=== design 1 ===
`src/rtl/aes_ct_collector_if.sv`:
```
// Ciphertext collector bus: byte-serial input from the AES core and the
// 128-bit valid/ready block output toward the consumer.
interface aes_ct_collector_if #(
    parameter int BLOCK_BYTES = 16
);
    logic [7:0]               d_in;
    logic                     d_vld;
    logic [8*BLOCK_BYTES-1:0] ct_out;
    logic                     ct_valid;
    logic                     ct_ready;

    modport master (
        output d_in, d_vld, ct_ready,
        input  ct_out, ct_valid
    );

    modport slave (
        input  d_in, d_vld, ct_ready,
        output ct_out, ct_valid
    );
endinterface

```
`src/rtl/aes_ct_collector.sv`:
```
// Packs aes_8_bit ciphertext bytes (first byte = MSB) into blocks and queues them.
// Define AES_CT_TIMEOUT_EN to discard stalled partial blocks and flag frag_err.
module aes_ct_collector #(
    parameter int BLOCK_BYTES = 16,
    parameter int FIFO_DEPTH  = 2,
    parameter int TIMEOUT_CYC = 32
) (
    input  logic                           clk,
    input  logic                           rst,
    aes_ct_collector_if.slave              bus,
    output logic [$clog2(BLOCK_BYTES)-1:0] byte_cnt,
    output logic                           overflow,
    output logic                           frag_err
);
    localparam int W  = 8 * BLOCK_BYTES;
    localparam int CW = $clog2(BLOCK_BYTES);
    localparam int AW = $clog2(FIFO_DEPTH);
    localparam logic [CW-1:0] LAST = CW'(BLOCK_BYTES - 1);

    localparam logic [0:0] IDLE    = 1'b0;
    localparam logic [0:0] COLLECT = 1'b1;

    logic [0:0]   state;
    logic [W-9:0] sr;
    logic [W-9:0] sr_shift;
    logic [W-1:0] blk;
    logic         tmo;
    logic         push;
    logic         pop;
    logic         full;
    logic         do_push;

    logic [W-1:0]  mem [FIFO_DEPTH];
    logic [AW-1:0] wr_ptr;
    logic [AW-1:0] rd_ptr;
    logic [AW:0]   count;
    logic [W-1:0]  last_q;

    assign sr_shift = {sr[W-17:0], bus.d_in};
    assign blk      = {sr, bus.d_in};
    assign push     = (state == COLLECT) && bus.d_vld && !tmo
                      && (byte_cnt == LAST);

`ifdef AES_CT_TIMEOUT_EN
    localparam int IW = $clog2(TIMEOUT_CYC + 1);
    logic [IW-1:0] idle_cnt;

    assign tmo = (state == COLLECT) && (idle_cnt == IW'(TIMEOUT_CYC));

    always_ff @(posedge clk) begin
        if (rst || bus.d_vld || tmo || state == IDLE) begin
            idle_cnt <= '0;
        end else begin
            idle_cnt <= idle_cnt + 1'b1;
        end
    end

    always_ff @(posedge clk) begin
        if (rst) frag_err <= 1'b0;
        else if (tmo) frag_err <= 1'b1;
    end
`else
    assign tmo      = 1'b0;
    assign frag_err = 1'b0;
`endif

    always_ff @(posedge clk) begin
        if (rst) begin
            state    <= IDLE;
            byte_cnt <= '0;
            sr       <= '0;
        end else begin
            unique case (state)
                IDLE: begin
                    if (bus.d_vld) begin
                        sr       <= sr_shift;
                        byte_cnt <= CW'(1);
                        state    <= COLLECT;
                    end
                end
                default: begin
                    if (tmo) begin
                        // A byte landing in the timeout cycle starts a fresh block
                        if (bus.d_vld) begin
                            sr       <= sr_shift;
                            byte_cnt <= CW'(1);
                        end else begin
                            byte_cnt <= '0;
                            state    <= IDLE;
                        end
                    end else if (bus.d_vld) begin
                        sr <= sr_shift;
                        if (byte_cnt == LAST) begin
                            byte_cnt <= '0;
                            state    <= IDLE;
                        end else begin
                            byte_cnt <= byte_cnt + 1'b1;
                        end
                    end
                end
            endcase
        end
    end

    assign full    = (count == (AW+1)'(FIFO_DEPTH));
    assign pop     = bus.ct_valid && bus.ct_ready;
    assign do_push = push && (!full || pop);

    always_ff @(posedge clk) begin
        if (!rst && do_push) mem[wr_ptr] <= blk;
    end

    always_ff @(posedge clk) begin
        if (rst) begin
            wr_ptr   <= '0;
            rd_ptr   <= '0;
            count    <= '0;
            last_q   <= '0;
            overflow <= 1'b0;
        end else begin
            if (do_push) wr_ptr <= wr_ptr + 1'b1;
            if (pop) begin
                rd_ptr <= rd_ptr + 1'b1;
                last_q <= mem[rd_ptr];
            end
            if (push && full && !pop) overflow <= 1'b1;
            if (do_push && !pop) count <= count + 1'b1;
            else if (!do_push && pop) count <= count - 1'b1;
        end
    end

    // Empty FIFO shows the last popped block rather than a stale slot
    assign bus.ct_valid = (count != '0);
    assign bus.ct_out   = bus.ct_valid ? mem[rd_ptr] : last_q;
endmodule

```
`src/flat_wrapper.sv`:
```
// flat-port wrapper written by rule: the top's interface ports become plain ports
module aes_ct_collector_flat 
#(
    parameter int BLOCK_BYTES = 16,
    parameter int FIFO_DEPTH  = 2,
    parameter int TIMEOUT_CYC = 32
)
  (clk, rst, byte_cnt, overflow, frag_err, bus_d_in, bus_d_vld, bus_ct_ready, bus_ct_out, bus_ct_valid);
  aes_ct_collector_if #(.BLOCK_BYTES(BLOCK_BYTES)) bus_i ();
  input  logic clk;
  input  logic rst;
  output logic [$clog2(BLOCK_BYTES)-1:0] byte_cnt;
  output logic overflow;
  output logic frag_err;
  input wire logic [$bits(bus_i.d_in)-1:0] bus_d_in;
  input wire logic [$bits(bus_i.d_vld)-1:0] bus_d_vld;
  input wire logic [$bits(bus_i.ct_ready)-1:0] bus_ct_ready;
  output wire logic [$bits(bus_i.ct_out)-1:0] bus_ct_out;
  output wire logic [$bits(bus_i.ct_valid)-1:0] bus_ct_valid;
  assign bus_i.d_in = bus_d_in;
  assign bus_i.d_vld = bus_d_vld;
  assign bus_i.ct_ready = bus_ct_ready;
  assign bus_ct_out = bus_i.ct_out;
  assign bus_ct_valid = bus_i.ct_valid;
  aes_ct_collector #(.BLOCK_BYTES(BLOCK_BYTES), .FIFO_DEPTH(FIFO_DEPTH), .TIMEOUT_CYC(TIMEOUT_CYC)) u_core (.clk(clk), .rst(rst), .bus(bus_i), .byte_cnt(byte_cnt), .overflow(overflow), .frag_err(frag_err));
endmodule
```
`config.mk`:
```
export PLATFORM = sky130hd
export DESIGN_NAME = aes_ct_collector_flat
export DESIGN_NICKNAME = d
export VERILOG_FILES = /design/src/rtl/aes_ct_collector_if.sv /design/src/rtl/aes_ct_collector.sv /design/src/flat_wrapper.sv
export SDC_FILE = /design/constraint.sdc
export NUM_CORES = 1
export LEC_CHECK = 0
export ABC_AREA = 1
export ABC_CLOCK_PERIOD_IN_PS = 14450
export CAP_MARGIN = 20
export CORE_ASPECT_RATIO = 0.9
export CORE_MARGIN = 8
export CORE_UTILIZATION = 35
export DETAILED_ROUTE_END_ITERATION = 10
export GPL_TIMING_DRIVEN = 0
export SETUP_SLACK_MARGIN = 0.15
export SYNTH_ARGS = -nofsm -noshare
export SYNTH_HDL_FRONTEND = slang
export SYNTH_SLANG_ARGS = --single-unit
```
`constraint.sdc`:
```
create_clock -name clk -period 14.45 [get_ports clk]
set_clock_uncertainty 0.05 [all_clocks]
set_input_delay 2.89 -clock clk [delete_from_list [all_inputs] [get_ports clk]]
set_output_delay 2.89 -clock clk [all_outputs]
set_load 0.01 [all_outputs]
```
Design 1, clock network drawn from the DEF:
Bar = 100 um.
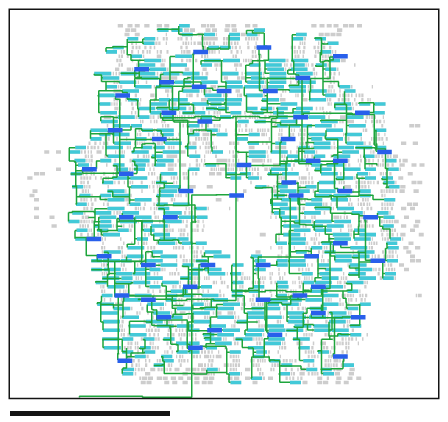
cells driving clock nets -> blue  # count 53
clock wires -> green  # length 6010 um
flip-flops -> cyan  # count 515
routed clock nets = 54

Design 1, pin placement:
Pins as bars across the die edge, other pins in gray.
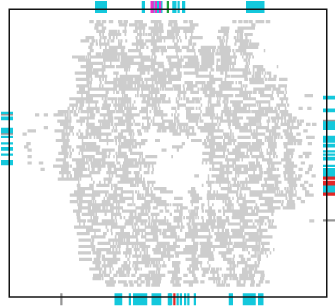
byte_cnt -> magenta  # pins 4, direction output, edge top
bus_d_in -> red  # pins 8, direction input, edge 7 right, 1 bottom
bus_ct_out -> cyan  # pins 128, direction output, edge 50 bottom, 35 top, 29 right, 14 left
bus_ct_ready -> green  # pins 1, direction input, edge top
all pins by edge = 53 bottom, 40 top, 38 right, 16 left

## cell usage after synthesis (12+ instances only)
cell,number,area share (%)
sky130_fd_sc_hd__o21ai_1,70,1.8
sky130_fd_sc_hd__edfxtp_1,256,39
sky130_fd_sc_hd__o21ai_2,18,0.79
sky130_fd_sc_hd__clkbuf_1,79,1.5
sky130_fd_sc_hd__dfxtp_1,259,26
sky130_fd_sc_hd__nand2_1,263,5.0
sky130_fd_sc_hd__nor2_1,250,4.7
sky130_fd_sc_hd__inv_1,265,5.0
sky130_fd_sc_hd__nand2_2,12,0.38
sky130_fd_sc_hd__o21ai_0,422,11
sky130_fd_sc_hd__buf_2,27,0.68
sky130_fd_sc_hd__a21oi_1,135,3.4
## tightest hold or removal path: cells and delay by family (launching register included)
family | cells | cell delay (ns)
buf+inv | 1 | 0.05
flops | 1 | 0.30
compound gates | 1 | 0.05
## per-layer routing
layer	vias to the layer above	routed length (um)
met5	-	0
met4	0	1410
met3	84	2640
met2	351	24500
met1	7182	23900
li1	7356	-
==> datasheet_impl.txt <==
Implementation parameters

Parameter                              Value

Worst setup path
  Maximum fanout count along the critical path .................. 10
  Worst reg2reg path startpoint .................. u_core.byte_cnt[1]
  Reg-to-reg endpoint .................. u_core.mem[1][18]
  Data required time at the worst endpoint .................. 11.51 ns
  Worst Setup SP .................. u_core.count[0]

Die
  Ports .................. 147
  Num rows .................. 83
  Core Region .................. 0.0567 mm^2

STA
  Period minus WS final .................. 6.19 ns
  Maximum achievable frequency .................. 161 MHz

Power
  Combinational cell fraction of total power .................. 14.4%
  Max power group .................. sequential cells
  Net switching share of the total power .................. 25.8%

Run status
  Status .................. complete, no violations

GRT
  Global-route total usage across every layer .................. 15.8%
  Number of global-route vias before repair .................. 14.3k
  GR Util met3 .................. 2.86%

Logic synthesis
  Syn Nets .................. 2117
  Share of synthesized registers carrying an async set or reset .................. 0%
  Mux cell area share .................. 0%
  Post-Synth Simple-Gate Area .................. 10.2%

Clocking
  Root buffer cell .................. sky130_fd_sc_hd__clkbuf_16

Cells and area
  Flip-flop count of the largest register, all copies and words added .................. 256
  Max-area cell class .................. flip-flops and latches
  Non-clock buffer share .................. 9.79%
  Flop Count .................. 515
  Most used logic cell in the final layout .................. sky130_fd_sc_hd__o21ai_0

Drt
  Vias after detailed routing .................. 15.0k

Placed design
  Instance area at placement .................. 0.0226 mm^2
  Number of port buffers .................. 144

=== design 2 ===
Design 2, clock network drawn from the DEF:
Bar = 10 um.
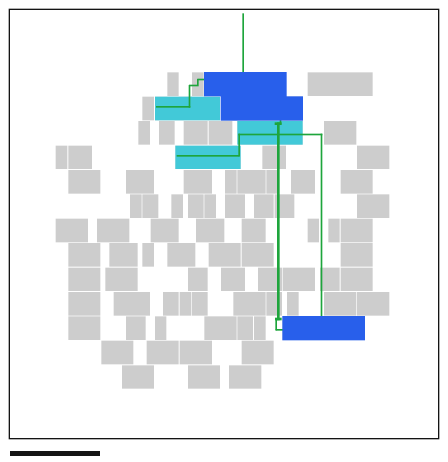
Design 2, clock wiring as the flow saved it:
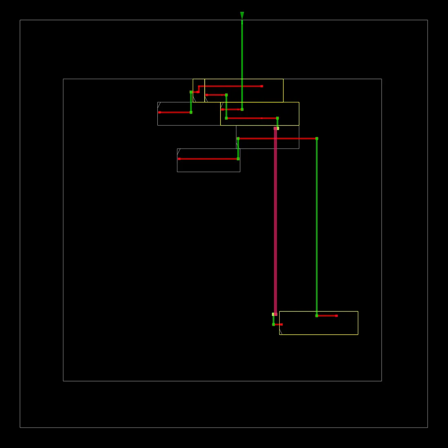
## src/rtl/machine_control.sv

```systemverilog
// Machine-mode trap sequencer: turns exception/interrupt/MRET events into CSR strobes, PC select and flush.
// Optional WFI wait state is built only when MCTRL_WFI_EN is defined; otherwise WFI retires as a NOP.
//
// state       | meaning
// RESET_ST    | held after reset, fetch from boot address, pipeline flushed
// OPERATING   | normal execution, trap/return detection
// TRAP_TAKEN  | bubble after trap entry
// TRAP_RETURN | bubble after mret
// WAIT_ST     | stalled on wfi until an enabled interrupt is pending (MCTRL_WFI_EN)
module machine_control #(
  parameter int RESET_HOLD = 2
) (
  input  logic       CLK,
  input  logic       RESET,
  input  logic       RETIRE_VALID,
  input  logic       ILLEGAL_INSTR,
  input  logic       MISALIGNED_INSTR,
  input  logic       MISALIGNED_LOAD,
  input  logic       MISALIGNED_STORE,
  input  logic       ECALL,
  input  logic       EBREAK,
  input  logic       MRET,
  input  logic       WFI,
  input  logic       MIE,
  input  logic       MEIE_IN,
  input  logic       MTIE_IN,
  input  logic       MSIE_IN,
  input  logic       MEIP_IN,
  input  logic       MTIP_IN,
  input  logic       MSIP_IN,
  output logic       I_OR_E,
  output logic       SET_CAUSE,
  output logic [3:0] CAUSE_OUT,
  output logic       SET_EPC,
  output logic       INSTRET_INC,
  output logic       MIE_CLEAR,
  output logic       MIE_SET,
  output logic [1:0] PC_SRC,
  output logic       FLUSH,
  output logic       STALL
);

  localparam int HOLD_W = (RESET_HOLD > 1) ? $clog2(RESET_HOLD) : 1;
  localparam logic [HOLD_W-1:0] HOLD_LAST = HOLD_W'(RESET_HOLD - 1);

  localparam logic [1:0] PC_BOOT = 2'b00;
  localparam logic [1:0] PC_EPC  = 2'b01;
  localparam logic [1:0] PC_TRAP = 2'b10;
  localparam logic [1:0] PC_NEXT = 2'b11;

  typedef enum logic [2:0] {
    RESET_ST    = 3'd0,
    OPERATING   = 3'd1,
    TRAP_TAKEN  = 3'd2,
    TRAP_RETURN = 3'd3
`ifdef MCTRL_WFI_EN
    , WAIT_ST   = 3'd4
`endif
  } state_e;

  state_e            state_q, state_d;
  logic [HOLD_W-1:0] hold_cnt_q, hold_cnt_d;

  logic       src_ext, src_sw, src_tmr, wake;
  logic       exc_any, irq_any, wfi_retire;
  logic [3:0] exc_cause, irq_cause;

  assign src_ext    = MEIE_IN & MEIP_IN;
  assign src_sw     = MSIE_IN & MSIP_IN;
  assign src_tmr    = MTIE_IN & MTIP_IN;
  assign wake       = src_ext | src_sw | src_tmr;
  assign exc_any    = RETIRE_VALID & (ILLEGAL_INSTR | MISALIGNED_INSTR | MISALIGNED_LOAD |
                                      MISALIGNED_STORE | ECALL | EBREAK);
  assign irq_any    = RETIRE_VALID & MIE & wake;
  assign wfi_retire = RETIRE_VALID & WFI;

  always_comb begin
    exc_cause = 4'd11;
    if (MISALIGNED_INSTR)      exc_cause = 4'd0;
    else if (ILLEGAL_INSTR)    exc_cause = 4'd2;
    else if (EBREAK)           exc_cause = 4'd3;
    else if (MISALIGNED_LOAD)  exc_cause = 4'd4;
    else if (MISALIGNED_STORE) exc_cause = 4'd6;
  end

  always_comb begin
    irq_cause = 4'd7;
    if (src_ext)     irq_cause = 4'd11;
    else if (src_sw) irq_cause = 4'd3;
  end

  always_ff @(posedge CLK) begin
    if (RESET) begin
      state_q    <= RESET_ST;
      hold_cnt_q <= '0;
    end else begin
      state_q    <= state_d;
      hold_cnt_q <= hold_cnt_d;
    end
  end

  always_comb begin
    state_d    = state_q;
    hold_cnt_d = hold_cnt_q;
    case (state_q)
      RESET_ST: begin
        if (hold_cnt_q == HOLD_LAST) state_d = OPERATING;
        else                         hold_cnt_d = hold_cnt_q + HOLD_W'(1);
      end
      OPERATING: begin
        if (exc_any || irq_any) state_d = TRAP_TAKEN;
        else if (MRET)          state_d = TRAP_RETURN;
`ifdef MCTRL_WFI_EN
        else if (wfi_retire)    state_d = WAIT_ST;
`endif
      end
      TRAP_TAKEN, TRAP_RETURN: state_d = OPERATING;
`ifdef MCTRL_WFI_EN
      WAIT_ST: if (wake) state_d = OPERATING;
`endif
      default: state_d = RESET_ST;
    endcase
  end

  always_comb begin
    I_OR_E      = 1'b0;
    SET_CAUSE   = 1'b0;
    CAUSE_OUT   = 4'd0;
    SET_EPC     = 1'b0;
    INSTRET_INC = 1'b0;
    MIE_CLEAR   = 1'b0;
    MIE_SET     = 1'b0;
    PC_SRC      = PC_NEXT;
    FLUSH       = 1'b0;
    STALL       = 1'b0;
    case (state_q)
      RESET_ST: begin
        PC_SRC = PC_BOOT;
        FLUSH  = 1'b1;
      end
      OPERATING: begin
        if (exc_any || irq_any) begin
          // exceptions outrank interrupts; the trapping instruction does not retire
          I_OR_E    = ~exc_any;
          SET_CAUSE = 1'b1;
          CAUSE_OUT = exc_any ? exc_cause : irq_cause;
          SET_EPC   = 1'b1;
          MIE_CLEAR = 1'b1;
          PC_SRC    = PC_TRAP;
          FLUSH     = 1'b1;
        end else if (MRET) begin
          MIE_SET     = 1'b1;
          INSTRET_INC = 1'b1;
          PC_SRC      = PC_EPC;
          FLUSH       = 1'b1;
        end else begin
          // a wfi retires like any other instruction, whether or not it then waits
          INSTRET_INC = RETIRE_VALID | wfi_retire;
        end
      end
      TRAP_TAKEN, TRAP_RETURN: FLUSH = 1'b1;
`ifdef MCTRL_WFI_EN
      WAIT_ST: STALL = ~wake;
`endif
      default: begin
        PC_SRC = PC_BOOT;
        FLUSH  = 1'b1;
      end
    endcase
  end

endmodule

```

## config.mk

```make
export PLATFORM = sky130hd
export DESIGN_NAME = machine_control
export DESIGN_NICKNAME = d
export VERILOG_FILES = /design/src/rtl/machine_control.sv
export SDC_FILE = /design/constraint.sdc
export NUM_CORES = 1
export LEC_CHECK = 0
export CAP_MARGIN = 10
export CORE_MARGIN = 5
export CORE_UTILIZATION = 25
export CTS_BUF_LIST = sky130_fd_sc_hd__clkbuf_16
export DETAILED_ROUTE_END_ITERATION = 8
export PLACE_DENSITY = 0.67
export SLEW_MARGIN = 5
export SYNTH_ARGS = -nofsm -noshare
export SYNTH_HDL_FRONTEND = slang
export SYNTH_SLANG_ARGS = --single-unit
```

## constraint.sdc

```tcl
create_clock -name CLK -period 3.75 [get_ports CLK]
set_clock_uncertainty 0.1 [all_clocks]
set_input_delay 0.5625 -clock CLK [delete_from_list [all_inputs] [get_ports CLK]]
set_output_delay 0.5625 -clock CLK [all_outputs]
set_load 0.05 [all_outputs]
```

==> datasheet_impl.txt <==
Implementation parameters

Parameter                              Value

STA
  Worst path setup slack after routing .................. 0.381 ns
  Maximum achievable frequency .................. 297 MHz
  Number of setup violations in the final report .................. 0

Worst setup path
  Largest delay contributor family on the critical path .................. buffers and inverters
  Buf/Inv on CP .................. 2
  Reg-to-reg endpoint .................. state_q[1]
  Crit-path max cell delay .................. 0.87 ns
  Worst reg2reg path startpoint .................. state_q[0]

Logic synthesis
  Number of standard cells reported by yosys .................. 51
  Share of synthesized registers carrying an async set or reset .................. 0%
  Number of distinct library cell variants in the gate-level netlist after synthesis .................. 26
  Post-synthesis instance area .................. 355 um^2
  Fraction of synthesized cell area in xor and xnor cells .................. 0%
  Yosys warnings .................. 0
  Post-Synthesis Cells .................. 51

Clocking
  Buffer levels on the longest clock path .................. 2
  CTS Hold Bufs .................. 0

Power
  Power consumption .................. 0.301 mW

Run status
  Status .................. complete, no violations

GRT
  Number of global-route vias before repair .................. 449

Die
  Fp_density .................. 27.0%

Cells and area
  Top logic cells by instance count in the layout .................. sky130_fd_sc_hd__clkdlybuf4s50_1, sky130_fd_sc_hd__nor2_1, sky130_fd_sc_hd__nand2_1, sky130_fd_sc_hd__inv_1

Placed design
  Post-DP HPWL .................. 971 um
Notes on 'clock network drawn from the DEF' of design 2 above:
clock wires -> green  # length 105 um
cells driving clock nets -> blue  # count 3
flip-flops -> cyan  # count 3
routed clock nets = 4
insertion delay of the later-clocked pin in the worst-skew pair: 0.23 ns
share of total power in the clock network: 56.4%
Clock group: 0.170 mW

Notes on 'clock wiring as the flow saved it' of design 2 above:
Flop Count: 3
clock tree buffer count of the final layout: 3
number of clock buffers inserted by TritonCTS: 3
total clock sinks: 3

[registers in the layout, indices dropped and copies added, names as in the netlist]
register / count
state_q: 2
hold_cnt_q: 1
[worst min path at each step]
stage	startpoint	end	slack [ns]
2_1_floorplan	hold_cnt_q	hold_cnt_q	0.34
4_1_cts	hold_cnt_q	hold_cnt_q	0.38
3_5_place_dp	hold_cnt_q	hold_cnt_q	0.37
3_3_place_gp	hold_cnt_q	hold_cnt_q	0.36
5_1_grt	hold_cnt_q	hold_cnt_q	0.40
6_report	hold_cnt_q	hold_cnt_q	0.37
[area by class of cell]
| type | count | share of cell area [%] |
|---|---|---|
| timing repair buffer | 30 | 41.3 |
| multi-input combinational | 42 | 35.7 |
| clock buffer | 3 | 10.2 |
| sequential | 3 | 8.19 |
| tap | 15 | 2.56 |
| inverter | 3 | 1.54 |
| clock inverter | 1 | 0.512 |
[where the power goes]
part	internal, mW	switching (mW)
Combinational	0.0382	0.0534
Sequential	0.0354	0.00422
Clock	0.138	0.0320
[metrics by stage]
stage / hold WS (ns) / area, um^2
floorplan: 0.342 / 355
global placement: 0.357 / 654
detailed placement: 0.370 / 654
CTS: 0.376 / 733
global route: 0.396 / 733
finish: 0.373 / 733

=== design 3 ===
Design 3, pin placement:
Pins as bars across the die edge, other pins in gray.
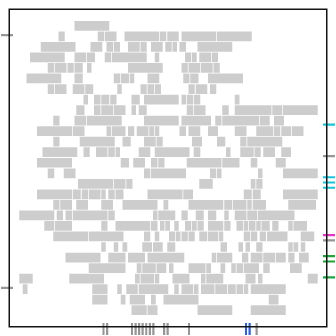
Design 3, clock wiring as the flow saved it:
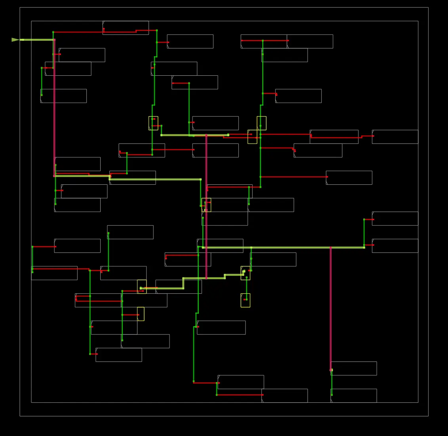
[src/rtl/mission_sequencer.sv]
`default_nettype none
// ============================================================================
// Module   : mission_sequencer
// Purpose  : Table-driven rover mission sequencer. Steps through NUM_STAGES
//            stages: wait for a gate event, wait a pre-delay, then enable the
//            colour sensor until the stage's target colour is seen. A hit
//            applies the stage speed and advances. A timeout in LOOK counts a
//            miss, and MAX_RETRY misses end in FAULT. abort returns to IDLE.
// Ports    : clock, reset (async, active-high)
//            go, abort               - mission start / return-to-idle levels
//            color_hit[NUM_COLORS]   - colour-sensor feedback (0 red,1 grn,2 blu)
//            gate_in[NUM_GATES]      - gate events
//            color_enable, speed, direction - actuator requests (registered)
//            state, stage_idx, retry_cnt, sec_count, done, fault - status
//            obj_detect / led_obj    - only when OBJ_PAUSE_EN is defined
// Options  : OBJ_PAUSE_EN - obstacle pause. While obj_detect is high, speed
//            reads 0 and the FSM and timers freeze.
// Revision : 1.0 - initial release
// ============================================================================
module mission_sequencer #(
    parameter int unsigned                    TICK_CYCLES = 100000000,
    parameter int unsigned                    NUM_STAGES  = 3,
    parameter int unsigned                    NUM_COLORS  = 3,
    parameter int unsigned                    NUM_GATES   = 2,
    parameter int unsigned                    SPEED_W     = 2,
    parameter logic [2*NUM_STAGES-1:0]        STAGE_COLOR = 6'b00_10_01,
    parameter logic [SPEED_W*NUM_STAGES-1:0]  STAGE_SPEED = 6'b00_01_10,
    parameter logic [2*NUM_STAGES-1:0]        STAGE_GATE  = 6'b11_01_11,
    parameter logic [4*NUM_STAGES-1:0]        STAGE_DELAY = 12'hA00,
    parameter logic [NUM_STAGES-1:0]          STAGE_DIR   = 3'b011,
    parameter int unsigned                    TIMEOUT_S   = 3,
    parameter int unsigned                    MAX_RETRY   = 2
) (
    input  logic                  clock,
    input  logic                  reset,
    input  logic                  go,
    input  logic                  abort,
    input  logic [NUM_COLORS-1:0] color_hit,
    input  logic [NUM_GATES-1:0]  gate_in,
`ifdef OBJ_PAUSE_EN
    input  logic                  obj_detect,
    output logic                  led_obj,
`endif
    output logic                  color_enable,
    output logic [SPEED_W-1:0]    speed,
    output logic                  direction,
    output logic [2:0]            state,
    output logic [2:0]            stage_idx,
    output logic [1:0]            retry_cnt,
    output logic [3:0]            sec_count,
    output logic                  done,
    output logic                  fault
);

    localparam int unsigned           c_TICK_W     = (TICK_CYCLES > 1) ? $clog2(TICK_CYCLES) : 1;
    localparam logic [c_TICK_W-1:0]   c_TICK_MAX   = c_TICK_W'(TICK_CYCLES - 1);
    localparam logic [3:0]            c_TIMEOUT    = 4'(TIMEOUT_S);
    localparam logic [2:0]            c_MAX_RETRY  = 3'(MAX_RETRY);
    localparam logic [2:0]            c_LAST_STAGE = 3'(NUM_STAGES - 1);
    localparam logic [2:0]            c_NUM_GATES  = 3'(NUM_GATES);

    typedef enum logic [2:0] {
        S_IDLE    = 3'd0,
        S_GATE    = 3'd1,
        S_DELAY   = 3'd2,
        S_LOOK    = 3'd3,
        S_BACKOFF = 3'd4,
        S_DONE    = 3'd5,
        S_FAULT   = 3'd6
    } state_t;

    state_t                r_state;
    logic [2:0]            r_stage;
    logic [1:0]            r_retry;
    logic [c_TICK_W-1:0]   r_tick;
    logic [3:0]            r_sec;
    logic                  r_color_en;
    logic [SPEED_W-1:0]    r_speed;
    logic                  r_dir;
    logic                  r_done;
    logic                  r_fault;
    logic                  r_led;

    // Stage tables are padded to 8 entries so the 3-bit stage index always
    // selects a defined entry.
    logic [1:0]            w_color_tab [8];
    logic [SPEED_W-1:0]    w_speed_tab [8];
    logic [1:0]            w_gate_tab  [8];
    logic [3:0]            w_delay_tab [8];
    logic                  w_dir_tab   [8];

    for (genvar g = 0; g < 8; g++) begin : g_stage_tab
        if (g < NUM_STAGES) begin : g_used
            assign w_color_tab[g] = STAGE_COLOR[2*g +: 2];
            assign w_speed_tab[g] = STAGE_SPEED[SPEED_W*g +: SPEED_W];
            assign w_gate_tab[g]  = STAGE_GATE[2*g +: 2];
            assign w_delay_tab[g] = STAGE_DELAY[4*g +: 4];
            assign w_dir_tab[g]   = STAGE_DIR[g];
        end else begin : g_unused
            assign w_color_tab[g] = '0;
            assign w_speed_tab[g] = '0;
            assign w_gate_tab[g]  = '0;
            assign w_delay_tab[g] = '0;
            assign w_dir_tab[g]   = 1'b0;
        end
    end

    // Zero-extended sensor/gate vectors: a table index beyond the real width
    // reads as "never seen" for colours. Gate indices at or above NUM_GATES
    // mean "no gate" and pass immediately.
    logic [3:0] w_hit_ext;
    logic [3:0] w_gate_ext;
    logic       w_hit;
    logic       w_gate_pass;
    logic [2:0] w_retry_inc;
    logic       w_pause;

    assign w_hit_ext   = 4'(color_hit);
    assign w_gate_ext  = 4'(gate_in);
    assign w_hit       = w_hit_ext[w_color_tab[r_stage]];
    assign w_gate_pass = ({1'b0, w_gate_tab[r_stage]} >= c_NUM_GATES) ||
                         w_gate_ext[w_gate_tab[r_stage]];
    assign w_retry_inc = {1'b0, r_retry} + 3'd1;

`ifdef OBJ_PAUSE_EN
    assign w_pause = obj_detect;
    assign led_obj = r_led;
    // The stored speed is kept and only masked, so motion resumes unchanged.
    assign speed   = r_led ? '0 : r_speed;
`else
    assign w_pause = 1'b0;
    assign speed   = r_speed;
`endif

    always_ff @(posedge clock or posedge reset) begin
        if (reset) begin
            r_state    <= S_IDLE;
            r_stage    <= '0;
            r_retry    <= '0;
            r_tick     <= '0;
            r_sec      <= '0;
            r_color_en <= 1'b0;
            r_speed    <= '0;
            r_dir      <= 1'b0;
            r_done     <= 1'b0;
            r_fault    <= 1'b0;
            r_led      <= 1'b0;
        end else begin
            r_led <= w_pause;
            if (abort && (r_state != S_IDLE)) begin
                r_state    <= S_IDLE;
                r_tick     <= '0;
                r_sec      <= '0;
                r_color_en <= 1'b0;
                r_speed    <= '0;
                r_dir      <= 1'b0;
                r_done     <= 1'b0;
                r_fault    <= 1'b0;
            end else if (!w_pause) begin
                // Free-running time base; every transition below overrides
                // this with a clear so sec_count is time-in-state.
                if (r_tick == c_TICK_MAX) begin
                    r_tick <= '0;
                    if (r_sec != 4'hF) begin
                        r_sec <= r_sec + 4'd1;
                    end
                end else begin
                    r_tick <= r_tick + c_TICK_W'(1);
                end

                case (r_state)
                    S_IDLE: begin
                        if (go) begin
                            r_stage <= '0;
                            r_retry <= '0;
                            r_state <= S_GATE;
                            r_tick  <= '0;
                            r_sec   <= '0;
                        end
                    end
                    S_GATE: begin
                        if (w_gate_pass) begin
                            r_dir   <= w_dir_tab[r_stage];
                            r_state <= S_DELAY;
                            r_tick  <= '0;
                            r_sec   <= '0;
                        end
                    end
                    S_DELAY: begin
                        if (r_sec == w_delay_tab[r_stage]) begin
                            r_color_en <= 1'b1;
                            r_state    <= S_LOOK;
                            r_tick     <= '0;
                            r_sec      <= '0;
                        end
                    end
                    S_LOOK: begin
                        // Hit is tested first so it wins over a coincident timeout.
                        if (w_hit) begin
                            r_color_en <= 1'b0;
                            r_speed    <= w_speed_tab[r_stage];
                            r_retry    <= '0;
                            r_tick     <= '0;
                            r_sec      <= '0;
                            if (r_stage == c_LAST_STAGE) begin
                                r_done  <= 1'b1;
                                r_state <= S_DONE;
                            end else begin
                                r_stage <= r_stage + 3'd1;
                                r_state <= S_GATE;
                            end
                        end else if (r_sec == c_TIMEOUT) begin
                            r_color_en <= 1'b0;
                            r_retry    <= w_retry_inc[1:0];
                            r_tick     <= '0;
                            r_sec      <= '0;
                            if (w_retry_inc >= c_MAX_RETRY) begin
                                r_speed <= '0;
                                r_fault <= 1'b1;
                                r_state <= S_FAULT;
                            end else begin
                                r_state <= S_BACKOFF;
                            end
                        end
                    end
                    S_BACKOFF: begin
                        // One second with the sensor off re-arms it.
                        if (r_sec == 4'd1) begin
                            r_color_en <= 1'b1;
                            r_state    <= S_LOOK;
                            r_tick     <= '0;
                            r_sec      <= '0;
                        end
                    end
                    S_DONE, S_FAULT: begin
                        // Terminal: outputs hold until abort or reset.
                    end
                    default: begin
                        r_state <= S_IDLE;
                        r_tick  <= '0;
                        r_sec   <= '0;
                    end
                endcase
            end
        end
    end

    assign state        = r_state;
    assign stage_idx    = r_stage;
    assign retry_cnt    = r_retry;
    assign sec_count    = r_sec;
    assign color_enable = r_color_en;
    assign direction    = r_dir;
    assign done         = r_done;
    assign fault        = r_fault;

endmodule
`default_nettype wire

[config.mk]
export PLATFORM = sky130hd
export DESIGN_NAME = mission_sequencer
export DESIGN_NICKNAME = d
export VERILOG_FILES = /design/src/rtl/mission_sequencer.sv
export SDC_FILE = /design/constraint.sdc
export NUM_CORES = 1
export LEC_CHECK = 0
export CORE_MARGIN = 2
export CORE_UTILIZATION = 45
export CTS_BUF_LIST = sky130_fd_sc_hd__clkbuf_2
export CTS_CLUSTER_DIAMETER = 30
export DETAILED_ROUTE_END_ITERATION = 10
export DONT_BUFFER_PORTS = 1
export SYNTH_ARGS = -nofsm -noshare
export SYNTH_HDL_FRONTEND = slang
export SYNTH_SLANG_ARGS = --single-unit
[constraint.sdc]
create_clock -name clock -period 2.7 [get_ports clock]
set_clock_uncertainty 0.2 [all_clocks]
set_input_delay 0.27 -clock clock [delete_from_list [all_inputs] [get_ports clock]]
set_output_delay 0.27 -clock clock [all_outputs]
set_load 0.05 [all_outputs]
==> datasheet_impl.txt <==
Implementation parameters

Parameter                              Value

STA
  Crit share post-route .................. 93.9%
  Transition time of the tightest slew-check pin .................. 0.952 ns
  Number of setup violations in the final report .................. 0
  Worst slew slack as a fraction of its limit .................. 36.5%

GRT
  Total global routing overflow .................. 0

Cells and area
  Total inserted antenna cells .................. 0
  Clock tree buffer count of the final layout .................. 7
  Inverter count .................. 14

Worst setup path
  CP startpoint kind .................. register
  Critical path arrival .................. 2.63 ns
  Largest delay contributor family on the critical path .................. simple AND/OR/NAND/NOR gates

Logic synthesis
  Number of standard cells reported by yosys .................. 289
  Main area contributors after synthesis .................. sky130_fd_sc_hd__dfrtp_1, sky130_fd_sc_hd__nor3_1, sky130_fd_sc_hd__xnor2_1

Run status
  Status .................. complete, no violations

Min path
  Number of stages on the worst hold path .................. 3
  Startpoint of the lowest-slack hold path .................. abort

Drt
  Met3 wire length .................. 249 um
  Vias after detailed routing .................. 2153

Power
  Lkg Pwr .................. 1.19 nW

Die
  Well-tap cell count .................. 75
## Picture notes: 'pin placement' of design 3
sec_count -> cyan  # pins 4, direction output, edge right
abort -> magenta  # pins 1, direction input, edge right
gate_in -> blue  # pins 2, direction input, edge bottom
state -> green  # pins 3, direction output, edge right
all pins by edge = 15 bottom, 10 right, 2 left

## Picture notes: 'clock wiring as the flow saved it' of design 3
number of clock buffers inserted by TritonCTS: 5
total clock sinks: 45
insertion delay of the later-clocked pin in the worst-skew pair: 0.42 ns
Clock group: 0.287 mW
Flop Count: 45

[layout by cell type, fill, tap and decap left out, types with 3 or more instances in the layout]
cell	Yosys	final
sky130_fd_sc_hd__or3b_2	3	3
sky130_fd_sc_hd__nand3_1	13	13
sky130_fd_sc_hd__dfrtp_1	45	41
sky130_fd_sc_hd__and3_1	6	6
sky130_fd_sc_hd__nand4_1	6	6
sky130_fd_sc_hd__nand2_1	26	26
sky130_fd_sc_hd__o21ai_0	10	10
sky130_fd_sc_hd__and4_1	4	4
sky130_fd_sc_hd__buf_4	1	14
sky130_fd_sc_hd__mux2_2	3	3
sky130_fd_sc_hd__dfrtp_2	0	4
sky130_fd_sc_hd__ha_1	9	9
sky130_fd_sc_hd__xnor2_1	18	18
sky130_fd_sc_hd__inv_1	14	13
sky130_fd_sc_hd__dlygate4sd3_1	0	3
sky130_fd_sc_hd__clkbuf_2	0	7
sky130_fd_sc_hd__xor2_1	8	8
sky130_fd_sc_hd__nor4_1	7	7
sky130_fd_sc_hd__nor2_1	17	17
sky130_fd_sc_hd__a21oi_1	10	10
sky130_fd_sc_hd__nor3_1	39	39
sky130_fd_sc_hd__mux2i_1	3	3

=== design 4 ===
Design 4, clock wiring as the flow saved it:
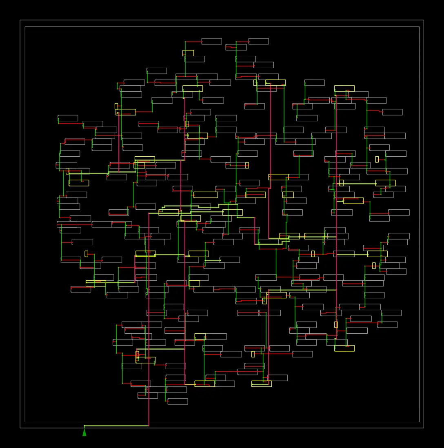
$ cat src/rtl/snowflake_mtimer.sv
// Memory-mapped RISC-V machine timer: prescaled 64-bit mtime, 64-bit mtimecmp and a level
// interrupt. It answers the core data bus req/ack handshake with a fixed one-cycle latency.
module snowflake_mtimer #(
  parameter int unsigned PRESCALE = 24  // clk cycles per mtime increment, 1..65535
) (
  input  logic        clk,
  input  logic        RSTN,
  input  logic [31:0] bus_addr,
  input  logic [31:0] bus_wr_data,
  input  logic [3:0]  bus_mask,
  input  logic        bus_wr_en,
  input  logic        bus_req,
  output logic [31:0] bus_rd_data,
  output logic        bus_ack,
  output logic        timer_interrupt
);

  // Register offsets, decoded from bus_addr[4:2].
  localparam logic [2:0] OffMtimeLo = 3'd0;
  localparam logic [2:0] OffMtimeHi = 3'd1;
  localparam logic [2:0] OffCmpLo   = 3'd2;
  localparam logic [2:0] OffCmpHi   = 3'd3;
  localparam logic [2:0] OffCtrl    = 3'd4;

  localparam logic [15:0] PsLast = 16'(PRESCALE - 1);

  typedef enum logic [0:0] {
    StIdle,
    StAck
  } state_e;

  state_e      state_q, state_d;
  logic [15:0] ps_q, ps_d;
  logic [63:0] mtime_q, mtime_d;
  logic [63:0] cmp_q, cmp_d;
  logic        en_q, en_d;
  logic        ie_q, ie_d;
  logic [31:0] shadow_q, shadow_d;
  logic [31:0] rd_q, rd_d;
  logic        irq_q, irq_d;

  logic        access;
  logic        wr_acc;
  logic        rd_acc;
  logic [2:0]  offset;
  logic        tick;
  logic [63:0] mtime_inc;

  // Only the word offset inside the block is decoded.
  logic unused_addr;
  assign unused_addr = ^{bus_addr[31:5], bus_addr[1:0]};

  assign offset = bus_addr[4:2];
  assign access = (state_q == StIdle) && bus_req;
  assign wr_acc = access && bus_wr_en;
  assign rd_acc = access && !bus_wr_en;

  assign bus_ack         = (state_q == StAck);
  assign bus_rd_data     = rd_q;
  assign timer_interrupt = irq_q;

  // Byte-lane merge: lanes with their mask bit set take the new data.
  function automatic logic [31:0] merge_bytes(input logic [31:0] old_val,
                                              input logic [31:0] new_val,
                                              input logic [3:0]  mask);
    logic [31:0] res;
    for (int b = 0; b < 4; b++) begin
      res[b*8 +: 8] = mask[b] ? new_val[b*8 +: 8] : old_val[b*8 +: 8];
    end
    return res;
  endfunction

  // Handshake FSM next state: every sampled request gets exactly one ack cycle.
  always_comb begin
    state_d = state_q;
    unique case (state_q)
      StIdle:  if (bus_req) state_d = StAck;
      StAck:   state_d = StIdle;
      default: state_d = StIdle;
    endcase
  end

  // Prescaler: wraps on terminal count and holds its phase while counting is disabled.
  always_comb begin
    tick = en_q && (ps_q == PsLast);
    ps_d = ps_q;
    if (en_q) begin
      ps_d = tick ? 16'd0 : ps_q + 16'd1;
    end
  end

  // Register file update. Unwritten mtime bytes take the incremented value, so a write in a
  // tick cycle does not lose that tick.
  always_comb begin
    mtime_inc = mtime_q + {63'd0, tick};
    mtime_d   = mtime_inc;
    cmp_d     = cmp_q;
    en_d      = en_q;
    ie_d      = ie_q;
    if (wr_acc) begin
      case (offset)
        OffMtimeLo: mtime_d[31:0]  = merge_bytes(mtime_inc[31:0], bus_wr_data, bus_mask);
        OffMtimeHi: mtime_d[63:32] = merge_bytes(mtime_inc[63:32], bus_wr_data, bus_mask);
        OffCmpLo:   cmp_d[31:0]    = merge_bytes(cmp_q[31:0], bus_wr_data, bus_mask);
        OffCmpHi:   cmp_d[63:32]   = merge_bytes(cmp_q[63:32], bus_wr_data, bus_mask);
        OffCtrl: begin
          if (bus_mask[0]) begin
            en_d = bus_wr_data[0];
            ie_d = bus_wr_data[1];
          end
        end
        default: ;
      endcase
    end
  end

  // Read path. A MTIME_LO read snapshots the upper half so a following MTIME_HI read
  // returns a coherent 64-bit value even if a carry happens in between.
  always_comb begin
    rd_d     = rd_q;
    shadow_d = shadow_q;
    if (rd_acc) begin
      case (offset)
        OffMtimeLo: begin
          rd_d     = mtime_q[31:0];
          shadow_d = mtime_q[63:32];
        end
        OffMtimeHi: rd_d = shadow_q;
        OffCmpLo:   rd_d = cmp_q[31:0];
        OffCmpHi:   rd_d = cmp_q[63:32];
        OffCtrl:    rd_d = {30'd0, ie_q, en_q};
        default:    rd_d = 32'd0;
      endcase
    end
  end

  // Interrupt level follows the current registers with one cycle of lag.
  always_comb begin
    irq_d = ie_q && (mtime_q >= cmp_q);
  end

  // State registers, all cleared asynchronously.
  always_ff @(posedge clk or negedge RSTN) begin
    if (!RSTN) begin
      state_q  <= StIdle;
      ps_q     <= 16'd0;
      mtime_q  <= 64'd0;
      cmp_q    <= 64'hFFFF_FFFF_FFFF_FFFF;
      en_q     <= 1'b0;
      ie_q     <= 1'b0;
      shadow_q <= 32'd0;
      rd_q     <= 32'd0;
      irq_q    <= 1'b0;
    end else begin
      state_q  <= state_d;
      ps_q     <= ps_d;
      mtime_q  <= mtime_d;
      cmp_q    <= cmp_d;
      en_q     <= en_d;
      ie_q     <= ie_d;
      shadow_q <= shadow_d;
      rd_q     <= rd_d;
      irq_q    <= irq_d;
    end
  end

endmodule

$ cat config.mk
export PLATFORM = sky130hd
export DESIGN_NAME = snowflake_mtimer
export DESIGN_NICKNAME = d
export VERILOG_FILES = /design/src/rtl/snowflake_mtimer.sv
export SDC_FILE = /design/constraint.sdc
export NUM_CORES = 1
export LEC_CHECK = 0
export CORE_AREA = 2 2 184 186
export CTS_CLUSTER_DIAMETER = 80
export DETAILED_ROUTE_END_ITERATION = 8
export DIE_AREA = 0 0 186 188
export PLACE_DENSITY = 0.65
export SLEW_MARGIN = 10
export SYNTH_ARGS = -nofsm -noshare
export SYNTH_HDL_FRONTEND = slang
export SYNTH_SLANG_ARGS = --single-unit
$ cat constraint.sdc
create_clock -name clk -period 6.5 [get_ports clk]
set_input_delay 1.3 -clock clk [delete_from_list [all_inputs] [get_ports clk]]
set_output_delay 1.3 -clock clk [all_outputs]
set_load 0.05 [all_outputs]
==> datasheet_impl.txt <==
Implementation parameters

Parameter                              Value

Logic synthesis
  Number of standard cells reported by yosys .................. 1225
  Fraction of synthesized cell area in xor and xnor cells .................. 5.52%
  Primary FF master, synth .................. sky130_fd_sc_hd__dfrtp_1

Placed design
  Post-place setup slack .................. 2.14 ns
  Post-DP HPWL .................. 22.5 mm
  Final weighted congestion in routability-driven placement .................. 0.875

STA
  Final Hold Fails .................. 0
  Number of setup violations in the final report .................. 0
  Maximum achievable frequency .................. 259 MHz
  Crit share post-route .................. 59.4%

Clocking
  CTS resizes .................. 0
  Post-CTS setup buffer count .................. 0

Power
  Power per unit of standard cell area .................. 330 mW/mm^2
  Power of the sequential group .................. 1.92 mW

Worst setup path
  Minimum setup slack among reg-to-reg paths .................. 2.68 ns
  Slowest stage cell on the critical path .................. sky130_fd_sc_hd__clkdlybuf4s50_1

Drt
  Post-DR vias/cell .................. 5.27
  Pre-Repair DR Iteration Count .................. 7

Run status
  Status .................. complete, no violations
Notes on 'clock wiring as the flow saved it' of design 4 above:
Clock group: 1.35 mW
total clock sinks: 212
insertion delay of the later-clocked pin in the worst-skew pair: 0.53 ns

-- stage by stage --
step / instance area [um^2] / hold slack (ns)
6_report: 13400 / 0.476
5_1_grt: 13400 / 0.503
4_1_cts: 13400 / 0.480
3_5_place_dp: 12700 / 0.468
3_3_place_gp: 12700 / 0.462
2_1_floorplan: 11400 / 0.446
-- worst max path at each step --
stage                              to  cells past startpoint
after floorplan           mtime_q[46]                     12
final                        cmp_q[8]                      5
after CTS                    cmp_q[8]                      5
after global routing      mtime_q[63]                      9
after global placement       cmp_q[8]                      5
after detailed placement     cmp_q[8]                      5
-- critical path: cells and delay by family --
family                 cells  cell delay, ns
buffers and inverters      2            1.28
AOI/OAI and AO/OA          1            0.20
and+or+nand+nor            2            1.46
-- layout make-up --
class / instances / area [um^2] / area share [%]
tap: 448 / 561 / 4.17
timing repair buffer: 87 / 860 / 6.40
clock buffer: 42 / 739 / 5.51
sequential: 212 / 5390 / 40.1
clock inverter: 3 / 40.0 / 0.298
multi-input combinational: 887 / 5560 / 41.4
inverter: 75 / 282 / 2.10
-- state kept, by name (all words and copies together), names as in the netlist, 16 cells and up --
signal,flops
bus_rd_data,32
cmp_q,64
mtime_q,64
ps_q,16
shadow_q,32

=== design 5 ===
Design 5, clock wiring as the flow saved it:
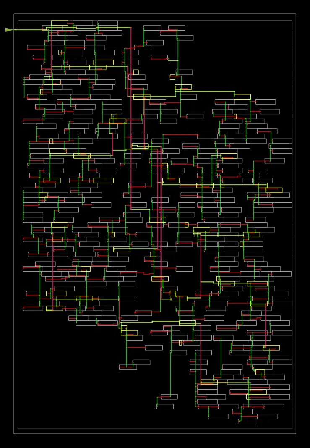
Design 5, clock network drawn from the DEF:
Bar = 50 um.
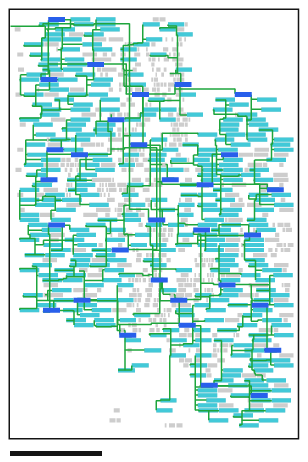
Design 5, sequential cells grouped by signal name:
Other sequential cells in the stronger gray, the rest of the logic in the fainter gray.
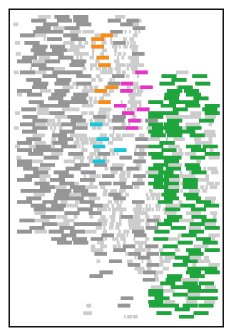
===== config.mk =====
export PLATFORM = sky130hd
export DESIGN_NAME = uart_core
export DESIGN_NICKNAME = d
export VERILOG_FILES = /design/src/rtl/uart_pkg.sv /design/src/rtl/uart_sync_fifo.sv /design/src/rtl/uart_core.sv
export SDC_FILE = /design/constraint.sdc
export NUM_CORES = 1
export LEC_CHECK = 0
export CAP_MARGIN = 20
export CORE_ASPECT_RATIO = 1.5
export CORE_MARGIN = 2
export CORE_UTILIZATION = 40
export DETAILED_ROUTE_END_ITERATION = 8
export SYNTH_ARGS = -nofsm -noshare
export SYNTH_HDL_FRONTEND = slang
export SYNTH_HIERARCHICAL = 1
export SYNTH_SLANG_ARGS = --single-unit

===== constraint.sdc =====
create_clock -name i_clk -period 6.6 [get_ports i_clk]
set_input_delay 0.66 -clock i_clk [delete_from_list [all_inputs] [get_ports i_clk]]
set_output_delay 0.66 -clock i_clk [all_outputs]
set_load 0.05 [all_outputs]

===== src/rtl/uart_pkg.sv =====
// rtl/uart_pkg.sv - shared parity codes, FSM state encoding and width helper for uart_core
package uart_pkg;

   localparam int PAR_NONE = 0;
   localparam int PAR_ODD  = 1;
   localparam int PAR_EVEN = 2;

   // One encoding serves both serial engines; each engine walks the same
   // IDLE > START > DATA > PARITY > STOP sequence.
   typedef enum logic [2:0] {
      ST_IDLE   = 3'd0,
      ST_START  = 3'd1,
      ST_DATA   = 3'd2,
      ST_PARITY = 3'd3,
      ST_STOP   = 3'd4
   } uart_state_t;

   // Bits needed to count 0..n-1, never less than one.
   function automatic int width_of(input int n);
      return (n < 2) ? 1 : $clog2(n);
   endfunction

endpackage


===== src/rtl/uart_sync_fifo.sv =====
// rtl/uart_sync_fifo.sv - first-word fall-through FIFO with registered full/empty
//
// Ports:
//   clk, rst_n  clock, async active-low reset
//   push        write push_data when not full (ignored when full)
//   pop         retire the head when not empty
//   pop_data    head entry, forced to zero while empty
//   full/empty  registered status derived from the wrap-bit pointer compare
module uart_sync_fifo
   import uart_pkg::*;
#(
   parameter int WIDTH = 8,
   parameter int DEPTH = 16
) (
   input  logic             clk,
   input  logic             rst_n,
   input  logic             push,
   input  logic [WIDTH-1:0] push_data,
   input  logic             pop,
   output logic [WIDTH-1:0] pop_data,
   output logic             full,
   output logic             empty
);

   localparam int AW = width_of(DEPTH);

   logic [WIDTH-1:0] mem [DEPTH];
   logic [AW:0]      wr_ptr;
   logic [AW:0]      rd_ptr;
   logic [AW:0]      wr_nxt;
   logic [AW:0]      rd_nxt;
   logic             do_push;
   logic             do_pop;

   // Full is judged on the current occupancy, so a same-cycle pop never
   // makes room for a push.
   assign do_push = push && !full;
   assign do_pop  = pop && !empty;
   assign wr_nxt  = do_push ? wr_ptr + (AW+1)'(1) : wr_ptr;
   assign rd_nxt  = do_pop  ? rd_ptr + (AW+1)'(1) : rd_ptr;

   always_ff @(posedge clk or negedge rst_n) begin
      if (!rst_n) begin
         wr_ptr <= '0;
         rd_ptr <= '0;
         full   <= 1'b0;
         empty  <= 1'b1;
      end else begin
         wr_ptr <= wr_nxt;
         rd_ptr <= rd_nxt;
         empty  <= (wr_nxt == rd_nxt);
         full   <= (wr_nxt[AW] != rd_nxt[AW]) && (wr_nxt[AW-1:0] == rd_nxt[AW-1:0]);
      end
   end

   always_ff @(posedge clk) begin
      if (do_push) begin
         mem[wr_ptr[AW-1:0]] <= push_data;
      end
   end

   assign pop_data = empty ? '0 : mem[rd_ptr[AW-1:0]];

endmodule


===== src/rtl/uart_core.sv =====
// rtl/uart_core.sv - parametrised full-duplex UART with TX/RX FIFOs and RX error pulses
//
// Ports:
//   i_clk, i_rst_n                 clock, async active-low reset
//   i_rx / o_tx                    serial line in (asynchronous) / out (idle high)
//   i_tx_valid/o_tx_ready/i_tx_data  TX byte handshake into the TX FIFO
//   o_tx_busy                      TX FIFO non-empty or frame on the wire
//   o_rx_valid/i_rx_ready/o_rx_data  RX FIFO head, first-word fall-through
//   o_rx_frame_err/o_rx_parity_err/o_rx_overrun  one-cycle error pulses
module uart_core
   import uart_pkg::*;
#(
   parameter int CLK_HZ    = 50_000_000,
   parameter int BAUD      = 115_200,
   parameter int DATA_BITS = 8,
   parameter int PARITY    = 0,
   parameter int STOP_BITS = 1,
   parameter int TX_DEPTH  = 16,
   parameter int RX_DEPTH  = 16
) (
   input  logic                 i_clk,
   input  logic                 i_rst_n,
   input  logic                 i_rx,
   output logic                 o_tx,
   input  logic                 i_tx_valid,
   output logic                 o_tx_ready,
   input  logic [DATA_BITS-1:0] i_tx_data,
   output logic                 o_tx_busy,
   output logic                 o_rx_valid,
   input  logic                 i_rx_ready,
   output logic [DATA_BITS-1:0] o_rx_data,
   output logic                 o_rx_frame_err,
   output logic                 o_rx_parity_err,
   output logic                 o_rx_overrun
);

   localparam int CLKS_PER_BIT = CLK_HZ / BAUD;
   localparam int CNT_W        = width_of(CLKS_PER_BIT);
   localparam int IDX_W        = width_of(DATA_BITS + 1);
   localparam logic [CNT_W-1:0] CNT_LAST  = CNT_W'(CLKS_PER_BIT - 1);
   localparam logic [CNT_W-1:0] CNT_MID   = CNT_W'(CLKS_PER_BIT / 2);
   localparam logic [IDX_W-1:0] DATA_LAST = IDX_W'(DATA_BITS - 1);
   localparam logic [IDX_W-1:0] STOP_LAST = IDX_W'(STOP_BITS - 1);
   localparam logic             ODD_FLIP  = (PARITY == PAR_ODD);

   generate
      if (CLKS_PER_BIT < 4 || DATA_BITS < 5 || DATA_BITS > 9 ||
          PARITY < PAR_NONE || PARITY > PAR_EVEN || STOP_BITS < 1 || STOP_BITS > 2 ||
          TX_DEPTH < 2 || (TX_DEPTH & (TX_DEPTH - 1)) != 0 ||
          RX_DEPTH < 2 || (RX_DEPTH & (RX_DEPTH - 1)) != 0) begin : g_bad_params
         $error("uart_core: parameter out of range");
      end
   endgenerate

   // ---------------------------------------------------------------- TX side
   logic                 tx_full, tx_empty, tx_pop, tx_tick, tx_bit;
   logic                 tx_line, tx_par;
   logic [DATA_BITS-1:0] tx_head, tx_shift;
   logic [CNT_W-1:0]     tx_cnt;
   logic [IDX_W-1:0]     tx_idx;
   uart_state_t          tx_state, tx_state_nxt;

   uart_sync_fifo #(.WIDTH(DATA_BITS), .DEPTH(TX_DEPTH)) u_tx_fifo (
      .clk       (i_clk),
      .rst_n     (i_rst_n),
      .push      (i_tx_valid),
      .push_data (i_tx_data),
      .pop       (tx_pop),
      .pop_data  (tx_head),
      .full      (tx_full),
      .empty     (tx_empty)
   );

   assign tx_tick = (tx_cnt == CNT_LAST);

   always_ff @(posedge i_clk or negedge i_rst_n) begin
      if (!i_rst_n) tx_state <= ST_IDLE;
      else          tx_state <= tx_state_nxt;
   end

   // tx_bit is the line level for the current state; it is registered into
   // tx_line, which puts the start bit two edges after the push.
   always_comb begin
      tx_state_nxt = tx_state;
      tx_pop       = 1'b0;
      tx_bit       = 1'b1;
      case (tx_state)
         ST_IDLE: begin
            if (!tx_empty) begin
               tx_state_nxt = ST_START;
               tx_pop       = 1'b1;
            end
         end
         ST_START: begin
            tx_bit = 1'b0;
            if (tx_tick) tx_state_nxt = ST_DATA;
         end
         ST_DATA: begin
            tx_bit = tx_shift[0];
            if (tx_tick && tx_idx == DATA_LAST)
               tx_state_nxt = (PARITY == PAR_NONE) ? ST_STOP : ST_PARITY;
         end
         ST_PARITY: begin
            tx_bit = tx_par;
            if (tx_tick) tx_state_nxt = ST_STOP;
         end
         ST_STOP: begin
            // Chain straight into the next start bit when more data waits.
            if (tx_tick && tx_idx == STOP_LAST) begin
               if (!tx_empty) begin
                  tx_state_nxt = ST_START;
                  tx_pop       = 1'b1;
               end else begin
                  tx_state_nxt = ST_IDLE;
               end
            end
         end
         default: tx_state_nxt = ST_IDLE;
      endcase
   end

   always_ff @(posedge i_clk or negedge i_rst_n) begin
      if (!i_rst_n) begin
         tx_line  <= 1'b1;
         tx_cnt   <= '0;
         tx_idx   <= '0;
         tx_shift <= '0;
         tx_par   <= 1'b0;
      end else begin
         tx_line <= tx_bit;
         if (tx_state_nxt != tx_state) begin
            tx_cnt <= '0;
            tx_idx <= '0;
         end else if (tx_tick) begin
            tx_cnt <= '0;
            tx_idx <= tx_idx + IDX_W'(1);
         end else begin
            tx_cnt <= tx_cnt + CNT_W'(1);
         end
         if (tx_pop) begin
            tx_shift <= tx_head;
            tx_par   <= (^tx_head) ^ ODD_FLIP;
         end else if (tx_state == ST_DATA && tx_tick) begin
            tx_shift <= tx_shift >> 1;
         end
      end
   end

   assign o_tx       = tx_line;
   assign o_tx_ready = !tx_full;
   assign o_tx_busy  = !tx_empty || (tx_state != ST_IDLE);

   // ---------------------------------------------------------------- RX side
   logic                 rx_meta, rx_s, rx_prev;
   logic                 rx_full, rx_empty, rx_push, rx_tick, rx_mid;
   logic                 rx_armed, rx_par, par_bad;
   logic                 ferr_d, perr_d, ovr_d;
   logic [DATA_BITS-1:0] rx_shift;
   logic [CNT_W-1:0]     rx_cnt;
   logic [IDX_W-1:0]     rx_idx;
   uart_state_t          rx_state, rx_state_nxt;

   uart_sync_fifo #(.WIDTH(DATA_BITS), .DEPTH(RX_DEPTH)) u_rx_fifo (
      .clk       (i_clk),
      .rst_n     (i_rst_n),
      .push      (rx_push),
      .push_data (rx_shift),
      .pop       (i_rx_ready),
      .pop_data  (o_rx_data),
      .full      (rx_full),
      .empty     (rx_empty)
   );

   always_ff @(posedge i_clk or negedge i_rst_n) begin
      if (!i_rst_n) begin
         rx_meta <= 1'b1;
         rx_s    <= 1'b1;
         rx_prev <= 1'b1;
      end else begin
         rx_meta <= i_rx;
         rx_s    <= rx_meta;
         rx_prev <= rx_s;
      end
   end

   assign rx_tick = (rx_cnt == CNT_LAST);
   assign rx_mid  = (rx_cnt == CNT_MID);
   assign par_bad = (PARITY != PAR_NONE) && (rx_par != ((^rx_shift) ^ ODD_FLIP));

   always_ff @(posedge i_clk or negedge i_rst_n) begin
      if (!i_rst_n) rx_state <= ST_IDLE;
      else          rx_state <= rx_state_nxt;
   end

   // STOP is left at its mid-bit sample so the next falling edge, which can
   // come at the end of this stop bit, is already watched for in IDLE.
   always_comb begin
      rx_state_nxt = rx_state;
      rx_push      = 1'b0;
      ferr_d       = 1'b0;
      perr_d       = 1'b0;
      ovr_d        = 1'b0;
      case (rx_state)
         ST_IDLE: begin
            if (rx_armed && rx_prev && !rx_s) rx_state_nxt = ST_START;
         end
         ST_START: begin
            if (rx_mid && rx_s)  rx_state_nxt = ST_IDLE;
            else if (rx_tick)    rx_state_nxt = ST_DATA;
         end
         ST_DATA: begin
            if (rx_tick && rx_idx == DATA_LAST)
               rx_state_nxt = (PARITY == PAR_NONE) ? ST_STOP : ST_PARITY;
         end
         ST_PARITY: begin
            if (rx_tick) rx_state_nxt = ST_STOP;
         end
         ST_STOP: begin
            if (rx_mid) begin
               rx_state_nxt = ST_IDLE;
               ferr_d       = !rx_s;
               perr_d       = par_bad;
               if (rx_s && !par_bad) begin
                  if (rx_full) ovr_d   = 1'b1;
                  else         rx_push = 1'b1;
               end
            end
         end
         default: rx_state_nxt = ST_IDLE;
      endcase
   end

   // While disarmed, rx_cnt counts consecutive high samples in IDLE; one full
   // bit time of idle line re-arms start detection (reset and break recovery).
   always_ff @(posedge i_clk or negedge i_rst_n) begin
      if (!i_rst_n) begin
         rx_cnt          <= '0;
         rx_idx          <= '0;
         rx_shift        <= '0;
         rx_par          <= 1'b0;
         rx_armed        <= 1'b0;
         o_rx_frame_err  <= 1'b0;
         o_rx_parity_err <= 1'b0;
         o_rx_overrun    <= 1'b0;
      end else begin
         o_rx_frame_err  <= ferr_d;
         o_rx_parity_err <= perr_d;
         o_rx_overrun    <= ovr_d;
         if (rx_state_nxt != rx_state) begin
            rx_cnt <= '0;
            rx_idx <= '0;
         end else if (rx_state == ST_IDLE) begin
            rx_cnt <= (rx_s && !rx_tick) ? rx_cnt + CNT_W'(1) : '0;
         end else if (rx_tick) begin
            rx_cnt <= '0;
            rx_idx <= rx_idx + IDX_W'(1);
         end else begin
            rx_cnt <= rx_cnt + CNT_W'(1);
         end
         if (rx_state == ST_IDLE && !rx_armed && rx_s && rx_tick) rx_armed <= 1'b1;
         else if (ferr_d)                                         rx_armed <= 1'b0;
         if (rx_state == ST_DATA && rx_mid)   rx_shift <= {rx_s, rx_shift[DATA_BITS-1:1]};
         if (rx_state == ST_PARITY && rx_mid) rx_par   <= rx_s;
      end
   end

   assign o_rx_valid = !rx_empty;

endmodule


==> datasheet_impl.txt <==
Implementation parameters

Parameter                              Value

Worst setup path
  Slowest stage cell on the critical path .................. sky130_fd_sc_hd__clkdlybuf4s50_1
  Largest delay contributor family on the critical path .................. buffers and inverters
  Cell-by-cell listing of the critical path .................. buf_4 -> mux4_2 -> a22oi_1 -> a21oi_1 -> clkdlybuf4s50_1

Cells and area
  Max-area cell class .................. flip-flops and latches
  Layout Cells excl Fill .................. 1294

Die
  Ports .................. 28
  Width of the chip .................. 156 um

Run status
  Status .................. complete, no violations

Power
  Net switching share of the total power .................. 27.9%
  Max power group .................. sequential cells
  Power per unit of standard cell area .................. 342 mW/mm^2

Drt
  Vias after detailed routing .................. 6990
  Met3 wire length .................. 958 um
  Routed wire length .................. 27.3 mm
  Routed metal-1 wirelength .................. 10.5 mm

Logic synthesis
  Flip-flop and latch count after synthesis .................. 336
  AND-OR/OR-AND share of the synthesized area .................. 4.24%
  Adder-Cell Fraction of Synth Area .................. 1.53%
  Fraction of synthesized cell area in xor and xnor cells .................. 3.15%

Clocking
  Root buffer cell .................. sky130_fd_sc_hd__clkbuf_16
  H-Tree Level Count .................. 1

Placed design
  Instance area at placement .................. 0.0145 mm^2
  Number of placed instances with taps included .................. 1233

GRT
  Number of antenna violations at the first check in global routing .................. 0
  Total global routing overflow .................. 0
About 'clock wiring as the flow saved it' of design 5:
Flop Count: 336
number of clock buffers inserted by TritonCTS: 31
total clock sinks: 336
clock tree buffer count of the final layout: 39
Clock group: 1.86 mW

About 'clock network drawn from the DEF' of design 5:
cells driving clock nets -> blue  # count 31
flip-flops -> cyan  # count 336
clock wires -> green  # length 3970 um
routed clock nets = 32

About 'sequential cells grouped by signal name' of design 5:
tx_shift -> orange  # placed flops 8, where top middle
tx_cnt -> magenta  # placed flops 9
u_tx_fifo/wr_ptr -> cyan  # placed flops 5, where middle
u_rx_fifo/mem -> green  # placed flops 128, where a vertical strip on the right
not colored = 186

## cells in the final DEF, fill, tap and decap left out, types with 7 or more instances in the layout
master                            count
sky130_fd_sc_hd__a21oi_1             27
sky130_fd_sc_hd__a22oi_1             33
sky130_fd_sc_hd__buf_4               12
sky130_fd_sc_hd__clkbuf_16           31
sky130_fd_sc_hd__clkdlybuf4s50_1     25
sky130_fd_sc_hd__dfrtp_1             72
sky130_fd_sc_hd__edfxtp_1           256
sky130_fd_sc_hd__ha_1                17
sky130_fd_sc_hd__inv_1               17
sky130_fd_sc_hd__mux2_2               8
sky130_fd_sc_hd__mux2i_1              7
sky130_fd_sc_hd__mux4_2              64
sky130_fd_sc_hd__nand2_1             26
sky130_fd_sc_hd__nand3_1             10
sky130_fd_sc_hd__nand4_1              7
sky130_fd_sc_hd__nor2_1              47
sky130_fd_sc_hd__nor2b_1              7
sky130_fd_sc_hd__nor3_1              27
sky130_fd_sc_hd__o21ai_0             17
sky130_fd_sc_hd__xnor2_1             27
sky130_fd_sc_hd__xor2_1              23
## per-layer routing
metal  vias to the layer above  track usage, %
met1                      3607            17.9
met4                         0            4.93
met5                         -               0
met3                        36            2.13
li1                       3210               -
met2                       137            29.5

=== design 6 ===
Design 6, routed metal, one color a layer:
Bar = 20 um.
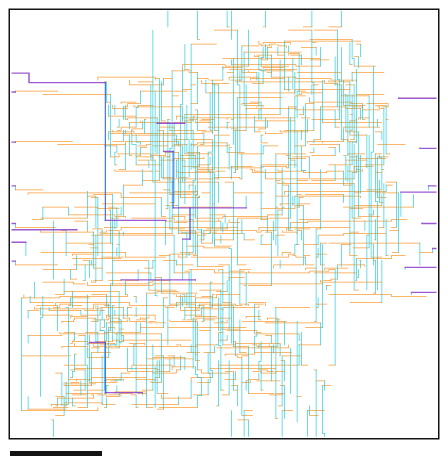
### src/rtl/game_flow_controller.sv
// Game flow sequencer: IDLE/PLAY/DYING/GAME_OVER with frame-tick consumption of collision flags.
// Optional feature: define GAME_FLOW_BONUS_LIFE_EN to award a life each time score crosses a BONUS_SCORE step.
module game_flow_controller #(
    parameter int unsigned INIT_LIVES     = 3,
    parameter int unsigned MAX_LIVES      = 7,
    parameter int unsigned RESPAWN_FRAMES = 60,
    parameter int unsigned GOLD_POINTS    = 500,
    parameter int unsigned ALIEN_POINTS   = 250,
    parameter int unsigned BONUS_SCORE    = 20000
) (
    input  logic        clk,
    input  logic        resetN,
    input  logic        startOfFrame,
    input  logic        start_key,
    input  logic        player_died,
    input  logic        alien_died_a,
    input  logic        player_eat_gold_1,
    output logic [1:0]  game_state,
    output logic        player_awake,
    output logic [2:0]  lives,
    output logic [15:0] score,
    output logic        respawn,
    output logic        level_start
);

    localparam int unsigned SCORE_W     = 16;
    localparam int unsigned LIVES_W     = 3;
    localparam int unsigned CNT_W       = 8;
    // Wide enough for a saturated score plus any single increment, and for the bonus threshold.
    localparam int unsigned SUM_W       = $clog2(65536 + GOLD_POINTS + ALIEN_POINTS + BONUS_SCORE + 1);
    localparam int unsigned START_LIVES = (INIT_LIVES > MAX_LIVES) ? MAX_LIVES : INIT_LIVES;
    localparam logic [SCORE_W-1:0] SCORE_MAX = '1;

    typedef enum logic [1:0] {
        S_IDLE  = 2'd0,
        S_PLAY  = 2'd1,
        S_DYING = 2'd2,
        S_OVER  = 2'd3
    } state_t;

    state_t             r_state,        w_state_nx;
    logic [CNT_W-1:0]   r_cnt,          w_cnt_nx;
    logic [LIVES_W-1:0] r_lives,        w_lives_nx;
    logic [SCORE_W-1:0] r_score,        w_score_nx;
    logic               r_flag_died,    w_flag_died_nx;
    logic               r_flag_alien,   w_flag_alien_nx;
    logic               r_flag_gold,    w_flag_gold_nx;
    logic               r_key_block,    w_key_block_nx;
    logic               r_awake,        w_awake_nx;
    logic               r_respawn,      w_respawn_nx;
    logic               r_level_start,  w_level_start_nx;

    logic [SUM_W-1:0]   w_sum;
    logic [SCORE_W-1:0] w_score_add;
    logic [LIVES_W:0]   w_lives_gain;
    logic [LIVES_W:0]   w_lives_net;

    // Score credit for the frame being closed, saturating at the 16-bit ceiling.
    assign w_sum = SUM_W'(r_score)
                 + (r_flag_gold  ? SUM_W'(GOLD_POINTS)  : SUM_W'(0))
                 + (r_flag_alien ? SUM_W'(ALIEN_POINTS) : SUM_W'(0));
    assign w_score_add = (w_sum > SUM_W'(SCORE_MAX)) ? SCORE_MAX : w_sum[SCORE_W-1:0];

`ifdef GAME_FLOW_BONUS_LIFE_EN
    logic [SUM_W-1:0]   r_next_bonus,   w_next_bonus_nx;
    logic               w_bonus;
    logic [LIVES_W:0]   w_lives_plus;

    assign w_bonus      = (SUM_W'(w_score_add) >= r_next_bonus);
    assign w_lives_plus = {1'b0, r_lives} + (w_bonus ? (LIVES_W+1)'(1) : (LIVES_W+1)'(0));
    assign w_lives_gain = (w_lives_plus > (LIVES_W+1)'(MAX_LIVES)) ? (LIVES_W+1)'(MAX_LIVES)
                                                                  : w_lives_plus;
`else
    assign w_lives_gain = {1'b0, r_lives};
`endif

    // State and datapath registers.
    always_ff @(posedge clk or negedge resetN) begin
        if (!resetN) begin
            r_state       <= S_IDLE;
            r_cnt         <= '0;
            r_lives       <= LIVES_W'(START_LIVES);
            r_score       <= '0;
            r_flag_died   <= 1'b0;
            r_flag_alien  <= 1'b0;
            r_flag_gold   <= 1'b0;
            r_key_block   <= 1'b0;
            r_awake       <= 1'b0;
            r_respawn     <= 1'b0;
            r_level_start <= 1'b0;
`ifdef GAME_FLOW_BONUS_LIFE_EN
            r_next_bonus  <= SUM_W'(BONUS_SCORE);
`endif
        end else begin
            r_state       <= w_state_nx;
            r_cnt         <= w_cnt_nx;
            r_lives       <= w_lives_nx;
            r_score       <= w_score_nx;
            r_flag_died   <= w_flag_died_nx;
            r_flag_alien  <= w_flag_alien_nx;
            r_flag_gold   <= w_flag_gold_nx;
            r_key_block   <= w_key_block_nx;
            r_awake       <= w_awake_nx;
            r_respawn     <= w_respawn_nx;
            r_level_start <= w_level_start_nx;
`ifdef GAME_FLOW_BONUS_LIFE_EN
            r_next_bonus  <= w_next_bonus_nx;
`endif
        end
    end

    // Next-state, flag and output logic.
    always_comb begin
        w_state_nx       = r_state;
        w_cnt_nx         = r_cnt;
        w_lives_nx       = r_lives;
        w_score_nx       = r_score;
        w_key_block_nx   = r_key_block & start_key;
        w_respawn_nx     = 1'b0;
        w_level_start_nx = 1'b0;
        w_lives_net      = w_lives_gain;
        w_flag_died_nx   = 1'b0;
        w_flag_alien_nx  = 1'b0;
        w_flag_gold_nx   = 1'b0;
`ifdef GAME_FLOW_BONUS_LIFE_EN
        w_next_bonus_nx  = r_next_bonus;
`endif

        // A tick consumes the flags; inputs seen on the tick itself start the next frame.
        if (r_state == S_PLAY) begin
            w_flag_died_nx  = player_died       | (r_flag_died  & ~startOfFrame);
            w_flag_alien_nx = alien_died_a      | (r_flag_alien & ~startOfFrame);
            w_flag_gold_nx  = player_eat_gold_1 | (r_flag_gold  & ~startOfFrame);
        end

        case (r_state)
            S_IDLE: begin
                w_lives_nx = LIVES_W'(START_LIVES);
                w_score_nx = '0;
                w_cnt_nx   = '0;
`ifdef GAME_FLOW_BONUS_LIFE_EN
                w_next_bonus_nx = SUM_W'(BONUS_SCORE);
`endif
                if (start_key && !r_key_block) begin
                    w_state_nx       = S_PLAY;
                    w_level_start_nx = 1'b1;
                end
            end
            S_PLAY: begin
                if (startOfFrame) begin
                    w_score_nx = w_score_add;
`ifdef GAME_FLOW_BONUS_LIFE_EN
                    if (w_bonus) begin
                        w_next_bonus_nx = r_next_bonus + SUM_W'(BONUS_SCORE);
                    end
`endif
                    if (r_flag_died) begin
                        w_lives_net = w_lives_gain - (LIVES_W+1)'(1);
                        if (w_lives_net == '0) begin
                            w_state_nx = S_OVER;
                        end else begin
                            w_state_nx = S_DYING;
                            w_cnt_nx   = CNT_W'(RESPAWN_FRAMES);
                        end
                    end
                    w_lives_nx = w_lives_net[LIVES_W-1:0];
                end
            end
            S_DYING: begin
                if (startOfFrame) begin
                    if (r_cnt <= CNT_W'(1)) begin
                        w_state_nx   = S_PLAY;
                        w_cnt_nx     = '0;
                        w_respawn_nx = 1'b1;
                    end else begin
                        w_cnt_nx = r_cnt - CNT_W'(1);
                    end
                end
            end
            S_OVER: begin
                // Held key must be released before IDLE will accept a new start.
                if (start_key) begin
                    w_state_nx     = S_IDLE;
                    w_key_block_nx = 1'b1;
                    w_lives_nx     = LIVES_W'(START_LIVES);
                    w_score_nx     = '0;
                end
            end
            default: w_state_nx = S_IDLE;
        endcase

        w_awake_nx = (w_state_nx == S_PLAY);
    end

    assign game_state   = r_state;
    assign player_awake = r_awake;
    assign lives        = r_lives;
    assign score        = r_score;
    assign respawn      = r_respawn;
    assign level_start  = r_level_start;

endmodule
### config.mk
export PLATFORM = sky130hd
export DESIGN_NAME = game_flow_controller
export DESIGN_NICKNAME = d
export VERILOG_FILES = /design/src/rtl/game_flow_controller.sv
export SDC_FILE = /design/constraint.sdc
export NUM_CORES = 1
export LEC_CHECK = 0
export CELL_PAD_IN_SITES_DETAIL_PLACEMENT = 1
export CELL_PAD_IN_SITES_GLOBAL_PLACEMENT = 2
export CORE_UTILIZATION = 30
export DETAILED_ROUTE_END_ITERATION = 7
export HOLD_SLACK_MARGIN = 0.02
export PLACE_DENSITY = 0.79
export SETUP_SLACK_MARGIN = 0.5
export SYNTH_ARGS = -nofsm -noshare
export SYNTH_HDL_FRONTEND = slang
export SYNTH_SLANG_ARGS = --single-unit
### constraint.sdc
create_clock -name clk -period 6.6 [get_ports clk]
set_clock_uncertainty 0.1 [all_clocks]
set_input_delay 1.32 -clock clk [delete_from_list [all_inputs] [get_ports clk]]
set_output_delay 1.32 -clock clk [all_outputs]
set_load 0.03 [all_outputs]
==> datasheet_impl.txt <==
Implementation parameters

Parameter                              Value

Clocking
  Total clock sinks .................. 36
  Reg clk slew, reported paths .................. 0.07 ns
  H-Tree Level Count .................. 2
  CTS Hold Bufs .................. 0

Drt
  Pre-Repair DR Iteration Count .................. 4
  DRC violation total after the first TritonRoute iteration .................. 61
  Post-DR vias/cell .................. 5.42

STA
  Period minus WS final .................. 3.23 ns
  Number of setup violations in the final report .................. 0
  Worst slew slack as a fraction of its limit .................. 45.3%

Placed design
  Post-DP HPWL .................. 4.97 mm
  Number of port buffers .................. 30

GRT
  Global-route total usage across every layer .................. 16.6%
  Maximum number of pins on one net before global-route repair .................. 37

Logic synthesis
  Area share of the leading cell type in the synthesized netlist .................. 34.3%
  YS chip area .................. 0.00248 mm^2
  Number of enable flip-flop cells .................. 0
  Number of standard cells reported by yosys .................. 273

Cells and area
  Non-clock buffer share .................. 9.99%

Run status
  Status .................. complete, no violations

Power
  Combinational cell fraction of total power .................. 62.0%
  Power Combinational .................. 0.827 mW

Min path
  Startpoint of the lowest-slack hold path .................. r_cnt[7]

Die
  Floorplan die area .................. 0.00864 mm^2
About 'routed metal, one color a layer' of design 6:
met4 -> blue  # wire length 59.8 um
met3 -> purple  # wire length 145 um
met2 -> cyan  # wire length 3000 um
met1 -> orange  # wire length 3340 um

## per-stage QoR
step	total power [mW]	hold slack, ns
2_1_floorplan	0.941	0.339
3_3_place_gp	1.16	0.354
3_5_place_dp	1.18	0.362
4_1_cts	1.35	0.372
5_1_grt	1.47	0.413
6_report	1.33	0.370
## logic make-up after synthesis
logic type               after synthesis  synth area share (%)
flip-flops                            36                  36.4
AND-OR/OR-AND                         97                  27.0
multiplexers                           1                 0.403
adder cells (fa/ha/maj)               25                  14.1
AND/OR/NAND/NOR                       85                  17.0
XOR/XNOR                               2                 0.706
buffers and inverters                 27                  4.39
## worst max path at each step
stage | endpoint | cells past startpoint | start | slack, ns
floorplan | score[13] | 10 | score[4] | 3.79
CTS | score[15] | 9 | r_flag_alien | 3.32
global route | score[15] | 9 | r_flag_alien | 3.03
finish | score[15] | 9 | r_flag_alien | 3.37
detailed placement | score[15] | 6 | start_key | 3.13
global placement | score[15] | 6 | start_key | 3.20
## per-layer routing
layer / up-vias / routed length [um] / GRT usage, %
met2: 26 / 3000 / 26.3
met4: 0 / 59 / 4.10
li1: 1059 / - / -
met1: 1098 / 3340 / 23.7
met5: - / 0 / 0
met3: 8 / 145 / 2.55

=== design 7 ===
$ cat src/rtl/addsub_arbiter_if.sv
// Requester/consumer bundle for addsub_arbiter; rsp_ovf exists only when ADDSUB_OVF_FLAG_EN is defined.
interface addsub_arbiter_if #(
  parameter int WIDTH = 4
);
  logic             req0_valid;
  logic             req0_ready;
  logic [WIDTH-1:0] req0_a;
  logic [WIDTH-1:0] req0_b;
  logic             req0_sub;
  logic             req1_valid;
  logic             req1_ready;
  logic [WIDTH-1:0] req1_a;
  logic [WIDTH-1:0] req1_b;
  logic             req1_sub;
  logic             rsp_valid;
  logic             rsp_ready;
  logic             rsp_id;
  logic [WIDTH-1:0] rsp_result;
  logic             rsp_carry;
`ifdef ADDSUB_OVF_FLAG_EN
  logic             rsp_ovf;
`endif

  // Client side: drives requests and consumes responses.
  modport master (
    output req0_valid, req0_a, req0_b, req0_sub,
    output req1_valid, req1_a, req1_b, req1_sub,
    output rsp_ready,
    input  req0_ready, req1_ready,
`ifdef ADDSUB_OVF_FLAG_EN
    input  rsp_ovf,
`endif
    input  rsp_valid, rsp_id, rsp_result, rsp_carry
  );

  // Arbiter side.
  modport slave (
    input  req0_valid, req0_a, req0_b, req0_sub,
    input  req1_valid, req1_a, req1_b, req1_sub,
    input  rsp_ready,
    output req0_ready, req1_ready,
`ifdef ADDSUB_OVF_FLAG_EN
    output rsp_ovf,
`endif
    output rsp_valid, rsp_id, rsp_result, rsp_carry
  );
endinterface

$ cat src/rtl/addsub_arbiter.sv
// Two-requester round-robin arbiter around one ripple-carry add/subtract slice.
// Define ADDSUB_OVF_FLAG_EN to add the registered signed-overflow flag rsp_ovf.
module addsub_arbiter #(
  parameter int WIDTH = 4
) (
  input  logic           clk,
  input  logic           rst_n,
  addsub_arbiter_if.slave bus
);

  typedef enum logic [1:0] {
    IDLE = 2'd0,
    EXEC = 2'd1,
    RESP = 2'd2
  } state_t;

  state_t           state_reg;
  logic             rr_ptr_reg;
  logic [WIDTH-1:0] a_reg;
  logic [WIDTH-1:0] b_reg;
  logic             sub_reg;
  logic             id_reg;

  logic             rsp_valid_reg;
  logic             rsp_id_reg;
  logic [WIDTH-1:0] rsp_result_reg;
  logic             rsp_carry_reg;
`ifdef ADDSUB_OVF_FLAG_EN
  logic             rsp_ovf_reg;
  logic             ovf_next;
`endif

  logic             grant_any;
  logic             grant_id;

  logic [WIDTH-1:0] b_eff;
  logic [WIDTH-1:0] sum_next;
  logic [WIDTH:0]   carry_chain;

  // With both requesters valid the pointer decides; otherwise the lone valid one wins.
  always_comb begin
    grant_any = bus.req0_valid | bus.req1_valid;
    grant_id  = 1'b0;
    if (bus.req0_valid && bus.req1_valid) begin
      grant_id = rr_ptr_reg;
    end else if (bus.req1_valid) begin
      grant_id = 1'b1;
    end
  end

  // Ready is gated by rst_n so it reads low while reset is held.
  assign bus.req0_ready = rst_n && (state_reg == IDLE) && grant_any && !grant_id;
  assign bus.req1_ready = rst_n && (state_reg == IDLE) && grant_any &&  grant_id;

  assign b_eff          = b_reg ^ {WIDTH{sub_reg}};
  assign carry_chain[0] = sub_reg;

  generate
    for (genvar gi = 0; gi < WIDTH; gi++) begin : g_fa
      assign sum_next[gi]      = a_reg[gi] ^ b_eff[gi] ^ carry_chain[gi];
      assign carry_chain[gi+1] = (a_reg[gi] & b_eff[gi]) |
                                 (carry_chain[gi] & (a_reg[gi] ^ b_eff[gi]));
    end
  endgenerate

`ifdef ADDSUB_OVF_FLAG_EN
  assign ovf_next = (a_reg[WIDTH-1] == b_eff[WIDTH-1]) &&
                    (sum_next[WIDTH-1] != a_reg[WIDTH-1]);
`endif

  always_ff @(posedge clk or negedge rst_n) begin
    if (!rst_n) begin
      state_reg      <= IDLE;
      rr_ptr_reg     <= 1'b0;
      a_reg          <= '0;
      b_reg          <= '0;
      sub_reg        <= 1'b0;
      id_reg         <= 1'b0;
      rsp_valid_reg  <= 1'b0;
      rsp_id_reg     <= 1'b0;
      rsp_result_reg <= '0;
      rsp_carry_reg  <= 1'b0;
`ifdef ADDSUB_OVF_FLAG_EN
      rsp_ovf_reg    <= 1'b0;
`endif
    end else begin
      case (state_reg)
        IDLE: begin
          if (grant_any) begin
            a_reg     <= grant_id ? bus.req1_a   : bus.req0_a;
            b_reg     <= grant_id ? bus.req1_b   : bus.req0_b;
            sub_reg   <= grant_id ? bus.req1_sub : bus.req0_sub;
            id_reg    <= grant_id;
            state_reg <= EXEC;
          end
        end
        EXEC: begin
          rsp_result_reg <= sum_next;
          rsp_carry_reg  <= carry_chain[WIDTH];
          rsp_id_reg     <= id_reg;
`ifdef ADDSUB_OVF_FLAG_EN
          rsp_ovf_reg    <= ovf_next;
`endif
          rsp_valid_reg  <= 1'b1;
          state_reg      <= RESP;
        end
        RESP: begin
          // Pointer moves only on a completed handshake, away from the one just served.
          if (bus.rsp_ready) begin
            rsp_valid_reg <= 1'b0;
            rr_ptr_reg    <= ~rsp_id_reg;
            state_reg     <= IDLE;
          end
        end
        default: begin
          state_reg <= IDLE;
        end
      endcase
    end
  end

  assign bus.rsp_valid  = rsp_valid_reg;
  assign bus.rsp_id     = rsp_id_reg;
  assign bus.rsp_result = rsp_result_reg;
  assign bus.rsp_carry  = rsp_carry_reg;
`ifdef ADDSUB_OVF_FLAG_EN
  assign bus.rsp_ovf    = rsp_ovf_reg;
`endif

endmodule

$ cat src/flat_wrapper.sv
// flat-port wrapper written by rule: the top's interface ports become plain ports
module addsub_arbiter_flat 
#(
  parameter int WIDTH = 4
)
  (clk, rst_n, bus_req0_valid, bus_req0_a, bus_req0_b, bus_req0_sub, bus_req1_valid, bus_req1_a, bus_req1_b, bus_req1_sub, bus_rsp_ready, bus_req0_ready, bus_req1_ready, bus_rsp_valid, bus_rsp_id, bus_rsp_result, bus_rsp_carry);
  addsub_arbiter_if #(.WIDTH(WIDTH)) bus_i ();
  input  logic clk;
  input  logic rst_n;
  input wire logic [$bits(bus_i.req0_valid)-1:0] bus_req0_valid;
  input wire logic [$bits(bus_i.req0_a)-1:0] bus_req0_a;
  input wire logic [$bits(bus_i.req0_b)-1:0] bus_req0_b;
  input wire logic [$bits(bus_i.req0_sub)-1:0] bus_req0_sub;
  input wire logic [$bits(bus_i.req1_valid)-1:0] bus_req1_valid;
  input wire logic [$bits(bus_i.req1_a)-1:0] bus_req1_a;
  input wire logic [$bits(bus_i.req1_b)-1:0] bus_req1_b;
  input wire logic [$bits(bus_i.req1_sub)-1:0] bus_req1_sub;
  input wire logic [$bits(bus_i.rsp_ready)-1:0] bus_rsp_ready;
  output wire logic [$bits(bus_i.req0_ready)-1:0] bus_req0_ready;
  output wire logic [$bits(bus_i.req1_ready)-1:0] bus_req1_ready;
  output wire logic [$bits(bus_i.rsp_valid)-1:0] bus_rsp_valid;
  output wire logic [$bits(bus_i.rsp_id)-1:0] bus_rsp_id;
  output wire logic [$bits(bus_i.rsp_result)-1:0] bus_rsp_result;
  output wire logic [$bits(bus_i.rsp_carry)-1:0] bus_rsp_carry;
  assign bus_i.req0_valid = bus_req0_valid;
  assign bus_i.req0_a = bus_req0_a;
  assign bus_i.req0_b = bus_req0_b;
  assign bus_i.req0_sub = bus_req0_sub;
  assign bus_i.req1_valid = bus_req1_valid;
  assign bus_i.req1_a = bus_req1_a;
  assign bus_i.req1_b = bus_req1_b;
  assign bus_i.req1_sub = bus_req1_sub;
  assign bus_i.rsp_ready = bus_rsp_ready;
  assign bus_req0_ready = bus_i.req0_ready;
  assign bus_req1_ready = bus_i.req1_ready;
  assign bus_rsp_valid = bus_i.rsp_valid;
  assign bus_rsp_id = bus_i.rsp_id;
  assign bus_rsp_result = bus_i.rsp_result;
  assign bus_rsp_carry = bus_i.rsp_carry;
  addsub_arbiter #(.WIDTH(WIDTH)) u_core (.clk(clk), .rst_n(rst_n), .bus(bus_i));
endmodule
$ cat config.mk
export PLATFORM = sky130hd
export DESIGN_NAME = addsub_arbiter_flat
export DESIGN_NICKNAME = d
export VERILOG_FILES = /design/src/rtl/addsub_arbiter_if.sv /design/src/rtl/addsub_arbiter.sv /design/src/flat_wrapper.sv
export SDC_FILE = /design/constraint.sdc
export NUM_CORES = 1
export LEC_CHECK = 0
export ABC_AREA = 1
export CORE_UTILIZATION = 46
export DETAILED_ROUTE_END_ITERATION = 10
export PLACE_DENSITY = 0.74
export SLEW_MARGIN = 10
export SYNTH_ARGS = -nofsm -noshare
export SYNTH_HDL_FRONTEND = slang
export SYNTH_SLANG_ARGS = --single-unit
$ cat constraint.sdc
create_clock -name clk -period 2.8 [get_ports clk]
set_clock_uncertainty 0.1 [all_clocks]
set_input_delay 0.7 -clock clk [delete_from_list [all_inputs] [get_ports clk]]
set_output_delay 0.7 -clock clk [all_outputs]
set_load 0.1 [all_outputs]
Design 7, sequential cells grouped by signal name:
Other sequential cells in the stronger gray, the rest of the logic in the fainter gray.
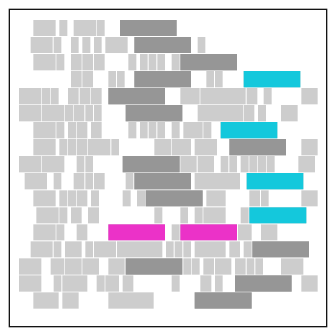
u_core.bus.rsp_result -> cyan  # placed flops 4, where right middle
u_core.state_reg -> magenta  # placed flops 2

## layout by cell type, fill, tap and decap left out, drive strengths merged, types with 3 or more instances in the layout
master	n
clkbuf	4
o21ai	7
nand3	19
nand2	45
nor2	4
xnor2	3
buf	15
fa	3
clkdlybuf4s50	22
inv	29
dfrtp	20
## how the worst max path moves through the flow
stage | start | end | slack, ns | cells past startpoint
after floorplan | bus_req1_valid | bus_req0_ready | -0.24 | 4
after global placement | bus_req1_valid | bus_req0_ready | 0.10 | 6
after detailed placement | bus_req1_valid | bus_req0_ready | 0.07 | 6
after CTS | bus_req1_valid | bus_req0_ready | 0.08 | 6
after global routing | bus_req1_valid | bus_req0_ready | 0.003 | 6
final | bus_req1_valid | bus_req0_ready | 0.08 | 6
## cell families after synthesis
group / Yosys count / synth area share, %
xor+xnor: 4 / 3.24
buf+inv: 33 / 12.6
compound gates: 7 / 3.24
fa+ha+maj: 3 / 5.56
simple gates: 69 / 28.1
mux: 1 / 0.926
flops: 20 / 46.3
## report_power, final
group	internal, mW	switching [mW]
Sequential	0.431	0.0965
Combinational	0.335	0.710
Clock	0.0790	0.0818
==> datasheet_impl.txt <==
Implementation parameters

Parameter                              Value

Cells and area
  Synth-to-layout area growth .................. 37.8%
  Layout cell share with drive strength beyond 1 .................. 15.5%

STA
  Transition time of the tightest slew-check pin .................. 0.306 ns

Clocking
  Reg clk slew, reported paths .................. 0.11 ns

Die
  Ports .................. 32
  Fp_density .................. 48.9%
  Well-tap cell count .................. 28

Min path
  Number of stages on the worst hold path .................. 2
  Class of the worst hold path .................. reg2reg

Power
  Maximum resistive drop on vdd .................. 819 uV

Run status
  Status .................. complete, no violations

Drt
  Vias after detailed routing .................. 910

Logic synthesis
  Sequential fraction of the synthesis area .................. 46.3%

Placed design
  Final weighted congestion in routability-driven placement .................. 0.777

GRT
  Met1 Usage GRT .................. 21.8%
  Number of antenna violations at the first check in global routing .................. 0

=== design 8 ===
===== config.mk =====
export PLATFORM = sky130hd
export DESIGN_NAME = control_unit
export DESIGN_NICKNAME = d
export VERILOG_FILES = /design/src/rtl/control_unit.sv
export SDC_FILE = /design/constraint.sdc
export NUM_CORES = 1
export LEC_CHECK = 0
export ABC_AREA = 0
export CAP_MARGIN = 25
export CORE_MARGIN = 5
export CORE_UTILIZATION = 32
export DETAILED_ROUTE_END_ITERATION = 6
export PLACE_DENSITY = 0.87
export SLEW_MARGIN = 10
export SYNTH_ARGS = -nofsm -noshare
export SYNTH_HDL_FRONTEND = slang
export SYNTH_SLANG_ARGS = --single-unit
export TNS_END_PERCENT = 10

===== constraint.sdc =====
create_clock -name clk -period 2.2 [get_ports clk]
set_clock_uncertainty 0.2 [all_clocks]
set_input_delay 0.22 -clock clk [delete_from_list [all_inputs] [get_ports clk]]
set_output_delay 0.22 -clock clk [all_outputs]
set_load 0.1 [all_outputs]

===== src/rtl/control_unit.sv =====
// Multi-cycle RV32I control FSM: FETCH/EXECUTE/MEM_READ/STORE/WRITEBACK/TRAP.
// Decodes instruction into execute selects; state drives data-path strobes.
//
// Ports:
//   clk, reset (async, active-low)
//   instruction, read_memory_valid, write_memory_ready      -- inputs
//   *_write_enable, write_memory_enable                      -- strobes
//   write_*_to_*, use_execute_result_for_read_memory         -- data-path selects
//   execute_*, use_*, *_type, csr_number                     -- execute selects
//   illegal_instruction                                      -- high in TRAP
module control_unit (
    input  logic        clk,
    input  logic        reset,
    input  logic [31:0] instruction,
    input  logic        read_memory_valid,
    input  logic        write_memory_ready,
    output logic        write_memory_enable,
    output logic        pc_write_enable,
    output logic        instruction_write_enable,
    output logic        register_file_write_enable,
    output logic        execute_result_write_enable,
    output logic        load_memory_data_write_enable,
    output logic        write_immediate_to_register_file,
    output logic        write_load_memory_to_register_file,
    output logic        write_pc_inc_to_register_file,
    output logic        write_execute_result_to_pc,
    output logic        write_execute_result_to_pc_if_compare_met,
    output logic        use_execute_result_for_read_memory,
    output logic        execute_alu,
    output logic        execute_compare,
    output logic        execute_shift,
    output logic        execute_csr,
    output logic        use_immediate,
    output logic        use_immediate_for_compare,
    output logic        use_pc_for_alu,
    output logic [2:0]  immediate_type,
    output logic [2:0]  alu_type,
    output logic [2:0]  compare_type,
    output logic [2:0]  load_memory_decoder_type,
    output logic [1:0]  shift_type,
    output logic [1:0]  store_memory_encoder_type,
    output logic [1:0]  csr_access_type,
    output logic [11:0] csr_number,
    output logic        illegal_instruction
);

    localparam logic [2:0] IMM_I = 3'd0, IMM_S = 3'd1, IMM_B = 3'd2;
    localparam logic [2:0] IMM_U = 3'd3, IMM_J = 3'd4;
    localparam logic [2:0] ALU_ADD = 3'd0, ALU_SUB = 3'd1, ALU_AND = 3'd2;
    localparam logic [2:0] ALU_OR = 3'd3, ALU_XOR = 3'd4;
    localparam logic [1:0] SH_SLL = 2'd0, SH_SRL = 2'd1, SH_SRA = 2'd2;
    localparam logic [2:0] CMP_LT = 3'b100, CMP_LTU = 3'b110;
    localparam logic [1:0] CSR_NONE = 2'd0;

    typedef enum logic [2:0] {
        FETCH, EXECUTE, MEM_READ, STORE, WRITEBACK, TRAP
    } state_t;

    state_t state, next_state;

    logic [6:0] opcode;
    logic [2:0] funct3;
    logic       alt;
    logic       is_lui, is_auipc, is_jal, is_jalr, is_branch, is_load;
    logic       is_store, is_op_imm, is_op, is_fence, is_system, legal;
    logic       unused_bits;

    assign opcode    = instruction[6:0];
    assign funct3    = instruction[14:12];
    assign alt       = instruction[30];
    assign is_lui    = opcode == 7'b0110111;
    assign is_auipc  = opcode == 7'b0010111;
    assign is_jal    = opcode == 7'b1101111;
    assign is_jalr   = opcode == 7'b1100111;
    assign is_branch = opcode == 7'b1100011;
    assign is_load   = opcode == 7'b0000011;
    assign is_store  = opcode == 7'b0100011;
    assign is_op_imm = opcode == 7'b0010011;
    assign is_op     = opcode == 7'b0110011;
    assign is_fence  = opcode == 7'b0001111;
    assign is_system = opcode == 7'b1110011;
    // ECALL/EBREAK (funct3 = 0) are treated as illegal: no trap handler exists.
    assign legal = is_lui | is_auipc | is_jal | is_jalr | is_branch | is_load
                 | is_store | is_op_imm | is_op | is_fence
                 | (is_system & (funct3 != 3'b000));
    assign unused_bits = ^{instruction[19:15], instruction[11:7]};

    assign csr_number                = instruction[31:20];
    assign load_memory_decoder_type  = funct3;
    assign store_memory_encoder_type = funct3[1:0];

    always_comb begin
        execute_alu               = 1'b0;
        execute_compare           = 1'b0;
        execute_shift             = 1'b0;
        execute_csr               = 1'b0;
        use_immediate             = 1'b0;
        use_immediate_for_compare = 1'b0;
        use_pc_for_alu            = 1'b0;
        immediate_type            = IMM_I;
        alu_type                  = ALU_ADD;
        compare_type              = 3'd0;
        shift_type                = SH_SLL;
        unique case (1'b1)
            is_op_imm, is_op: begin
                use_immediate = is_op_imm;
                unique case (funct3)
                    3'b000: begin
                        execute_alu = 1'b1;
                        alu_type = (is_op && alt) ? ALU_SUB : ALU_ADD;
                    end
                    3'b001: execute_shift = 1'b1;
                    3'b010, 3'b011: begin
                        execute_compare = 1'b1;
                        compare_type = funct3[0] ? CMP_LTU : CMP_LT;
                        use_immediate_for_compare = is_op_imm;
                    end
                    3'b100: begin
                        execute_alu = 1'b1;
                        alu_type = ALU_XOR;
                    end
                    3'b101: begin
                        execute_shift = 1'b1;
                        shift_type = alt ? SH_SRA : SH_SRL;
                    end
                    3'b110: begin
                        execute_alu = 1'b1;
                        alu_type = ALU_OR;
                    end
                    default: begin
                        execute_alu = 1'b1;
                        alu_type = ALU_AND;
                    end
                endcase
            end
            is_lui: immediate_type = IMM_U;
            is_auipc, is_jal, is_branch: begin
                execute_alu    = 1'b1;
                use_immediate  = 1'b1;
                use_pc_for_alu = 1'b1;
                immediate_type = is_auipc ? IMM_U : (is_jal ? IMM_J : IMM_B);
                if (is_branch) compare_type = funct3;
            end
            is_jalr, is_load, is_store: begin
                execute_alu    = 1'b1;
                use_immediate  = 1'b1;
                immediate_type = is_store ? IMM_S : IMM_I;
            end
            is_system: begin
                execute_csr   = funct3 != 3'b000;
                use_immediate = funct3[2];
            end
            default: ;
        endcase
    end

    always_ff @(posedge clk or negedge reset) begin
        if (!reset) state <= FETCH;
        else        state <= next_state;
    end

    always_comb begin
        next_state                                = state;
        write_memory_enable                       = 1'b0;
        pc_write_enable                           = 1'b0;
        instruction_write_enable                  = 1'b0;
        register_file_write_enable                = 1'b0;
        execute_result_write_enable               = 1'b0;
        load_memory_data_write_enable             = 1'b0;
        write_immediate_to_register_file          = 1'b0;
        write_load_memory_to_register_file        = 1'b0;
        write_pc_inc_to_register_file             = 1'b0;
        write_execute_result_to_pc                = 1'b0;
        write_execute_result_to_pc_if_compare_met = 1'b0;
        use_execute_result_for_read_memory        = 1'b0;
        csr_access_type                           = CSR_NONE;
        illegal_instruction                       = 1'b0;
        // Strobes stay quiet while reset is held so an abandoned
        // instruction never writes anything.
        if (reset) begin
            unique case (state)
                FETCH: begin
                    instruction_write_enable = read_memory_valid;
                    if (read_memory_valid) begin
                        if (!legal)      next_state = TRAP;
                        else if (is_lui) next_state = WRITEBACK;
                        else             next_state = EXECUTE;
                    end
                end
                EXECUTE: begin
                    execute_result_write_enable = 1'b1;
                    if (execute_csr) csr_access_type = funct3[1:0];
                    if (is_load)       next_state = MEM_READ;
                    else if (is_store) next_state = STORE;
                    else               next_state = WRITEBACK;
                end
                MEM_READ: begin
                    use_execute_result_for_read_memory = 1'b1;
                    load_memory_data_write_enable = read_memory_valid;
                    if (read_memory_valid) next_state = WRITEBACK;
                end
                STORE: begin
                    write_memory_enable = 1'b1;
                    if (write_memory_ready) begin
                        pc_write_enable = 1'b1;
                        next_state = FETCH;
                    end
                end
                WRITEBACK: begin
                    pc_write_enable = 1'b1;
                    register_file_write_enable = !(is_branch || is_fence);
                    write_immediate_to_register_file = is_lui;
                    write_load_memory_to_register_file = is_load;
                    write_pc_inc_to_register_file = is_jal || is_jalr;
                    write_execute_result_to_pc = is_jal || is_jalr;
                    write_execute_result_to_pc_if_compare_met = is_branch;
                    next_state = FETCH;
                end
                TRAP: illegal_instruction = 1'b1;
                default: next_state = FETCH;
            endcase
        end
    end

endmodule


Design 8, clock network drawn from the DEF:
Bar = 20 um.
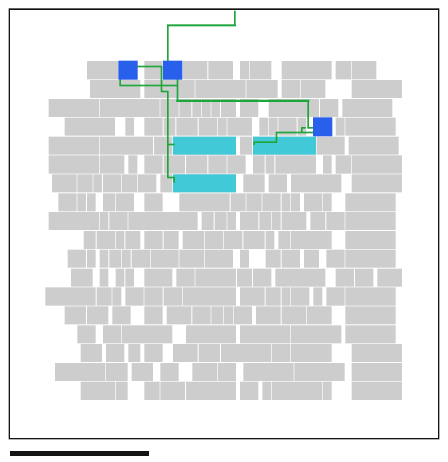
cells driving clock nets -> blue  # count 3
flip-flops -> cyan  # count 3
clock wires -> green  # length 92.8 um
routed clock nets = 4

Design 8, pin placement:
Pins as bars across the die edge, other pins in gray.
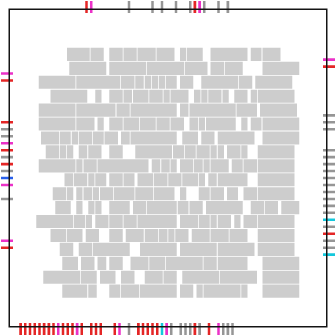
instruction -> red  # pins 32, direction input, edge 23 bottom, 5 left, 2 right, 2 top
load_memory_decoder_type -> cyan  # pins 3, direction output, edge 2 right, 1 bottom
csr_number -> magenta  # pins 12, direction output, edge 5 bottom, 4 left, 2 top, 1 right
register_file_write_enable -> blue  # pins 1, direction output, edge left
all pins by edge = 38 bottom, 21 right, 15 left, 12 top
width of the chip: 61.7 um
number of port buffers: 53
y dimension of the die: 61.7 um

Design 8, a small window of the routed layout:
Region (5, 5) to (25, 25) um. Cells in gray, sequential cells in the stronger gray; small squares are vias.
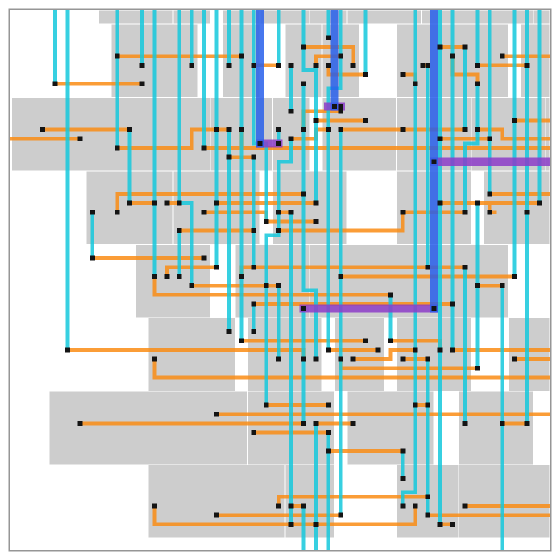
met1 -> orange
met2 -> cyan
met4 -> blue
met3 -> purple
most frequent = buf_4 (8), dlygate4sd2_1 (3), buf_12 (3)
cells with their middle in the window = 31
sequential cells in the window = 0

==> datasheet_impl.txt <==
Implementation parameters

Parameter                              Value

Placed design
  Number of placed instances with taps included .................. 233
  Post-DP HPWL .................. 3.37 mm

Clocking
  Total clock sinks .................. 3

Logic synthesis
  Main area contributors after synthesis .................. sky130_fd_sc_hd__buf_4, sky130_fd_sc_hd__dfrtp_1, sky130_fd_sc_hd__nand2_1
  YS chip area .................. 856 um^2
  Primary FF master, synth .................. sky130_fd_sc_hd__dfrtp_1

Die
  Fp_density .................. 33.9%

Worst setup path
  CP startpoint kind .................. input port
  Cell-by-cell listing of the critical path .................. clkdlybuf4s50_1 -> nor2b_1 -> nand4_1 -> a211oi_4 -> buf_12

GRT
  Met2 usage .................. 49.8%

Cells and area
  Non-clock buffer share .................. 57.9%
  Count of filler cells inserted in the layout .................. 125
  Utilization of the core after routing .................. 86.7%
  Final standard cell area without fillers .................. 0.00219 mm^2
  Non-clk bufs .................. 99

Run status
  Status .................. complete, no violations

STA
  Worst slew slack as a fraction of its limit .................. 75.2%
  Final Hold Fails .................. 0
## kinds of logic (layout without fill, tap and decap cells)
family,after synthesis,after routing,synth area share (%)
simple gates,76,76,46.6
flops,3,3,8.77
xor+xnor,1,1,1.02
buf+inv,31,107,23.0
compound gates,25,25,19.4
mux,1,1,1.17
## final timing paths
path	start	to	slack (ns)	cells after the start
min in group clk	instruction[22]	csr_number[2]	0.24	0
max	instruction[5]	alu_type[0]	0.01	5
max in group asynchronous	reset	state[1]	1.58	2
max reg2reg	state[2]	state[0]	0.61	3
min reg2reg	state[1]	state[1]	0.43	2
min	reset	state[2]	0.09	2
## power breakdown
group	leakage (nW)	total, mW	internal [mW]	switching (mW)
sequential	0.0389	0.110	0.0727	0.0368
combinational	0.897	0.718	0.275	0.443
clock	0.0150	0.103	0.0684	0.0351
## routing by layer
| layer | vias up | wire [um] | part of all wire [%] |
|---|---|---|---|
| li1 | 614 | - | - |
| met1 | 667 | 1560 | 34 |
| met2 | 69 | 2460 | 54 |
| met3 | 28 | 281 | 6.2 |
| met4 | 0 | 231 | 5.1 |
| met5 | - | 0 | 0 |

=== design 9 ===
[src/rtl/conv_stage_ctrl.sv]
// Stage sequencer for one convolution pass: drives the 3-bit stage code shared by the
// weight and image caches, and reports row progress, result timing, completion and weight set.
module conv_stage_ctrl #(
    parameter int unsigned KERNEL_SIZE    = 3,
    parameter int unsigned IMAGE_SIZE     = 8,
    parameter int unsigned ARRAY_SIZE     = 6,
    parameter int unsigned WEIGHT_SET_NUM = 2
) (
    input  logic       clk,
    input  logic       rst,
    input  logic       i_start,
    input  logic       i_hold,
    output logic [2:0] o_current_state,
    output logic [2:0] o_out_row,
    output logic [1:0] o_stage_cnt,
    output logic       o_result_valid,
    output logic       o_busy,
    output logic       o_done,
    output logic       o_weight_set
);

    localparam int unsigned OUT_ROWS = IMAGE_SIZE - KERNEL_SIZE + 1;
    localparam logic [1:0]  CntLast  = 2'(KERNEL_SIZE - 1);
    localparam logic [2:0]  RowLast  = 3'(OUT_ROWS - 1);
    localparam logic        WsLast   = 1'(WEIGHT_SET_NUM - 1);

    if (ARRAY_SIZE != OUT_ROWS) begin : g_bad_array_size
        $error("ARRAY_SIZE must equal IMAGE_SIZE - KERNEL_SIZE + 1");
    end

    typedef enum logic [2:0] {
        StInit    = 3'd0,
        StPreload = 3'd1,
        StRow0    = 3'd2,
        StRow1    = 3'd3,
        StRow2    = 3'd4,
        StBias    = 3'd5,
        StLoad    = 3'd6,
        StIdle    = 3'd7
    } stage_e;

    stage_e     st_q, st_d;
    logic [1:0] cnt_q, cnt_d;
    logic [2:0] row_q, row_d;
    logic       ws_q, ws_d;
    logic       rv_q, rv_d;

    always_ff @(posedge clk or posedge rst) begin
        if (rst) begin
            st_q  <= StInit;
            cnt_q <= '0;
            row_q <= '0;
            ws_q  <= 1'b0;
            rv_q  <= 1'b0;
        end else begin
            st_q  <= st_d;
            cnt_q <= cnt_d;
            row_q <= row_d;
            ws_q  <= ws_d;
            rv_q  <= rv_d;
        end
    end

    // A hold freezes everything, including a pending result pulse, so that pulse
    // reappears once the hold drops instead of being lost.
    always_comb begin
        st_d  = st_q;
        cnt_d = cnt_q;
        row_d = row_q;
        ws_d  = ws_q;
        rv_d  = rv_q;
        if (!i_hold) begin
            rv_d = (st_q == StBias);
            unique case (st_q)
                StInit: begin
                    if (i_start) begin
                        st_d = StPreload;
                    end
                end
                StPreload, StRow0, StRow1, StRow2: begin
                    if (cnt_q == CntLast) begin
                        cnt_d = '0;
                        unique case (st_q)
                            StPreload: st_d = StRow0;
                            StRow0:    st_d = StRow1;
                            StRow1:    st_d = StRow2;
                            default:   st_d = StBias;
                        endcase
                    end else begin
                        cnt_d = cnt_q + 2'd1;
                    end
                end
                StBias: begin
                    st_d = (row_q == RowLast) ? StIdle : StLoad;
                end
                StLoad: begin
                    row_d = row_q + 3'd1;
                    st_d  = StRow0;
                end
                StIdle: begin
                    row_d = '0;
                    ws_d  = (ws_q == WsLast) ? 1'b0 : ws_q + 1'b1;
                    st_d  = StInit;
                end
                default: begin
                    st_d  = StInit;
                    cnt_d = '0;
                end
            endcase
        end
    end

    // Showing IDLE while held keeps the caches from advancing or clearing.
    always_comb begin
        o_current_state = i_hold ? 3'(StIdle) : 3'(st_q);
        o_out_row       = row_q;
        o_stage_cnt     = cnt_q;
        o_result_valid  = rv_q & ~i_hold;
        o_busy          = (st_q != StInit);
        o_done          = (st_q == StIdle) & ~i_hold;
        o_weight_set    = ws_q;
    end

endmodule

[config.mk]
export PLATFORM = sky130hd
export DESIGN_NAME = conv_stage_ctrl
export DESIGN_NICKNAME = d
export VERILOG_FILES = /design/src/rtl/conv_stage_ctrl.sv
export SDC_FILE = /design/constraint.sdc
export NUM_CORES = 1
export LEC_CHECK = 0
export CORE_MARGIN = 5
export CORE_UTILIZATION = 41
export DETAILED_ROUTE_END_ITERATION = 7
export GPL_ROUTABILITY_DRIVEN = 1
export PLACE_DENSITY = 0.68
export SLEW_MARGIN = 25
export SYNTH_ARGS = -nofsm -noshare
export SYNTH_HDL_FRONTEND = slang
export SYNTH_SLANG_ARGS = --single-unit
[constraint.sdc]
create_clock -name clk -period 3.19 [get_ports clk]
set_clock_uncertainty 0.05 [all_clocks]
set_input_delay 0.7975 -clock clk [delete_from_list [all_inputs] [get_ports clk]]
set_output_delay 0.7975 -clock clk [all_outputs]
set_load 0.1 [all_outputs]
Design 9, sequential cells grouped by signal name:
Other sequential cells in the stronger gray, the rest of the logic in the fainter gray.
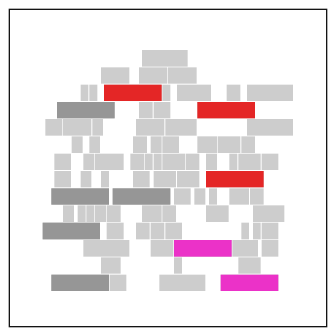
st_q -> red  # placed flops 3
o_stage_cnt -> magenta  # placed flops 2

==> datasheet_impl.txt <==
Implementation parameters

Parameter                              Value

Die
  Ports .................. 16

GRT
  Number of antenna violations at the first check in global routing .................. 0

Cells and area
  Layout cell share with drive strength beyond 1 .................. 29.8%
  Area occupied by registers .................. 250 um^2
  Synth-to-layout area growth .................. 35.7%

Worst setup path
  Depth of the critical timing path with buffers and inverters included .................. 4
  Type of the setup path with the least slack .................. in2out
  Worst Setup SP .................. i_hold
  Count of cells along the worst register-to-register path .................. 6

STA
  Crit share post-route .................. 85.5%
  Transition time of the tightest slew-check pin .................. 0.407 ns

Clocking
  Number of clock buffers inserted by TritonCTS .................. 3
  CTS resizes .................. 0
  CTS Hold Bufs .................. 0
  Buffer levels on the longest clock path .................. 2

Run
  Count of max-cap constraint violations .................. 0

Run status
  Status .................. complete, no violations

Logic synthesis
  Share of synthesized registers carrying an async set or reset .................. 100%
  Post-Synth Simple-Gate Area .................. 24.5%
  Fraction of synthesized cell area in xor and xnor cells .................. 1.35%

Placed design
  Number of port buffers .................. 15

Drt
  Routed wire length .................. 1.31 mm
[per-layer routing]
metal	vias to the layer above	part of all wire, %
li1	265	-
met2	16	49
met1	238	43
met3	2	7.4
met4	0	0.69
met5	-	0
[stage by stage]
| step | utilization, % | area, um^2 | instances |
|---|---|---|---|
| floorplan | - | 648 | 66 |
| global placement | 56.0 | 843 | 96 |
| detailed placement | 56.0 | 843 | 96 |
| CTS | 58.4 | 880 | 100 |
| global route | 58.4 | 880 | 100 |
| finish | 58.4 | 880 | 100 |
[layout make-up]
| cell class | instances | area share (%) |
|---|---|---|
| tap | 16 | 2.28 |
| clock buffer | 4 | 4.13 |
| sequential | 10 | 28.4 |
| timing repair buffer | 16 | 21.6 |
| multi-input combinational | 50 | 41.8 |
| inverter | 4 | 1.71 |
[sequential cells by signal, summed over array words and instances, names as in the netlist]
| register | count |
|---|---|
| o_out_row | 3 |
| rv_q | 1 |
| o_weight_set | 1 |
| st_q | 3 |
| o_stage_cnt | 2 |

=== design 10 ===
### src/rtl/priority_arbiter8.sv
// Eight-way request arbiter with registered one-hot grant, optional round-robin
// rotation and a hold limit that forcibly revokes long-held grants.
module priority_arbiter8 #(
  parameter int MAX_HOLD = 16,
  parameter bit RR_EN    = 1'b1
) (
  input  logic       clk,
  input  logic       rst,
  input  logic [7:0] req,
  output logic [7:0] grant,
  output logic [2:0] grant_id,
  output logic       grant_valid,
  output logic       timeout
);

  localparam int            CW        = $clog2(MAX_HOLD);
  localparam logic [CW-1:0] HOLD_LAST = CW'(MAX_HOLD - 1);

  typedef enum logic {IDLE, GRANT} state_t;

  state_t        state_reg, state_next;
  logic [7:0]    grant_reg, grant_next;
  logic [2:0]    grant_id_reg, grant_id_next;
  logic          timeout_reg, timeout_next;
  logic [CW-1:0] hold_cnt_reg, hold_cnt_next;
  logic [2:0]    last_id_reg, last_id_next;

  logic [2:0] search_base;
  logic [7:0] req_rot;
  logic [2:0] win_offset;
  logic [2:0] winner_id;

  // Rotate requests so the search always starts at offset 0; fixed priority
  // is simply a rotation by zero.
  assign search_base = RR_EN ? (last_id_reg + 3'd1) : 3'd0;

  generate
    for (genvar gi = 0; gi < 8; gi++) begin : g_rot
      assign req_rot[gi] = req[3'(gi) + search_base];
    end
  endgenerate

  always_comb begin
    win_offset = 3'd0;
    for (int k = 7; k >= 0; k--) begin
      if (req_rot[k]) win_offset = 3'(k);
    end
  end

  assign winner_id = search_base + win_offset;

  always_ff @(posedge clk or posedge rst) begin
    if (rst) begin
      state_reg    <= IDLE;
      grant_reg    <= 8'h00;
      grant_id_reg <= 3'd0;
      timeout_reg  <= 1'b0;
      hold_cnt_reg <= '0;
      last_id_reg  <= 3'd7;
    end else begin
      state_reg    <= state_next;
      grant_reg    <= grant_next;
      grant_id_reg <= grant_id_next;
      timeout_reg  <= timeout_next;
      hold_cnt_reg <= hold_cnt_next;
      last_id_reg  <= last_id_next;
    end
  end

  always_comb begin
    state_next    = state_reg;
    grant_next    = grant_reg;
    grant_id_next = grant_id_reg;
    timeout_next  = 1'b0;
    hold_cnt_next = hold_cnt_reg;
    last_id_next  = last_id_reg;

    case (state_reg)
      IDLE: begin
        if (|req) begin
          state_next    = GRANT;
          grant_next    = 8'd1 << winner_id;
          grant_id_next = winner_id;
          hold_cnt_next = '0;
          last_id_next  = winner_id;
        end
      end
      GRANT: begin
        // A holder releasing on its final cycle wins over the timeout.
        if (!req[grant_id_reg]) begin
          state_next    = IDLE;
          grant_next    = 8'h00;
          grant_id_next = 3'd0;
          hold_cnt_next = '0;
        end else if (hold_cnt_reg == HOLD_LAST) begin
          state_next    = IDLE;
          grant_next    = 8'h00;
          grant_id_next = 3'd0;
          hold_cnt_next = '0;
          timeout_next  = 1'b1;
        end else begin
          hold_cnt_next = hold_cnt_reg + 1'b1;
        end
      end
      default: begin
        state_next    = IDLE;
        grant_next    = 8'h00;
        grant_id_next = 3'd0;
        hold_cnt_next = '0;
      end
    endcase
  end

  assign grant       = grant_reg;
  assign grant_id    = grant_id_reg;
  assign grant_valid = |grant_reg;
  assign timeout     = timeout_reg;

endmodule

### config.mk
export PLATFORM = sky130hd
export DESIGN_NAME = priority_arbiter8
export DESIGN_NICKNAME = d
export VERILOG_FILES = /design/src/rtl/priority_arbiter8.sv
export SDC_FILE = /design/constraint.sdc
export NUM_CORES = 1
export LEC_CHECK = 0
export CAP_MARGIN = 20
export CORE_MARGIN = 2
export CORE_UTILIZATION = 56
export DETAILED_ROUTE_END_ITERATION = 10
export PLACE_DENSITY = 0.81
export SYNTH_ARGS = -nofsm -noshare
export SYNTH_HDL_FRONTEND = slang
export SYNTH_SLANG_ARGS = --single-unit
### constraint.sdc
create_clock -name clk -period 8.1 [get_ports clk]
set_input_delay 1.62 -clock clk [delete_from_list [all_inputs] [get_ports clk]]
set_output_delay 1.62 -clock clk [all_outputs]
set_load 0.02 [all_outputs]
==> datasheet_impl.txt <==
Implementation parameters

Parameter                              Value

Run status
  Status .................. complete, no violations

Worst setup path
  Maximum fanout count along the critical path .................. 11
  Kind of end point of the critical path .................. register
  Cell-by-cell listing of the critical path .................. clkdlybuf4s50_1 -> mux4_1 -> mux2i_1 -> a32oi_1 -> o21ai_0 -> ha_1 -> inv_1 -> fa_1 -> xnor2_1 -> nor2_1 -> a211oi_1 -> nand3_1

Logic synthesis
  Post-Synthesis Cells .................. 211
  Number of distinct library cell variants in the gate-level netlist after synthesis .................. 42
  Number of enable flip-flop cells .................. 0
  Flip-flop and latch count after synthesis .................. 20
  YS chip area .................. 0.00189 mm^2

Cells and area
  Comb/total area .................. 58.2%
  Top logic cells by instance count in the layout .................. sky130_fd_sc_hd__nand3_1, sky130_fd_sc_hd__clkdlybuf4s50_1, sky130_fd_sc_hd__nand2_1, sky130_fd_sc_hd__inv_1, sky130_fd_sc_hd__dfrtp_1
  Max-area cell class .................. multi-input combinational cells

STA
  RSZ-0062 raised after global routing .................. no
  Final Hold Fails .................. 0
  Final Skew .................. 0.00460 ns

Die
  Floorplan die area .................. 0.00385 mm^2

GRT
  Number of antenna violations at the first check in global routing .................. 0

Drt
  Remaining number of nets flagged by the antenna check after routing .................. 0
## per-stage QoR
stage	area, um^2	std cells	utilization, %	worst slack (ns)
final	2130	268	64.8	2.61
after CTS	2130	268	64.8	2.72
after global routing	2130	268	64.8	2.34
after global placement	2090	264	63.7	2.49
after floorplan	1890	211	-	3.60
after detailed placement	2090	264	63.7	2.41
## logic make-up (layout without fill, tap and decap cells)
group                      count (synthesis)  after routing  share of synthesized area, %
DFF                                       20             20                          26.7
muxes                                     17             17                          16.6
adders and majority gates                  5              5                          3.71
xor gates and xnor gates                   6              6                          4.24
buffers and inverters                     33             44                          7.75
AOI/OAI and AO/OA                         47             47                          18.8
and+or+nand+nor                           83             83                          22.2
## routing by layer
layer	track usage [%]	vias up
met5	0	-
met4	4.86	0
met3	4.35	6
met2	42.3	56
met1	38.1	872
li1	-	843
Design 10, clock network drawn from the DEF:
Bar = 20 um.
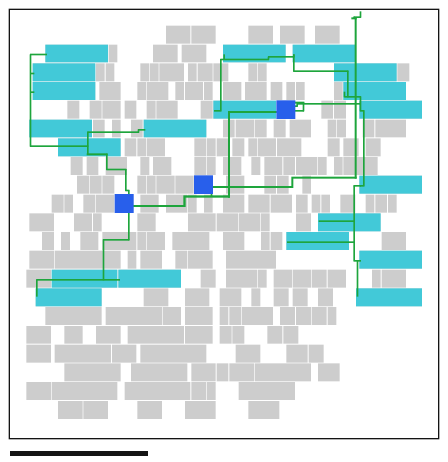
clock wires -> green  # length 271 um
cells driving clock nets -> blue  # count 3
flip-flops -> cyan  # count 20
routed clock nets = 4

Design 10, pin placement:
Pins as bars across the die edge, other pins in gray.
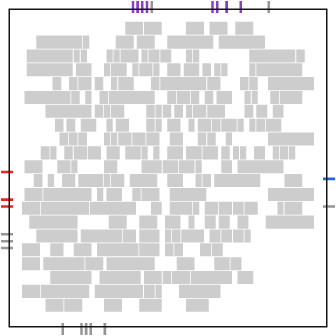
grant_id -> red  # pins 3, direction output, edge left
grant -> purple  # pins 8, direction output, edge top
timeout -> blue  # pins 1, direction output, edge right
all pins by edge = 10 top, 6 left, 5 bottom, 2 right
width of the chip: 62.1 um
number of port buffers: 22

Design 10, sequential cells grouped by signal name:
Other sequential cells in the stronger gray, the rest of the logic in the fainter gray.
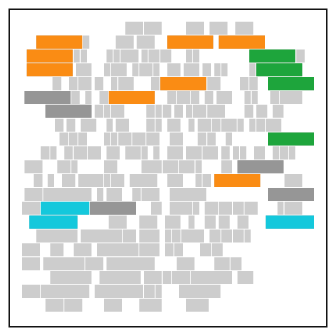
grant -> orange  # placed flops 8
last_id_reg -> cyan  # placed flops 3
hold_cnt_reg -> green  # placed flops 4, where top right
not colored = 5
area occupied by registers: 504 um^2
flop share of the area: 23.7%
utilization of the core after routing: 64.8%


=== design 11 ===
--- config.mk ---
export PLATFORM = sky130hd
export DESIGN_NAME = seg_scan_ctrl
export DESIGN_NICKNAME = d
export VERILOG_FILES = /design/src/rtl/seg_scan_ctrl.sv
export SDC_FILE = /design/constraint.sdc
export NUM_CORES = 1
export LEC_CHECK = 0
export CAP_MARGIN = 20
export CORE_MARGIN = 3
export CORE_UTILIZATION = 55
export DETAILED_ROUTE_END_ITERATION = 7
export PLACE_DENSITY = 0.82
export SYNTH_ARGS = -nofsm -noshare
export SYNTH_HDL_FRONTEND = slang
export SYNTH_SLANG_ARGS = --single-unit
--- constraint.sdc ---
create_clock -name clk -period 3.7 [get_ports clk]
set_input_delay 0.74 -clock clk [delete_from_list [all_inputs] [get_ports clk]]
set_output_delay 0.74 -clock clk [all_outputs]
set_load 0.01 [all_outputs]
--- src/rtl/seg_scan_ctrl.sv ---
// seg_scan_ctrl: four-digit active-low seven-segment scanner with double-buffered digit bank,
// programmable on-time and blanking gap, frame-boundary commit of the shadow bank.
module seg_scan_ctrl #(
    parameter int ON_CYC  = 50000,
    parameter int GAP_CYC = 500
) (
    input  logic       clk,
    input  logic       rst_n,
    input  logic       en,
    input  logic       wr_en,
    input  logic [1:0] wr_addr,
    input  logic [3:0] wr_data,
    input  logic       wr_dp,
    input  logic       wr_blank,
    input  logic       commit,
    output logic       commit_pend,
    output logic [3:0] cs_n,
    output logic [7:0] dx,
    output logic       frame_done
);
    localparam logic [1:0] S_OFF = 2'd0;
    localparam logic [1:0] S_GAP = 2'd1;
    localparam logic [1:0] S_ON  = 2'd2;
    localparam logic [15:0] ON_LAST  = 16'(ON_CYC - 1);
    localparam logic [15:0] GAP_LAST = 16'(GAP_CYC - 1);
    localparam logic [5:0] BLANK = 6'b10_0000;

    logic [1:0]  state_q, state_d;
    logic [1:0]  idx_q, idx_d;
    logic [15:0] cnt_q, cnt_d;
    logic        pend_q, pend_d;
    logic [3:0]  cs_n_q, cs_n_d;
    logic [7:0]  dx_q, dx_d;
    logic        fd_q, fd_d;
    logic [5:0]  shadow_q [4];
    logic [5:0]  active_q [4];
    logic        off_w, on_end, boundary, copy;
    logic [5:0]  cur;

    function automatic logic [7:0] seg(input logic [3:0] v);
        case (v)
            4'h0: seg = 8'hC0;
            4'h1: seg = 8'hF9;
            4'h2: seg = 8'hA4;
            4'h3: seg = 8'hB0;
            4'h4: seg = 8'h99;
            4'h5: seg = 8'h92;
            4'h6: seg = 8'h82;
            4'h7: seg = 8'hF8;
            4'h8: seg = 8'h80;
            4'h9: seg = 8'h90;
            4'hA: seg = 8'h88;
            4'hB: seg = 8'h83;
            4'hC: seg = 8'hC6;
            4'hD: seg = 8'hA1;
            4'hE: seg = 8'h86;
            default: seg = 8'h8E;
        endcase
    endfunction

    // Any encoding other than GAP/ON behaves as OFF, so a corrupted state recovers.
    assign off_w    = state_q != S_GAP && state_q != S_ON;
    assign on_end   = state_q == S_ON && cnt_q == ON_LAST;
    assign boundary = en && (off_w || (on_end && idx_q == 2'd3));
    assign copy     = boundary && (pend_q || commit);

    always_comb begin
        state_d = state_q;
        idx_d   = idx_q;
        cnt_d   = cnt_q + 16'd1;
        if (!en) begin
            state_d = S_OFF;
            idx_d   = 2'd0;
            cnt_d   = 16'd0;
        end else if (off_w) begin
            state_d = S_GAP;
            idx_d   = 2'd0;
            cnt_d   = 16'd0;
        end else if (state_q == S_GAP && cnt_q == GAP_LAST) begin
            state_d = S_ON;
            cnt_d   = 16'd0;
        end else if (on_end) begin
            state_d = S_GAP;
            idx_d   = idx_q + 2'd1;
            cnt_d   = 16'd0;
        end
    end

    // Active bank only changes on GAP entry, so it is stable whenever ON is entered.
    assign cur    = active_q[idx_d];
    assign pend_d = boundary ? 1'b0 : (pend_q | commit);
    assign fd_d   = en && on_end && idx_q == 2'd3;
    assign cs_n_d = state_d == S_ON ? ~(4'b0001 << idx_d) : 4'hF;
    assign dx_d   = (state_d == S_ON && !cur[5]) ? (seg(cur[3:0]) & ~{cur[4], 7'b0}) : 8'hFF;

    always_ff @(posedge clk) begin
        if (!rst_n) begin
            state_q  <= S_OFF;
            idx_q    <= 2'd0;
            cnt_q    <= 16'd0;
            pend_q   <= 1'b0;
            cs_n_q   <= 4'hF;
            dx_q     <= 8'hFF;
            fd_q     <= 1'b0;
            shadow_q <= '{default: BLANK};
            active_q <= '{default: BLANK};
        end else begin
            state_q <= state_d;
            idx_q   <= idx_d;
            cnt_q   <= cnt_d;
            pend_q  <= pend_d;
            cs_n_q  <= cs_n_d;
            dx_q    <= dx_d;
            fd_q    <= fd_d;
            if (copy) active_q <= shadow_q;
            if (wr_en) shadow_q[wr_addr] <= {wr_blank, wr_dp, wr_data};
        end
    end

    assign commit_pend = pend_q;
    assign cs_n        = cs_n_q;
    assign dx          = dx_q;
    assign frame_done  = fd_q;
endmodule

Design 11, clock network drawn from the DEF:
Bar = 20 um.
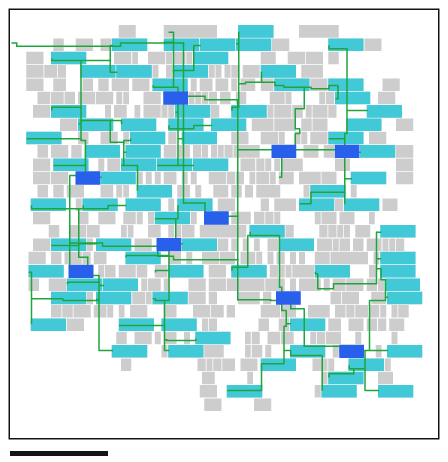
cells driving clock nets -> blue  # count 9
flip-flops -> cyan  # count 82
clock wires -> green  # length 879 um
routed clock nets = 10
flops lie = all over the die
insertion delay of the later-clocked pin in the worst-skew pair: 0.36 ns
Final Skew: 0.0126 ns
share of total power in the clock network: 39.3%
Clock group: 0.649 mW

==> datasheet_impl.txt <==
Implementation parameters

Parameter                              Value

Run status
  Status .................. complete, no violations

Logic synthesis
  Main area contributors after synthesis .................. sky130_fd_sc_hd__dfxtp_1, sky130_fd_sc_hd__mux2i_1, sky130_fd_sc_hd__nand2_1
  Post-synthesis instance area .................. 0.00364 mm^2
  Number of distinct library cell variants in the gate-level netlist after synthesis .................. 48
  Cell taking the most area after synthesis .................. sky130_fd_sc_hd__dfxtp_1
  Flip-flop and latch count after synthesis .................. 82
  Sequential fraction of the synthesis area .................. 45.1%

Drt
  Routed WL per cell .................. 14.0 um
  Met3 wire length .................. 265 um

Cells and area
  Comb/total area .................. 45.0%
  Comb_multi_in .................. 279
  Flop Count .................. 82

Worst setup path
  Critical path arrival .................. 3.73 ns

Clocking
  Number of clock buffers inserted by TritonCTS .................. 9
  CTS tree .................. done

Min path
  Number of stages on the worst hold path .................. 1

Run
  Count of max-cap constraint violations .................. 0

Placed design
  Post-DP HPWL .................. 5.00 mm

STA
  Period minus WS final .................. 3.51 ns

Die
  Fp_density .................. 57.0%
  Y dimension of the die .................. 87.3 um
Design 11, routed metal, one color a layer:
Bar = 20 um.
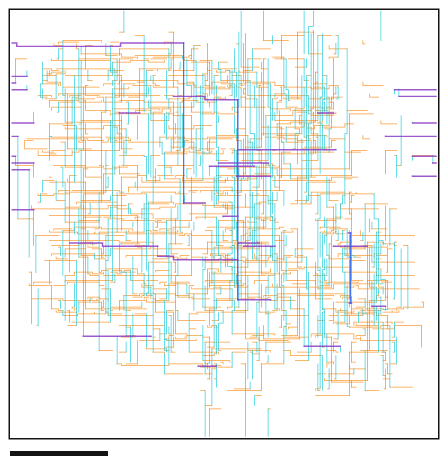
met1 -> orange  # wire length 3140 um
met2 -> cyan  # wire length 3460 um
met4 -> blue  # wire length 87.7 um
met3 -> purple  # wire length 266 um
vias after detailed routing: 2759
global-route total usage across every layer: 19.8%
routed wire length: 6.96 mm

-- cell usage in the layout (no fill, tap or decap), drive strengths merged, types with 2 or more instances in the layout --
master,netlist,layout
xnor2,7,7
a221oi,2,2
a32o,3,3
nor3b,3,3
buf,5,6
nor2,25,25
nand2,70,70
dfxtp,82,82
mux2i,33,33
xor2,7,7
o221ai,5,5
o21ai,5,5
nor2b,24,24
and2,2,2
nand4,4,4
clkdlybuf4s50,0,26
and3,5,5
inv,10,12
a211o,2,2
clkbuf,12,9
nand2b,4,4
nand3,22,22
clkinv,1,3
a21boi,20,20
clkinvlp,0,2
a21oi,7,7
mux2,2,2
or2,2,2
ha,10,10
nand3b,2,2
-- cell families after synthesis --
group / synth area share, %
and+or+nand+nor: 22.4
DFF: 45.1
AOI/OAI and AO/OA: 11.9
muxes: 10.4
buffers and inverters: 3.41
xor gates and xnor gates: 3.37
adders and majority gates: 3.44
-- worst max-delay path: cells and delay by family (launching register included) --
kind | cells | cell delay, ns
multiplexers | 2 | 0.89
flip-flops | 1 | 0.36
adder cells (fa/ha/maj) | 2 | 0.36
buffers and inverters | 2 | 0.21
AND/OR/NAND/NOR | 4 | 0.95
AND-OR/OR-AND | 2 | 0.59

=== design 12 ===
Design 12, clock wiring as the flow saved it:
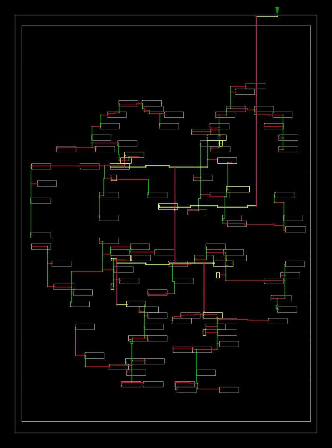
Design 12, pin placement:
Pins as bars across the die edge, other pins in gray.
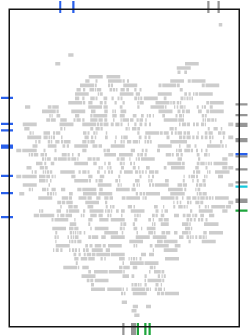
<file path="src/rtl/bumpy_mover_if.sv">
// bumpy_mover_if: frame tick, FSM state and hit inputs plus position/visibility outputs for Bumpy
interface bumpy_mover_if;
  logic              startOfFrame;
  logic [3:0]        state;
  logic              land_hit;
  logic              ceil_hit;
  logic signed [10:0] topLeftX;
  logic signed [10:0] topLeftY;
  logic              visible;
  logic              death_done;
  modport master (
    output startOfFrame, state, land_hit, ceil_hit,
    input  topLeftX, topLeftY, visible, death_done
  );
  modport slave (
    input  startOfFrame, state, land_hit, ceil_hit,
    output topLeftX, topLeftY, visible, death_done
  );
endinterface

</file>
<file path="src/rtl/bumpy_mover.sv">
// bumpy_mover: per-frame Bumpy position physics (walk, jump, gravity, stops) and death blink
module bumpy_mover #(
  parameter int FP_SHIFT     = 6,
  parameter int INIT_X       = 300,
  parameter int INIT_Y       = 50,
  parameter int X_SPEED      = 64,
  parameter int JUMP_SPEED   = 320,
  parameter int GRAVITY      = 16,
  parameter int MAX_FALL     = 384,
  parameter int X_MAX        = 608,
  parameter int BLINK_FRAMES = 8,
  parameter int DIE_BLINKS   = 6
) (
  input  logic          clk,
  input  logic          resetN,
  bumpy_mover_if.slave  bus
);
  typedef enum logic [3:0] {
    S_RESET = 4'd0,
    S_IDLE  = 4'd1,
    S_LEFT  = 4'd2,
    S_RIGHT = 4'd3,
    S_DOWN  = 4'd4,
    S_UP    = 4'd5,
    S_DIE   = 4'd6
  } state_e;

  localparam int FW     = $clog2(BLINK_FRAMES + 1);
  localparam int TW     = $clog2(DIE_BLINKS + 1);
  localparam int X_INIT = INIT_X << FP_SHIFT;
  localparam int Y_INIT = INIT_Y << FP_SHIFT;
  localparam int X_LIM  = X_MAX << FP_SHIFT;

  logic signed [31:0] pos_x_q, pos_x_d;
  logic signed [31:0] pos_y_q, pos_y_d;
  logic signed [31:0] speed_y_q, speed_y_d;
  logic               land_q, land_d;
  logic               ceil_q, ceil_d;
  logic               jump_q, jump_d;
  logic [3:0]         prev_state_q, prev_state_d;
  logic [FW-1:0]      frame_cnt_q, frame_cnt_d;
  logic [TW-1:0]      toggle_cnt_q, toggle_cnt_d;
  logic               visible_q, visible_d;
  logic               death_done_q, death_done_d;

  logic               tick, land_any, ceil_any, jump_any, frame_wrap;
  logic signed [31:0] speed_grav, speed_new, x_step, x_clamp;
  logic [TW-1:0]      toggles_next;

  // Hit and jump-entry capture, and the candidate speed/position for a moving-state tick.
  // A hit or entry seen in the tick cycle itself already counts toward that update.
  always_comb begin
    tick         = bus.startOfFrame;
    land_any     = land_q | bus.land_hit;
    ceil_any     = ceil_q | bus.ceil_hit;
    jump_any     = jump_q | (bus.state == S_UP && prev_state_q != S_UP);
    speed_grav   = speed_y_q + GRAVITY;
    speed_new    = jump_any                     ? -32'(JUMP_SPEED) :
                   (land_any && !speed_y_q[31]) ? '0 :
                   (ceil_any &&  speed_y_q[31]) ? '0 :
                   (speed_grav > MAX_FALL)      ? 32'(MAX_FALL) : speed_grav;
    x_step       = (bus.state == S_LEFT)  ? pos_x_q - X_SPEED :
                   (bus.state == S_RIGHT) ? pos_x_q + X_SPEED : pos_x_q;
    x_clamp      = (x_step < 0) ? '0 : (x_step > X_LIM) ? 32'(X_LIM) : x_step;
    frame_wrap   = frame_cnt_q == FW'(BLINK_FRAMES - 1);
    toggles_next = toggle_cnt_q + 1'b1;
  end

  // Next-state selection: latches clear on every tick, movement only on ticks.
  always_comb begin
    pos_x_d      = pos_x_q;
    pos_y_d      = pos_y_q;
    speed_y_d    = speed_y_q;
    frame_cnt_d  = frame_cnt_q;
    toggle_cnt_d = toggle_cnt_q;
    visible_d    = visible_q;
    death_done_d = death_done_q;
    prev_state_d = bus.state;
    land_d       = tick ? 1'b0 : land_any;
    ceil_d       = tick ? 1'b0 : ceil_any;
    jump_d       = tick ? 1'b0 : jump_any;
    if (tick) begin
      case (bus.state)
        S_RESET: begin
          pos_x_d      = X_INIT;
          pos_y_d      = Y_INIT;
          speed_y_d    = '0;
          frame_cnt_d  = '0;
          toggle_cnt_d = '0;
          visible_d    = 1'b1;
          death_done_d = 1'b0;
        end
        S_LEFT, S_RIGHT, S_DOWN, S_UP: begin
          speed_y_d = speed_new;
          pos_y_d   = pos_y_q + speed_new;
          pos_x_d   = x_clamp;
        end
        S_DIE: begin
          if (!death_done_q) begin
            frame_cnt_d = frame_wrap ? '0 : frame_cnt_q + 1'b1;
            if (frame_wrap) begin
              toggle_cnt_d = toggles_next;
              visible_d    = (toggles_next == TW'(DIE_BLINKS)) ? 1'b0 : ~visible_q;
              death_done_d = toggles_next == TW'(DIE_BLINKS);
            end
          end
        end
        default: speed_y_d = '0;
      endcase
    end
  end

  // State registers with asynchronous reset to the start position.
  always_ff @(posedge clk or negedge resetN) begin
    if (!resetN) begin
      pos_x_q      <= X_INIT;
      pos_y_q      <= Y_INIT;
      speed_y_q    <= '0;
      land_q       <= 1'b0;
      ceil_q       <= 1'b0;
      jump_q       <= 1'b0;
      prev_state_q <= '0;
      frame_cnt_q  <= '0;
      toggle_cnt_q <= '0;
      visible_q    <= 1'b1;
      death_done_q <= 1'b0;
    end else begin
      pos_x_q      <= pos_x_d;
      pos_y_q      <= pos_y_d;
      speed_y_q    <= speed_y_d;
      land_q       <= land_d;
      ceil_q       <= ceil_d;
      jump_q       <= jump_d;
      prev_state_q <= prev_state_d;
      frame_cnt_q  <= frame_cnt_d;
      toggle_cnt_q <= toggle_cnt_d;
      visible_q    <= visible_d;
      death_done_q <= death_done_d;
    end
  end

  assign bus.topLeftX   = pos_x_q[FP_SHIFT +: 11];
  assign bus.topLeftY   = pos_y_q[FP_SHIFT +: 11];
  assign bus.visible    = visible_q;
  assign bus.death_done = death_done_q;
endmodule

</file>
<file path="src/flat_wrapper.sv">
// flat-port wrapper written by rule: the top's interface ports become plain ports
module bumpy_mover_flat 
#(
  parameter int FP_SHIFT     = 6,
  parameter int INIT_X       = 300,
  parameter int INIT_Y       = 50,
  parameter int X_SPEED      = 64,
  parameter int JUMP_SPEED   = 320,
  parameter int GRAVITY      = 16,
  parameter int MAX_FALL     = 384,
  parameter int X_MAX        = 608,
  parameter int BLINK_FRAMES = 8,
  parameter int DIE_BLINKS   = 6
)
  (clk, resetN, bus_startOfFrame, bus_state, bus_land_hit, bus_ceil_hit, bus_topLeftX, bus_topLeftY, bus_visible, bus_death_done);
  bumpy_mover_if bus_i ();
  input  logic clk;
  input  logic resetN;
  input wire logic [$bits(bus_i.startOfFrame)-1:0] bus_startOfFrame;
  input wire logic [$bits(bus_i.state)-1:0] bus_state;
  input wire logic [$bits(bus_i.land_hit)-1:0] bus_land_hit;
  input wire logic [$bits(bus_i.ceil_hit)-1:0] bus_ceil_hit;
  output wire logic [$bits(bus_i.topLeftX)-1:0] bus_topLeftX;
  output wire logic [$bits(bus_i.topLeftY)-1:0] bus_topLeftY;
  output wire logic [$bits(bus_i.visible)-1:0] bus_visible;
  output wire logic [$bits(bus_i.death_done)-1:0] bus_death_done;
  assign bus_i.startOfFrame = bus_startOfFrame;
  assign bus_i.state = bus_state;
  assign bus_i.land_hit = bus_land_hit;
  assign bus_i.ceil_hit = bus_ceil_hit;
  assign bus_topLeftX = bus_i.topLeftX;
  assign bus_topLeftY = bus_i.topLeftY;
  assign bus_visible = bus_i.visible;
  assign bus_death_done = bus_i.death_done;
  bumpy_mover #(.FP_SHIFT(FP_SHIFT), .INIT_X(INIT_X), .INIT_Y(INIT_Y), .X_SPEED(X_SPEED), .JUMP_SPEED(JUMP_SPEED), .GRAVITY(GRAVITY), .MAX_FALL(MAX_FALL), .X_MAX(X_MAX), .BLINK_FRAMES(BLINK_FRAMES), .DIE_BLINKS(DIE_BLINKS)) u_core (.clk(clk), .resetN(resetN), .bus(bus_i));
endmodule
</file>
<file path="config.mk">
export PLATFORM = sky130hd
export DESIGN_NAME = bumpy_mover_flat
export DESIGN_NICKNAME = d
export VERILOG_FILES = /design/src/rtl/bumpy_mover_if.sv /design/src/rtl/bumpy_mover.sv /design/src/flat_wrapper.sv
export SDC_FILE = /design/constraint.sdc
export NUM_CORES = 1
export LEC_CHECK = 0
export CORE_ASPECT_RATIO = 1.4
export CORE_MARGIN = 3
export CORE_UTILIZATION = 25
export DETAILED_ROUTE_END_ITERATION = 10
export GPL_TIMING_DRIVEN = 1
export PLACE_DENSITY = 0.49
export SYNTH_ARGS = -nofsm -noshare
export SYNTH_HDL_FRONTEND = slang
export SYNTH_SLANG_ARGS = --single-unit
export TNS_END_PERCENT = 5
</file>
<file path="constraint.sdc">
create_clock -name clk -period 6.7 [get_ports clk]
set_clock_uncertainty 0.15 [all_clocks]
set_input_delay 1.34 -clock clk [delete_from_list [all_inputs] [get_ports clk]]
set_output_delay 1.34 -clock clk [all_outputs]
set_load 0.05 [all_outputs]
</file>
==> datasheet_impl.txt <==
Implementation parameters

Parameter                              Value

GRT
  Layer with the highest usage after global routing .................. met2
  Total global routing overflow .................. 0
  Global-route total usage across every layer .................. 13.1%

Worst setup path
  Worst Setup SP .................. u_core.speed_y_q[4]
  Depth of the critical timing path with buffers and inverters included .................. 23
  Destination of the critical timing path .................. u_core.pos_y_q[16]
  CP startpoint kind .................. register

Logic synthesis
  Post-Synthesis Cells .................. 803
  Adder-Cell Fraction of Synth Area .................. 4.10%
  Primary FF master, synth .................. sky130_fd_sc_hd__dfrtp_1
  Share of synthesized registers carrying an async set or reset .................. 100%

Power
  Internal power contribution .................. 1.13 mW
  Max power group .................. sequential cells

Drt
  Routed WL per cell .................. 16.5 um
  DRC violations left .................. 0
  Remaining number of nets flagged by the antenna check after routing .................. 0

Clocking
  CTS resizes .................. 0
  CTS Hold Bufs .................. 0

Cells and area
  Synth-to-layout area growth .................. 10.7%
  Clock network area share .................. 3.99%
  Flop share of the area .................. 31.0%
  Non-clk bufs .................. 42

Run status
  Status .................. complete, no violations
Notes on 'clock wiring as the flow saved it' of design 12 above:
number of clock buffers inserted by TritonCTS: 9
total clock sinks: 90
Clock group: 0.517 mW
Flop Count: 90
clock tree buffer count of the final layout: 14

Notes on 'pin placement' of design 12 above:
bus_land_hit -> cyan  # pins 1, direction input, edge right
bus_state -> green  # pins 4, direction input, edge 3 bottom, 1 right
bus_topLeftY -> blue  # pins 11, direction output, edge 8 left, 2 top, 1 right
width of the chip: 143 um
y dimension of the die: 198 um
number of port buffers: 32

-- cell usage after synthesis (all sizes together), types with 8 or more instances --
library cell | count | area [um^2]
nor4 | 13 | 103
xor2 | 18 | 158
o41ai | 8 | 77.6
ha | 20 | 250
buf | 38 | 251
a22o | 15 | 131
dfstp | 8 | 210
o31ai | 11 | 87.6
inv | 15 | 56.3
clkbuf | 35 | 131
xnor2 | 24 | 210
and3 | 14 | 88.8
o21ai | 83 | 415
nand3 | 30 | 163
nor2 | 80 | 300
and2 | 29 | 186
nand2 | 79 | 297
dfrtp | 82 | 2050
a31oi | 14 | 87.6
nand4 | 12 | 75.1
nor3 | 26 | 135
a21oi | 44 | 220
nor2b | 11 | 68.8
-- flip-flops by register name (all words and copies together), names as in the netlist --
register and count:
u_core.land_q 1, u_core.bus.visible 1, u_core.toggle_cnt_q 3, u_core.pos_x_q 25
u_core.pos_y_q 17, u_core.prev_state_q 4, u_core.ceil_q 1, u_core.frame_cnt_q 4
u_core.bus.death_done 1, u_core.speed_y_q 32, u_core.jump_q 1

=== design 13 ===
`src/rtl/pair_trace_capture.sv`:
```
// pair_trace_capture: samples an (i, j) counter pair every cycle, timestamps each
// change of value and queues it in a FIFO drained over a valid/ready port. It also
// flags illegal steps of i and counts captures lost to a full FIFO.
module pair_trace_capture #(
    parameter  int W     = 15,
    parameter  int DEPTH = 16,
    parameter  int TSW   = 16,
    parameter  int CW    = 8,
    localparam int AW    = $clog2(DEPTH),
    localparam int LW    = AW + 1
) (
    input  logic           clk,
    input  logic           rst,
    input  logic           in_valid,
    input  logic [W-1:0]   i,
    input  logic [W-1:0]   j,
    input  logic           freeze,
    output logic           out_valid,
    input  logic           out_ready,
    output logic [W-1:0]   out_i,
    output logic [W-1:0]   out_j,
    output logic [TSW-1:0] out_ts,
    output logic           step_err,
    output logic [CW-1:0]  dropped,
    output logic [LW-1:0]  level
);

    typedef enum logic {
        IDLE,
        TRACK
    } state_t;

    typedef struct packed {
        logic [W-1:0]   i;
        logic [W-1:0]   j;
        logic [TSW-1:0] ts;
    } entry_t;

    state_t         state_q, state_d;
    logic [W-1:0]   last_i_q, last_i_d;
    logic [W-1:0]   last_j_q, last_j_d;
    logic [TSW-1:0] ts_q, ts_d;
    logic           step_err_q, step_err_d;
    logic [CW-1:0]  dropped_q, dropped_d;
    logic [AW-1:0]  wr_ptr_q, wr_ptr_d;
    logic [AW-1:0]  rd_ptr_q, rd_ptr_d;
    logic [LW-1:0]  level_q, level_d;
    entry_t         mem_q [DEPTH];

    logic           capture;
    logic           pop;
    logic           full;
    logic           push;
    logic           drop;
    logic [W-1:0]   last_i_inc;

    // Tracking FSM, step check, FIFO bookkeeping and counters for the coming edge.
    always_comb begin
        // NOTE: every signal gets a default first so no path leaves it unassigned (no latches).
        state_d    = state_q;
        last_i_d   = last_i_q;
        last_j_d   = last_j_q;
        step_err_d = step_err_q;
        capture    = 1'b0;
        last_i_inc = last_i_q + {{(W-1){1'b0}}, 1'b1};

        if (in_valid) begin
            unique case (state_q)
                IDLE: begin
                    capture = 1'b1;
                    state_d = TRACK;
                end
                TRACK: begin
                    if ((i != last_i_q) || (j != last_j_q)) begin
                        capture = 1'b1;
                    end
                    // Holding or advancing by one (including the all-ones -> 0 wrap) is legal.
                    if ((i != last_i_q) && (i != last_i_inc)) begin
                        step_err_d = 1'b1;
                    end
                end
                default: state_d = IDLE;
            endcase
        end

        // The reference pair follows every capture, even one discarded by freeze.
        if (capture) begin
            last_i_d = i;
            last_j_d = j;
        end

        pop  = (level_q != '0) && out_ready;
        full = (level_q == LW'(DEPTH));
        // A pop on the same edge frees the slot, so a full FIFO can still accept.
        push = capture && !freeze && (!full || pop);
        drop = capture && !freeze && full && !pop;

        wr_ptr_d = push ? wr_ptr_q + AW'(1) : wr_ptr_q;
        rd_ptr_d = pop  ? rd_ptr_q + AW'(1) : rd_ptr_q;

        unique case ({push, pop})
            2'b10:   level_d = level_q + LW'(1);
            2'b01:   level_d = level_q - LW'(1);
            default: level_d = level_q;
        endcase

        dropped_d = (drop && (dropped_q != '1)) ? dropped_q + CW'(1) : dropped_q;
        ts_d      = ts_q + TSW'(1);
    end

    // Control and status registers, cleared asynchronously.
    always_ff @(posedge clk or negedge rst) begin
        if (!rst) begin
            state_q    <= IDLE;
            last_i_q   <= '0;
            last_j_q   <= '0;
            ts_q       <= '0;
            step_err_q <= 1'b0;
            dropped_q  <= '0;
            wr_ptr_q   <= '0;
            rd_ptr_q   <= '0;
            level_q    <= '0;
        end else begin
            // NOTE: sequential state uses non-blocking assignment so all flops update together.
            state_q    <= state_d;
            last_i_q   <= last_i_d;
            last_j_q   <= last_j_d;
            ts_q       <= ts_d;
            step_err_q <= step_err_d;
            dropped_q  <= dropped_d;
            wr_ptr_q   <= wr_ptr_d;
            rd_ptr_q   <= rd_ptr_d;
            level_q    <= level_d;
        end
    end

    // FIFO storage: write the sampled pair with the timestamp of the sampling cycle.
    always_ff @(posedge clk) begin
        // NOTE: storage is not reset; level/pointers define validity, so stale data is never seen.
        if (push) begin
            mem_q[wr_ptr_q] <= '{i: i, j: j, ts: ts_q};
        end
    end

    assign out_valid = (level_q != '0);
    assign out_i     = mem_q[rd_ptr_q].i;
    assign out_j     = mem_q[rd_ptr_q].j;
    assign out_ts    = mem_q[rd_ptr_q].ts;
    assign step_err  = step_err_q;
    assign dropped   = dropped_q;
    assign level     = level_q;

endmodule

```
`config.mk`:
```
export PLATFORM = sky130hd
export DESIGN_NAME = pair_trace_capture
export DESIGN_NICKNAME = d
export VERILOG_FILES = /design/src/rtl/pair_trace_capture.sv
export SDC_FILE = /design/constraint.sdc
export NUM_CORES = 1
export LEC_CHECK = 0
export ABC_AREA = 1
export CORE_MARGIN = 3
export CORE_UTILIZATION = 45
export DETAILED_ROUTE_END_ITERATION = 7
export GPL_ROUTABILITY_DRIVEN = 0
export PLACE_DENSITY = 0.69
export RECOVER_POWER = 25
export SYNTH_ARGS = -nofsm -noshare
export SYNTH_HDL_FRONTEND = slang
export SYNTH_SLANG_ARGS = --single-unit
```
`constraint.sdc`:
```
create_clock -name clk -period 5.3 [get_ports clk]
set_input_delay 1.06 -clock clk [delete_from_list [all_inputs] [get_ports clk]]
set_output_delay 1.06 -clock clk [all_outputs]
set_load 0.1 [all_outputs]
```
Design 13, routed metal, one color a layer:
Bar = 100 um.
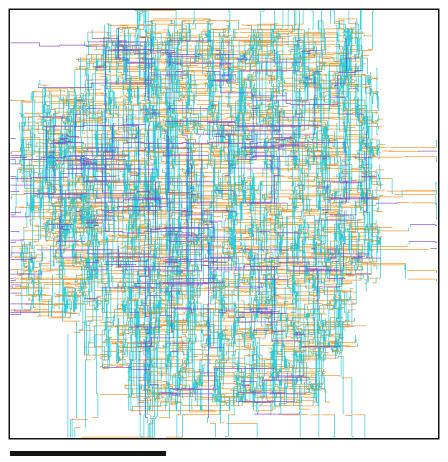
met3 -> purple  # wire length 5470 um
met4 -> blue  # wire length 1990 um
met2 -> cyan  # wire length 36.1 mm
met1 -> orange  # wire length 32.2 mm

==> datasheet_impl.txt <==
Implementation parameters

Parameter                              Value

Run status
  Status .................. complete, but fails checks
  Failing checks .................. capacitance limit, slew limit

Logic synthesis
  Sequential fraction of the synthesis area .................. 73.5%
  Flip-flop and latch count after synthesis .................. 805
  Mux cell area share .................. 4.48%
  Main logic family after synthesis .................. AND-OR/OR-AND gates
  Number of enable flip-flop cells .................. 736

Placed design
  Post-place setup slack .................. 0.736 ns
  Number of placed instances with taps included .................. 3292

Cells and area
  Comb_multi_in .................. 1297
  Comb/total area .................. 20.9%

Power
  Net switching power .................. 8.99 mW
  Combinational cell fraction of total power .................. 39.2%

Worst setup path
  Depth of the critical timing path with buffers and inverters included .................. 7
  Maximum fanout count along the critical path .................. 96

Run
  Count of max-cap constraint violations .................. 1

Drt
  Remaining number of nets flagged by the antenna check after routing .................. 0

Clocking
  H-Tree Level Count .................. 3
  Post-CTS setup buffer count .................. 0

STA
  RSZ-0062 raised after global routing .................. no
  Total count of max-transition violations in the final report .................. 42
Design 13, clock wiring as the flow saved it:
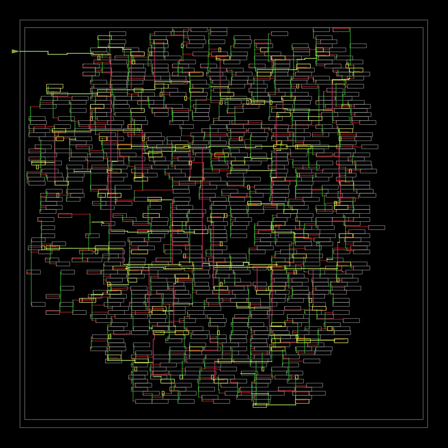
Final Skew: 0.0228 ns
number of clock buffers inserted by TritonCTS: 80
Flop Count: 805
insertion delay of the later-clocked pin in the worst-skew pair: 0.62 ns
total clock sinks: 805

## state kept, by name (all words and copies together), names as in the netlist
| name | count |
|---|---|
| dropped | 8 |
| wr_ptr_q | 4 |
| ts_q | 16 |
| state_q | 1 |
| mem_q | 736 |
| rd_ptr_q | 4 |
| level | 5 |
| last_i_q | 15 |
| step_err | 1 |
| last_j_q | 15 |
## synth_stat cells, types with 25 or more instances
cell type and count:
sky130_fd_sc_hd__edfxtp_1 736, sky130_fd_sc_hd__nand2_1 215, sky130_fd_sc_hd__o221ai_1 145, sky130_fd_sc_hd__nand3_1 78
sky130_fd_sc_hd__inv_1 84, sky130_fd_sc_hd__o211ai_1 34, sky130_fd_sc_hd__o32ai_1 34, sky130_fd_sc_hd__o21ai_0 223
sky130_fd_sc_hd__buf_2 39, sky130_fd_sc_hd__xor2_1 25, sky130_fd_sc_hd__nor2_1 317, sky130_fd_sc_hd__dfrtp_1 69
sky130_fd_sc_hd__mux2i_1 145, sky130_fd_sc_hd__clkbuf_1 87
## worst min-delay path, cell delays in order, from the launching register on
cell and delay [ns]:
sky130_fd_sc_hd__dfrtp_1 0.37, sky130_fd_sc_hd__inv_1 0.05, sky130_fd_sc_hd__nand2_1 0.05

=== design 14 ===
Design 14, clock network drawn from the DEF:
Bar = 20 um.
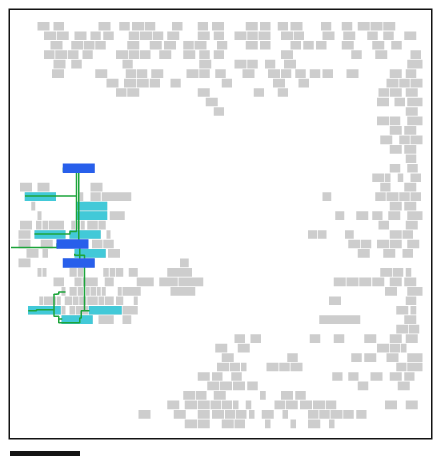
Design 14, clock wiring as the flow saved it:
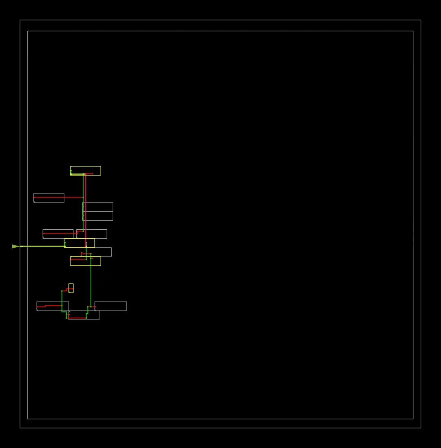
--- src/rtl/mem_arbiter.sv ---
// rtl/mem_arbiter.sv - two-requester round-robin arbiter for the shared synchronous memory port
//
// Shares one memory port (one-cycle read latency) between requester 0 (core)
// and requester 1 (loader/debug). Ownership is round-robin with a bounded hold:
// an owner that keeps requesting while the other side waits is forced off after
// MAX_HOLD accesses. Read data is steered back to whichever requester issued the
// read, even if ownership has already moved on by the time the data returns.
//
// Ports:
//   clk, reset                 clock (rising edge) and asynchronous active-low reset
//   m0_*/m1_* req,we,addr,     requester access, held stable until granted
//       wdata,funct3
//   m0_gnt, m1_gnt             requester owns the port this cycle
//   m0_rvalid, m1_rvalid       read data for that requester is valid this cycle
//   m0_rdata, m1_rdata         memory read data fanned out to both requesters
//   mem_addr, mem_wren,        memory request side
//       mem_wdata, mem_funct3
//   mem_rdata                  memory read data, valid one cycle after a read

module mem_arbiter #(
    parameter int ADDR_W   = 32,
    parameter int DATA_W   = 32,
    parameter int MAX_HOLD = 8
) (
    input  logic              clk,
    input  logic              reset,

    input  logic              m0_req,
    input  logic              m0_we,
    input  logic [ADDR_W-1:0] m0_addr,
    input  logic [DATA_W-1:0] m0_wdata,
    input  logic [2:0]        m0_funct3,
    output logic              m0_gnt,
    output logic              m0_rvalid,
    output logic [DATA_W-1:0] m0_rdata,

    input  logic              m1_req,
    input  logic              m1_we,
    input  logic [ADDR_W-1:0] m1_addr,
    input  logic [DATA_W-1:0] m1_wdata,
    input  logic [2:0]        m1_funct3,
    output logic              m1_gnt,
    output logic              m1_rvalid,
    output logic [DATA_W-1:0] m1_rdata,

    output logic [ADDR_W-1:0] mem_addr,
    output logic              mem_wren,
    output logic [DATA_W-1:0] mem_wdata,
    output logic [2:0]        mem_funct3,
    input  logic [DATA_W-1:0] mem_rdata
);

    localparam int HOLD_W = $clog2(MAX_HOLD + 1);
    localparam logic [HOLD_W-1:0] HOLD_LAST = HOLD_W'(MAX_HOLD - 1);

    localparam logic [1:0] ST_IDLE = 2'd0;
    localparam logic [1:0] ST_OWN0 = 2'd1;
    localparam logic [1:0] ST_OWN1 = 2'd2;

    logic [1:0]        state;
    logic [1:0]        state_nxt;
    logic              last;        // 0: requester 0 owned last, 1: requester 1
    logic              last_nxt;
    logic [HOLD_W-1:0] hold_cnt;
    logic [HOLD_W-1:0] hold_nxt;
    logic              rvalid0;
    logic              rvalid1;

    logic own0;
    logic own1;
    logic issue0;
    logic issue1;
    logic hold_hit;
    logic contended;

    assign own0     = (state == ST_OWN0);
    assign own1     = (state == ST_OWN1);
    assign issue0   = own0 & m0_req;
    assign issue1   = own1 & m1_req;
    assign hold_hit = (hold_cnt == HOLD_LAST);

    // An access counts toward the hold limit only while the other side waits.
    assign contended = (issue0 & m1_req) | (issue1 & m0_req);

    always_comb begin
        state_nxt = state;
        case (state)
            ST_IDLE: begin
                if (m0_req && m1_req) begin
                    state_nxt = last ? ST_OWN0 : ST_OWN1;
                end else if (m0_req) begin
                    state_nxt = ST_OWN0;
                end else if (m1_req) begin
                    state_nxt = ST_OWN1;
                end
            end
            ST_OWN0: begin
                if (!m0_req) begin
                    state_nxt = m1_req ? ST_OWN1 : ST_IDLE;
                end else if (m1_req && hold_hit) begin
                    state_nxt = ST_OWN1;
                end
            end
            ST_OWN1: begin
                if (!m1_req) begin
                    state_nxt = m0_req ? ST_OWN0 : ST_IDLE;
                end else if (m0_req && hold_hit) begin
                    state_nxt = ST_OWN0;
                end
            end
            default: state_nxt = ST_IDLE;
        endcase
    end

    always_comb begin
        hold_nxt = hold_cnt;
        last_nxt = last;
        if (state_nxt != state) begin
            hold_nxt = '0;
            if (own0) begin
                last_nxt = 1'b0;
            end else if (own1) begin
                last_nxt = 1'b1;
            end
        end else if (contended) begin
            hold_nxt = hold_cnt + 1'b1;
        end
    end

    always_ff @(posedge clk or negedge reset) begin
        if (!reset) begin
            state    <= ST_IDLE;
            last     <= 1'b1;       // requester 0 wins the first tie
            hold_cnt <= '0;
            rvalid0  <= 1'b0;
            rvalid1  <= 1'b0;
        end else begin
            state    <= state_nxt;
            last     <= last_nxt;
            hold_cnt <= hold_nxt;
            // Return tags follow the issuer, not the current owner.
            rvalid0  <= issue0 & ~m0_we;
            rvalid1  <= issue1 & ~m1_we;
        end
    end

    always_comb begin
        mem_addr   = '0;
        mem_wdata  = '0;
        mem_funct3 = 3'd0;
        mem_wren   = 1'b0;
        if (own0) begin
            mem_addr   = m0_addr;
            mem_wdata  = m0_wdata;
            mem_funct3 = m0_funct3;
            mem_wren   = issue0 & m0_we;
        end else if (own1) begin
            mem_addr   = m1_addr;
            mem_wdata  = m1_wdata;
            mem_funct3 = m1_funct3;
            mem_wren   = issue1 & m1_we;
        end
    end

    assign m0_gnt    = own0;
    assign m1_gnt    = own1;
    assign m0_rvalid = rvalid0;
    assign m1_rvalid = rvalid1;
    assign m0_rdata  = mem_rdata;
    assign m1_rdata  = mem_rdata;

endmodule
--- config.mk ---
export PLATFORM = sky130hd
export DESIGN_NAME = mem_arbiter
export DESIGN_NICKNAME = d
export VERILOG_FILES = /design/src/rtl/mem_arbiter.sv
export SDC_FILE = /design/constraint.sdc
export NUM_CORES = 1
export LEC_CHECK = 0
export CAP_MARGIN = 30
export CORE_AREA = 2 2 119 121
export CTS_CLUSTER_DIAMETER = 80
export DETAILED_ROUTE_END_ITERATION = 7
export DIE_AREA = 0 0 121 123
export PLACE_DENSITY_LB_ADDON = 0.3
export SLEW_MARGIN = 30
export SYNTH_ARGS = -nofsm -noshare
export SYNTH_HDL_FRONTEND = slang
export SYNTH_SLANG_ARGS = --single-unit
--- constraint.sdc ---
create_clock -name clk -period 2.4 [get_ports clk]
set_input_delay 0.24 -clock clk [delete_from_list [all_inputs] [get_ports clk]]
set_output_delay 0.24 -clock clk [all_outputs]
set_load 0.02 [all_outputs]
==> datasheet_impl.txt <==
Implementation parameters

Parameter                              Value

Worst setup path
  Count of cells along the worst register-to-register path .................. 8
  Reg-to-reg endpoint .................. last
  Worst reg2reg path startpoint .................. state[1]
  Type of the setup path with the least slack .................. reg2out
  Critical path arrival .................. 1.98 ns
  Cell-by-cell listing of the critical path .................. inv_2 -> ha_1 -> nor2b_4 -> buf_12 -> a22o_1 -> dlygate4sd2_1
  Destination of the critical timing path .................. mem_wdata[31]

Cells and area
  Most used logic cell in the final layout .................. sky130_fd_sc_hd__clkdlybuf4s50_1
  Number of nets in the finished design .................. 532

Logic synthesis
  Area share of the leading cell type in the synthesized netlist .................. 33.4%
  Top cells by count, synth .................. sky130_fd_sc_hd__a22o_1, sky130_fd_sc_hd__buf_4, sky130_fd_sc_hd__nor2_1

Run status
  Status .................. complete, no violations

Placed design
  Final weighted congestion in routability-driven placement .................. 0.744

Run
  Count of max-cap constraint violations .................. 0

STA
  RSZ-0062 raised after global routing .................. no

Clocking
  CTS tree .................. done
  CTS resizes .................. 57

Drt
  Routed WL per cell .................. 15.9 um
  Vias after detailed routing .................. 2113

Power
  Power Combinational .................. 2.69 mW
  Lkg Pwr .................. 1.72 nW
## Picture notes: 'clock network drawn from the DEF' of design 14
flip-flops -> cyan  # count 9
cells driving clock nets -> blue  # count 3
clock wires -> green  # length 154 um
flops lie = left middle

## Picture notes: 'clock wiring as the flow saved it' of design 14
total clock sinks: 9
number of clock buffers inserted by TritonCTS: 3
Clock group: 0.296 mW
clock tree buffer count of the final layout: 4

==> area by class of cell <==
type	count	area, um^2
clock buffers	4	78.8
fillers	1445	9990
well taps	180	225
flip-flops and latches	9	228
inverters	5	18.8
repair buffers	218	2120
multi-input cells	118	955
==> sequential cells by signal, summed over array words and instances, names as in the netlist <==
register / cells
m0_rvalid: 1
last: 1
hold_cnt: 4
state: 2
m1_rvalid: 1
==> metrics by stage <==
step	cells	total power, mW
after floorplan	213	1.92
after global placement	528	3.17
after detailed placement	528	3.17
after CTS	534	3.29
after global routing	534	3.43
final	534	3.22
==> logic make-up (layout without fill, tap and decap cells) <==
logic type / after synthesis / after routing / synth area share [%]
buffers and inverters: 86 / 227 / 33.3
AND-OR/OR-AND: 84 / 84 / 39.6
AND/OR/NAND/NOR: 23 / 23 / 7.48
flip-flops: 9 / 9 / 12.9
adder cells (fa/ha/maj): 5 / 5 / 3.56
XOR/XNOR: 3 / 3 / 1.50
multiplexers: 3 / 3 / 1.71
==> per-layer routing <==
layer / wire (um) / vias to the layer above / track usage, %
li1: - / 1013 / -
met2: 4390 / 118 / 17.8
met1: 3030 / 964 / 10.5
met4: 169 / 0 / 2.91
met5: 0 / - / 0
met3: 882 / 18 / 2.72

=== design 15 ===
Design 15, routed metal, one color a layer:
Bar = 20 um.
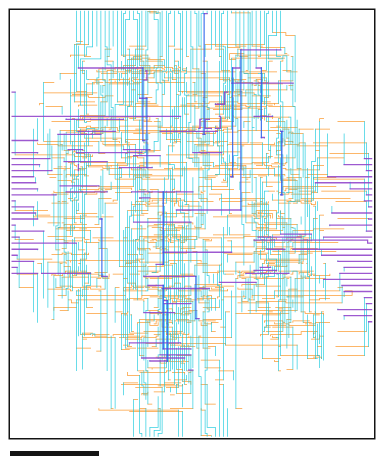
`src/rtl/rf_write_arbiter.sv`:
```
// Round-robin arbiter sharing the register file write port among R requesters,
// with a registered write stage and a per-register pending-write scoreboard.
// Optional macro RF_ARB_R0_DISCARD_EN: grant writes to register 0 but never commit them.
module rf_write_arbiter #(
  parameter int W = 16,
  parameter int N = 8,
  parameter int R = 4,
  localparam int AW = (N > 1) ? $clog2(N) : 1,
  localparam int RW = (R > 1) ? $clog2(R) : 1
) (
  input  logic            clk,
  input  logic            reset,
  input  logic [R-1:0]    req_v_i,
  input  logic [R*AW-1:0] req_wa_i,
  input  logic [R*W-1:0]  req_wd_i,
  output logic [R-1:0]    req_rdy_o,
  input  logic            stall_i,
  output logic            wen_o,
  output logic [AW-1:0]   wa_o,
  output logic [W-1:0]    wd_o,
  output logic [N-1:0]    pending_o,
  output logic [RW-1:0]   rr_ptr_o
);

  logic          wen_q, wen_d;
  logic [AW-1:0] wa_q, wa_d;
  logic [W-1:0]  wd_q, wd_d;
  logic [N-1:0]  pending_q, pending_d;
  logic [RW-1:0] rr_ptr_q, rr_ptr_d;

  logic [R-1:0]  grant;
  logic [RW-1:0] sel_idx;
  logic [AW-1:0] sel_wa;
  logic [W-1:0]  sel_wd;
  logic          accept;
  logic          commit_req;

  // Rotating priority search; depends only on valids, stall, reset and the pointer.
  always_comb begin
    int   idx;
    logic found;
    grant = '0;
    found = 1'b0;
    idx   = 0;
    if (!reset && !stall_i) begin
      for (int i = 0; i < R; i++) begin
        idx = int'(rr_ptr_q) + i;
        if (idx >= R) idx = idx - R;
        if (!found && req_v_i[idx[RW-1:0]]) begin
          grant[idx[RW-1:0]] = 1'b1;
          found = 1'b1;
        end
      end
    end
  end

  always_comb begin
    sel_idx = '0;
    sel_wa  = '0;
    sel_wd  = '0;
    for (int k = 0; k < R; k++) begin
      if (grant[k]) begin
        sel_idx = RW'(k);
        sel_wa  = req_wa_i[k*AW +: AW];
        sel_wd  = req_wd_i[k*W +: W];
      end
    end
  end

  assign accept = |grant;

`ifdef RF_ARB_R0_DISCARD_EN
  assign commit_req = accept && (sel_wa != '0);
`else
  assign commit_req = accept;
`endif

  // Set after clear, so a same-cycle accept and commit of one address leaves it pending.
  always_comb begin
    wen_d     = commit_req;
    wa_d      = wa_q;
    wd_d      = wd_q;
    rr_ptr_d  = rr_ptr_q;
    pending_d = pending_q;
    if (accept) begin
      wa_d     = sel_wa;
      wd_d     = sel_wd;
      rr_ptr_d = (sel_idx == RW'(R - 1)) ? '0 : sel_idx + RW'(1);
    end
    if (wen_q) pending_d[wa_q] = 1'b0;
    if (commit_req) pending_d[sel_wa] = 1'b1;
  end

  always_ff @(posedge clk or posedge reset) begin
    if (reset) begin
      wen_q     <= 1'b0;
      wa_q      <= '0;
      wd_q      <= '0;
      pending_q <= '0;
      rr_ptr_q  <= '0;
    end else begin
      wen_q     <= wen_d;
      wa_q      <= wa_d;
      wd_q      <= wd_d;
      pending_q <= pending_d;
      rr_ptr_q  <= rr_ptr_d;
    end
  end

  assign req_rdy_o = grant;
  assign wen_o     = wen_q;
  assign wa_o      = wa_q;
  assign wd_o      = wd_q;
  assign pending_o = pending_q;
  assign rr_ptr_o  = rr_ptr_q;

endmodule

```
`config.mk`:
```
export PLATFORM = sky130hd
export DESIGN_NAME = rf_write_arbiter
export DESIGN_NICKNAME = d
export VERILOG_FILES = /design/src/rtl/rf_write_arbiter.sv
export SDC_FILE = /design/constraint.sdc
export NUM_CORES = 1
export LEC_CHECK = 0
export CAP_MARGIN = 5
export CORE_ASPECT_RATIO = 1.2
export CORE_MARGIN = 5
export CORE_UTILIZATION = 37
export DETAILED_ROUTE_END_ITERATION = 8
export GPL_ROUTABILITY_DRIVEN = 1
export PLACE_DENSITY = 0.89
export SLEW_MARGIN = 20
export SYNTH_ARGS = -nofsm -noshare
export SYNTH_HDL_FRONTEND = slang
export SYNTH_SLANG_ARGS = --single-unit
```
`constraint.sdc`:
```
create_clock -name clk -period 3.5 [get_ports clk]
set_clock_uncertainty 0.15 [all_clocks]
set_input_delay 0.7 -clock clk [delete_from_list [all_inputs] [get_ports clk]]
set_output_delay 0.7 -clock clk [all_outputs]
set_load 0.02 [all_outputs]
```
==> datasheet_impl.txt <==
Implementation parameters

Parameter                              Value

Worst setup path
  Maximum fanout count along the critical path .................. 33
  Worst Setup SP .................. req_v_i[2]
  Data required time at the worst endpoint .................. 3.52 ns
  Slowest stage cell on the critical path .................. sky130_fd_sc_hd__a2111o_1

Drt
  DRC violation total after the first TritonRoute iteration .................. 167
  Top layer in use .................. met4
  Post-DR vias/cell .................. 6.04

STA
  Worst path setup slack after routing .................. 0.0567 ns
  Total count of max-transition violations in the final report .................. 0
  Final Hold Fails .................. 0
  Period minus WS final .................. 3.44 ns

Clocking
  Number of clock buffers inserted by TritonCTS .................. 5
  Root buffer cell .................. sky130_fd_sc_hd__clkbuf_8

Logic synthesis
  Main logic family after synthesis .................. AND-OR/OR-AND gates
  Cell taking the most area after synthesis .................. sky130_fd_sc_hd__dfrtp_1
  Post-synthesis instance area .................. 0.00230 mm^2
  Primary FF master, synth .................. sky130_fd_sc_hd__dfrtp_1
  Main area contributors after synthesis .................. sky130_fd_sc_hd__dfrtp_1, sky130_fd_sc_hd__a32oi_1, sky130_fd_sc_hd__a21o_1
  Share of synthesized registers carrying an async set or reset .................. 100%
  Top cells by count, synth .................. sky130_fd_sc_hd__dfrtp_1, sky130_fd_sc_hd__nand4_1, sky130_fd_sc_hd__nor4_1
  Number of distinct library cell variants in the gate-level netlist after synthesis .................. 51

GRT
  Number of antenna violations at the first check in global routing .................. 0
  Layer with the highest usage after global routing .................. met2
  Total global routing overflow .................. 0

Cells and area
  Gate Area .................. 0.00146 mm^2

Die
  Floorplan die area .................. 0.00790 mm^2
  Ports .................. 117

Run status
  Status .................. complete, no violations

Placed design
  Instance area at placement .................. 0.00382 mm^2
## Picture notes: 'routed metal, one color a layer' of design 15
met2 -> cyan  # wire length 4960 um
met1 -> orange  # wire length 3290 um
met3 -> purple  # wire length 730 um
met4 -> blue  # wire length 216 um
Routed WL per cell: 19.3 um
global-route total usage across every layer: 22.5%
routed wire length: 9.20 mm

registers in the layout, indices dropped and copies added (netlist names):
register / count
pending_o: 8
rr_ptr_o: 2
wa_o: 3
wd_o: 16
wen_o: 1
layout make-up:
| class | instances | share of cell area (%) |
|---|---|---|
| clock buffer | 7 | 2.17 |
| multi-input combinational | 184 | 36.5 |
| sequential | 30 | 18.9 |
| timing repair buffer | 160 | 38.5 |
| tap | 82 | 2.57 |
| clock inverter | 1 | 0.126 |
| inverter | 13 | 1.22 |
path summary, 6_finish.rpt:
| path | cells past startpoint | end | slack, ns |
|---|---|---|---|
| worst max register to register | 12 | wd_o[11] | 0.15 |
| max in group asynchronous | 3 | pending_o[1] | 1.86 |
| worst min register to register | 2 | pending_o[1] | 0.36 |
| worst max-delay path | 9 | pending_o[0] | 0.06 |
| min in group asynchronous | 2 | rr_ptr_o[1] | 0.68 |
| worst min-delay path | 2 | pending_o[1] | 0.36 |
power by group:
| part | leakage (nW) | total, mW | internal (mW) | switching [mW] |
|---|---|---|---|---|
| combinational | 1.20 | 2.66 | 1.30 | 1.36 |
| clock | 0.0482 | 0.296 | 0.159 | 0.137 |
| sequential | 0.355 | 0.650 | 0.534 | 0.116 |

=== design 16 ===
Design 16, clock network drawn from the DEF:
Bar = 50 um.
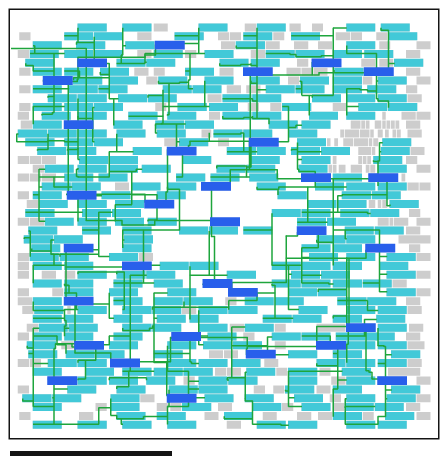
Design 16, pin placement:
Pins as bars across the die edge, other pins in gray.
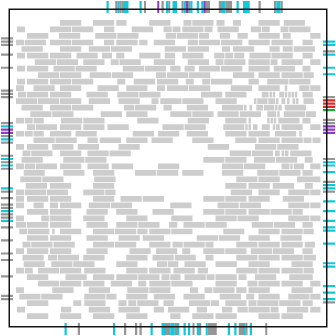
[src/rtl/systolic_movement_output.sv]
// ---------------------------------------------------------------------------
// systolic_movement_output
//
// Output-edge de-skew stage for the systolic array, the mirror image of the
// input skew triangle. Column c of the array's bottom edge produces its
// result c cycles after column 0, so lane c is delayed by (NUM_COL-1-c)
// cycles here. Every lane then passes through one common output register,
// and each result row leaves the block as one aligned vector.
//
// The block also tags each aligned vector with its row index inside the
// tile, marks the last row of the tile, and raises a sticky error flag when
// the lanes arrive with a misaligned valid pattern. There is no backpressure
// because the array cannot stall.
//
// Ports:
//   clk        clock
//   rst_n      asynchronous active-low reset
//   i_data     skewed lane data, lane c at [c*DATA_WIDTH +: DATA_WIDTH]
//   i_valid    per-lane valid, skewed the same way as i_data
//   i_clear    synchronous clear of the row counter and the error flag
//   o_data     aligned result vector (registered)
//   o_valid    aligned vector valid (registered)
//   o_last     this vector is row TILE_ROWS-1 of the tile (only with o_valid)
//   o_row_idx  row index of o_data within the tile; holds while o_valid=0
//   o_err      sticky alignment error
// ---------------------------------------------------------------------------
module systolic_movement_output #(
  parameter int NUM_COL    = 8,
  parameter int DATA_WIDTH = 8,
  parameter int TILE_ROWS  = 8,
  parameter int IDX_W      = 3
) (
  input  logic                          clk,
  input  logic                          rst_n,
  input  logic [NUM_COL*DATA_WIDTH-1:0] i_data,
  input  logic [NUM_COL-1:0]            i_valid,
  input  logic                          i_clear,
  output logic [NUM_COL*DATA_WIDTH-1:0] o_data,
  output logic                          o_valid,
  output logic                          o_last,
  output logic [IDX_W-1:0]              o_row_idx,
  output logic                          o_err
);

  localparam logic [IDX_W-1:0] LAST_IDX = IDX_W'(TILE_ROWS - 1);

  // Lane data and valid bits as they enter the output register.
  logic [NUM_COL*DATA_WIDTH-1:0] aligned_data;
  logic [NUM_COL-1:0]            aligned_valid;

  logic                          all_ones;
  logic                          mixed;
  logic [IDX_W-1:0]              row_cnt;
  logic [IDX_W-1:0]              cnt_sel;
  logic [IDX_W-1:0]              cnt_inc;

  // Per-lane delay chains. The deepest chain belongs to lane 0, the last
  // lane has none and feeds the output register straight from the input.
  genvar c;
  generate
    for (c = 0; c < NUM_COL; c++) begin : g_lane
      localparam int DEPTH = NUM_COL - 1 - c;
      if (DEPTH == 0) begin : g_direct
        assign aligned_data[c*DATA_WIDTH +: DATA_WIDTH] = i_data[c*DATA_WIDTH +: DATA_WIDTH];
        assign aligned_valid[c] = i_valid[c];
      end else begin : g_chain
        logic [DATA_WIDTH-1:0] data_pipe [DEPTH];
        logic [DEPTH-1:0]      valid_pipe;

        // Shift register of DEPTH stages; reset clears every stage so that
        // nothing in flight survives a reset.
        always_ff @(posedge clk or negedge rst_n) begin
          if (!rst_n) begin
            for (int i = 0; i < DEPTH; i++) begin
              data_pipe[i] <= '0;
            end
            valid_pipe <= '0;
          end else begin
            data_pipe[0]  <= i_data[c*DATA_WIDTH +: DATA_WIDTH];
            valid_pipe[0] <= i_valid[c];
            for (int i = 1; i < DEPTH; i++) begin
              data_pipe[i]  <= data_pipe[i-1];
              valid_pipe[i] <= valid_pipe[i-1];
            end
          end
        end

        assign aligned_data[c*DATA_WIDTH +: DATA_WIDTH] = data_pipe[DEPTH-1];
        assign aligned_valid[c] = valid_pipe[DEPTH-1];
      end
    end
  endgenerate

  assign all_ones = &aligned_valid;
  assign mixed    = (|aligned_valid) & ~all_ones;

  // A clear restarts the tile, so the vector registered in the same cycle
  // is numbered as if the counter were already zero. The increment wraps at
  // the last row, which also keeps the counter at zero when TILE_ROWS is 1.
  always_comb begin
    cnt_sel = i_clear ? '0 : row_cnt;
    cnt_inc = (cnt_sel == LAST_IDX) ? '0 : cnt_sel + IDX_W'(1);
  end

  // Output register, row counter and sticky error flag. o_data follows the
  // aligned lanes every cycle; the tag outputs only move on a full vector.
  always_ff @(posedge clk or negedge rst_n) begin
    if (!rst_n) begin
      o_data    <= '0;
      o_valid   <= 1'b0;
      o_last    <= 1'b0;
      o_row_idx <= '0;
      o_err     <= 1'b0;
      row_cnt   <= '0;
    end else begin
      o_data  <= aligned_data;
      o_valid <= all_ones;
      o_last  <= all_ones && (cnt_sel == LAST_IDX);
      if (all_ones) begin
        o_row_idx <= cnt_sel;
        row_cnt   <= cnt_inc;
      end else if (i_clear) begin
        row_cnt <= '0;
      end
      if (i_clear) begin
        o_err <= 1'b0;
      end else if (mixed) begin
        o_err <= 1'b1;
      end
    end
  end

endmodule

[config.mk]
export PLATFORM = sky130hd
export DESIGN_NAME = systolic_movement_output
export DESIGN_NICKNAME = d
export VERILOG_FILES = /design/src/rtl/systolic_movement_output.sv
export SDC_FILE = /design/constraint.sdc
export NUM_CORES = 1
export LEC_CHECK = 0
export ABC_AREA = 1
export CORE_MARGIN = 2
export CORE_UTILIZATION = 51
export CTS_CLUSTER_DIAMETER = 100
export CTS_CLUSTER_SIZE = 12
export DETAILED_ROUTE_END_ITERATION = 8
export GPL_TIMING_DRIVEN = 0
export PLACE_DENSITY_LB_ADDON = 0.15
export SETUP_SLACK_MARGIN = 0.02
export SKIP_CTS_REPAIR_TIMING = 1
export SYNTH_ARGS = -nofsm -noshare
export SYNTH_HDL_FRONTEND = slang
export SYNTH_SLANG_ARGS = --single-unit
[constraint.sdc]
create_clock -name clk -period 1.4 [get_ports clk]
set_input_delay 0.21 -clock clk [delete_from_list [all_inputs] [get_ports clk]]
set_output_delay 0.21 -clock clk [all_outputs]
set_load 0.01 [all_outputs]
==> datasheet_impl.txt <==
Implementation parameters

Parameter                              Value

Worst setup path
  Slowest stage cell on the critical path .................. sky130_fd_sc_hd__dfrtp_1

Placed design
  Post-place setup slack .................. -0.354 ns
  Number of port buffers .................. 144

Logic synthesis
  Cell taking the most area after synthesis .................. sky130_fd_sc_hd__dfrtp_1

Run status
  Failing checks .................. hold timing
  Status .................. complete, but fails checks

STA
  Final Hold Fails .................. 89
  Smallest hold slack .................. -0.322 ns
  Worst slew slack as a fraction of its limit .................. 55.8%

GRT
  Global-route total usage across every layer .................. 13.4%

Die
  Core Region .................. 0.0159 mm^2
  Y dimension of the die .................. 132 um
  Width of the chip .................. 132 um

Power
  Power consumption .................. 17.4 mW
  Maximum resistive drop on vdd .................. 889 uV

Cells and area
  Flop Count .................. 325

Drt
  Met3 wire length .................. 711 um
About 'clock network drawn from the DEF' of design 16:
clock wires -> green  # length 3030 um
cells driving clock nets -> blue  # count 31
flip-flops -> cyan  # count 325
routed clock nets = 32
share of total power in the clock network: 39.1%
insertion delay of the later-clocked pin in the worst-skew pair: 0.53 ns
Final Skew: 0.0110 ns

About 'pin placement' of design 16:
o_row_idx -> red  # pins 3, direction output, edge right
o_data -> cyan  # pins 64, direction output, edge 21 right, 20 top, 16 bottom, 7 left
i_valid -> purple  # pins 8, direction input, edge 3 top, 3 right, 2 left
o_last -> green  # pins 1, direction output, edge right

-- worst paths after layout --
| check | startpoint | end | depth (start not counted) | slack (ns) |
|---|---|---|---|---|
| worst max-delay path | o_data[8] | o_data[8] | 1 | 0.09 |
| worst min-delay path | rst_n | o_data[34] | 1 | -0.32 |
| worst max register to register | row_cnt[1] | row_cnt[2] | 6 | 0.16 |
| worst min register to register | g_lane[0].g_chain.data_pipe[44] | g_lane[0].g_chain.data_pipe[36] | 0 | 0.34 |
| max in group asynchronous | rst_n | g_lane[0].g_chain.data_pipe[16] | 3 | 0.50 |
| min in group clk | i_data[2] | g_lane[0].g_chain.data_pipe[50] | 1 | 0.11 |
-- placed cells by master (no fill, tap or decap), drive strengths merged --
cell	count
a21oi	1
buf	3
clkbuf	33
clkdlybuf4s50	73
clkinv	1
dfrtp	325
dlymetal6s2s	70
ha	2
inv	8
nand2	16
nor2	8
o21ai	5
xnor2	1
-- cell families (layout without fill, tap and decap cells) --
family                     Yosys count  after routing  share of synthesized area [%]
adders and majority gates            2              2                          0.300
and+or+nand+nor                     24             24                           1.26
DFF                                325            325                           97.5
buffers and inverters                7            188                          0.375
xor gates and xnor gates             1              1                          0.105
AOI/OAI and AO/OA                    6              6                          0.450

=== design 17 ===
Design 17, clock network drawn from the DEF:
Bar = 100 um.
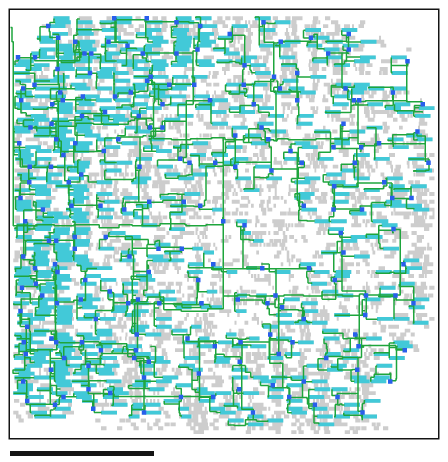
--- src/rtl/tortoise_pkg.sv ---
// Shared types for the tortoise core: scoreboard entries,
// writeback bundles and ring sizing constants.
package tortoise_pkg;

   localparam int CONFIG_SB_ENTRIES = 8;
   localparam int NR_WB_PORTS       = 2;
   localparam int SB_IDX_W          = $clog2(CONFIG_SB_ENTRIES);

   typedef logic [SB_IDX_W-1:0] sb_idx_t;
   typedef logic [31:0]         data_t;

   typedef enum logic [1:0] {
      FU_ALU,
      FU_LSU,
      FU_MUL,
      FU_CSR
   } fu_t;

   typedef struct packed {
      logic       valid;
      logic [4:0] cause;
   } exception_t;

   typedef struct packed {
      logic  valid;
      data_t value;
   } result_t;

   typedef struct packed {
      logic       valid;
      sb_idx_t    trans_id;
      fu_t        fu;
      logic [4:0] rd;
      data_t      pc;
      result_t    result;
      exception_t ex;
   } scoreboard_entry_t;

   typedef struct packed {
      logic       valid;
      sb_idx_t    trans_id;
      data_t      data;
      exception_t ex;
   } sb_wb_t;

endpackage

--- src/rtl/scoreboard_ctrl.sv ---
// Scoreboard ring: in-order issue, out-of-order writeback,
// in-order commit, with a full flush.
module scoreboard_ctrl
   import tortoise_pkg::*;
#(
   parameter int SB_ENTRIES  = CONFIG_SB_ENTRIES,
   parameter int NR_WB_PORTS = tortoise_pkg::NR_WB_PORTS
) (
   input  logic                          clk_i,
   input  logic                          rst_i,
   input  logic                          flush_i,
   input  logic                          issue_valid_i,
   input  scoreboard_entry_t             issue_entry_i,
   output logic                          issue_ready_o,
   output logic [$clog2(SB_ENTRIES)-1:0] issue_id_o,
   input  sb_wb_t                        wb_i [NR_WB_PORTS],
   output logic                          commit_valid_o,
   output scoreboard_entry_t             commit_entry_o,
   input  logic                          commit_ack_i,
   output logic [$clog2(SB_ENTRIES):0]   count_o
);

   localparam int IDX_W = $clog2(SB_ENTRIES);
   localparam int CNT_W = IDX_W + 1;

   scoreboard_entry_t mem_q [SB_ENTRIES];
   scoreboard_entry_t mem_d [SB_ENTRIES];
   logic [SB_ENTRIES-1:0] occ_q, occ_d;
   logic [SB_ENTRIES-1:0] done_q, done_d;
   logic [IDX_W-1:0]      head_q, head_d;
   logic [IDX_W-1:0]      tail_q, tail_d;
   logic [CNT_W-1:0]      cnt_q, cnt_d;

   sb_wb_t wb_sel [SB_ENTRIES];
   logic   issue_fire;
   logic   commit_fire;

   // Scanning from the top down lets the lowest port index win.
   function automatic sb_wb_t wb_pick(
      input sb_wb_t           wb [NR_WB_PORTS],
      input logic [IDX_W-1:0] idx
   );
      sb_wb_t r;
      r = '0;
      for (int p = NR_WB_PORTS - 1; p >= 0; p--) begin
         if (wb[p].valid && wb[p].trans_id == idx) begin
            r = wb[p];
         end
      end
      return r;
   endfunction

   always_comb begin
      for (int s = 0; s < SB_ENTRIES; s++) begin
         wb_sel[s] = wb_pick(wb_i, IDX_W'(s));
      end
   end

   assign issue_ready_o  = (cnt_q < CNT_W'(SB_ENTRIES)) & ~flush_i;
   assign issue_id_o     = tail_q;
   assign commit_valid_o = occ_q[head_q] & done_q[head_q];
   assign commit_entry_o = mem_q[head_q];
   assign count_o        = cnt_q;

   assign issue_fire  = issue_valid_i & issue_ready_o;
   assign commit_fire = commit_ack_i & commit_valid_o;

   always_comb begin
      mem_d  = mem_q;
      occ_d  = occ_q;
      done_d = done_q;
      head_d = head_q;
      tail_d = tail_q;
      cnt_d  = cnt_q;

      if (flush_i) begin
         occ_d  = '0;
         done_d = '0;
         head_d = '0;
         tail_d = '0;
         cnt_d  = '0;
      end else begin
         for (int s = 0; s < SB_ENTRIES; s++) begin
            if (wb_sel[s].valid && occ_q[s] && !done_q[s]) begin
               mem_d[s].result.value = wb_sel[s].data;
               mem_d[s].result.valid = 1'b1;
               mem_d[s].ex           = wb_sel[s].ex;
               done_d[s]             = 1'b1;
            end
         end

         if (commit_fire) begin
            occ_d[head_q]  = 1'b0;
            done_d[head_q] = 1'b0;
            head_d         = head_q + 1'b1;
         end

         // A faulted entry never reaches an FU, so it is done at issue.
         if (issue_fire) begin
            mem_d[tail_q]          = issue_entry_i;
            mem_d[tail_q].trans_id = tail_q;
            mem_d[tail_q].valid    = 1'b1;
            occ_d[tail_q]          = 1'b1;
            done_d[tail_q]         = issue_entry_i.ex.valid;
            tail_d                 = tail_q + 1'b1;
         end

         cnt_d = cnt_q + CNT_W'(issue_fire) - CNT_W'(commit_fire);
      end
   end

   always_ff @(posedge clk_i) begin
      if (rst_i) begin
         occ_q  <= '0;
         done_q <= '0;
         head_q <= '0;
         tail_q <= '0;
         cnt_q  <= '0;
      end else begin
         occ_q  <= occ_d;
         done_q <= done_d;
         head_q <= head_d;
         tail_q <= tail_d;
         cnt_q  <= cnt_d;
      end
   end

   always_ff @(posedge clk_i) begin
      mem_q <= mem_d;
   end

endmodule

--- config.mk ---
export PLATFORM = sky130hd
export DESIGN_NAME = scoreboard_ctrl
export DESIGN_NICKNAME = d
export VERILOG_FILES = /design/src/rtl/tortoise_pkg.sv /design/src/rtl/scoreboard_ctrl.sv
export SDC_FILE = /design/constraint.sdc
export NUM_CORES = 2
export LEC_CHECK = 0
export CORE_MARGIN = 2
export CORE_UTILIZATION = 42
export CTS_BUF_LIST = sky130_fd_sc_hd__clkbuf_2
export CTS_CLUSTER_DIAMETER = 30
export DETAILED_ROUTE_END_ITERATION = 8
export GPL_TIMING_DRIVEN = 0
export HOLD_SLACK_MARGIN = 0.15
export SYNTH_ARGS = -nofsm -noshare
export SYNTH_HDL_FRONTEND = slang
export SYNTH_SLANG_ARGS = --single-unit
--- constraint.sdc ---
create_clock -name clk_i -period 8.5 [get_ports clk_i]
set_input_delay 1.275 -clock clk_i [delete_from_list [all_inputs] [get_ports clk_i]]
set_output_delay 1.275 -clock clk_i [all_outputs]
set_load 0.02 [all_outputs]
==> datasheet_impl.txt <==
Implementation parameters

Parameter                              Value

Run status
  Status .................. complete, but fails checks
  Failing checks .................. capacitance limit, slew limit

Logic synthesis
  Share of synthesized registers carrying an async set or reset .................. 0%
  Cell taking the most area after synthesis .................. sky130_fd_sc_hd__edfxtp_1
  Post-synthesis instance area .................. 0.0363 mm^2

Cells and area
  Clock network area share .................. 4.29%
  Area occupied by registers .................. 0.0202 mm^2

Power
  Net switching power .................. 2.06 mW
  Maximum resistive drop on vdd .................. 125 uV

Drt
  DRC violations left .................. 0
  Met3 wire length .................. 23.2 mm
  Routed wire length .................. 178 mm
  Routed metal-1 wirelength .................. 65.3 mm

Clocking
  Reg clk slew, reported paths .................. 0.11 ns
  Total clock sinks .................. 682

Run
  OpenROAD warning count .................. 36
  Count of max-cap constraint violations .................. 7

Worst setup path
  Reg-to-reg endpoint .................. count_o[2]

Die
  Well-tap cell count .................. 1144

Min path
  Startpoint of the lowest-slack hold path .................. issue_entry_i[27]
  Hold path endpoint .................. mem_q[273]

STA
  Maximum achievable frequency .................. 132 MHz
  Total count of max-transition violations in the final report .................. 72
  Period minus WS final .................. 7.56 ns
Notes on 'clock network drawn from the DEF' of design 17 above:
flip-flops -> cyan  # count 682
clock wires -> green  # length 11000 um
cells driving clock nets -> blue  # count 198
routed clock nets = 199
share of total power in the clock network: 36.3%
Clock group: 2.58 mW
Final Skew: 0.111 ns
insertion delay of the later-clocked pin in the worst-skew pair: 1.64 ns

[cells by family after synthesis]
kind of cell             after synthesis  synth area share (%)
AND-OR/OR-AND                        733                  14.5
XOR/XNOR                               5                 0.121
adder cells (fa/ha/maj)                7                 0.262
buffers and inverters                336                  4.56
flip-flops                           682                  55.6
multiplexers                         530                  16.9
other                                  1                0.0103
AND/OR/NAND/NOR                      647                  8.03
[worst max path at each step]
stage / start / depth (start not counted) / slack [ns] / to
4_1_cts: head_q[0] / 6 / 1.29 / commit_entry_o[17]
5_1_grt: head_q[0] / 6 / 1.29 / commit_entry_o[17]
3_5_place_dp: head_q[0] / 6 / 3.07 / commit_entry_o[17]
2_1_floorplan: flush_i / 1 / 0.56 / mem_q[0]
6_report: head_q[0] / 6 / 0.94 / commit_entry_o[17]
3_3_place_gp: flush_i / 2 / -3.47 / mem_q[107]
[sequential cells by signal, indices dropped and copies added (netlist names)]
name and cells:
head_q 3, mem_q 656, count_o 4, issue_id_o 3, done_q 8, occ_q 8
[through the flow]
stage	TNS, ns	utilization, %	cell area [um^2]
finish	0	49.8	42500
floorplan	0	-	36400
global route	0	49.7	42500
CTS	0	49.7	42400
detailed placement	0	47.3	40400
global placement	-1065.05	46.8	40000

=== design 18 ===
`src/rtl/regfile_wb_queue.sv`:
```
// Register-file writeback queue: buffers writes behind a stallable RegFile port
// and forwards pending (not yet written) values to the two read queries.
module regfile_wb_queue #(
  parameter int DEPTH = 4
) (
  input  logic        clk,
  input  logic        rst,
  input  logic        in_valid,
  output logic        in_ready,
  input  logic [4:0]  in_rd,
  input  logic [31:0] in_data,
  input  logic        wr_stall,
  output logic [4:0]  W_write_rd,
  output logic [31:0] W_write_data,
  output logic        W_en,
  input  logic [4:0]  query_rs,
  input  logic [4:0]  query_rt,
  output logic        rs_hit,
  output logic        rt_hit,
  output logic [31:0] rs_data,
  output logic [31:0] rt_data,
  output logic [3:0]  count
);

  localparam int PW = $clog2(DEPTH);

  logic [4:0]    rd_mem   [DEPTH];
  logic [31:0]   data_mem [DEPTH];
  logic [PW-1:0] head_reg;
  logic [PW-1:0] tail_reg;
  logic [3:0]    count_reg;
  logic [4:0]    w_rd_reg;
  logic [31:0]   w_data_reg;
  logic          w_en_reg;

  logic push;
  logic pop;

  assign in_ready = (count_reg < 4'(DEPTH));
  // Writes to r0 are accepted but dropped; they never occupy a slot.
  assign push     = in_valid & in_ready & (in_rd != 5'd0);
  assign pop      = (count_reg != 4'd0) & ~wr_stall;

  assign count        = count_reg;
  assign W_en         = w_en_reg;
  assign W_write_rd   = w_rd_reg;
  assign W_write_data = w_data_reg;

  always_ff @(posedge clk) begin
    if (push) begin
      rd_mem[tail_reg]   <= in_rd;
      data_mem[tail_reg] <= in_data;
    end
  end

  always_ff @(posedge clk) begin
    if (!rst) begin
      head_reg   <= '0;
      tail_reg   <= '0;
      count_reg  <= '0;
      w_en_reg   <= 1'b0;
      w_rd_reg   <= '0;
      w_data_reg <= '0;
    end else begin
      w_en_reg <= pop;
      if (push) begin
        tail_reg <= tail_reg + 1'b1;
      end
      if (pop) begin
        head_reg   <= head_reg + 1'b1;
        w_rd_reg   <= rd_mem[head_reg];
        w_data_reg <= data_mem[head_reg];
      end
      case ({push, pop})
        2'b10:   count_reg <= count_reg + 4'd1;
        2'b01:   count_reg <= count_reg - 4'd1;
        default: count_reg <= count_reg;
      endcase
    end
  end

  // Queue contents reordered by age: slot 0 is the head (oldest), higher slots are younger.
  logic [DEPTH-1:0] slot_live;
  logic [4:0]       slot_rd   [DEPTH];
  logic [31:0]      slot_data [DEPTH];

  generate
    for (genvar gi = 0; gi < DEPTH; gi++) begin : g_slot
      wire [PW-1:0] idx = head_reg + PW'(gi);
      assign slot_live[gi] = (4'(gi) < count_reg);
      assign slot_rd[gi]   = rd_mem[idx];
      assign slot_data[gi] = data_mem[idx];
    end
  endgenerate

  // Scan oldest to youngest so the last match wins.
  always_comb begin
    rs_hit  = 1'b0;
    rs_data = '0;
    if (query_rs != 5'd0) begin
      if (w_en_reg && (w_rd_reg == query_rs)) begin
        rs_hit  = 1'b1;
        rs_data = w_data_reg;
      end
      for (int k = 0; k < DEPTH; k++) begin
        if (slot_live[k] && (slot_rd[k] == query_rs)) begin
          rs_hit  = 1'b1;
          rs_data = slot_data[k];
        end
      end
    end
  end

  always_comb begin
    rt_hit  = 1'b0;
    rt_data = '0;
    if (query_rt != 5'd0) begin
      if (w_en_reg && (w_rd_reg == query_rt)) begin
        rt_hit  = 1'b1;
        rt_data = w_data_reg;
      end
      for (int k = 0; k < DEPTH; k++) begin
        if (slot_live[k] && (slot_rd[k] == query_rt)) begin
          rt_hit  = 1'b1;
          rt_data = slot_data[k];
        end
      end
    end
  end

endmodule

```
`config.mk`:
```
export PLATFORM = sky130hd
export DESIGN_NAME = regfile_wb_queue
export DESIGN_NICKNAME = d
export VERILOG_FILES = /design/src/rtl/regfile_wb_queue.sv
export SDC_FILE = /design/constraint.sdc
export NUM_CORES = 1
export LEC_CHECK = 0
export ABC_AREA = 1
export CORE_UTILIZATION = 35
export CTS_BUF_LIST = sky130_fd_sc_hd__clkbuf_8
export DETAILED_ROUTE_END_ITERATION = 10
export SETUP_SLACK_MARGIN = 0.3
export SYNTH_ARGS = -nofsm -noshare
export SYNTH_HDL_FRONTEND = slang
export SYNTH_SLANG_ARGS = --single-unit
export TNS_END_PERCENT = 50
```
`constraint.sdc`:
```
create_clock -name clk -period 8.5 [get_ports clk]
set_clock_uncertainty 0.2 [all_clocks]
set_input_delay 1.7 -clock clk [delete_from_list [all_inputs] [get_ports clk]]
set_output_delay 1.7 -clock clk [all_outputs]
set_load 0.02 [all_outputs]
```
Design 18, routed metal, one color a layer:
Bar = 50 um.
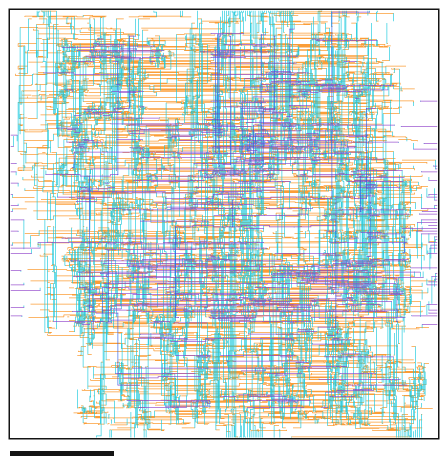
met2 -> cyan  # wire length 25.8 mm
met3 -> purple  # wire length 8300 um
met4 -> blue  # wire length 1030 um
met1 -> orange  # wire length 30.7 mm
routed wire length: 65.9 mm
global-route total usage across every layer: 31.2%
vias after detailed routing: 16.0k
Routed WL per cell: 23.8 um

==> datasheet_impl.txt <==
Implementation parameters

Parameter                              Value

Logic synthesis
  Flip-flop and latch count after synthesis .................. 196
  Number of distinct library cell variants in the gate-level netlist after synthesis .................. 47
  Dominant cell by count in the synthesized netlist .................. sky130_fd_sc_hd__nand2_1
  Number of enable flip-flop cells .................. 148

Cells and area
  Clock tree buffer count of the final layout .................. 17
  Utilization of the core after routing .................. 41.2%
  Largest register by flop count .................. data_mem
  Flop Count .................. 196
  Flop share of the area .................. 32.1%
  Area occupied by registers .................. 0.00541 mm^2
  Non-clk bufs .................. 193
  Comb_multi_in .................. 1664
  Max-area cell class .................. multi-input combinational cells
  Non-clock buffer share .................. 11.1%

Clocking
  CTS resizes .................. 0
  H-Tree Level Count .................. 4
  Root buffer cell .................. sky130_fd_sc_hd__clkbuf_8
  CTS tree .................. done
  Buffer levels on the longest clock path .................. 2

Worst setup path
  Reg-to-reg endpoint .................. W_write_data[29]
  Data required time at the worst endpoint .................. 6.60 ns
  Minimum setup slack among reg-to-reg paths .................. 5.02 ns
  Cell-by-cell listing of the critical path .................. clkdlybuf4s50_1 -> clkinv_1 -> nand2_1 -> nand2_1 -> nor2_1 -> nand3_2 -> nand3_1 -> nand3_1 -> a21oi_1 -> clkdlybuf4s50_1

Die
  Width of the chip .................. 206 um

STA
  Number of setup violations in the final report .................. 0
  Smallest hold slack .................. 0.342 ns

Power
  Maximum resistive drop on vdd .................. 154 uV

Run status
  Status .................. complete, no violations
==> routing by layer <==
metal	up-vias	GRT usage, %
li1	7455	-
met1	7494	49.1
met2	974	42.0
met3	70	6.84
met4	0	7.38
met5	-	0
==> logic make-up (layout without fill, tap and decap cells) <==
kind of cell | after synthesis | count (layout) | share of synthesized area (%)
simple gates | 1170 | 1170 | 34.0
compound gates | 479 | 479 | 18.5
buf+inv | 307 | 376 | 9.30
flops | 196 | 196 | 37.1
fa+ha+maj | 8 | 8 | 0.687
xor+xnor | 5 | 5 | 0.300
mux | 2 | 2 | 0.137
other cells | 0 | 1 | 0
==> power by group <==
part           switching (mW)  internal, mW
sequential              0.223          1.22
clock                   0.423         0.255
combinational            2.71         0.999
total                    3.35          2.48
==> how the worst min path moves through the flow <==
stage | startpoint | endpoint | slack (ns) | depth (start not counted)
global route | W_write_data[16] | W_write_data[16] | 0.37 | 2
floorplan | tail_reg[1] | tail_reg[1] | 0.29 | 2
detailed placement | count[3] | count[3] | 0.32 | 2
finish | count[3] | count[3] | 0.34 | 2
CTS | count[3] | count[3] | 0.34 | 2
global placement | W_write_data[3] | W_write_data[3] | 0.32 | 2

=== design 19 ===
### src/rtl/unicycle_pkg.sv
// Shared definitions for the unicycle wheel-speed path: measurement FSM states and
// default debounce/timeout constants, also consumed by the chaser's blink-delay table.
package unicycle_pkg;

  typedef enum logic {
    IDLE    = 1'b0,
    MEASURE = 1'b1
  } state_t;

  localparam int DEFAULT_SYNC_STAGES     = 2;
  localparam int DEFAULT_DEBOUNCE_CYCLES = 1000;
  localparam int DEFAULT_PERIOD_W        = 32;
  localparam int DEFAULT_TIMEOUT_CYCLES  = 50_000_000;

endpackage

### src/rtl/sync_debounce.sv
// Synchronises an asynchronous pin into clk and only lets the filtered level follow it
// after DEBOUNCE_CYCLES consecutive cycles of disagreement.
module sync_debounce
  import unicycle_pkg::*;
#(
  parameter int SYNC_STAGES     = DEFAULT_SYNC_STAGES,
  parameter int DEBOUNCE_CYCLES = DEFAULT_DEBOUNCE_CYCLES
) (
  input  logic clk,
  input  logic rst,
  input  logic raw_in,
  output logic level_out
);

  localparam int CNT_W = $clog2(DEBOUNCE_CYCLES + 1);
  localparam logic [CNT_W-1:0] CNT_LAST = CNT_W'(DEBOUNCE_CYCLES - 1);

  logic [SYNC_STAGES-1:0] sync_q;
  logic [CNT_W-1:0]       db_cnt;
  logic                   sync_lvl;

  assign sync_lvl = sync_q[SYNC_STAGES-1];

  always_ff @(posedge clk) begin
    if (rst) begin
      sync_q <= '0;
    end else begin
      sync_q <= {sync_q[SYNC_STAGES-2:0], raw_in};
    end
  end

  // The increment that would bring the count to DEBOUNCE_CYCLES flips the level instead.
  always_ff @(posedge clk) begin
    if (rst) begin
      level_out <= 1'b0;
      db_cnt    <= '0;
    end else if (sync_lvl == level_out) begin
      db_cnt <= '0;
    end else if (db_cnt == CNT_LAST) begin
      level_out <= sync_lvl;
      db_cnt    <= '0;
    end else begin
      db_cnt <= db_cnt + CNT_W'(1);
    end
  end

endmodule

### src/rtl/hall_period_meter.sv
// Hall sensor front end: debounced revolution pulse, revolution period in clk cycles,
// and a stopped flag when no revolution arrives within TIMEOUT_CYCLES.
module hall_period_meter
  import unicycle_pkg::*;
#(
  parameter int SYNC_STAGES     = DEFAULT_SYNC_STAGES,
  parameter int DEBOUNCE_CYCLES = DEFAULT_DEBOUNCE_CYCLES,
  parameter int PERIOD_W        = DEFAULT_PERIOD_W,
  parameter int TIMEOUT_CYCLES  = DEFAULT_TIMEOUT_CYCLES
) (
  input  logic                clk,
  input  logic                rst,
  input  logic                hall_in,
  output logic                rev_pulse,
  output logic [PERIOD_W-1:0] period,
  output logic                period_valid,
  output logic                stopped,
  output logic                state_dbg
);

  localparam logic [PERIOD_W-1:0] TIMEOUT_P = PERIOD_W'(TIMEOUT_CYCLES);

  logic hall_lvl;
  logic hall_lvl_d;

  state_t              state, state_next;
  logic [PERIOD_W-1:0] cnt, cnt_next;
  logic [PERIOD_W-1:0] period_next;
  logic                valid_next;
  logic                stopped_next;

  sync_debounce #(
    .SYNC_STAGES    (SYNC_STAGES),
    .DEBOUNCE_CYCLES(DEBOUNCE_CYCLES)
  ) u_sync_debounce (
    .clk      (clk),
    .rst      (rst),
    .raw_in   (hall_in),
    .level_out(hall_lvl)
  );

  // Registered rising-edge detect; falling edges of the filtered level are ignored.
  always_ff @(posedge clk) begin
    if (rst) begin
      hall_lvl_d <= 1'b0;
      rev_pulse  <= 1'b0;
    end else begin
      hall_lvl_d <= hall_lvl;
      rev_pulse  <= hall_lvl & ~hall_lvl_d;
    end
  end

  always_ff @(posedge clk) begin
    if (rst) begin
      state        <= IDLE;
      cnt          <= '0;
      period       <= '0;
      period_valid <= 1'b0;
      stopped      <= 1'b1;
    end else begin
      state        <= state_next;
      cnt          <= cnt_next;
      period       <= period_next;
      period_valid <= valid_next;
      stopped      <= stopped_next;
    end
  end

  // A revolution edge always beats the timeout when both land on the same cycle.
  always_comb begin
    state_next   = state;
    cnt_next     = cnt;
    period_next  = period;
    valid_next   = 1'b0;
    stopped_next = stopped;
    case (state)
      IDLE: begin
        stopped_next = 1'b1;
        cnt_next     = '0;
        if (rev_pulse) begin
          state_next = MEASURE;
          cnt_next   = PERIOD_W'(1);
        end
      end
      MEASURE: begin
        if (rev_pulse) begin
          period_next  = cnt;
          valid_next   = 1'b1;
          stopped_next = 1'b0;
          cnt_next     = PERIOD_W'(1);
        end else if (cnt == TIMEOUT_P) begin
          state_next   = IDLE;
          stopped_next = 1'b1;
          period_next  = '0;
          cnt_next     = '0;
        end else begin
          cnt_next = cnt + PERIOD_W'(1);
        end
      end
      default: begin
        state_next = IDLE;
        cnt_next   = '0;
      end
    endcase
  end

  assign state_dbg = (state == MEASURE);

endmodule

### config.mk
export PLATFORM = sky130hd
export DESIGN_NAME = hall_period_meter
export DESIGN_NICKNAME = d
export VERILOG_FILES = /design/src/rtl/unicycle_pkg.sv /design/src/rtl/sync_debounce.sv /design/src/rtl/hall_period_meter.sv
export SDC_FILE = /design/constraint.sdc
export NUM_CORES = 1
export LEC_CHECK = 0
export CORE_AREA = 2 2 87 89
export CTS_CLUSTER_SIZE = 24
export DETAILED_ROUTE_END_ITERATION = 10
export DIE_AREA = 0 0 89 91
export PLACE_DENSITY = 0.71
export SLEW_MARGIN = 30
export SYNTH_ARGS = -nofsm -noshare
export SYNTH_HDL_FRONTEND = slang
export SYNTH_SLANG_ARGS = --single-unit
### constraint.sdc
create_clock -name clk -period 3.4 [get_ports clk]
set_input_delay 0.68 -clock clk [delete_from_list [all_inputs] [get_ports clk]]
set_output_delay 0.68 -clock clk [all_outputs]
set_load 0.02 [all_outputs]
Design 19, pin placement:
Pins as bars across the die edge, other pins in gray.
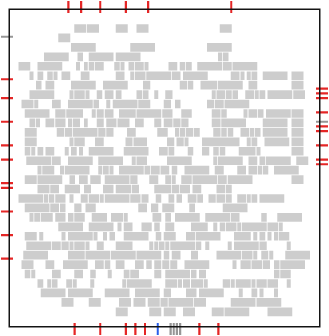
period -> red  # pins 32, direction output, edge 10 left, 9 right, 7 bottom, 6 top
hall_in -> blue  # pins 1, direction input, edge bottom
y dimension of the die: 91 um
number of port buffers: 38
width of the chip: 89 um

==> datasheet_impl.txt <==
Implementation parameters

Parameter                              Value

Cells and area
  Number of nets in the finished design .................. 440
  Flop Count .................. 82
  Comb_multi_in .................. 293
  Clock network area share .................. 4.18%
  Layout Cells excl Fill .................. 536
  Most used logic cell in the final layout .................. sky130_fd_sc_hd__dfxtp_1
  Layout cell share with drive strength beyond 1 .................. 6.18%

Run status
  Status .................. complete, no violations

Clocking
  CTS Hold Bufs .................. 0

Drt
  DRC violations left .................. 0

Power
  Maximum resistive drop on vdd .................. 328 uV
  Net switching power .................. 0.339 mW

Worst setup path
  Crit-path max cell delay .................. 0.58 ns
  Kind of end point of the critical path .................. register
  CP startpoint kind .................. input port
  Slowest stage cell on the critical path .................. sky130_fd_sc_hd__clkdlybuf4s50_1

Logic synthesis
  Number of enable flip-flop cells .................. 0
  Dominant cell by count in the synthesized netlist .................. sky130_fd_sc_hd__dfxtp_1

Die
  Ports .................. 39
  Floorplan die area .................. 0.00810 mm^2

STA
  Number of setup violations in the final report .................. 0
[power by group through the flow]
stage / logic, mW / registers [mW] / clock network, mW
3_3_place_gp: 0.0214 / 0.984 / 0
6_report: 0.0214 / 0.962 / 0.651
2_1_floorplan: 0.0141 / 0.984 / 0
5_1_grt: 0.0240 / 0.962 / 0.709
3_5_place_dp: 0.0220 / 0.984 / 0
4_1_cts: 0.0220 / 0.962 / 0.668
[routing by layer]
| metal | vias up | share of wire (%) | global-route usage [%] |
|---|---|---|---|
| li1 | 1524 | - | - |
| met4 | 0 | 1.5 | 6.47 |
| met3 | 10 | 4.5 | 6.09 |
| met5 | - | 0 | 0 |
| met2 | 64 | 46 | 29.7 |
| met1 | 1405 | 48 | 27.7 |
[cells by family (layout without fill, tap and decap cells)]
family          after synthesis  after routing
compound gates              100            100
xor+xnor                     22             22
fa+ha+maj                     3              3
buf+inv                      27             62
flops                        82             82
mux                           3              3
simple gates                165            165
[flip-flops by register name, summed over array words and instances (netlist names)]
name,count
u_sync_debounce.level_out,1
hall_lvl_d,1
period,32
cnt,32
period_valid,1
rev_pulse,1
state_dbg,1
stopped,1
u_sync_debounce.db_cnt,10
u_sync_debounce.sync_q,2

=== design 20 ===
<file path="src/rtl/alu_seq_ext.sv">
// rtl/alu_seq_ext.sv - multi-cycle extended ALU with iterative restoring divider
//
// Purpose: single-cycle AND/OR/XOR/ADD/SUB/SLT/SLTU and WIDTH+1 cycle
// unsigned DIV/MOD behind a Start/Busy/Done handshake. Result and flags are
// registered and hold between operations.
// Optional feature macro: ALU_SIGNED_DIV_EN (DIV/MOD with i_bnegate=1 become
// signed two's complement; quotient truncates toward zero, remainder takes
// the sign of the dividend).
//
// Ports:
//   i_clock       rising-edge clock
//   i_reset       asynchronous active-high reset
//   i_start       op request, sampled only while o_busy=0
//   i_a, i_b      operand A / dividend, operand B / divisor (WIDTH)
//   i_bnegate     invert B with carry-in 1 (SUB); signed select for DIV/MOD
//   i_aluctrl     op select (3 bits)
//   o_busy        multi-cycle op in progress
//   o_done        one-cycle pulse, result valid
//   o_rez         registered result (WIDTH)
//   o_zero        o_rez == 0
//   o_overflow    signed overflow
//   o_carryout    adder carry out
//   o_divbyzero   DIV/MOD with B == 0
module alu_seq_ext #(
  parameter int WIDTH = 16,
  parameter int CNT_W = $clog2(WIDTH) + 1
) (
  input  logic             i_clock,
  input  logic             i_reset,
  input  logic             i_start,
  input  logic [WIDTH-1:0] i_a,
  input  logic [WIDTH-1:0] i_b,
  input  logic             i_bnegate,
  input  logic [2:0]       i_aluctrl,
  output logic             o_busy,
  output logic             o_done,
  output logic [WIDTH-1:0] o_rez,
  output logic             o_zero,
  output logic             o_overflow,
  output logic             o_carryout,
  output logic             o_divbyzero
);

  localparam int MSB = WIDTH - 1;

  typedef enum logic [1:0] {S_IDLE, S_DIV, S_FIN} state_t;

  state_t           r_state, w_next;
  logic             r_busy, r_done, r_zero, r_ovf, r_cout, r_dbz, r_mod;
  logic [WIDTH-1:0] r_rez, r_rem, r_quo, r_dvs;
  logic [CNT_W-1:0] r_cnt;

  logic             w_is_div, w_b_nz;
  logic [WIDTH-1:0] w_bop, w_res, w_a_mag, w_b_mag;
  logic [WIDTH:0]   w_sum;
  logic             w_ovf, w_cout, w_dbz;
  logic [WIDTH:0]   w_shift;
  logic             w_ge;
  logic [WIDTH-1:0] w_diff, w_rem_nxt;
  logic [WIDTH-1:0] w_q, w_r, w_fin_res;
  logic             w_fin_ovf;

  assign w_is_div = (i_aluctrl[2:1] == 2'b11);
  assign w_b_nz   = (i_b != '0);

  // Adder shared by ADD/SUB: B is inverted and carry-in set for SUB.
  assign w_bop = i_bnegate ? ~i_b : i_b;
  assign w_sum = {1'b0, i_a} + {1'b0, w_bop} + {{WIDTH{1'b0}}, i_bnegate};

  always_comb begin
    w_res  = '0;
    w_ovf  = 1'b0;
    w_cout = 1'b0;
    w_dbz  = 1'b0;
    case (i_aluctrl)
      3'b000: w_res = i_a & i_b;
      3'b001: w_res = i_a | i_b;
      3'b011: w_res = i_a ^ i_b;
      3'b010: begin
        w_res  = w_sum[WIDTH-1:0];
        w_cout = w_sum[WIDTH];
        w_ovf  = (i_a[MSB] == w_bop[MSB]) && (w_sum[MSB] != i_a[MSB]);
      end
      3'b100: w_res = {{(WIDTH-1){1'b0}}, ($signed(i_a) < $signed(i_b))};
      3'b101: w_res = {{(WIDTH-1){1'b0}}, (i_a < i_b)};
      // DIV/MOD only reach here when B == 0; nonzero divisors go to S_DIV.
      3'b110: begin w_res = i_a; w_dbz = 1'b1; end
      default: begin w_res = '1; w_dbz = 1'b1; end
    endcase
  end

`ifdef ALU_SIGNED_DIV_EN
  logic r_neg_q, r_neg_r, r_sovf;
  assign w_a_mag = (i_bnegate && i_a[MSB]) ? (~i_a + WIDTH'(1)) : i_a;
  assign w_b_mag = (i_bnegate && i_b[MSB]) ? (~i_b + WIDTH'(1)) : i_b;
  // Most-negative / -1 yields magnitude quotient = most-negative, which
  // already reads back correctly unnegated; only the flag needs raising.
  assign w_q       = r_neg_q ? (~r_quo + WIDTH'(1)) : r_quo;
  assign w_r       = r_neg_r ? (~r_rem + WIDTH'(1)) : r_rem;
  assign w_fin_ovf = r_sovf && !r_mod;
`else
  assign w_a_mag   = i_a;
  assign w_b_mag   = i_b;
  assign w_q       = r_quo;
  assign w_r       = r_rem;
  assign w_fin_ovf = 1'b0;
`endif

  assign w_fin_res = r_mod ? w_r : w_q;

  // One restoring step: r_quo shifts the dividend out at the top while
  // quotient bits enter at the bottom.
  assign w_shift   = {r_rem, r_quo[MSB]};
  assign w_ge      = (w_shift >= {1'b0, r_dvs});
  assign w_diff    = w_shift[WIDTH-1:0] - r_dvs;
  assign w_rem_nxt = w_ge ? w_diff : w_shift[WIDTH-1:0];

  always_ff @(posedge i_clock or posedge i_reset) begin
    if (i_reset) r_state <= S_IDLE;
    else         r_state <= w_next;
  end

  always_comb begin
    w_next = r_state;
    case (r_state)
      S_IDLE: if (i_start && w_is_div && w_b_nz) w_next = S_DIV;
      // The step taken with r_cnt==1 is the last; count reaches 0 as we leave.
      S_DIV:  if (r_cnt == CNT_W'(1)) w_next = S_FIN;
      S_FIN:  w_next = S_IDLE;
      default: w_next = S_IDLE;
    endcase
  end

  always_ff @(posedge i_clock or posedge i_reset) begin
    if (i_reset) begin
      r_busy <= 1'b0; r_done <= 1'b0; r_rez  <= '0;   r_zero <= 1'b0;
      r_ovf  <= 1'b0; r_cout <= 1'b0; r_dbz  <= 1'b0; r_mod  <= 1'b0;
      r_rem  <= '0;   r_quo  <= '0;   r_dvs  <= '0;   r_cnt  <= '0;
`ifdef ALU_SIGNED_DIV_EN
      r_neg_q <= 1'b0; r_neg_r <= 1'b0; r_sovf <= 1'b0;
`endif
    end else begin
      r_done <= 1'b0;
      case (r_state)
        S_IDLE: begin
          if (i_start) begin
            if (w_is_div && w_b_nz) begin
              r_rem  <= '0;
              r_quo  <= w_a_mag;
              r_dvs  <= w_b_mag;
              r_cnt  <= CNT_W'(WIDTH);
              r_mod  <= ~i_aluctrl[0];
              r_busy <= 1'b1;
`ifdef ALU_SIGNED_DIV_EN
              r_neg_q <= i_bnegate && (i_a[MSB] ^ i_b[MSB]);
              r_neg_r <= i_bnegate && i_a[MSB];
              r_sovf  <= i_bnegate && (i_a == {1'b1, {(WIDTH-1){1'b0}}})
                         && (i_b == '1);
`endif
            end else begin
              r_rez  <= w_res;
              r_zero <= (w_res == '0);
              r_ovf  <= w_ovf;
              r_cout <= w_cout;
              r_dbz  <= w_dbz;
              r_done <= 1'b1;
            end
          end
        end
        S_DIV: begin
          r_rem <= w_rem_nxt;
          r_quo <= {r_quo[WIDTH-2:0], w_ge};
          r_cnt <= r_cnt - CNT_W'(1);
        end
        S_FIN: begin
          r_rez  <= w_fin_res;
          r_zero <= (w_fin_res == '0);
          r_ovf  <= w_fin_ovf;
          r_cout <= 1'b0;
          r_dbz  <= 1'b0;
          r_busy <= 1'b0;
          r_done <= 1'b1;
        end
        default: ;
      endcase
    end
  end

  assign o_busy      = r_busy;
  assign o_done      = r_done;
  assign o_rez       = r_rez;
  assign o_zero      = r_zero;
  assign o_overflow  = r_ovf;
  assign o_carryout  = r_cout;
  assign o_divbyzero = r_dbz;

endmodule

</file>
<file path="config.mk">
export PLATFORM = sky130hd
export DESIGN_NAME = alu_seq_ext
export DESIGN_NICKNAME = d
export VERILOG_FILES = /design/src/rtl/alu_seq_ext.sv
export SDC_FILE = /design/constraint.sdc
export NUM_CORES = 1
export LEC_CHECK = 0
export CAP_MARGIN = 20
export CORE_UTILIZATION = 40
export CTS_BUF_LIST = sky130_fd_sc_hd__clkbuf_4
export DETAILED_ROUTE_END_ITERATION = 10
export SETUP_SLACK_MARGIN = 0.1
export SYNTH_ARGS = -nofsm -noshare
export SYNTH_HDL_FRONTEND = slang
export SYNTH_SLANG_ARGS = --single-unit
</file>
<file path="constraint.sdc">
create_clock -name i_clock -period 6.3 [get_ports i_clock]
set_input_delay 0.63 -clock i_clock [delete_from_list [all_inputs] [get_ports i_clock]]
set_output_delay 0.63 -clock i_clock [all_outputs]
set_load 0.05 [all_outputs]
</file>
Design 20, clock wiring as the flow saved it:
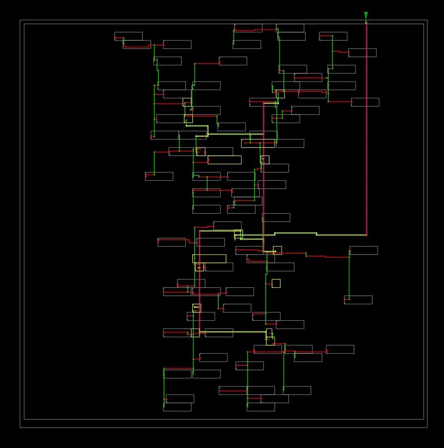
Final Skew: 0.0198 ns
clock tree buffer count of the final layout: 10
total clock sinks: 78

Design 20, pin placement:
Pins as bars across the die edge, other pins in gray.
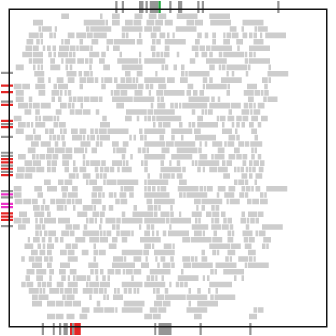
o_divbyzero -> green  # pins 1, direction output, edge top
i_b -> red  # pins 16, direction input, edge 12 left, 4 bottom
i_aluctrl -> magenta  # pins 3, direction input, edge left

==> datasheet_impl.txt <==
Implementation parameters

Parameter                              Value

Clocking
  CTS tree .................. done
  Insertion delay of the later-clocked pin in the worst-skew pair .................. 0.45 ns

Worst setup path
  Depth of the critical timing path with buffers and inverters included .................. 11
  Destination of the critical timing path .................. o_zero
  Minimum setup slack among reg-to-reg paths .................. 3.13 ns
  Critical path arrival .................. 4.66 ns

Logic synthesis
  Post-synthesis instance area .................. 0.00703 mm^2
  Syn Nets .................. 982
  Post-Synthesis Cells .................. 860
  Main area contributors after synthesis .................. sky130_fd_sc_hd__dfrtp_1, sky130_fd_sc_hd__ha_1, sky130_fd_sc_hd__o21ai_0

STA
  Transition time of the tightest slew-check pin .................. 0.978 ns
  Smallest hold slack .................. 0.474 ns
  Maximum achievable frequency .................. 233 MHz
  Worst slew slack as a fraction of its limit .................. 34.6%

Cells and area
  Comb/total area .................. 57.8%
  Layout Cells excl Fill .................. 1134
  Total inserted antenna cells .................. 1
  Inverter count .................. 69

Drt
  DRC violations left .................. 0

Die
  Ports .................. 61

Run status
  Status .................. complete, no violations

Min path
  Class of the worst hold path .................. in2async

Run
  OpenROAD warning count .................. 59

Placed design
  Post-DP HPWL .................. 16.3 mm
==> cells by family after synthesis <==
group / count (synthesis) / synth area share [%]
mux: 28 / 4.07
xor+xnor: 36 / 4.48
fa+ha+maj: 83 / 15.0
compound gates: 266 / 24.6
simple gates: 259 / 17.9
flops: 78 / 27.8
buf+inv: 110 / 6.17
==> state kept, by name, summed over array words and instances (netlist names) <==
register     flops
r_rem           16
r_quo           16
o_done           1
o_overflow       1
o_busy           1
o_carryout       1
r_cnt            5
o_divbyzero      1
o_rez           16
o_zero           1
r_mod            1
r_dvs           16
r_state          2
==> report_power, final <==
part | leakage, nW | internal (mW) | switching, mW | total [mW]
combinational | 2.55 | 0.934 | 1.33 | 2.26
clock | 0.0926 | 0.204 | 0.185 | 0.389
sequential | 0.973 | 0.729 | 0.223 | 0.952
==> metal layers <==
metal	share of wire (%)	up-vias	routed length, um	track usage (%)
li1	-	3168	-	-
met5	0	-	0	0
met2	45	188	9440	38.3
met4	3.8	0	800	10.9
met1	47	3035	9750	31.7
met3	4.4	44	927	2.93

=== design 21 ===
Design 21, clock wiring as the flow saved it:
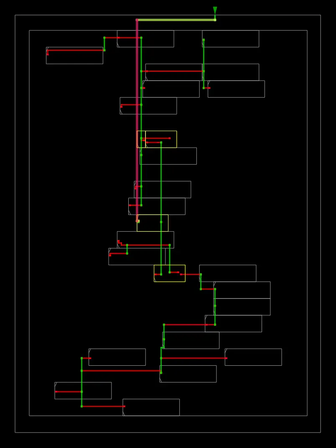
Design 21, sequential cells grouped by signal name:
Other sequential cells in the stronger gray, the rest of the logic in the fainter gray.
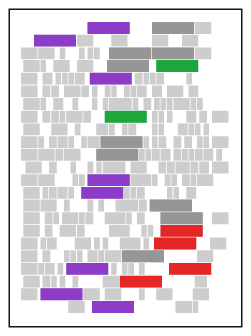
Design 21, routed metal, one color a layer:
Bar = 10 um.
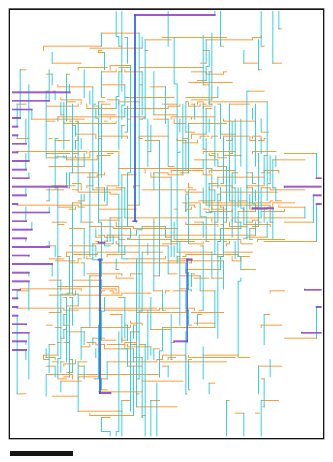
[config.mk]
export PLATFORM = sky130hd
export DESIGN_NAME = reg_share_arbiter
export DESIGN_NICKNAME = d
export VERILOG_FILES = /design/src/rtl/reg_share_arbiter.sv
export SDC_FILE = /design/constraint.sdc
export NUM_CORES = 1
export LEC_CHECK = 0
export ABC_AREA = 1
export CORE_ASPECT_RATIO = 1.4
export CORE_MARGIN = 2
export CORE_UTILIZATION = 46
export DETAILED_ROUTE_END_ITERATION = 10
export PLACE_DENSITY = 0.86
export SYNTH_ARGS = -nofsm -noshare
export SYNTH_HDL_FRONTEND = slang
export SYNTH_SLANG_ARGS = --single-unit
[constraint.sdc]
create_clock -name Clk -period 2.4 [get_ports Clk]
set_input_delay 0.6 -clock Clk [delete_from_list [all_inputs] [get_ports Clk]]
set_output_delay 0.6 -clock Clk [all_outputs]
set_load 0.03 [all_outputs]
[src/rtl/reg_share_arbiter.sv]
// reg_share_arbiter: round-robin Req/Gnt/Ack write sequencer for one shared register.
// Define REG_SHARE_ARBITER_WRCOUNT_EN to add the 16-bit saturating WrCount output.
module reg_share_arbiter #(
    parameter int NREQ  = 4,
    parameter int WIDTH = 8
) (
    input  logic                  Clk,
    input  logic                  Reset,
    input  logic [NREQ-1:0]       Req,
    input  logic [NREQ*WIDTH-1:0] WrData,
    output logic [NREQ-1:0]       Gnt,
    output logic [NREQ-1:0]       Ack,
    output logic [WIDTH-1:0]      Q,
    output logic                  Busy
`ifdef REG_SHARE_ARBITER_WRCOUNT_EN
    ,
    output logic [15:0]           WrCount
`endif
);
    localparam int IW = $clog2(NREQ);
    typedef enum logic [1:0] {IDLE, GRANT, COMMIT} state_t;
    state_t state, state_nxt;
    logic [IW-1:0] ptr, ptr_nxt, win, win_nxt, pick;
    logic [NREQ-1:0] gnt_nxt, ack_nxt;
    logic [WIDTH-1:0] q_nxt;
    logic commit;
    int idx;
    // Scan from the highest offset down so the requester nearest ptr wins.
    always_comb begin
        pick = '0;
        idx = 0;
        for (int k = NREQ - 1; k >= 0; k--) begin
            idx = int'(ptr) + k;
            if (idx >= NREQ) idx = idx - NREQ;
            if (Req[IW'(idx)]) pick = IW'(idx);
        end
    end
    assign commit = (state == GRANT) && Req[win];
    always_comb begin
        state_nxt = state;
        ptr_nxt   = ptr;
        win_nxt   = win;
        gnt_nxt   = '0;
        ack_nxt   = '0;
        q_nxt     = Q;
        case (state)
            IDLE: if (|Req) begin
                win_nxt       = pick;
                gnt_nxt[pick] = 1'b1;
                state_nxt     = GRANT;
            end
            GRANT: begin
                state_nxt = commit ? COMMIT : IDLE;
                if (commit) begin
                    q_nxt        = WrData[win*WIDTH +: WIDTH];
                    ack_nxt[win] = 1'b1;
                    ptr_nxt      = (win == IW'(NREQ - 1)) ? '0 : win + IW'(1);
                end
            end
            default: state_nxt = IDLE;
        endcase
    end
    always_ff @(posedge Clk or posedge Reset) begin
        if (Reset) begin
            state <= IDLE;
            ptr   <= '0;
            win   <= '0;
            Gnt   <= '0;
            Ack   <= '0;
            Q     <= '0;
            Busy  <= 1'b0;
        end else begin
            state <= state_nxt;
            ptr   <= ptr_nxt;
            win   <= win_nxt;
            Gnt   <= gnt_nxt;
            Ack   <= ack_nxt;
            Q     <= q_nxt;
            Busy  <= state_nxt != IDLE;
        end
    end
`ifdef REG_SHARE_ARBITER_WRCOUNT_EN
    always_ff @(posedge Clk or posedge Reset) begin
        if (Reset) WrCount <= '0;
        else if (commit && WrCount != 16'hFFFF) WrCount <= WrCount + 16'd1;
    end
`endif
endmodule

==> datasheet_impl.txt <==
Implementation parameters

Parameter                              Value

Worst setup path
  Kind of end point of the critical path .................. output pin
  Reg-to-reg endpoint .................. ptr[1]

STA
  Aggregate negative setup slack .................. 0 ns
  Final Hold Fails .................. 0
  Period minus WS final .................. 1.93 ns

Cells and area
  Number of nets in the finished design .................. 277
  Layout cell share with drive strength beyond 1 .................. 9.40%
  Comb_multi_in .................. 131

Run status
  Status .................. complete, no violations

Clocking
  CTS Hold Bufs .................. 0

Logic synthesis
  YS chip area .................. 0.00134 mm^2
  Average footprint of a synthesized cell .................. 7.42 um^2

GRT
  Number of antenna violations at the first check in global routing .................. 0
  Wire length of the first global-routing pass .................. 5.09 mm

Placed design
  Number of port buffers .................. 54

Die
  Fp_density .................. 47.4%
  Well-tap cell count .................. 37
  Core Region .................. 0.00282 mm^2
## Picture notes: 'clock wiring as the flow saved it' of design 21
Final Skew: 0.00421 ns
clock tree buffer count of the final layout: 4
insertion delay of the later-clocked pin in the worst-skew pair: 0.25 ns

## Picture notes: 'sequential cells grouped by signal name' of design 21
win -> green  # placed flops 2
Q -> purple  # placed flops 8
Ack -> red  # placed flops 4, where bottom right
not colored = 9
area occupied by registers: 576 um^2
utilization of the core after routing: 68.7%
power of the sequential group: 0.693 mW
flop share of the area: 29.7%

## Picture notes: 'routed metal, one color a layer' of design 21
met3 -> purple  # wire length 122 um
met4 -> blue  # wire length 66.6 um
met2 -> cyan  # wire length 1500 um
met1 -> orange  # wire length 1280 um
vias after detailed routing: 1333
Routed WL per cell: 11.0 um

[metal layers]
metal | track usage [%] | share of wire (%) | up-vias | routed length, um
met5 | 0 | 0 | - | 0
met4 | 8.68 | 2.2 | 0 | 66
met3 | 1.99 | 4.1 | 6 | 121
met2 | 35.2 | 50 | 48 | 1500
met1 | 22.6 | 43 | 595 | 1280
li1 | - | - | 684 | -
[power breakdown]
group	leakage [nW]	switching, mW	internal (mW)
clock network	0.0228	0.108	0.118
registers	0.295	0.142	0.552
logic	0.611	0.911	0.579
[worst min path at each step]
stage	slack, ns	start	endpoint
floorplan	0.53	state[1]	state[0]
global placement	0.47	Q[3]	Q[3]
detailed placement	0.47	Q[2]	Q[2]
CTS	0.49	Q[2]	Q[2]
global route	0.52	Q[2]	Q[2]
finish	0.48	Q[2]	Q[2]
[flip-flops by register name, indices dropped and copies added, names as in the netlist]
signal,cells
win,2
Ack,4
Busy,1
Q,8
ptr,2
state,2
Gnt,4
[tightest hold or removal path, delay by kind of cell, from the launching register on]
kind             cells  cell delay (ns)
DFF                  1             0.34
and+or+nand+nor      2             0.11

=== design 22 ===
Design 22, clock network drawn from the DEF:
Bar = 20 um.
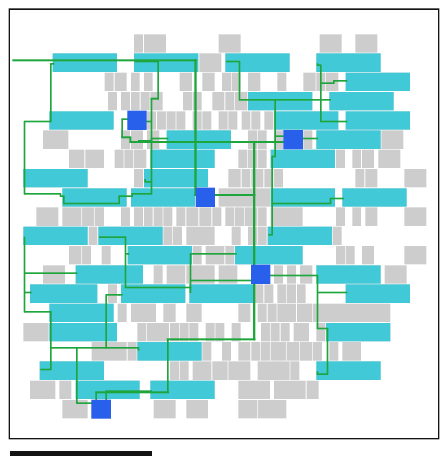
Design 22, routed metal, one color a layer:
Bar = 20 um.
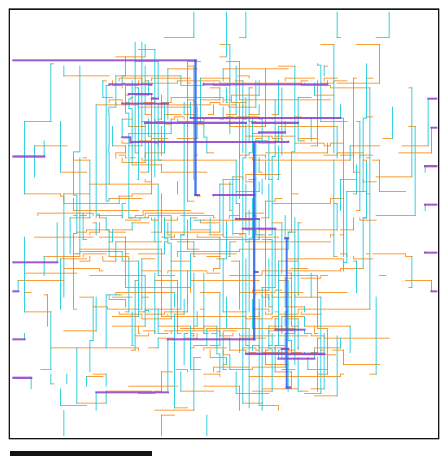
Design 22, clock wiring as the flow saved it:
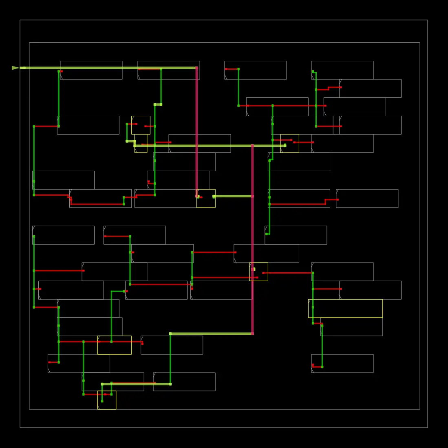
$ cat src/rtl/spi_pkg.sv
// Shared types and constants for the SPI receive path.
// Holds the receiver FSM encoding and the edge-counter width helper.
package spi_pkg;

    localparam int SPI_DATA_W      = 12;
    localparam int SPI_LEAD        = 1;
    localparam int SPI_SYNC_STAGES = 2;

    typedef enum logic [0:0] {
        IDLE = 1'b0,
        RECV = 1'b1
    } spi_rx_state_t;

    // Counter must reach LEAD+DATA_W+1 (saturation value) without wrapping.
    function automatic int spi_cnt_w(input int lead, input int data_w);
        return $clog2(lead + data_w + 2);
    endfunction

endpackage

$ cat src/rtl/spi_sync.sv
// Multi-bit, SYNC_STAGES-deep flop-chain synchronizer with per-bit reset value.
// Latency SYNC_STAGES clk cycles; no backpressure.
module spi_sync #(
    parameter int           W           = 3,
    parameter int           SYNC_STAGES = 2,
    parameter logic [W-1:0] RST_VAL     = '0
) (
    input  logic         clk_i,
    input  logic         rst_ni,
    input  logic [W-1:0] d_i,
    output logic [W-1:0] q_o
);

    logic [W-1:0] stg_q [SYNC_STAGES];

    always_ff @(posedge clk_i or negedge rst_ni) begin
        if (!rst_ni) begin
            for (int i = 0; i < SYNC_STAGES; i++) begin
                stg_q[i] <= RST_VAL;
            end
        end else begin
            stg_q[0] <= d_i;
            for (int i = 1; i < SYNC_STAGES; i++) begin
                stg_q[i] <= stg_q[i-1];
            end
        end
    end

    assign q_o = stg_q[SYNC_STAGES-1];

endmodule

$ cat src/rtl/spi_slave_rx.sv
// Oversampling SPI receiver: rebuilds LSB-first DATA_W-bit frames from sclk/cs/mosi pins.
// Valid/error pulse SYNC_STAGES+1 clk after cs rises on the pin; no backpressure (pulses are not held).
module spi_slave_rx
    import spi_pkg::*;
#(
    parameter int DATA_W      = SPI_DATA_W,
    parameter int LEAD        = SPI_LEAD,
    parameter int SYNC_STAGES = SPI_SYNC_STAGES
) (
    input  logic              clk_i,
    input  logic              rst_ni,
    input  logic              sclk_i,
    input  logic              cs_i,
    input  logic              mosi_i,
    output logic [DATA_W-1:0] dout_o,
    output logic              dout_valid_o,
    output logic              frame_err_o,
    output logic              busy_o
);

    localparam int CNT_W = spi_cnt_w(LEAD, DATA_W);

    localparam logic [CNT_W-1:0] CNT_FIRST = CNT_W'(LEAD);
    localparam logic [CNT_W-1:0] CNT_LAST  = CNT_W'(LEAD + DATA_W - 1);
    localparam logic [CNT_W-1:0] CNT_DONE  = CNT_W'(LEAD + DATA_W);
    localparam logic [CNT_W-1:0] CNT_MAX   = CNT_W'(LEAD + DATA_W + 1);

    // All three pins share one chain so mosi stays aligned with the sclk edge detect.
    logic [2:0] sync_vec;
    logic       cs_s;
    logic       sclk_s;
    logic       mosi_s;

    spi_sync #(
        .W           (3),
        .SYNC_STAGES (SYNC_STAGES),
        .RST_VAL     (3'b100)
    ) u_sync (
        .clk_i  (clk_i),
        .rst_ni (rst_ni),
        .d_i    ({cs_i, sclk_i, mosi_i}),
        .q_o    (sync_vec)
    );

    assign {cs_s, sclk_s, mosi_s} = sync_vec;

    logic cs_prev_q;
    logic sclk_prev_q;

    always_ff @(posedge clk_i or negedge rst_ni) begin
        if (!rst_ni) begin
            cs_prev_q   <= 1'b1;
            sclk_prev_q <= 1'b0;
        end else begin
            cs_prev_q   <= cs_s;
            sclk_prev_q <= sclk_s;
        end
    end

    logic cs_fall;
    logic cs_rise;
    logic sclk_fall;

    assign cs_fall   = cs_prev_q & ~cs_s;
    assign cs_rise   = ~cs_prev_q & cs_s;
    assign sclk_fall = sclk_prev_q & ~sclk_s;

    spi_rx_state_t     state_q, state_d;
    logic [CNT_W-1:0]  cnt_q, cnt_d;
    logic [DATA_W-1:0] shift_q, shift_d;
    logic [DATA_W-1:0] dout_q, dout_d;
    logic              valid_q, valid_d;
    logic              err_q, err_d;

    always_ff @(posedge clk_i or negedge rst_ni) begin
        if (!rst_ni) begin
            state_q <= IDLE;
            cnt_q   <= '0;
            shift_q <= '0;
            dout_q  <= '0;
            valid_q <= 1'b0;
            err_q   <= 1'b0;
        end else begin
            state_q <= state_d;
            cnt_q   <= cnt_d;
            shift_q <= shift_d;
            dout_q  <= dout_d;
            valid_q <= valid_d;
            err_q   <= err_d;
        end
    end

    always_comb begin
        state_d = state_q;
        cnt_d   = cnt_q;
        shift_d = shift_q;
        dout_d  = dout_q;
        valid_d = 1'b0;
        err_d   = 1'b0;

        unique case (state_q)
            IDLE: begin
                if (cs_fall) begin
                    state_d = RECV;
                    cnt_d   = '0;
                    shift_d = '0;
                end
            end
            RECV: begin
                // A cs_rise coinciding with an sclk fall closes the frame; that edge is dropped.
                if (cs_rise) begin
                    state_d = IDLE;
                    if (cnt_q == CNT_DONE) begin
                        dout_d  = shift_q;
                        valid_d = 1'b1;
                    end else begin
                        err_d = 1'b1;
                    end
                end else if (sclk_fall) begin
                    if (cnt_q != CNT_MAX) begin
                        cnt_d = cnt_q + 1'b1;
                    end
                    if ((cnt_q >= CNT_FIRST) && (cnt_q <= CNT_LAST)) begin
                        shift_d = {mosi_s, shift_q[DATA_W-1:1]};
                    end
                end
            end
            default: begin
                state_d = IDLE;
            end
        endcase
    end

    assign dout_o       = dout_q;
    assign dout_valid_o = valid_q;
    assign frame_err_o  = err_q;
    assign busy_o       = (state_q == RECV);

endmodule

$ cat config.mk
export PLATFORM = sky130hd
export DESIGN_NAME = spi_slave_rx
export DESIGN_NICKNAME = d
export VERILOG_FILES = /design/src/rtl/spi_pkg.sv /design/src/rtl/spi_sync.sv /design/src/rtl/spi_slave_rx.sv
export SDC_FILE = /design/constraint.sdc
export NUM_CORES = 1
export LEC_CHECK = 0
export ABC_AREA = 1
export CORE_UTILIZATION = 50
export DETAILED_ROUTE_END_ITERATION = 8
export PLACE_DENSITY = 0.77
export SLEW_MARGIN = 10
export SYNTH_ARGS = -nofsm -noshare
export SYNTH_HDL_FRONTEND = slang
export SYNTH_SLANG_ARGS = --single-unit
$ cat constraint.sdc
create_clock -name clk_i -period 1.6 [get_ports clk_i]
set_input_delay 0.32 -clock clk_i [delete_from_list [all_inputs] [get_ports clk_i]]
set_output_delay 0.32 -clock clk_i [all_outputs]
set_load 0.02 [all_outputs]
==> datasheet_impl.txt <==
Implementation parameters

Parameter                              Value

Run status
  Status .................. complete, no violations

Worst setup path
  Depth of the critical timing path with buffers and inverters included .................. 10
  Reg-to-reg endpoint .................. shift_q[11]
  Worst reg2reg path startpoint .................. cnt_q[0]
  Count of cells along the worst register-to-register path .................. 10
  Crit-path max cell delay .................. 0.46 ns

Power
  Share of total power in the clock network .................. 31.4%
  Max power group .................. sequential cells

Logic synthesis
  Area share of the leading cell type in the synthesized netlist .................. 52.7%
  Yosys warnings .................. 0
  Cell taking the most area after synthesis .................. sky130_fd_sc_hd__dfrtp_1
  Top cells by count, synth .................. sky130_fd_sc_hd__nand2_1, sky130_fd_sc_hd__dfrtp_1, sky130_fd_sc_hd__inv_1

Min path
  Hold path endpoint .................. u_sync.q_o[1]

STA
  Crit share post-route .................. 93.8%

Placed design
  Instance area at placement .................. 0.00197 mm^2

GRT
  Global-route total usage across every layer .................. 22.8%

Cells and area
  Total inserted antenna cells .................. 0
  Final standard cell area without fillers .................. 0.00206 mm^2
  Number of nets in the finished design .................. 232
  Layout cell share with drive strength beyond 1 .................. 14.7%

Clocking
  Reg clk slew, reported paths .................. 0.11 ns
  CTS Hold Bufs .................. 1
  CTS tree .................. done

Drt
  DRC violations left .................. 0
  Post-DR vias/cell .................. 5.07
About 'clock network drawn from the DEF' of design 22:
clock wires -> green  # length 432 um
cells driving clock nets -> blue  # count 5
flip-flops -> cyan  # count 39
flops lie = all over the die
routed clock nets = 6

About 'routed metal, one color a layer' of design 22:
met3 -> purple  # wire length 210 um
met2 -> cyan  # wire length 1730 um
met4 -> blue  # wire length 68.0 um
met1 -> orange  # wire length 1380 um

About 'clock wiring as the flow saved it' of design 22:
Clock group: 0.687 mW
Final Skew: 0.00484 ns
Flop Count: 39
total clock sinks: 39
number of clock buffers inserted by TritonCTS: 5

-- routing by layer --
layer | global-route usage, % | routed length, um
met1 | 27.6 | 1380
met2 | 36.9 | 1730
met3 | 7.68 | 210
met4 | 10.4 | 68
met5 | 0 | 0
-- kinds of logic after synthesis --
kind of cell	Yosys count	share of synthesized area (%)
xor+xnor	1	0.512
flops	39	57.3
buf+inv	28	7.68
simple gates	105	26.0
compound gates	18	5.63
fa+ha+maj	4	2.93
-- cell type report --
cell class	instances	area [um^2]
Multi-Input combinational cell	128	609
Inverter	20	75.1
Fill cell	282	1090
Tap cell	44	55.1
Timing Repair Buffer	29	256
Sequential cell	39	981
Clock buffer	6	51.3
Clock inverter	2	35.0
-- sequential cells by signal (all words and copies together), names as in the netlist --
signal and count:
u_sync.stg_q 3, busy_o 1, sclk_prev_q 1, cs_prev_q 1, cnt_q 4, frame_err_o 1
shift_q 12, u_sync.q_o 3, dout_valid_o 1, dout_o 12
-- through the flow --
step                setup WS, ns  util, %  cells  power (mW)
floorplan                  0.274        -    195        1.34
global placement           0.180     62.6    259        1.46
detailed placement        0.0567     62.6    259        1.49
CTS                       0.0152     65.1    268        2.18
global route            0.000616     65.4    268        2.30
finish                    0.0986     65.4    268        2.19

=== design 23 ===
Design 23, clock wiring as the flow saved it:
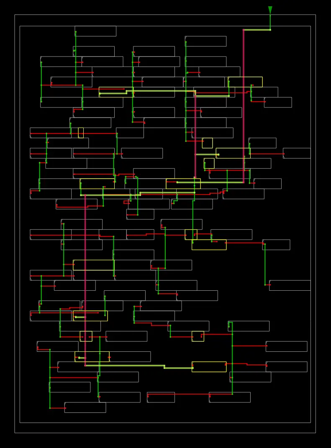
Design 23, routed metal, one color a layer:
Bar = 20 um.
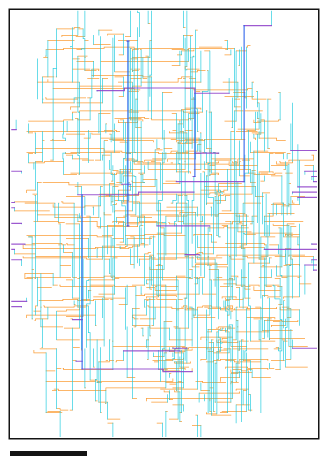
### config.mk
export PLATFORM = sky130hd
export DESIGN_NAME = tx_arbiter
export DESIGN_NICKNAME = d
export VERILOG_FILES = /design/src/rtl/tx_arbiter.sv
export SDC_FILE = /design/constraint.sdc
export NUM_CORES = 1
export LEC_CHECK = 0
export ABC_CLOCK_PERIOD_IN_PS = 2280
export CORE_ASPECT_RATIO = 1.4
export CORE_UTILIZATION = 45
export DETAILED_ROUTE_END_ITERATION = 10
export PLACE_DENSITY = 0.71
export SLEW_MARGIN = 20
export SYNTH_ARGS = -nofsm -noshare
export SYNTH_HDL_FRONTEND = slang
export SYNTH_SLANG_ARGS = --single-unit
### constraint.sdc
create_clock -name clk -period 2.28 [get_ports clk]
set_input_delay 0.456 -clock clk [delete_from_list [all_inputs] [get_ports clk]]
set_output_delay 0.456 -clock clk [all_outputs]
set_load 0.005 [all_outputs]
### src/rtl/tx_arbiter.sv
// tx_arbiter: two private byte FIFOs drained round-robin into the tx_pipe
// push interface. Pushes are spaced IDLE -> ISSUE -> GAP so the pipe's full
// flag always has a settled cycle before the next decision is made.
//
// Handshake: a source byte is taken on every clk edge where srcN_push=1 and
// its FIFO is not full (srcN_full reflects the registered count); otherwise
// it is dropped and ovf[N] latches. Downstream, tx_push_back is a one-cycle
// strobe with tx_data_in valid in that cycle; it is only raised when tx_full
// was low in the preceding IDLE cycle, so no byte is ever refused downstream.
module tx_arbiter #(
   parameter int DEPTH = 4,
   parameter int W     = 8
) (
   input  logic         clk,
   input  logic         rst_n,
   input  logic         src0_push,
   input  logic [W-1:0] src0_data,
   output logic         src0_full,
   input  logic         src1_push,
   input  logic [W-1:0] src1_data,
   output logic         src1_full,
   input  logic         tx_full,
   output logic         tx_push_back,
   output logic [W-1:0] tx_data_in,
   output logic         grant,
   output logic [1:0]   ovf,
   output logic         busy,
   output logic [1:0]   fsm_state
);

   localparam int AW = $clog2(DEPTH);
   localparam int CW = AW + 1;

   typedef enum logic [1:0] {
      IDLE  = 2'd0,
      ISSUE = 2'd1,
      GAP   = 2'd2
   } state_t;

   state_t         state;
   logic [W-1:0]   mem   [2][DEPTH];
   logic [AW-1:0]  wp    [2];
   logic [AW-1:0]  rp    [2];
   logic [CW-1:0]  cnt   [2];
   logic [W-1:0]   wdata [2];
   logic [1:0]     push_req;
   logic [1:0]     wr_ok;
   logic [1:0]     nonempty;
   logic [1:0]     pop;
   logic           issue;
   logic           sel;

   // Write acceptance, scheduling decision and pop selection for this cycle.
   always_comb begin
      push_req = {src1_push, src0_push};
      wdata[0] = src0_data;
      wdata[1] = src1_data;
      for (int i = 0; i < 2; i++) begin
         nonempty[i] = (cnt[i] != '0);
         // Acceptance looks only at the registered count: a pop in the same
         // cycle does not make room for a push into a full FIFO.
         wr_ok[i]    = push_req[i] && (cnt[i] != CW'(DEPTH));
      end
      issue = (state == IDLE) && !tx_full && (nonempty != 2'b00);
      // With both sources waiting, alternate away from the last winner;
      // otherwise take whichever one has data.
      sel   = (nonempty == 2'b11) ? ~grant : nonempty[1];
      pop   = 2'b00;
      if (issue) begin
         pop = sel ? 2'b10 : 2'b01;
      end
   end

   // FIFO storage writes; contents need no reset because count gates reads.
   always_ff @(posedge clk) begin
      for (int i = 0; i < 2; i++) begin
         if (wr_ok[i]) begin
            mem[i][wp[i]] <= wdata[i];
         end
      end
   end

   // FIFO pointers, occupancy counts and sticky overflow flags.
   always_ff @(posedge clk) begin
      if (!rst_n) begin
         for (int i = 0; i < 2; i++) begin
            wp[i]  <= '0;
            rp[i]  <= '0;
            cnt[i] <= '0;
         end
         ovf <= 2'b00;
      end else begin
         for (int i = 0; i < 2; i++) begin
            if (wr_ok[i]) begin
               wp[i] <= wp[i] + AW'(1);
            end
            if (pop[i]) begin
               rp[i] <= rp[i] + AW'(1);
            end
            if (push_req[i] && !wr_ok[i]) begin
               ovf[i] <= 1'b1;
            end
            case ({wr_ok[i], pop[i]})
               2'b10:   cnt[i] <= cnt[i] + CW'(1);
               2'b01:   cnt[i] <= cnt[i] - CW'(1);
               default: cnt[i] <= cnt[i];
            endcase
         end
      end
   end

   // Scheduler FSM with registered push strobe, data and grant.
   always_ff @(posedge clk) begin
      if (!rst_n) begin
         state        <= IDLE;
         tx_push_back <= 1'b0;
         tx_data_in   <= '0;
         grant        <= 1'b1;
      end else begin
         case (state)
            IDLE: begin
               if (issue) begin
                  state        <= ISSUE;
                  tx_push_back <= 1'b1;
                  grant        <= sel;
                  tx_data_in   <= mem[sel][rp[sel]];
               end
            end
            ISSUE: begin
               // tx_full is not consulted here: the push has already happened.
               state        <= GAP;
               tx_push_back <= 1'b0;
            end
            GAP: begin
               state <= IDLE;
            end
            default: begin
               state        <= IDLE;
               tx_push_back <= 1'b0;
            end
         endcase
      end
   end

   assign src0_full = (cnt[0] == CW'(DEPTH));
   assign src1_full = (cnt[1] == CW'(DEPTH));
   assign busy      = nonempty[0] || nonempty[1] || (state != IDLE);
   assign fsm_state = state;

endmodule
==> datasheet_impl.txt <==
Implementation parameters

Parameter                              Value

STA
  Number of setup violations in the final report .................. 3
  Worst path setup slack after routing .................. -0.155 ns

Die
  Core Region .................. 0.00825 mm^2
  Well-tap cell count .................. 102
  Fp_density .................. 47.0%
  Width of the chip .................. 80.5 um

Run status
  Status .................. complete, but fails checks
  Failing checks .................. setup timing

Cells and area
  Final standard cell area without fillers .................. 0.00506 mm^2
  Non-clk bufs .................. 77
  Clock network area share .................. 5.94%
  Max-area cell class .................. flip-flops and latches
  Count of filler cells inserted in the layout .................. 603
  Flop Count .................. 92
  Inverter count .................. 18
  Comb_multi_in .................. 124
  Comb/total area .................. 25.1%

GRT
  Number of antenna violations at the first check in global routing .................. 0

Worst setup path
  Depth of the critical timing path with buffers and inverters included .................. 8

Logic synthesis
  YS chip area .................. 0.00388 mm^2
  Yosys warnings .................. 0
  Main logic family after synthesis .................. multiplexers

Run
  OpenROAD warning count .................. 39

Power
  Power per unit of standard cell area .................. 1120 mW/mm^2

Placed design
  Post-DP HPWL .................. 4.96 mm
  Post-place setup slack .................. -0.403 ns
  Number of placed instances with taps included .................. 404

Clocking
  CTS Hold Bufs .................. 0
  Buffer levels on the longest clock path .................. 2

Min path
  Startpoint of the lowest-slack hold path .................. fsm_state[1]
Notes on 'clock wiring as the flow saved it' of design 23 above:
Clock group: 1.48 mW
number of clock buffers inserted by TritonCTS: 9
clock tree buffer count of the final layout: 10
Final Skew: 0.00738 ns

Notes on 'routed metal, one color a layer' of design 23 above:
met3 -> purple  # wire length 245 um
met2 -> cyan  # wire length 4080 um
met1 -> orange  # wire length 2920 um
met4 -> blue  # wire length 156 um

[Yosys cell counts (all sizes together) (2+ instances only)]
cell type  instances
nor2              16
inv               18
nand2             11
xnor2              3
mux4              16
nor2b              2
a21oi             13
o21ai             15
and3               4
ha                15
nor3               2
edfxtp            78
clkbuf             3
and2               5
mux2i              8
buf                4
nand2b             2
dfxtp             14
[registers in the layout, summed over array words and instances (netlist names)]
name          count
rp                4
wp                4
cnt               6
grant             1
ovf               2
tx_data_in        8
fsm_state         2
tx_push_back      1
mem              64
[repair_timing]
| item | 4_1_cts | 5_1_grt |
|---|---|---|
| buffers inserted | 3 | 6 |
| pin swaps | 3 | 5 |
| resized | 13 | 8 |
| endpoints found under the hold margin | 0 | 0 |
| setup endpoints to repair | 7 | 5 |
[routing by layer]
layer / GRT usage (%) / routed length, um / vias to the layer above / part of all wire, %
li1: - / - / 1065 / -
met1: 21.5 / 2920 / 1097 / 39
met2: 32.8 / 4080 / 47 / 55
met3: 4.51 / 245 / 11 / 3.3
met4: 7.62 / 156 / 0 / 2.1
met5: 0 / 0 / - / 0
[logic make-up after synthesis]
family          count (synthesis)
mux                            24
buf+inv                        25
xor+xnor                        4
flops                          92
compound gates                 34
fa+ha+maj                      16
simple gates                   46

=== design 24 ===
Design 24, pin placement:
Pins as bars across the die edge, other pins in gray.
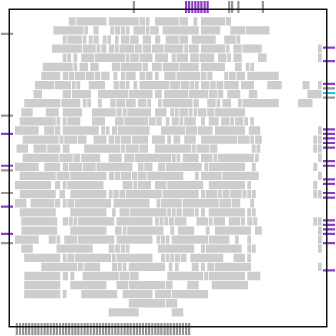
Design 24, clock network drawn from the DEF:
Bar = 20 um.
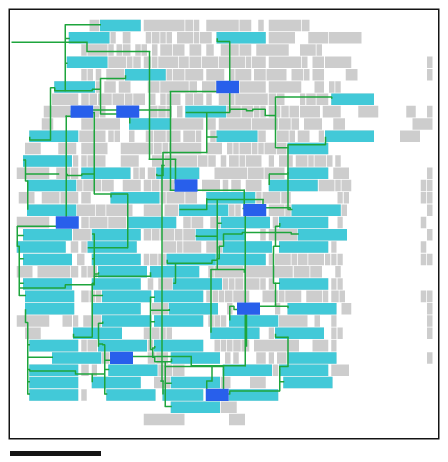
--- config.mk ---
export PLATFORM = sky130hd
export DESIGN_NAME = apb_fifo_slave
export DESIGN_NICKNAME = d
export VERILOG_FILES = /design/src/rtl/apb_fifo_slave.sv
export SDC_FILE = /design/constraint.sdc
export NUM_CORES = 1
export LEC_CHECK = 0
export ABC_AREA = 1
export CORE_UTILIZATION = 43
export DETAILED_ROUTE_END_ITERATION = 6
export GPL_TIMING_DRIVEN = 1
export PLACE_DENSITY = 0.8
export SYNTH_ARGS = -nofsm -noshare
export SYNTH_HDL_FRONTEND = slang
export SYNTH_SLANG_ARGS = --single-unit
--- constraint.sdc ---
create_clock -name PCLK -period 1.9 [get_ports PCLK]
set_input_delay 0.38 -clock PCLK [delete_from_list [all_inputs] [get_ports PCLK]]
set_output_delay 0.38 -clock PCLK [all_outputs]
set_load 0.05 [all_outputs]
--- src/rtl/apb_fifo_slave.sv ---
// APB slave wrapping a DEPTH x DATA_W synchronous FIFO behind STATUS/TXDATA/RXDATA/CTRL registers.
// Optional interrupt output is enabled by defining APB_FIFO_IRQ_EN.
module apb_fifo_slave #(
  parameter int DEPTH  = 8,
  parameter int DATA_W = 8
) (
  input  logic        PCLK,
  input  logic        PRESET,
  input  logic        PSEL,
  input  logic        PENABLE,
  input  logic        PWRITE,
  input  logic [31:0] PADDR,
  input  logic [31:0] PWDATA,
  output logic [31:0] PRDATA,
  output logic        PREADY
`ifdef APB_FIFO_IRQ_EN
  ,
  output logic        irq
`endif
);

  localparam int AW = $clog2(DEPTH);
  localparam logic [AW:0] FULL_CNT = (AW+1)'(DEPTH);

  logic [DATA_W-1:0] mem [DEPTH];
  logic [AW-1:0]     wr_ptr, rd_ptr;
  logic [AW:0]       count;
  logic              overflow, underflow, irq_en;
  logic              empty, full;
  logic              access, commit;
  logic [1:0]        sel;
  logic              wr_tx, rd_rx, wr_ctrl, flush, push_ok;
  logic [31:0]       status_word, rd_word;
  logic              unused_ok;

  // Handshake: a transfer is one SETUP cycle then ACCESS; PREADY is low for the
  // first ACCESS cycle and high for the second, and the edge that sees
  // PSEL&PENABLE&PREADY is the one and only commit edge of the transfer.
  assign access = PSEL & PENABLE;
  assign commit = access & PREADY;
  assign sel    = PADDR[3:2];

  assign empty   = (count == '0);
  assign full    = (count == FULL_CNT);
  assign wr_tx   = commit &  PWRITE & (sel == 2'd1);
  assign rd_rx   = commit & !PWRITE & (sel == 2'd2);
  assign wr_ctrl = commit &  PWRITE & (sel == 2'd3);
  assign flush   = wr_ctrl & PWDATA[0];
  assign push_ok = wr_tx & !full;

  assign unused_ok = &{1'b0, PADDR, PWDATA};

  always_ff @(posedge PCLK or posedge PRESET) begin
    if (PRESET) begin
      PREADY <= 1'b0;
    end else begin
      PREADY <= access & !PREADY;
    end
  end

  always_ff @(posedge PCLK or posedge PRESET) begin
    if (PRESET) begin
      wr_ptr    <= '0;
      rd_ptr    <= '0;
      count     <= '0;
      overflow  <= 1'b0;
      underflow <= 1'b0;
    end else if (flush) begin
      wr_ptr    <= '0;
      rd_ptr    <= '0;
      count     <= '0;
      overflow  <= 1'b0;
      underflow <= 1'b0;
    end else begin
      if (wr_tx) begin
        if (full) begin
          overflow <= 1'b1;
        end else begin
          wr_ptr <= wr_ptr + AW'(1);
          count  <= count + (AW+1)'(1);
        end
      end
      if (rd_rx) begin
        if (empty) begin
          underflow <= 1'b1;
        end else begin
          rd_ptr <= rd_ptr + AW'(1);
          count  <= count - (AW+1)'(1);
        end
      end
    end
  end

  // Storage is deliberately left unreset.
  always_ff @(posedge PCLK) begin
    if (push_ok) begin
      mem[wr_ptr] <= PWDATA[DATA_W-1:0];
    end
  end

`ifdef APB_FIFO_IRQ_EN
  always_ff @(posedge PCLK or posedge PRESET) begin
    if (PRESET) begin
      irq_en <= 1'b0;
      irq    <= 1'b0;
    end else begin
      if (wr_ctrl) begin
        irq_en <= PWDATA[1];
      end
      irq <= irq_en & !empty;
    end
  end
`else
  assign irq_en = 1'b0;
`endif

  always_comb begin
    status_word            = '0;
    status_word[0]         = empty;
    status_word[1]         = full;
    status_word[2]         = overflow;
    status_word[3]         = underflow;
    status_word[8 +: AW+1] = count;
  end

  // The pre-pop head is presented for both ACCESS cycles; pointers move only at commit.
  always_comb begin
    rd_word = '0;
    PRDATA  = '0;
    if (!empty) begin
      rd_word[DATA_W-1:0] = mem[rd_ptr];
    end
    if (access && !PWRITE) begin
      case (sel)
        2'd0:    PRDATA = status_word;
        2'd2:    PRDATA = rd_word;
        2'd3:    PRDATA = {30'd0, irq_en, 1'b0};
        default: PRDATA = '0;
      endcase
    end
  end

endmodule

==> datasheet_impl.txt <==
Implementation parameters

Parameter                              Value

Logic synthesis
  Share of synthesized registers carrying an async set or reset .................. 16.9%
  Number of enable flip-flop cells .................. 64
  AND-OR/OR-AND share of the synthesized area .................. 6.90%
  Dominant cell by count in the synthesized netlist .................. sky130_fd_sc_hd__edfxtp_1
  Cell taking the most area after synthesis .................. sky130_fd_sc_hd__edfxtp_1

Run status
  Status .................. complete, but fails checks
  Failing checks .................. setup timing

STA
  Worst path setup slack after routing .................. -0.314 ns
  Aggregate negative setup slack .................. -2.27 ns
  Period minus WS final .................. 2.21 ns
  Worst slew slack as a fraction of its limit .................. 58.6%
  Final Hold Fails .................. 0
  Number of setup violations in the final report .................. 8

Cells and area
  Count of filler cells inserted in the layout .................. 555
  Top Registers .................. mem x64, count x4

GRT
  Maximum number of pins on one net before global-route repair .................. 18

Power
  Combinational cell fraction of total power .................. 32.8%
Notes on 'pin placement' of design 24 above:
PRDATA -> purple  # pins 32, direction output, edge 20 right, 8 top, 4 left
PWRITE -> cyan  # pins 1, direction input, edge right

Notes on 'clock network drawn from the DEF' of design 24 above:
clock wires -> green  # length 1010 um
flip-flops -> cyan  # count 77
cells driving clock nets -> blue  # count 9
routed clock nets = 10
share of total power in the clock network: 25.8%
Final Skew: 0.0209 ns
insertion delay of the later-clocked pin in the worst-skew pair: 0.37 ns
Clock group: 1.25 mW

## path summary, 6_finish.rpt
kind / from / endpoint / slack (ns) / cells after the start
max: rd_ptr[0] / PRDATA[4] / -0.31 / 7
min: PRESET / count[2] / 0.38 / 2
max reg2reg: count[0] / mem[1][2] / 0.01 / 10
min reg2reg: PREADY / PREADY / 0.50 / 1
max in group asynchronous: PRESET / rd_ptr[0] / 1.09 / 2
min in group PCLK: PSEL / PREADY / 0.40 / 4
## layout by cell type (no fill, tap or decap), types with 16 or more instances in the layout
master,count
sky130_fd_sc_hd__nand2_1,48
sky130_fd_sc_hd__conb_1,20
sky130_fd_sc_hd__o21ai_0,20
sky130_fd_sc_hd__buf_12,16
sky130_fd_sc_hd__buf_4,40
sky130_fd_sc_hd__nand3_2,18
sky130_fd_sc_hd__buf_6,16
sky130_fd_sc_hd__inv_1,36
sky130_fd_sc_hd__nor2_1,35
sky130_fd_sc_hd__edfxtp_1,64
## what timing repair did
action	in CTS	in global routing
gates resized	66	61
pin swaps	21	24
hold buffers	0	0
setup endpoints to repair	43	75
setup buffers	4	5
gates cloned	2	1

=== design 25 ===
Design 25, clock network drawn from the DEF:
Bar = 20 um.
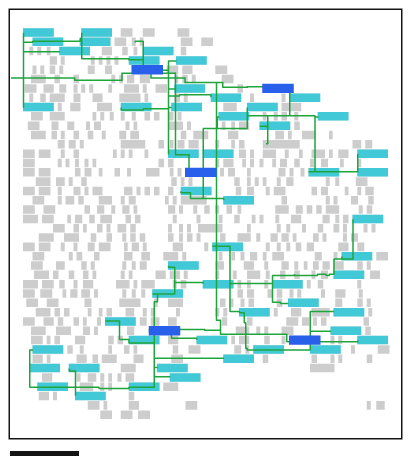
File: config.mk
export PLATFORM = sky130hd
export DESIGN_NAME = clock_time_counter
export DESIGN_NICKNAME = d
export VERILOG_FILES = /design/src/rtl/clock_pkg.sv /design/src/rtl/bcd_pair_counter.sv /design/src/rtl/clock_time_counter.sv
export SDC_FILE = /design/constraint.sdc
export NUM_CORES = 1
export LEC_CHECK = 0
export ABC_AREA = 1
export CELL_PAD_IN_SITES_DETAIL_PLACEMENT = 1
export CELL_PAD_IN_SITES_GLOBAL_PLACEMENT = 1
export CORE_ASPECT_RATIO = 1.1
export CORE_MARGIN = 3
export CORE_UTILIZATION = 30
export CTS_CLUSTER_DIAMETER = 200
export DETAILED_ROUTE_END_ITERATION = 8
export GPL_TIMING_DRIVEN = 0
export PLACE_DENSITY = 0.7
export SYNTH_ARGS = -nofsm -noshare
export SYNTH_HDL_FRONTEND = slang
export SYNTH_SLANG_ARGS = --single-unit
File: constraint.sdc
create_clock -name clk -period 2.2 [get_ports clk]
set_clock_uncertainty 0.2 [all_clocks]
set_input_delay 0.33 -clock clk [delete_from_list [all_inputs] [get_ports clk]]
set_output_delay 0.33 -clock clk [all_outputs]
set_load 0.05 [all_outputs]
File: src/rtl/clock_pkg.sv
// Shared types, limits and BCD helpers for the clock time counter.
package clock_pkg;

  typedef struct packed {
    logic [7:0] hh;
    logic [7:0] mm;
    logic [7:0] ss;
  } bcd_time_t;

  localparam logic [7:0] SEC_MAX     = 8'h59;
  localparam logic [7:0] MIN_MAX     = 8'h59;
  localparam logic [7:0] HOUR_MAX_24 = 8'h23;
  localparam logic [7:0] HOUR_MAX_12 = 8'h12;

  // True when both nibbles are decimal digits and the pair lies in [lo, hi].
  // With valid nibbles, packed BCD orders the same way as binary.
  function automatic logic bcd_pair_valid(input logic [7:0] v,
                                          input logic [7:0] lo,
                                          input logic [7:0] hi);
    return (v[7:4] <= 4'd9) && (v[3:0] <= 4'd9) && (v >= lo) && (v <= hi);
  endfunction

endpackage

File: src/rtl/bcd_pair_counter.sv
// Two-digit packed BCD counter running MIN..MAX, wrapping MAX -> MIN.
// Load takes precedence over increment; wrap flags an increment taken at MAX.
module bcd_pair_counter #(
  parameter logic [7:0] MIN     = 8'h00,
  parameter logic [7:0] MAX     = 8'h59,
  parameter logic [7:0] RST_VAL = 8'h00
) (
  input  logic       clk,
  input  logic       rst_n,
  input  logic       load,
  input  logic [7:0] load_val,
  input  logic       inc,
  output logic [7:0] value,
  output logic       wrap
);

  logic [7:0] value_q, value_d, next_val;

  // Next value on increment: wrap at MAX, else BCD +1 with digit carry.
  always_comb begin
    next_val = value_q;
    if (value_q == MAX) begin
      next_val = MIN;
    end else if (value_q[3:0] == 4'd9) begin
      next_val = {value_q[7:4] + 4'd1, 4'd0};
    end else begin
      next_val = {value_q[7:4], value_q[3:0] + 4'd1};
    end
  end

  // Select load, increment or hold.
  always_comb begin
    value_d = value_q;
    if (load) begin
      value_d = load_val;
    end else if (inc) begin
      value_d = next_val;
    end
  end

  // Pair register.
  always_ff @(posedge clk or negedge rst_n) begin
    if (!rst_n) begin
      value_q <= RST_VAL;
    end else begin
      value_q <= value_d;
    end
  end

  assign value = value_q;
  assign wrap  = inc && (value_q == MAX);

endmodule

File: src/rtl/clock_time_counter.sv
// Timekeeping core: 1 Hz prescaler plus HH:MM:SS packed BCD time of day with
// load and per-field adjust. Define CLOCK_12H_EN for 12 h mode with PM flag.
module clock_time_counter
  import clock_pkg::*;
#(
  parameter int unsigned CLK_HZ = 50_000_000
) (
  input  logic        clk,
  input  logic        rst_n,
  input  logic        run_en,
  input  logic        set_valid,
  input  logic [23:0] set_time,
  input  logic        adj_min,
  input  logic        adj_hour,
  output logic [23:0] number_sig,
  output logic        sec_tick,
  output logic        set_err,
  output logic        pm
);

  localparam int unsigned PreW = (CLK_HZ > 1) ? $clog2(CLK_HZ) : 1;
  localparam logic [PreW-1:0] PreMax = PreW'(CLK_HZ - 1);

`ifdef CLOCK_12H_EN
  localparam logic [7:0] HourMin = 8'h01;
  localparam logic [7:0] HourMax = HOUR_MAX_12;
  localparam logic [7:0] HourRst = 8'h12;
`else
  localparam logic [7:0] HourMin = 8'h00;
  localparam logic [7:0] HourMax = HOUR_MAX_24;
  localparam logic [7:0] HourRst = 8'h00;
`endif

  bcd_time_t  set_t;
  logic [PreW-1:0] pre_cnt_q, pre_cnt_d;
  logic       tick, load_ok, adj_any;
  logic       sec_inc, min_inc, hour_inc;
  logic       sec_wrap, min_wrap, hour_wrap;
  logic [7:0] ss, mm, hh;
  logic       sec_tick_q, set_err_q;

  assign set_t   = set_time;
  assign tick    = run_en && (pre_cnt_q == PreMax);
  assign load_ok = set_valid && bcd_pair_valid(set_t.hh, HourMin, HourMax) &&
                   bcd_pair_valid(set_t.mm, 8'h00, MIN_MAX) &&
                   bcd_pair_valid(set_t.ss, 8'h00, SEC_MAX);
  assign adj_any = adj_min || adj_hour;

  // Increment gating: a load blocks everything; an adjust drops tick carries.
  always_comb begin
    sec_inc  = tick && !set_valid;
    min_inc  = !set_valid && (adj_min || (sec_wrap && !adj_any));
    hour_inc = !set_valid && (adj_hour || (min_wrap && !adj_any));
  end

  // Prescaler next state: cleared by an accepted load, frozen when stopped.
  always_comb begin
    pre_cnt_d = pre_cnt_q;
    if (load_ok) begin
      pre_cnt_d = '0;
    end else if (run_en) begin
      pre_cnt_d = (pre_cnt_q == PreMax) ? '0 : pre_cnt_q + PreW'(1);
    end
  end

  // Prescaler and status pulse registers.
  always_ff @(posedge clk or negedge rst_n) begin
    if (!rst_n) begin
      pre_cnt_q  <= '0;
      sec_tick_q <= 1'b0;
      set_err_q  <= 1'b0;
    end else begin
      pre_cnt_q  <= pre_cnt_d;
      sec_tick_q <= sec_inc;
      set_err_q  <= set_valid && !load_ok;
    end
  end

  bcd_pair_counter #(
    .MIN     (8'h00),
    .MAX     (SEC_MAX),
    .RST_VAL (8'h00)
  ) u_sec (
    .clk      (clk),
    .rst_n    (rst_n),
    .load     (load_ok),
    .load_val (set_t.ss),
    .inc      (sec_inc),
    .value    (ss),
    .wrap     (sec_wrap)
  );

  bcd_pair_counter #(
    .MIN     (8'h00),
    .MAX     (MIN_MAX),
    .RST_VAL (8'h00)
  ) u_min (
    .clk      (clk),
    .rst_n    (rst_n),
    .load     (load_ok),
    .load_val (set_t.mm),
    .inc      (min_inc),
    .value    (mm),
    .wrap     (min_wrap)
  );

  bcd_pair_counter #(
    .MIN     (HourMin),
    .MAX     (HourMax),
    .RST_VAL (HourRst)
  ) u_hour (
    .clk      (clk),
    .rst_n    (rst_n),
    .load     (load_ok),
    .load_val (set_t.hh),
    .inc      (hour_inc),
    .value    (hh),
    .wrap     (hour_wrap)
  );

`ifdef CLOCK_12H_EN
  logic pm_q;

  // PM flips whenever hours step 11 -> 12; loads leave it alone.
  always_ff @(posedge clk or negedge rst_n) begin
    if (!rst_n) begin
      pm_q <= 1'b0;
    end else if (hour_inc && !load_ok && (hh == 8'h11)) begin
      pm_q <= !pm_q;
    end
  end

  assign pm = pm_q;
`else
  assign pm = 1'b0;
`endif

  assign number_sig = {hh, mm, ss};
  assign sec_tick   = sec_tick_q;
  assign set_err    = set_err_q;

  // Hours wrap has no further carry in either mode.
  logic unused_hour_wrap;
  assign unused_hour_wrap = hour_wrap;

endmodule

==> datasheet_impl.txt <==
Implementation parameters

Parameter                              Value

STA
  Worst path setup slack after routing .................. 0.0673 ns

Clocking
  CTS tree .................. done
  Root buffer cell .................. sky130_fd_sc_hd__clkbuf_16

Run status
  Status .................. complete, no violations

Power
  Lkg Pwr .................. 2.28 nW

Cells and area
  Count of filler cells inserted in the layout .................. 1555
  Max-area cell class .................. multi-input combinational cells
  Area occupied by registers .................. 0.00130 mm^2
  Number of nets in the finished design .................. 631
  Top logic cells by instance count in the layout .................. sky130_fd_sc_hd__nand2_1, sky130_fd_sc_hd__inv_1, sky130_fd_sc_hd__dfrtp_1, sky130_fd_sc_hd__clkdlybuf4s50_1, sky130_fd_sc_hd__nand3_1
  Non-clock buffer share .................. 14.1%
  Flop share of the area .................. 26.6%

Drt
  Remaining number of nets flagged by the antenna check after routing .................. 0
  Routed WL per cell .................. 16.4 um

Logic synthesis
  Number of standard cells reported by yosys .................. 521
  Yosys warnings .................. 0
  Primary FF master, synth .................. sky130_fd_sc_hd__dfrtp_1
  Share of synthesized registers carrying an async set or reset .................. 100%
  Mux cell area share .................. 0%

Worst setup path
  Kind of end point of the critical path .................. output pin
  Maximum fanout count along the critical path .................. 6
  Worst reg2reg path startpoint .................. pre_cnt_q[14]
  Slowest stage cell on the critical path .................. sky130_fd_sc_hd__clkdlybuf4s50_1

GRT
  Global-route total usage across every layer .................. 17.5%
  Total global routing overflow .................. 0
  Number of global-route vias before repair .................. 4073

Placed design
  Final weighted congestion in routability-driven placement .................. 0.861
  Post-place setup slack .................. -0.341 ns

Die
  Num rows .................. 42
About 'clock network drawn from the DEF' of design 25:
cells driving clock nets -> blue  # count 5
flip-flops -> cyan  # count 52
clock wires -> green  # length 869 um
flops lie = all over the die

flip-flops by register name, summed over array words and instances, names as in the netlist:
register      cells
pre_cnt_q        26
u_hour.value      8
u_min.value       8
u_sec.value       8
sec_tick          1
set_err           1
metal layers:
layer  wire [um]  global-route usage [%]  up-vias
met5           0                       0        -
met4         103                    3.42        0
met2        6440                    32.3       59
met3         314                    3.01        7
li1            -                       -     1864
met1        5320                    21.1     1856
report_power, final:
part | switching [mW] | internal, mW | total, mW
clock | 0.375 | 0.537 | 0.912
sequential | 0.217 | 1.12 | 1.33
combinational | 0.799 | 0.464 | 1.26
total | 1.39 | 2.12 | 3.51
per-stage QoR:
step	power (mW)	cell area, um^2
global placement	2.56	4600
global route	3.73	4880
CTS	3.55	4800
detailed placement	2.60	4610
floorplan	2.13	3850
finish	3.51	4880
what timing repair did:
action                                  in CTS  in global routing
pin swaps                                    0                  4
endpoints found under the setup margin       9                 30
gates resized                                3                 25
hold buffers                                 1                  0
endpoints found under the hold margin       15                  0
cloned                                       0                  0
buffers inserted                             0                  3


==> layout pictures side by side <==
Sequential cells grouped by signal name.
Other sequential cells in the stronger gray, the rest of the logic in the fainter gray.
image #1
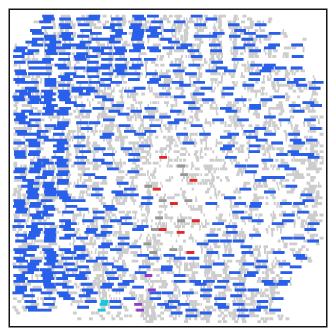
image #2
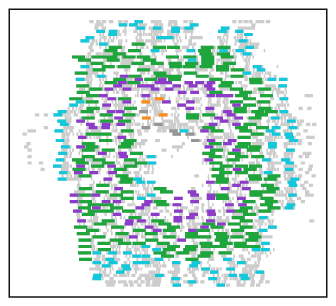
image #3
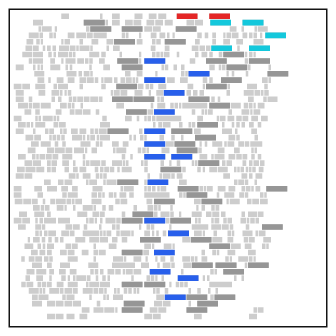
image #4
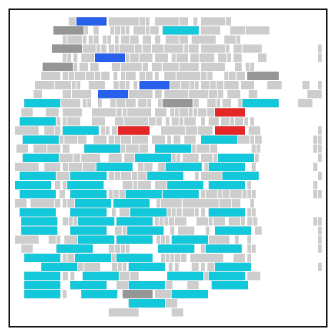
image #5
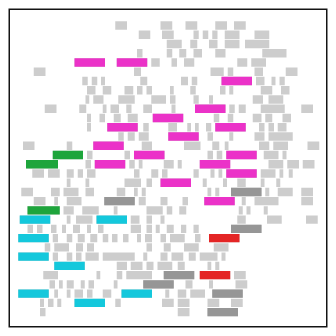
image #6
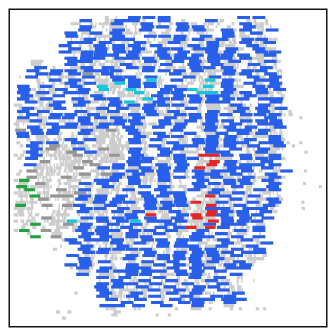
| picture | from |
|---|---|
| image #6 | design 13 |
| image #5 | design 6 |
| image #3 | design 20 |
| image #4 | design 24 |
| image #1 | design 17 |
| image #2 | design 1 |

Key to image #6:
ts_q -> red  # placed flops 16
last_j_q -> cyan  # placed flops 15
dropped -> green  # placed flops 8, where left middle
mem_q -> blue  # placed flops 736
not colored = 30


==> screenshots <==
Sequential cells grouped by signal name.
Other sequential cells in the stronger gray, the rest of the logic in the fainter gray.
(a)
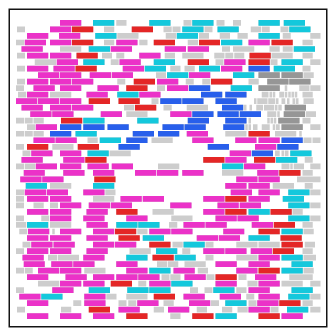
(b)
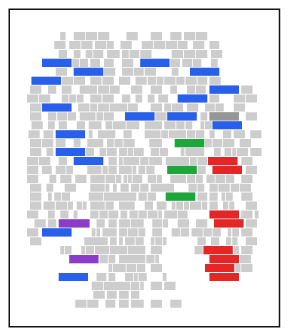
(c)
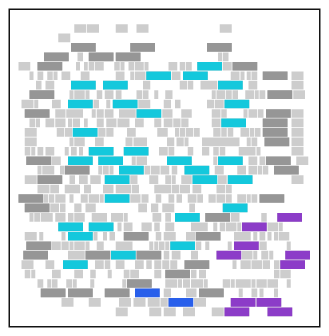
(d)
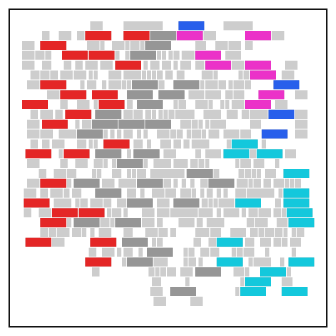
(e)
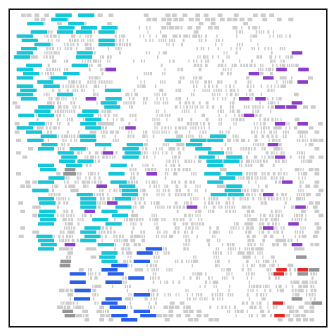
(f)
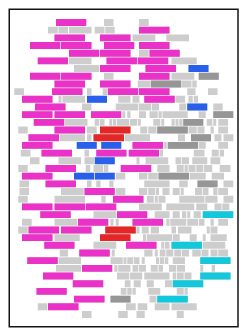
Of these, most cells: (e)
Of these, most sequential cells: (a)
(e) is design 18.
(b) is design 15.
(f) is design 23.
(a) is design 16.
(d) is design 11.
(c) is design 19.

Power is estimated from default activity; no workload was simulated.
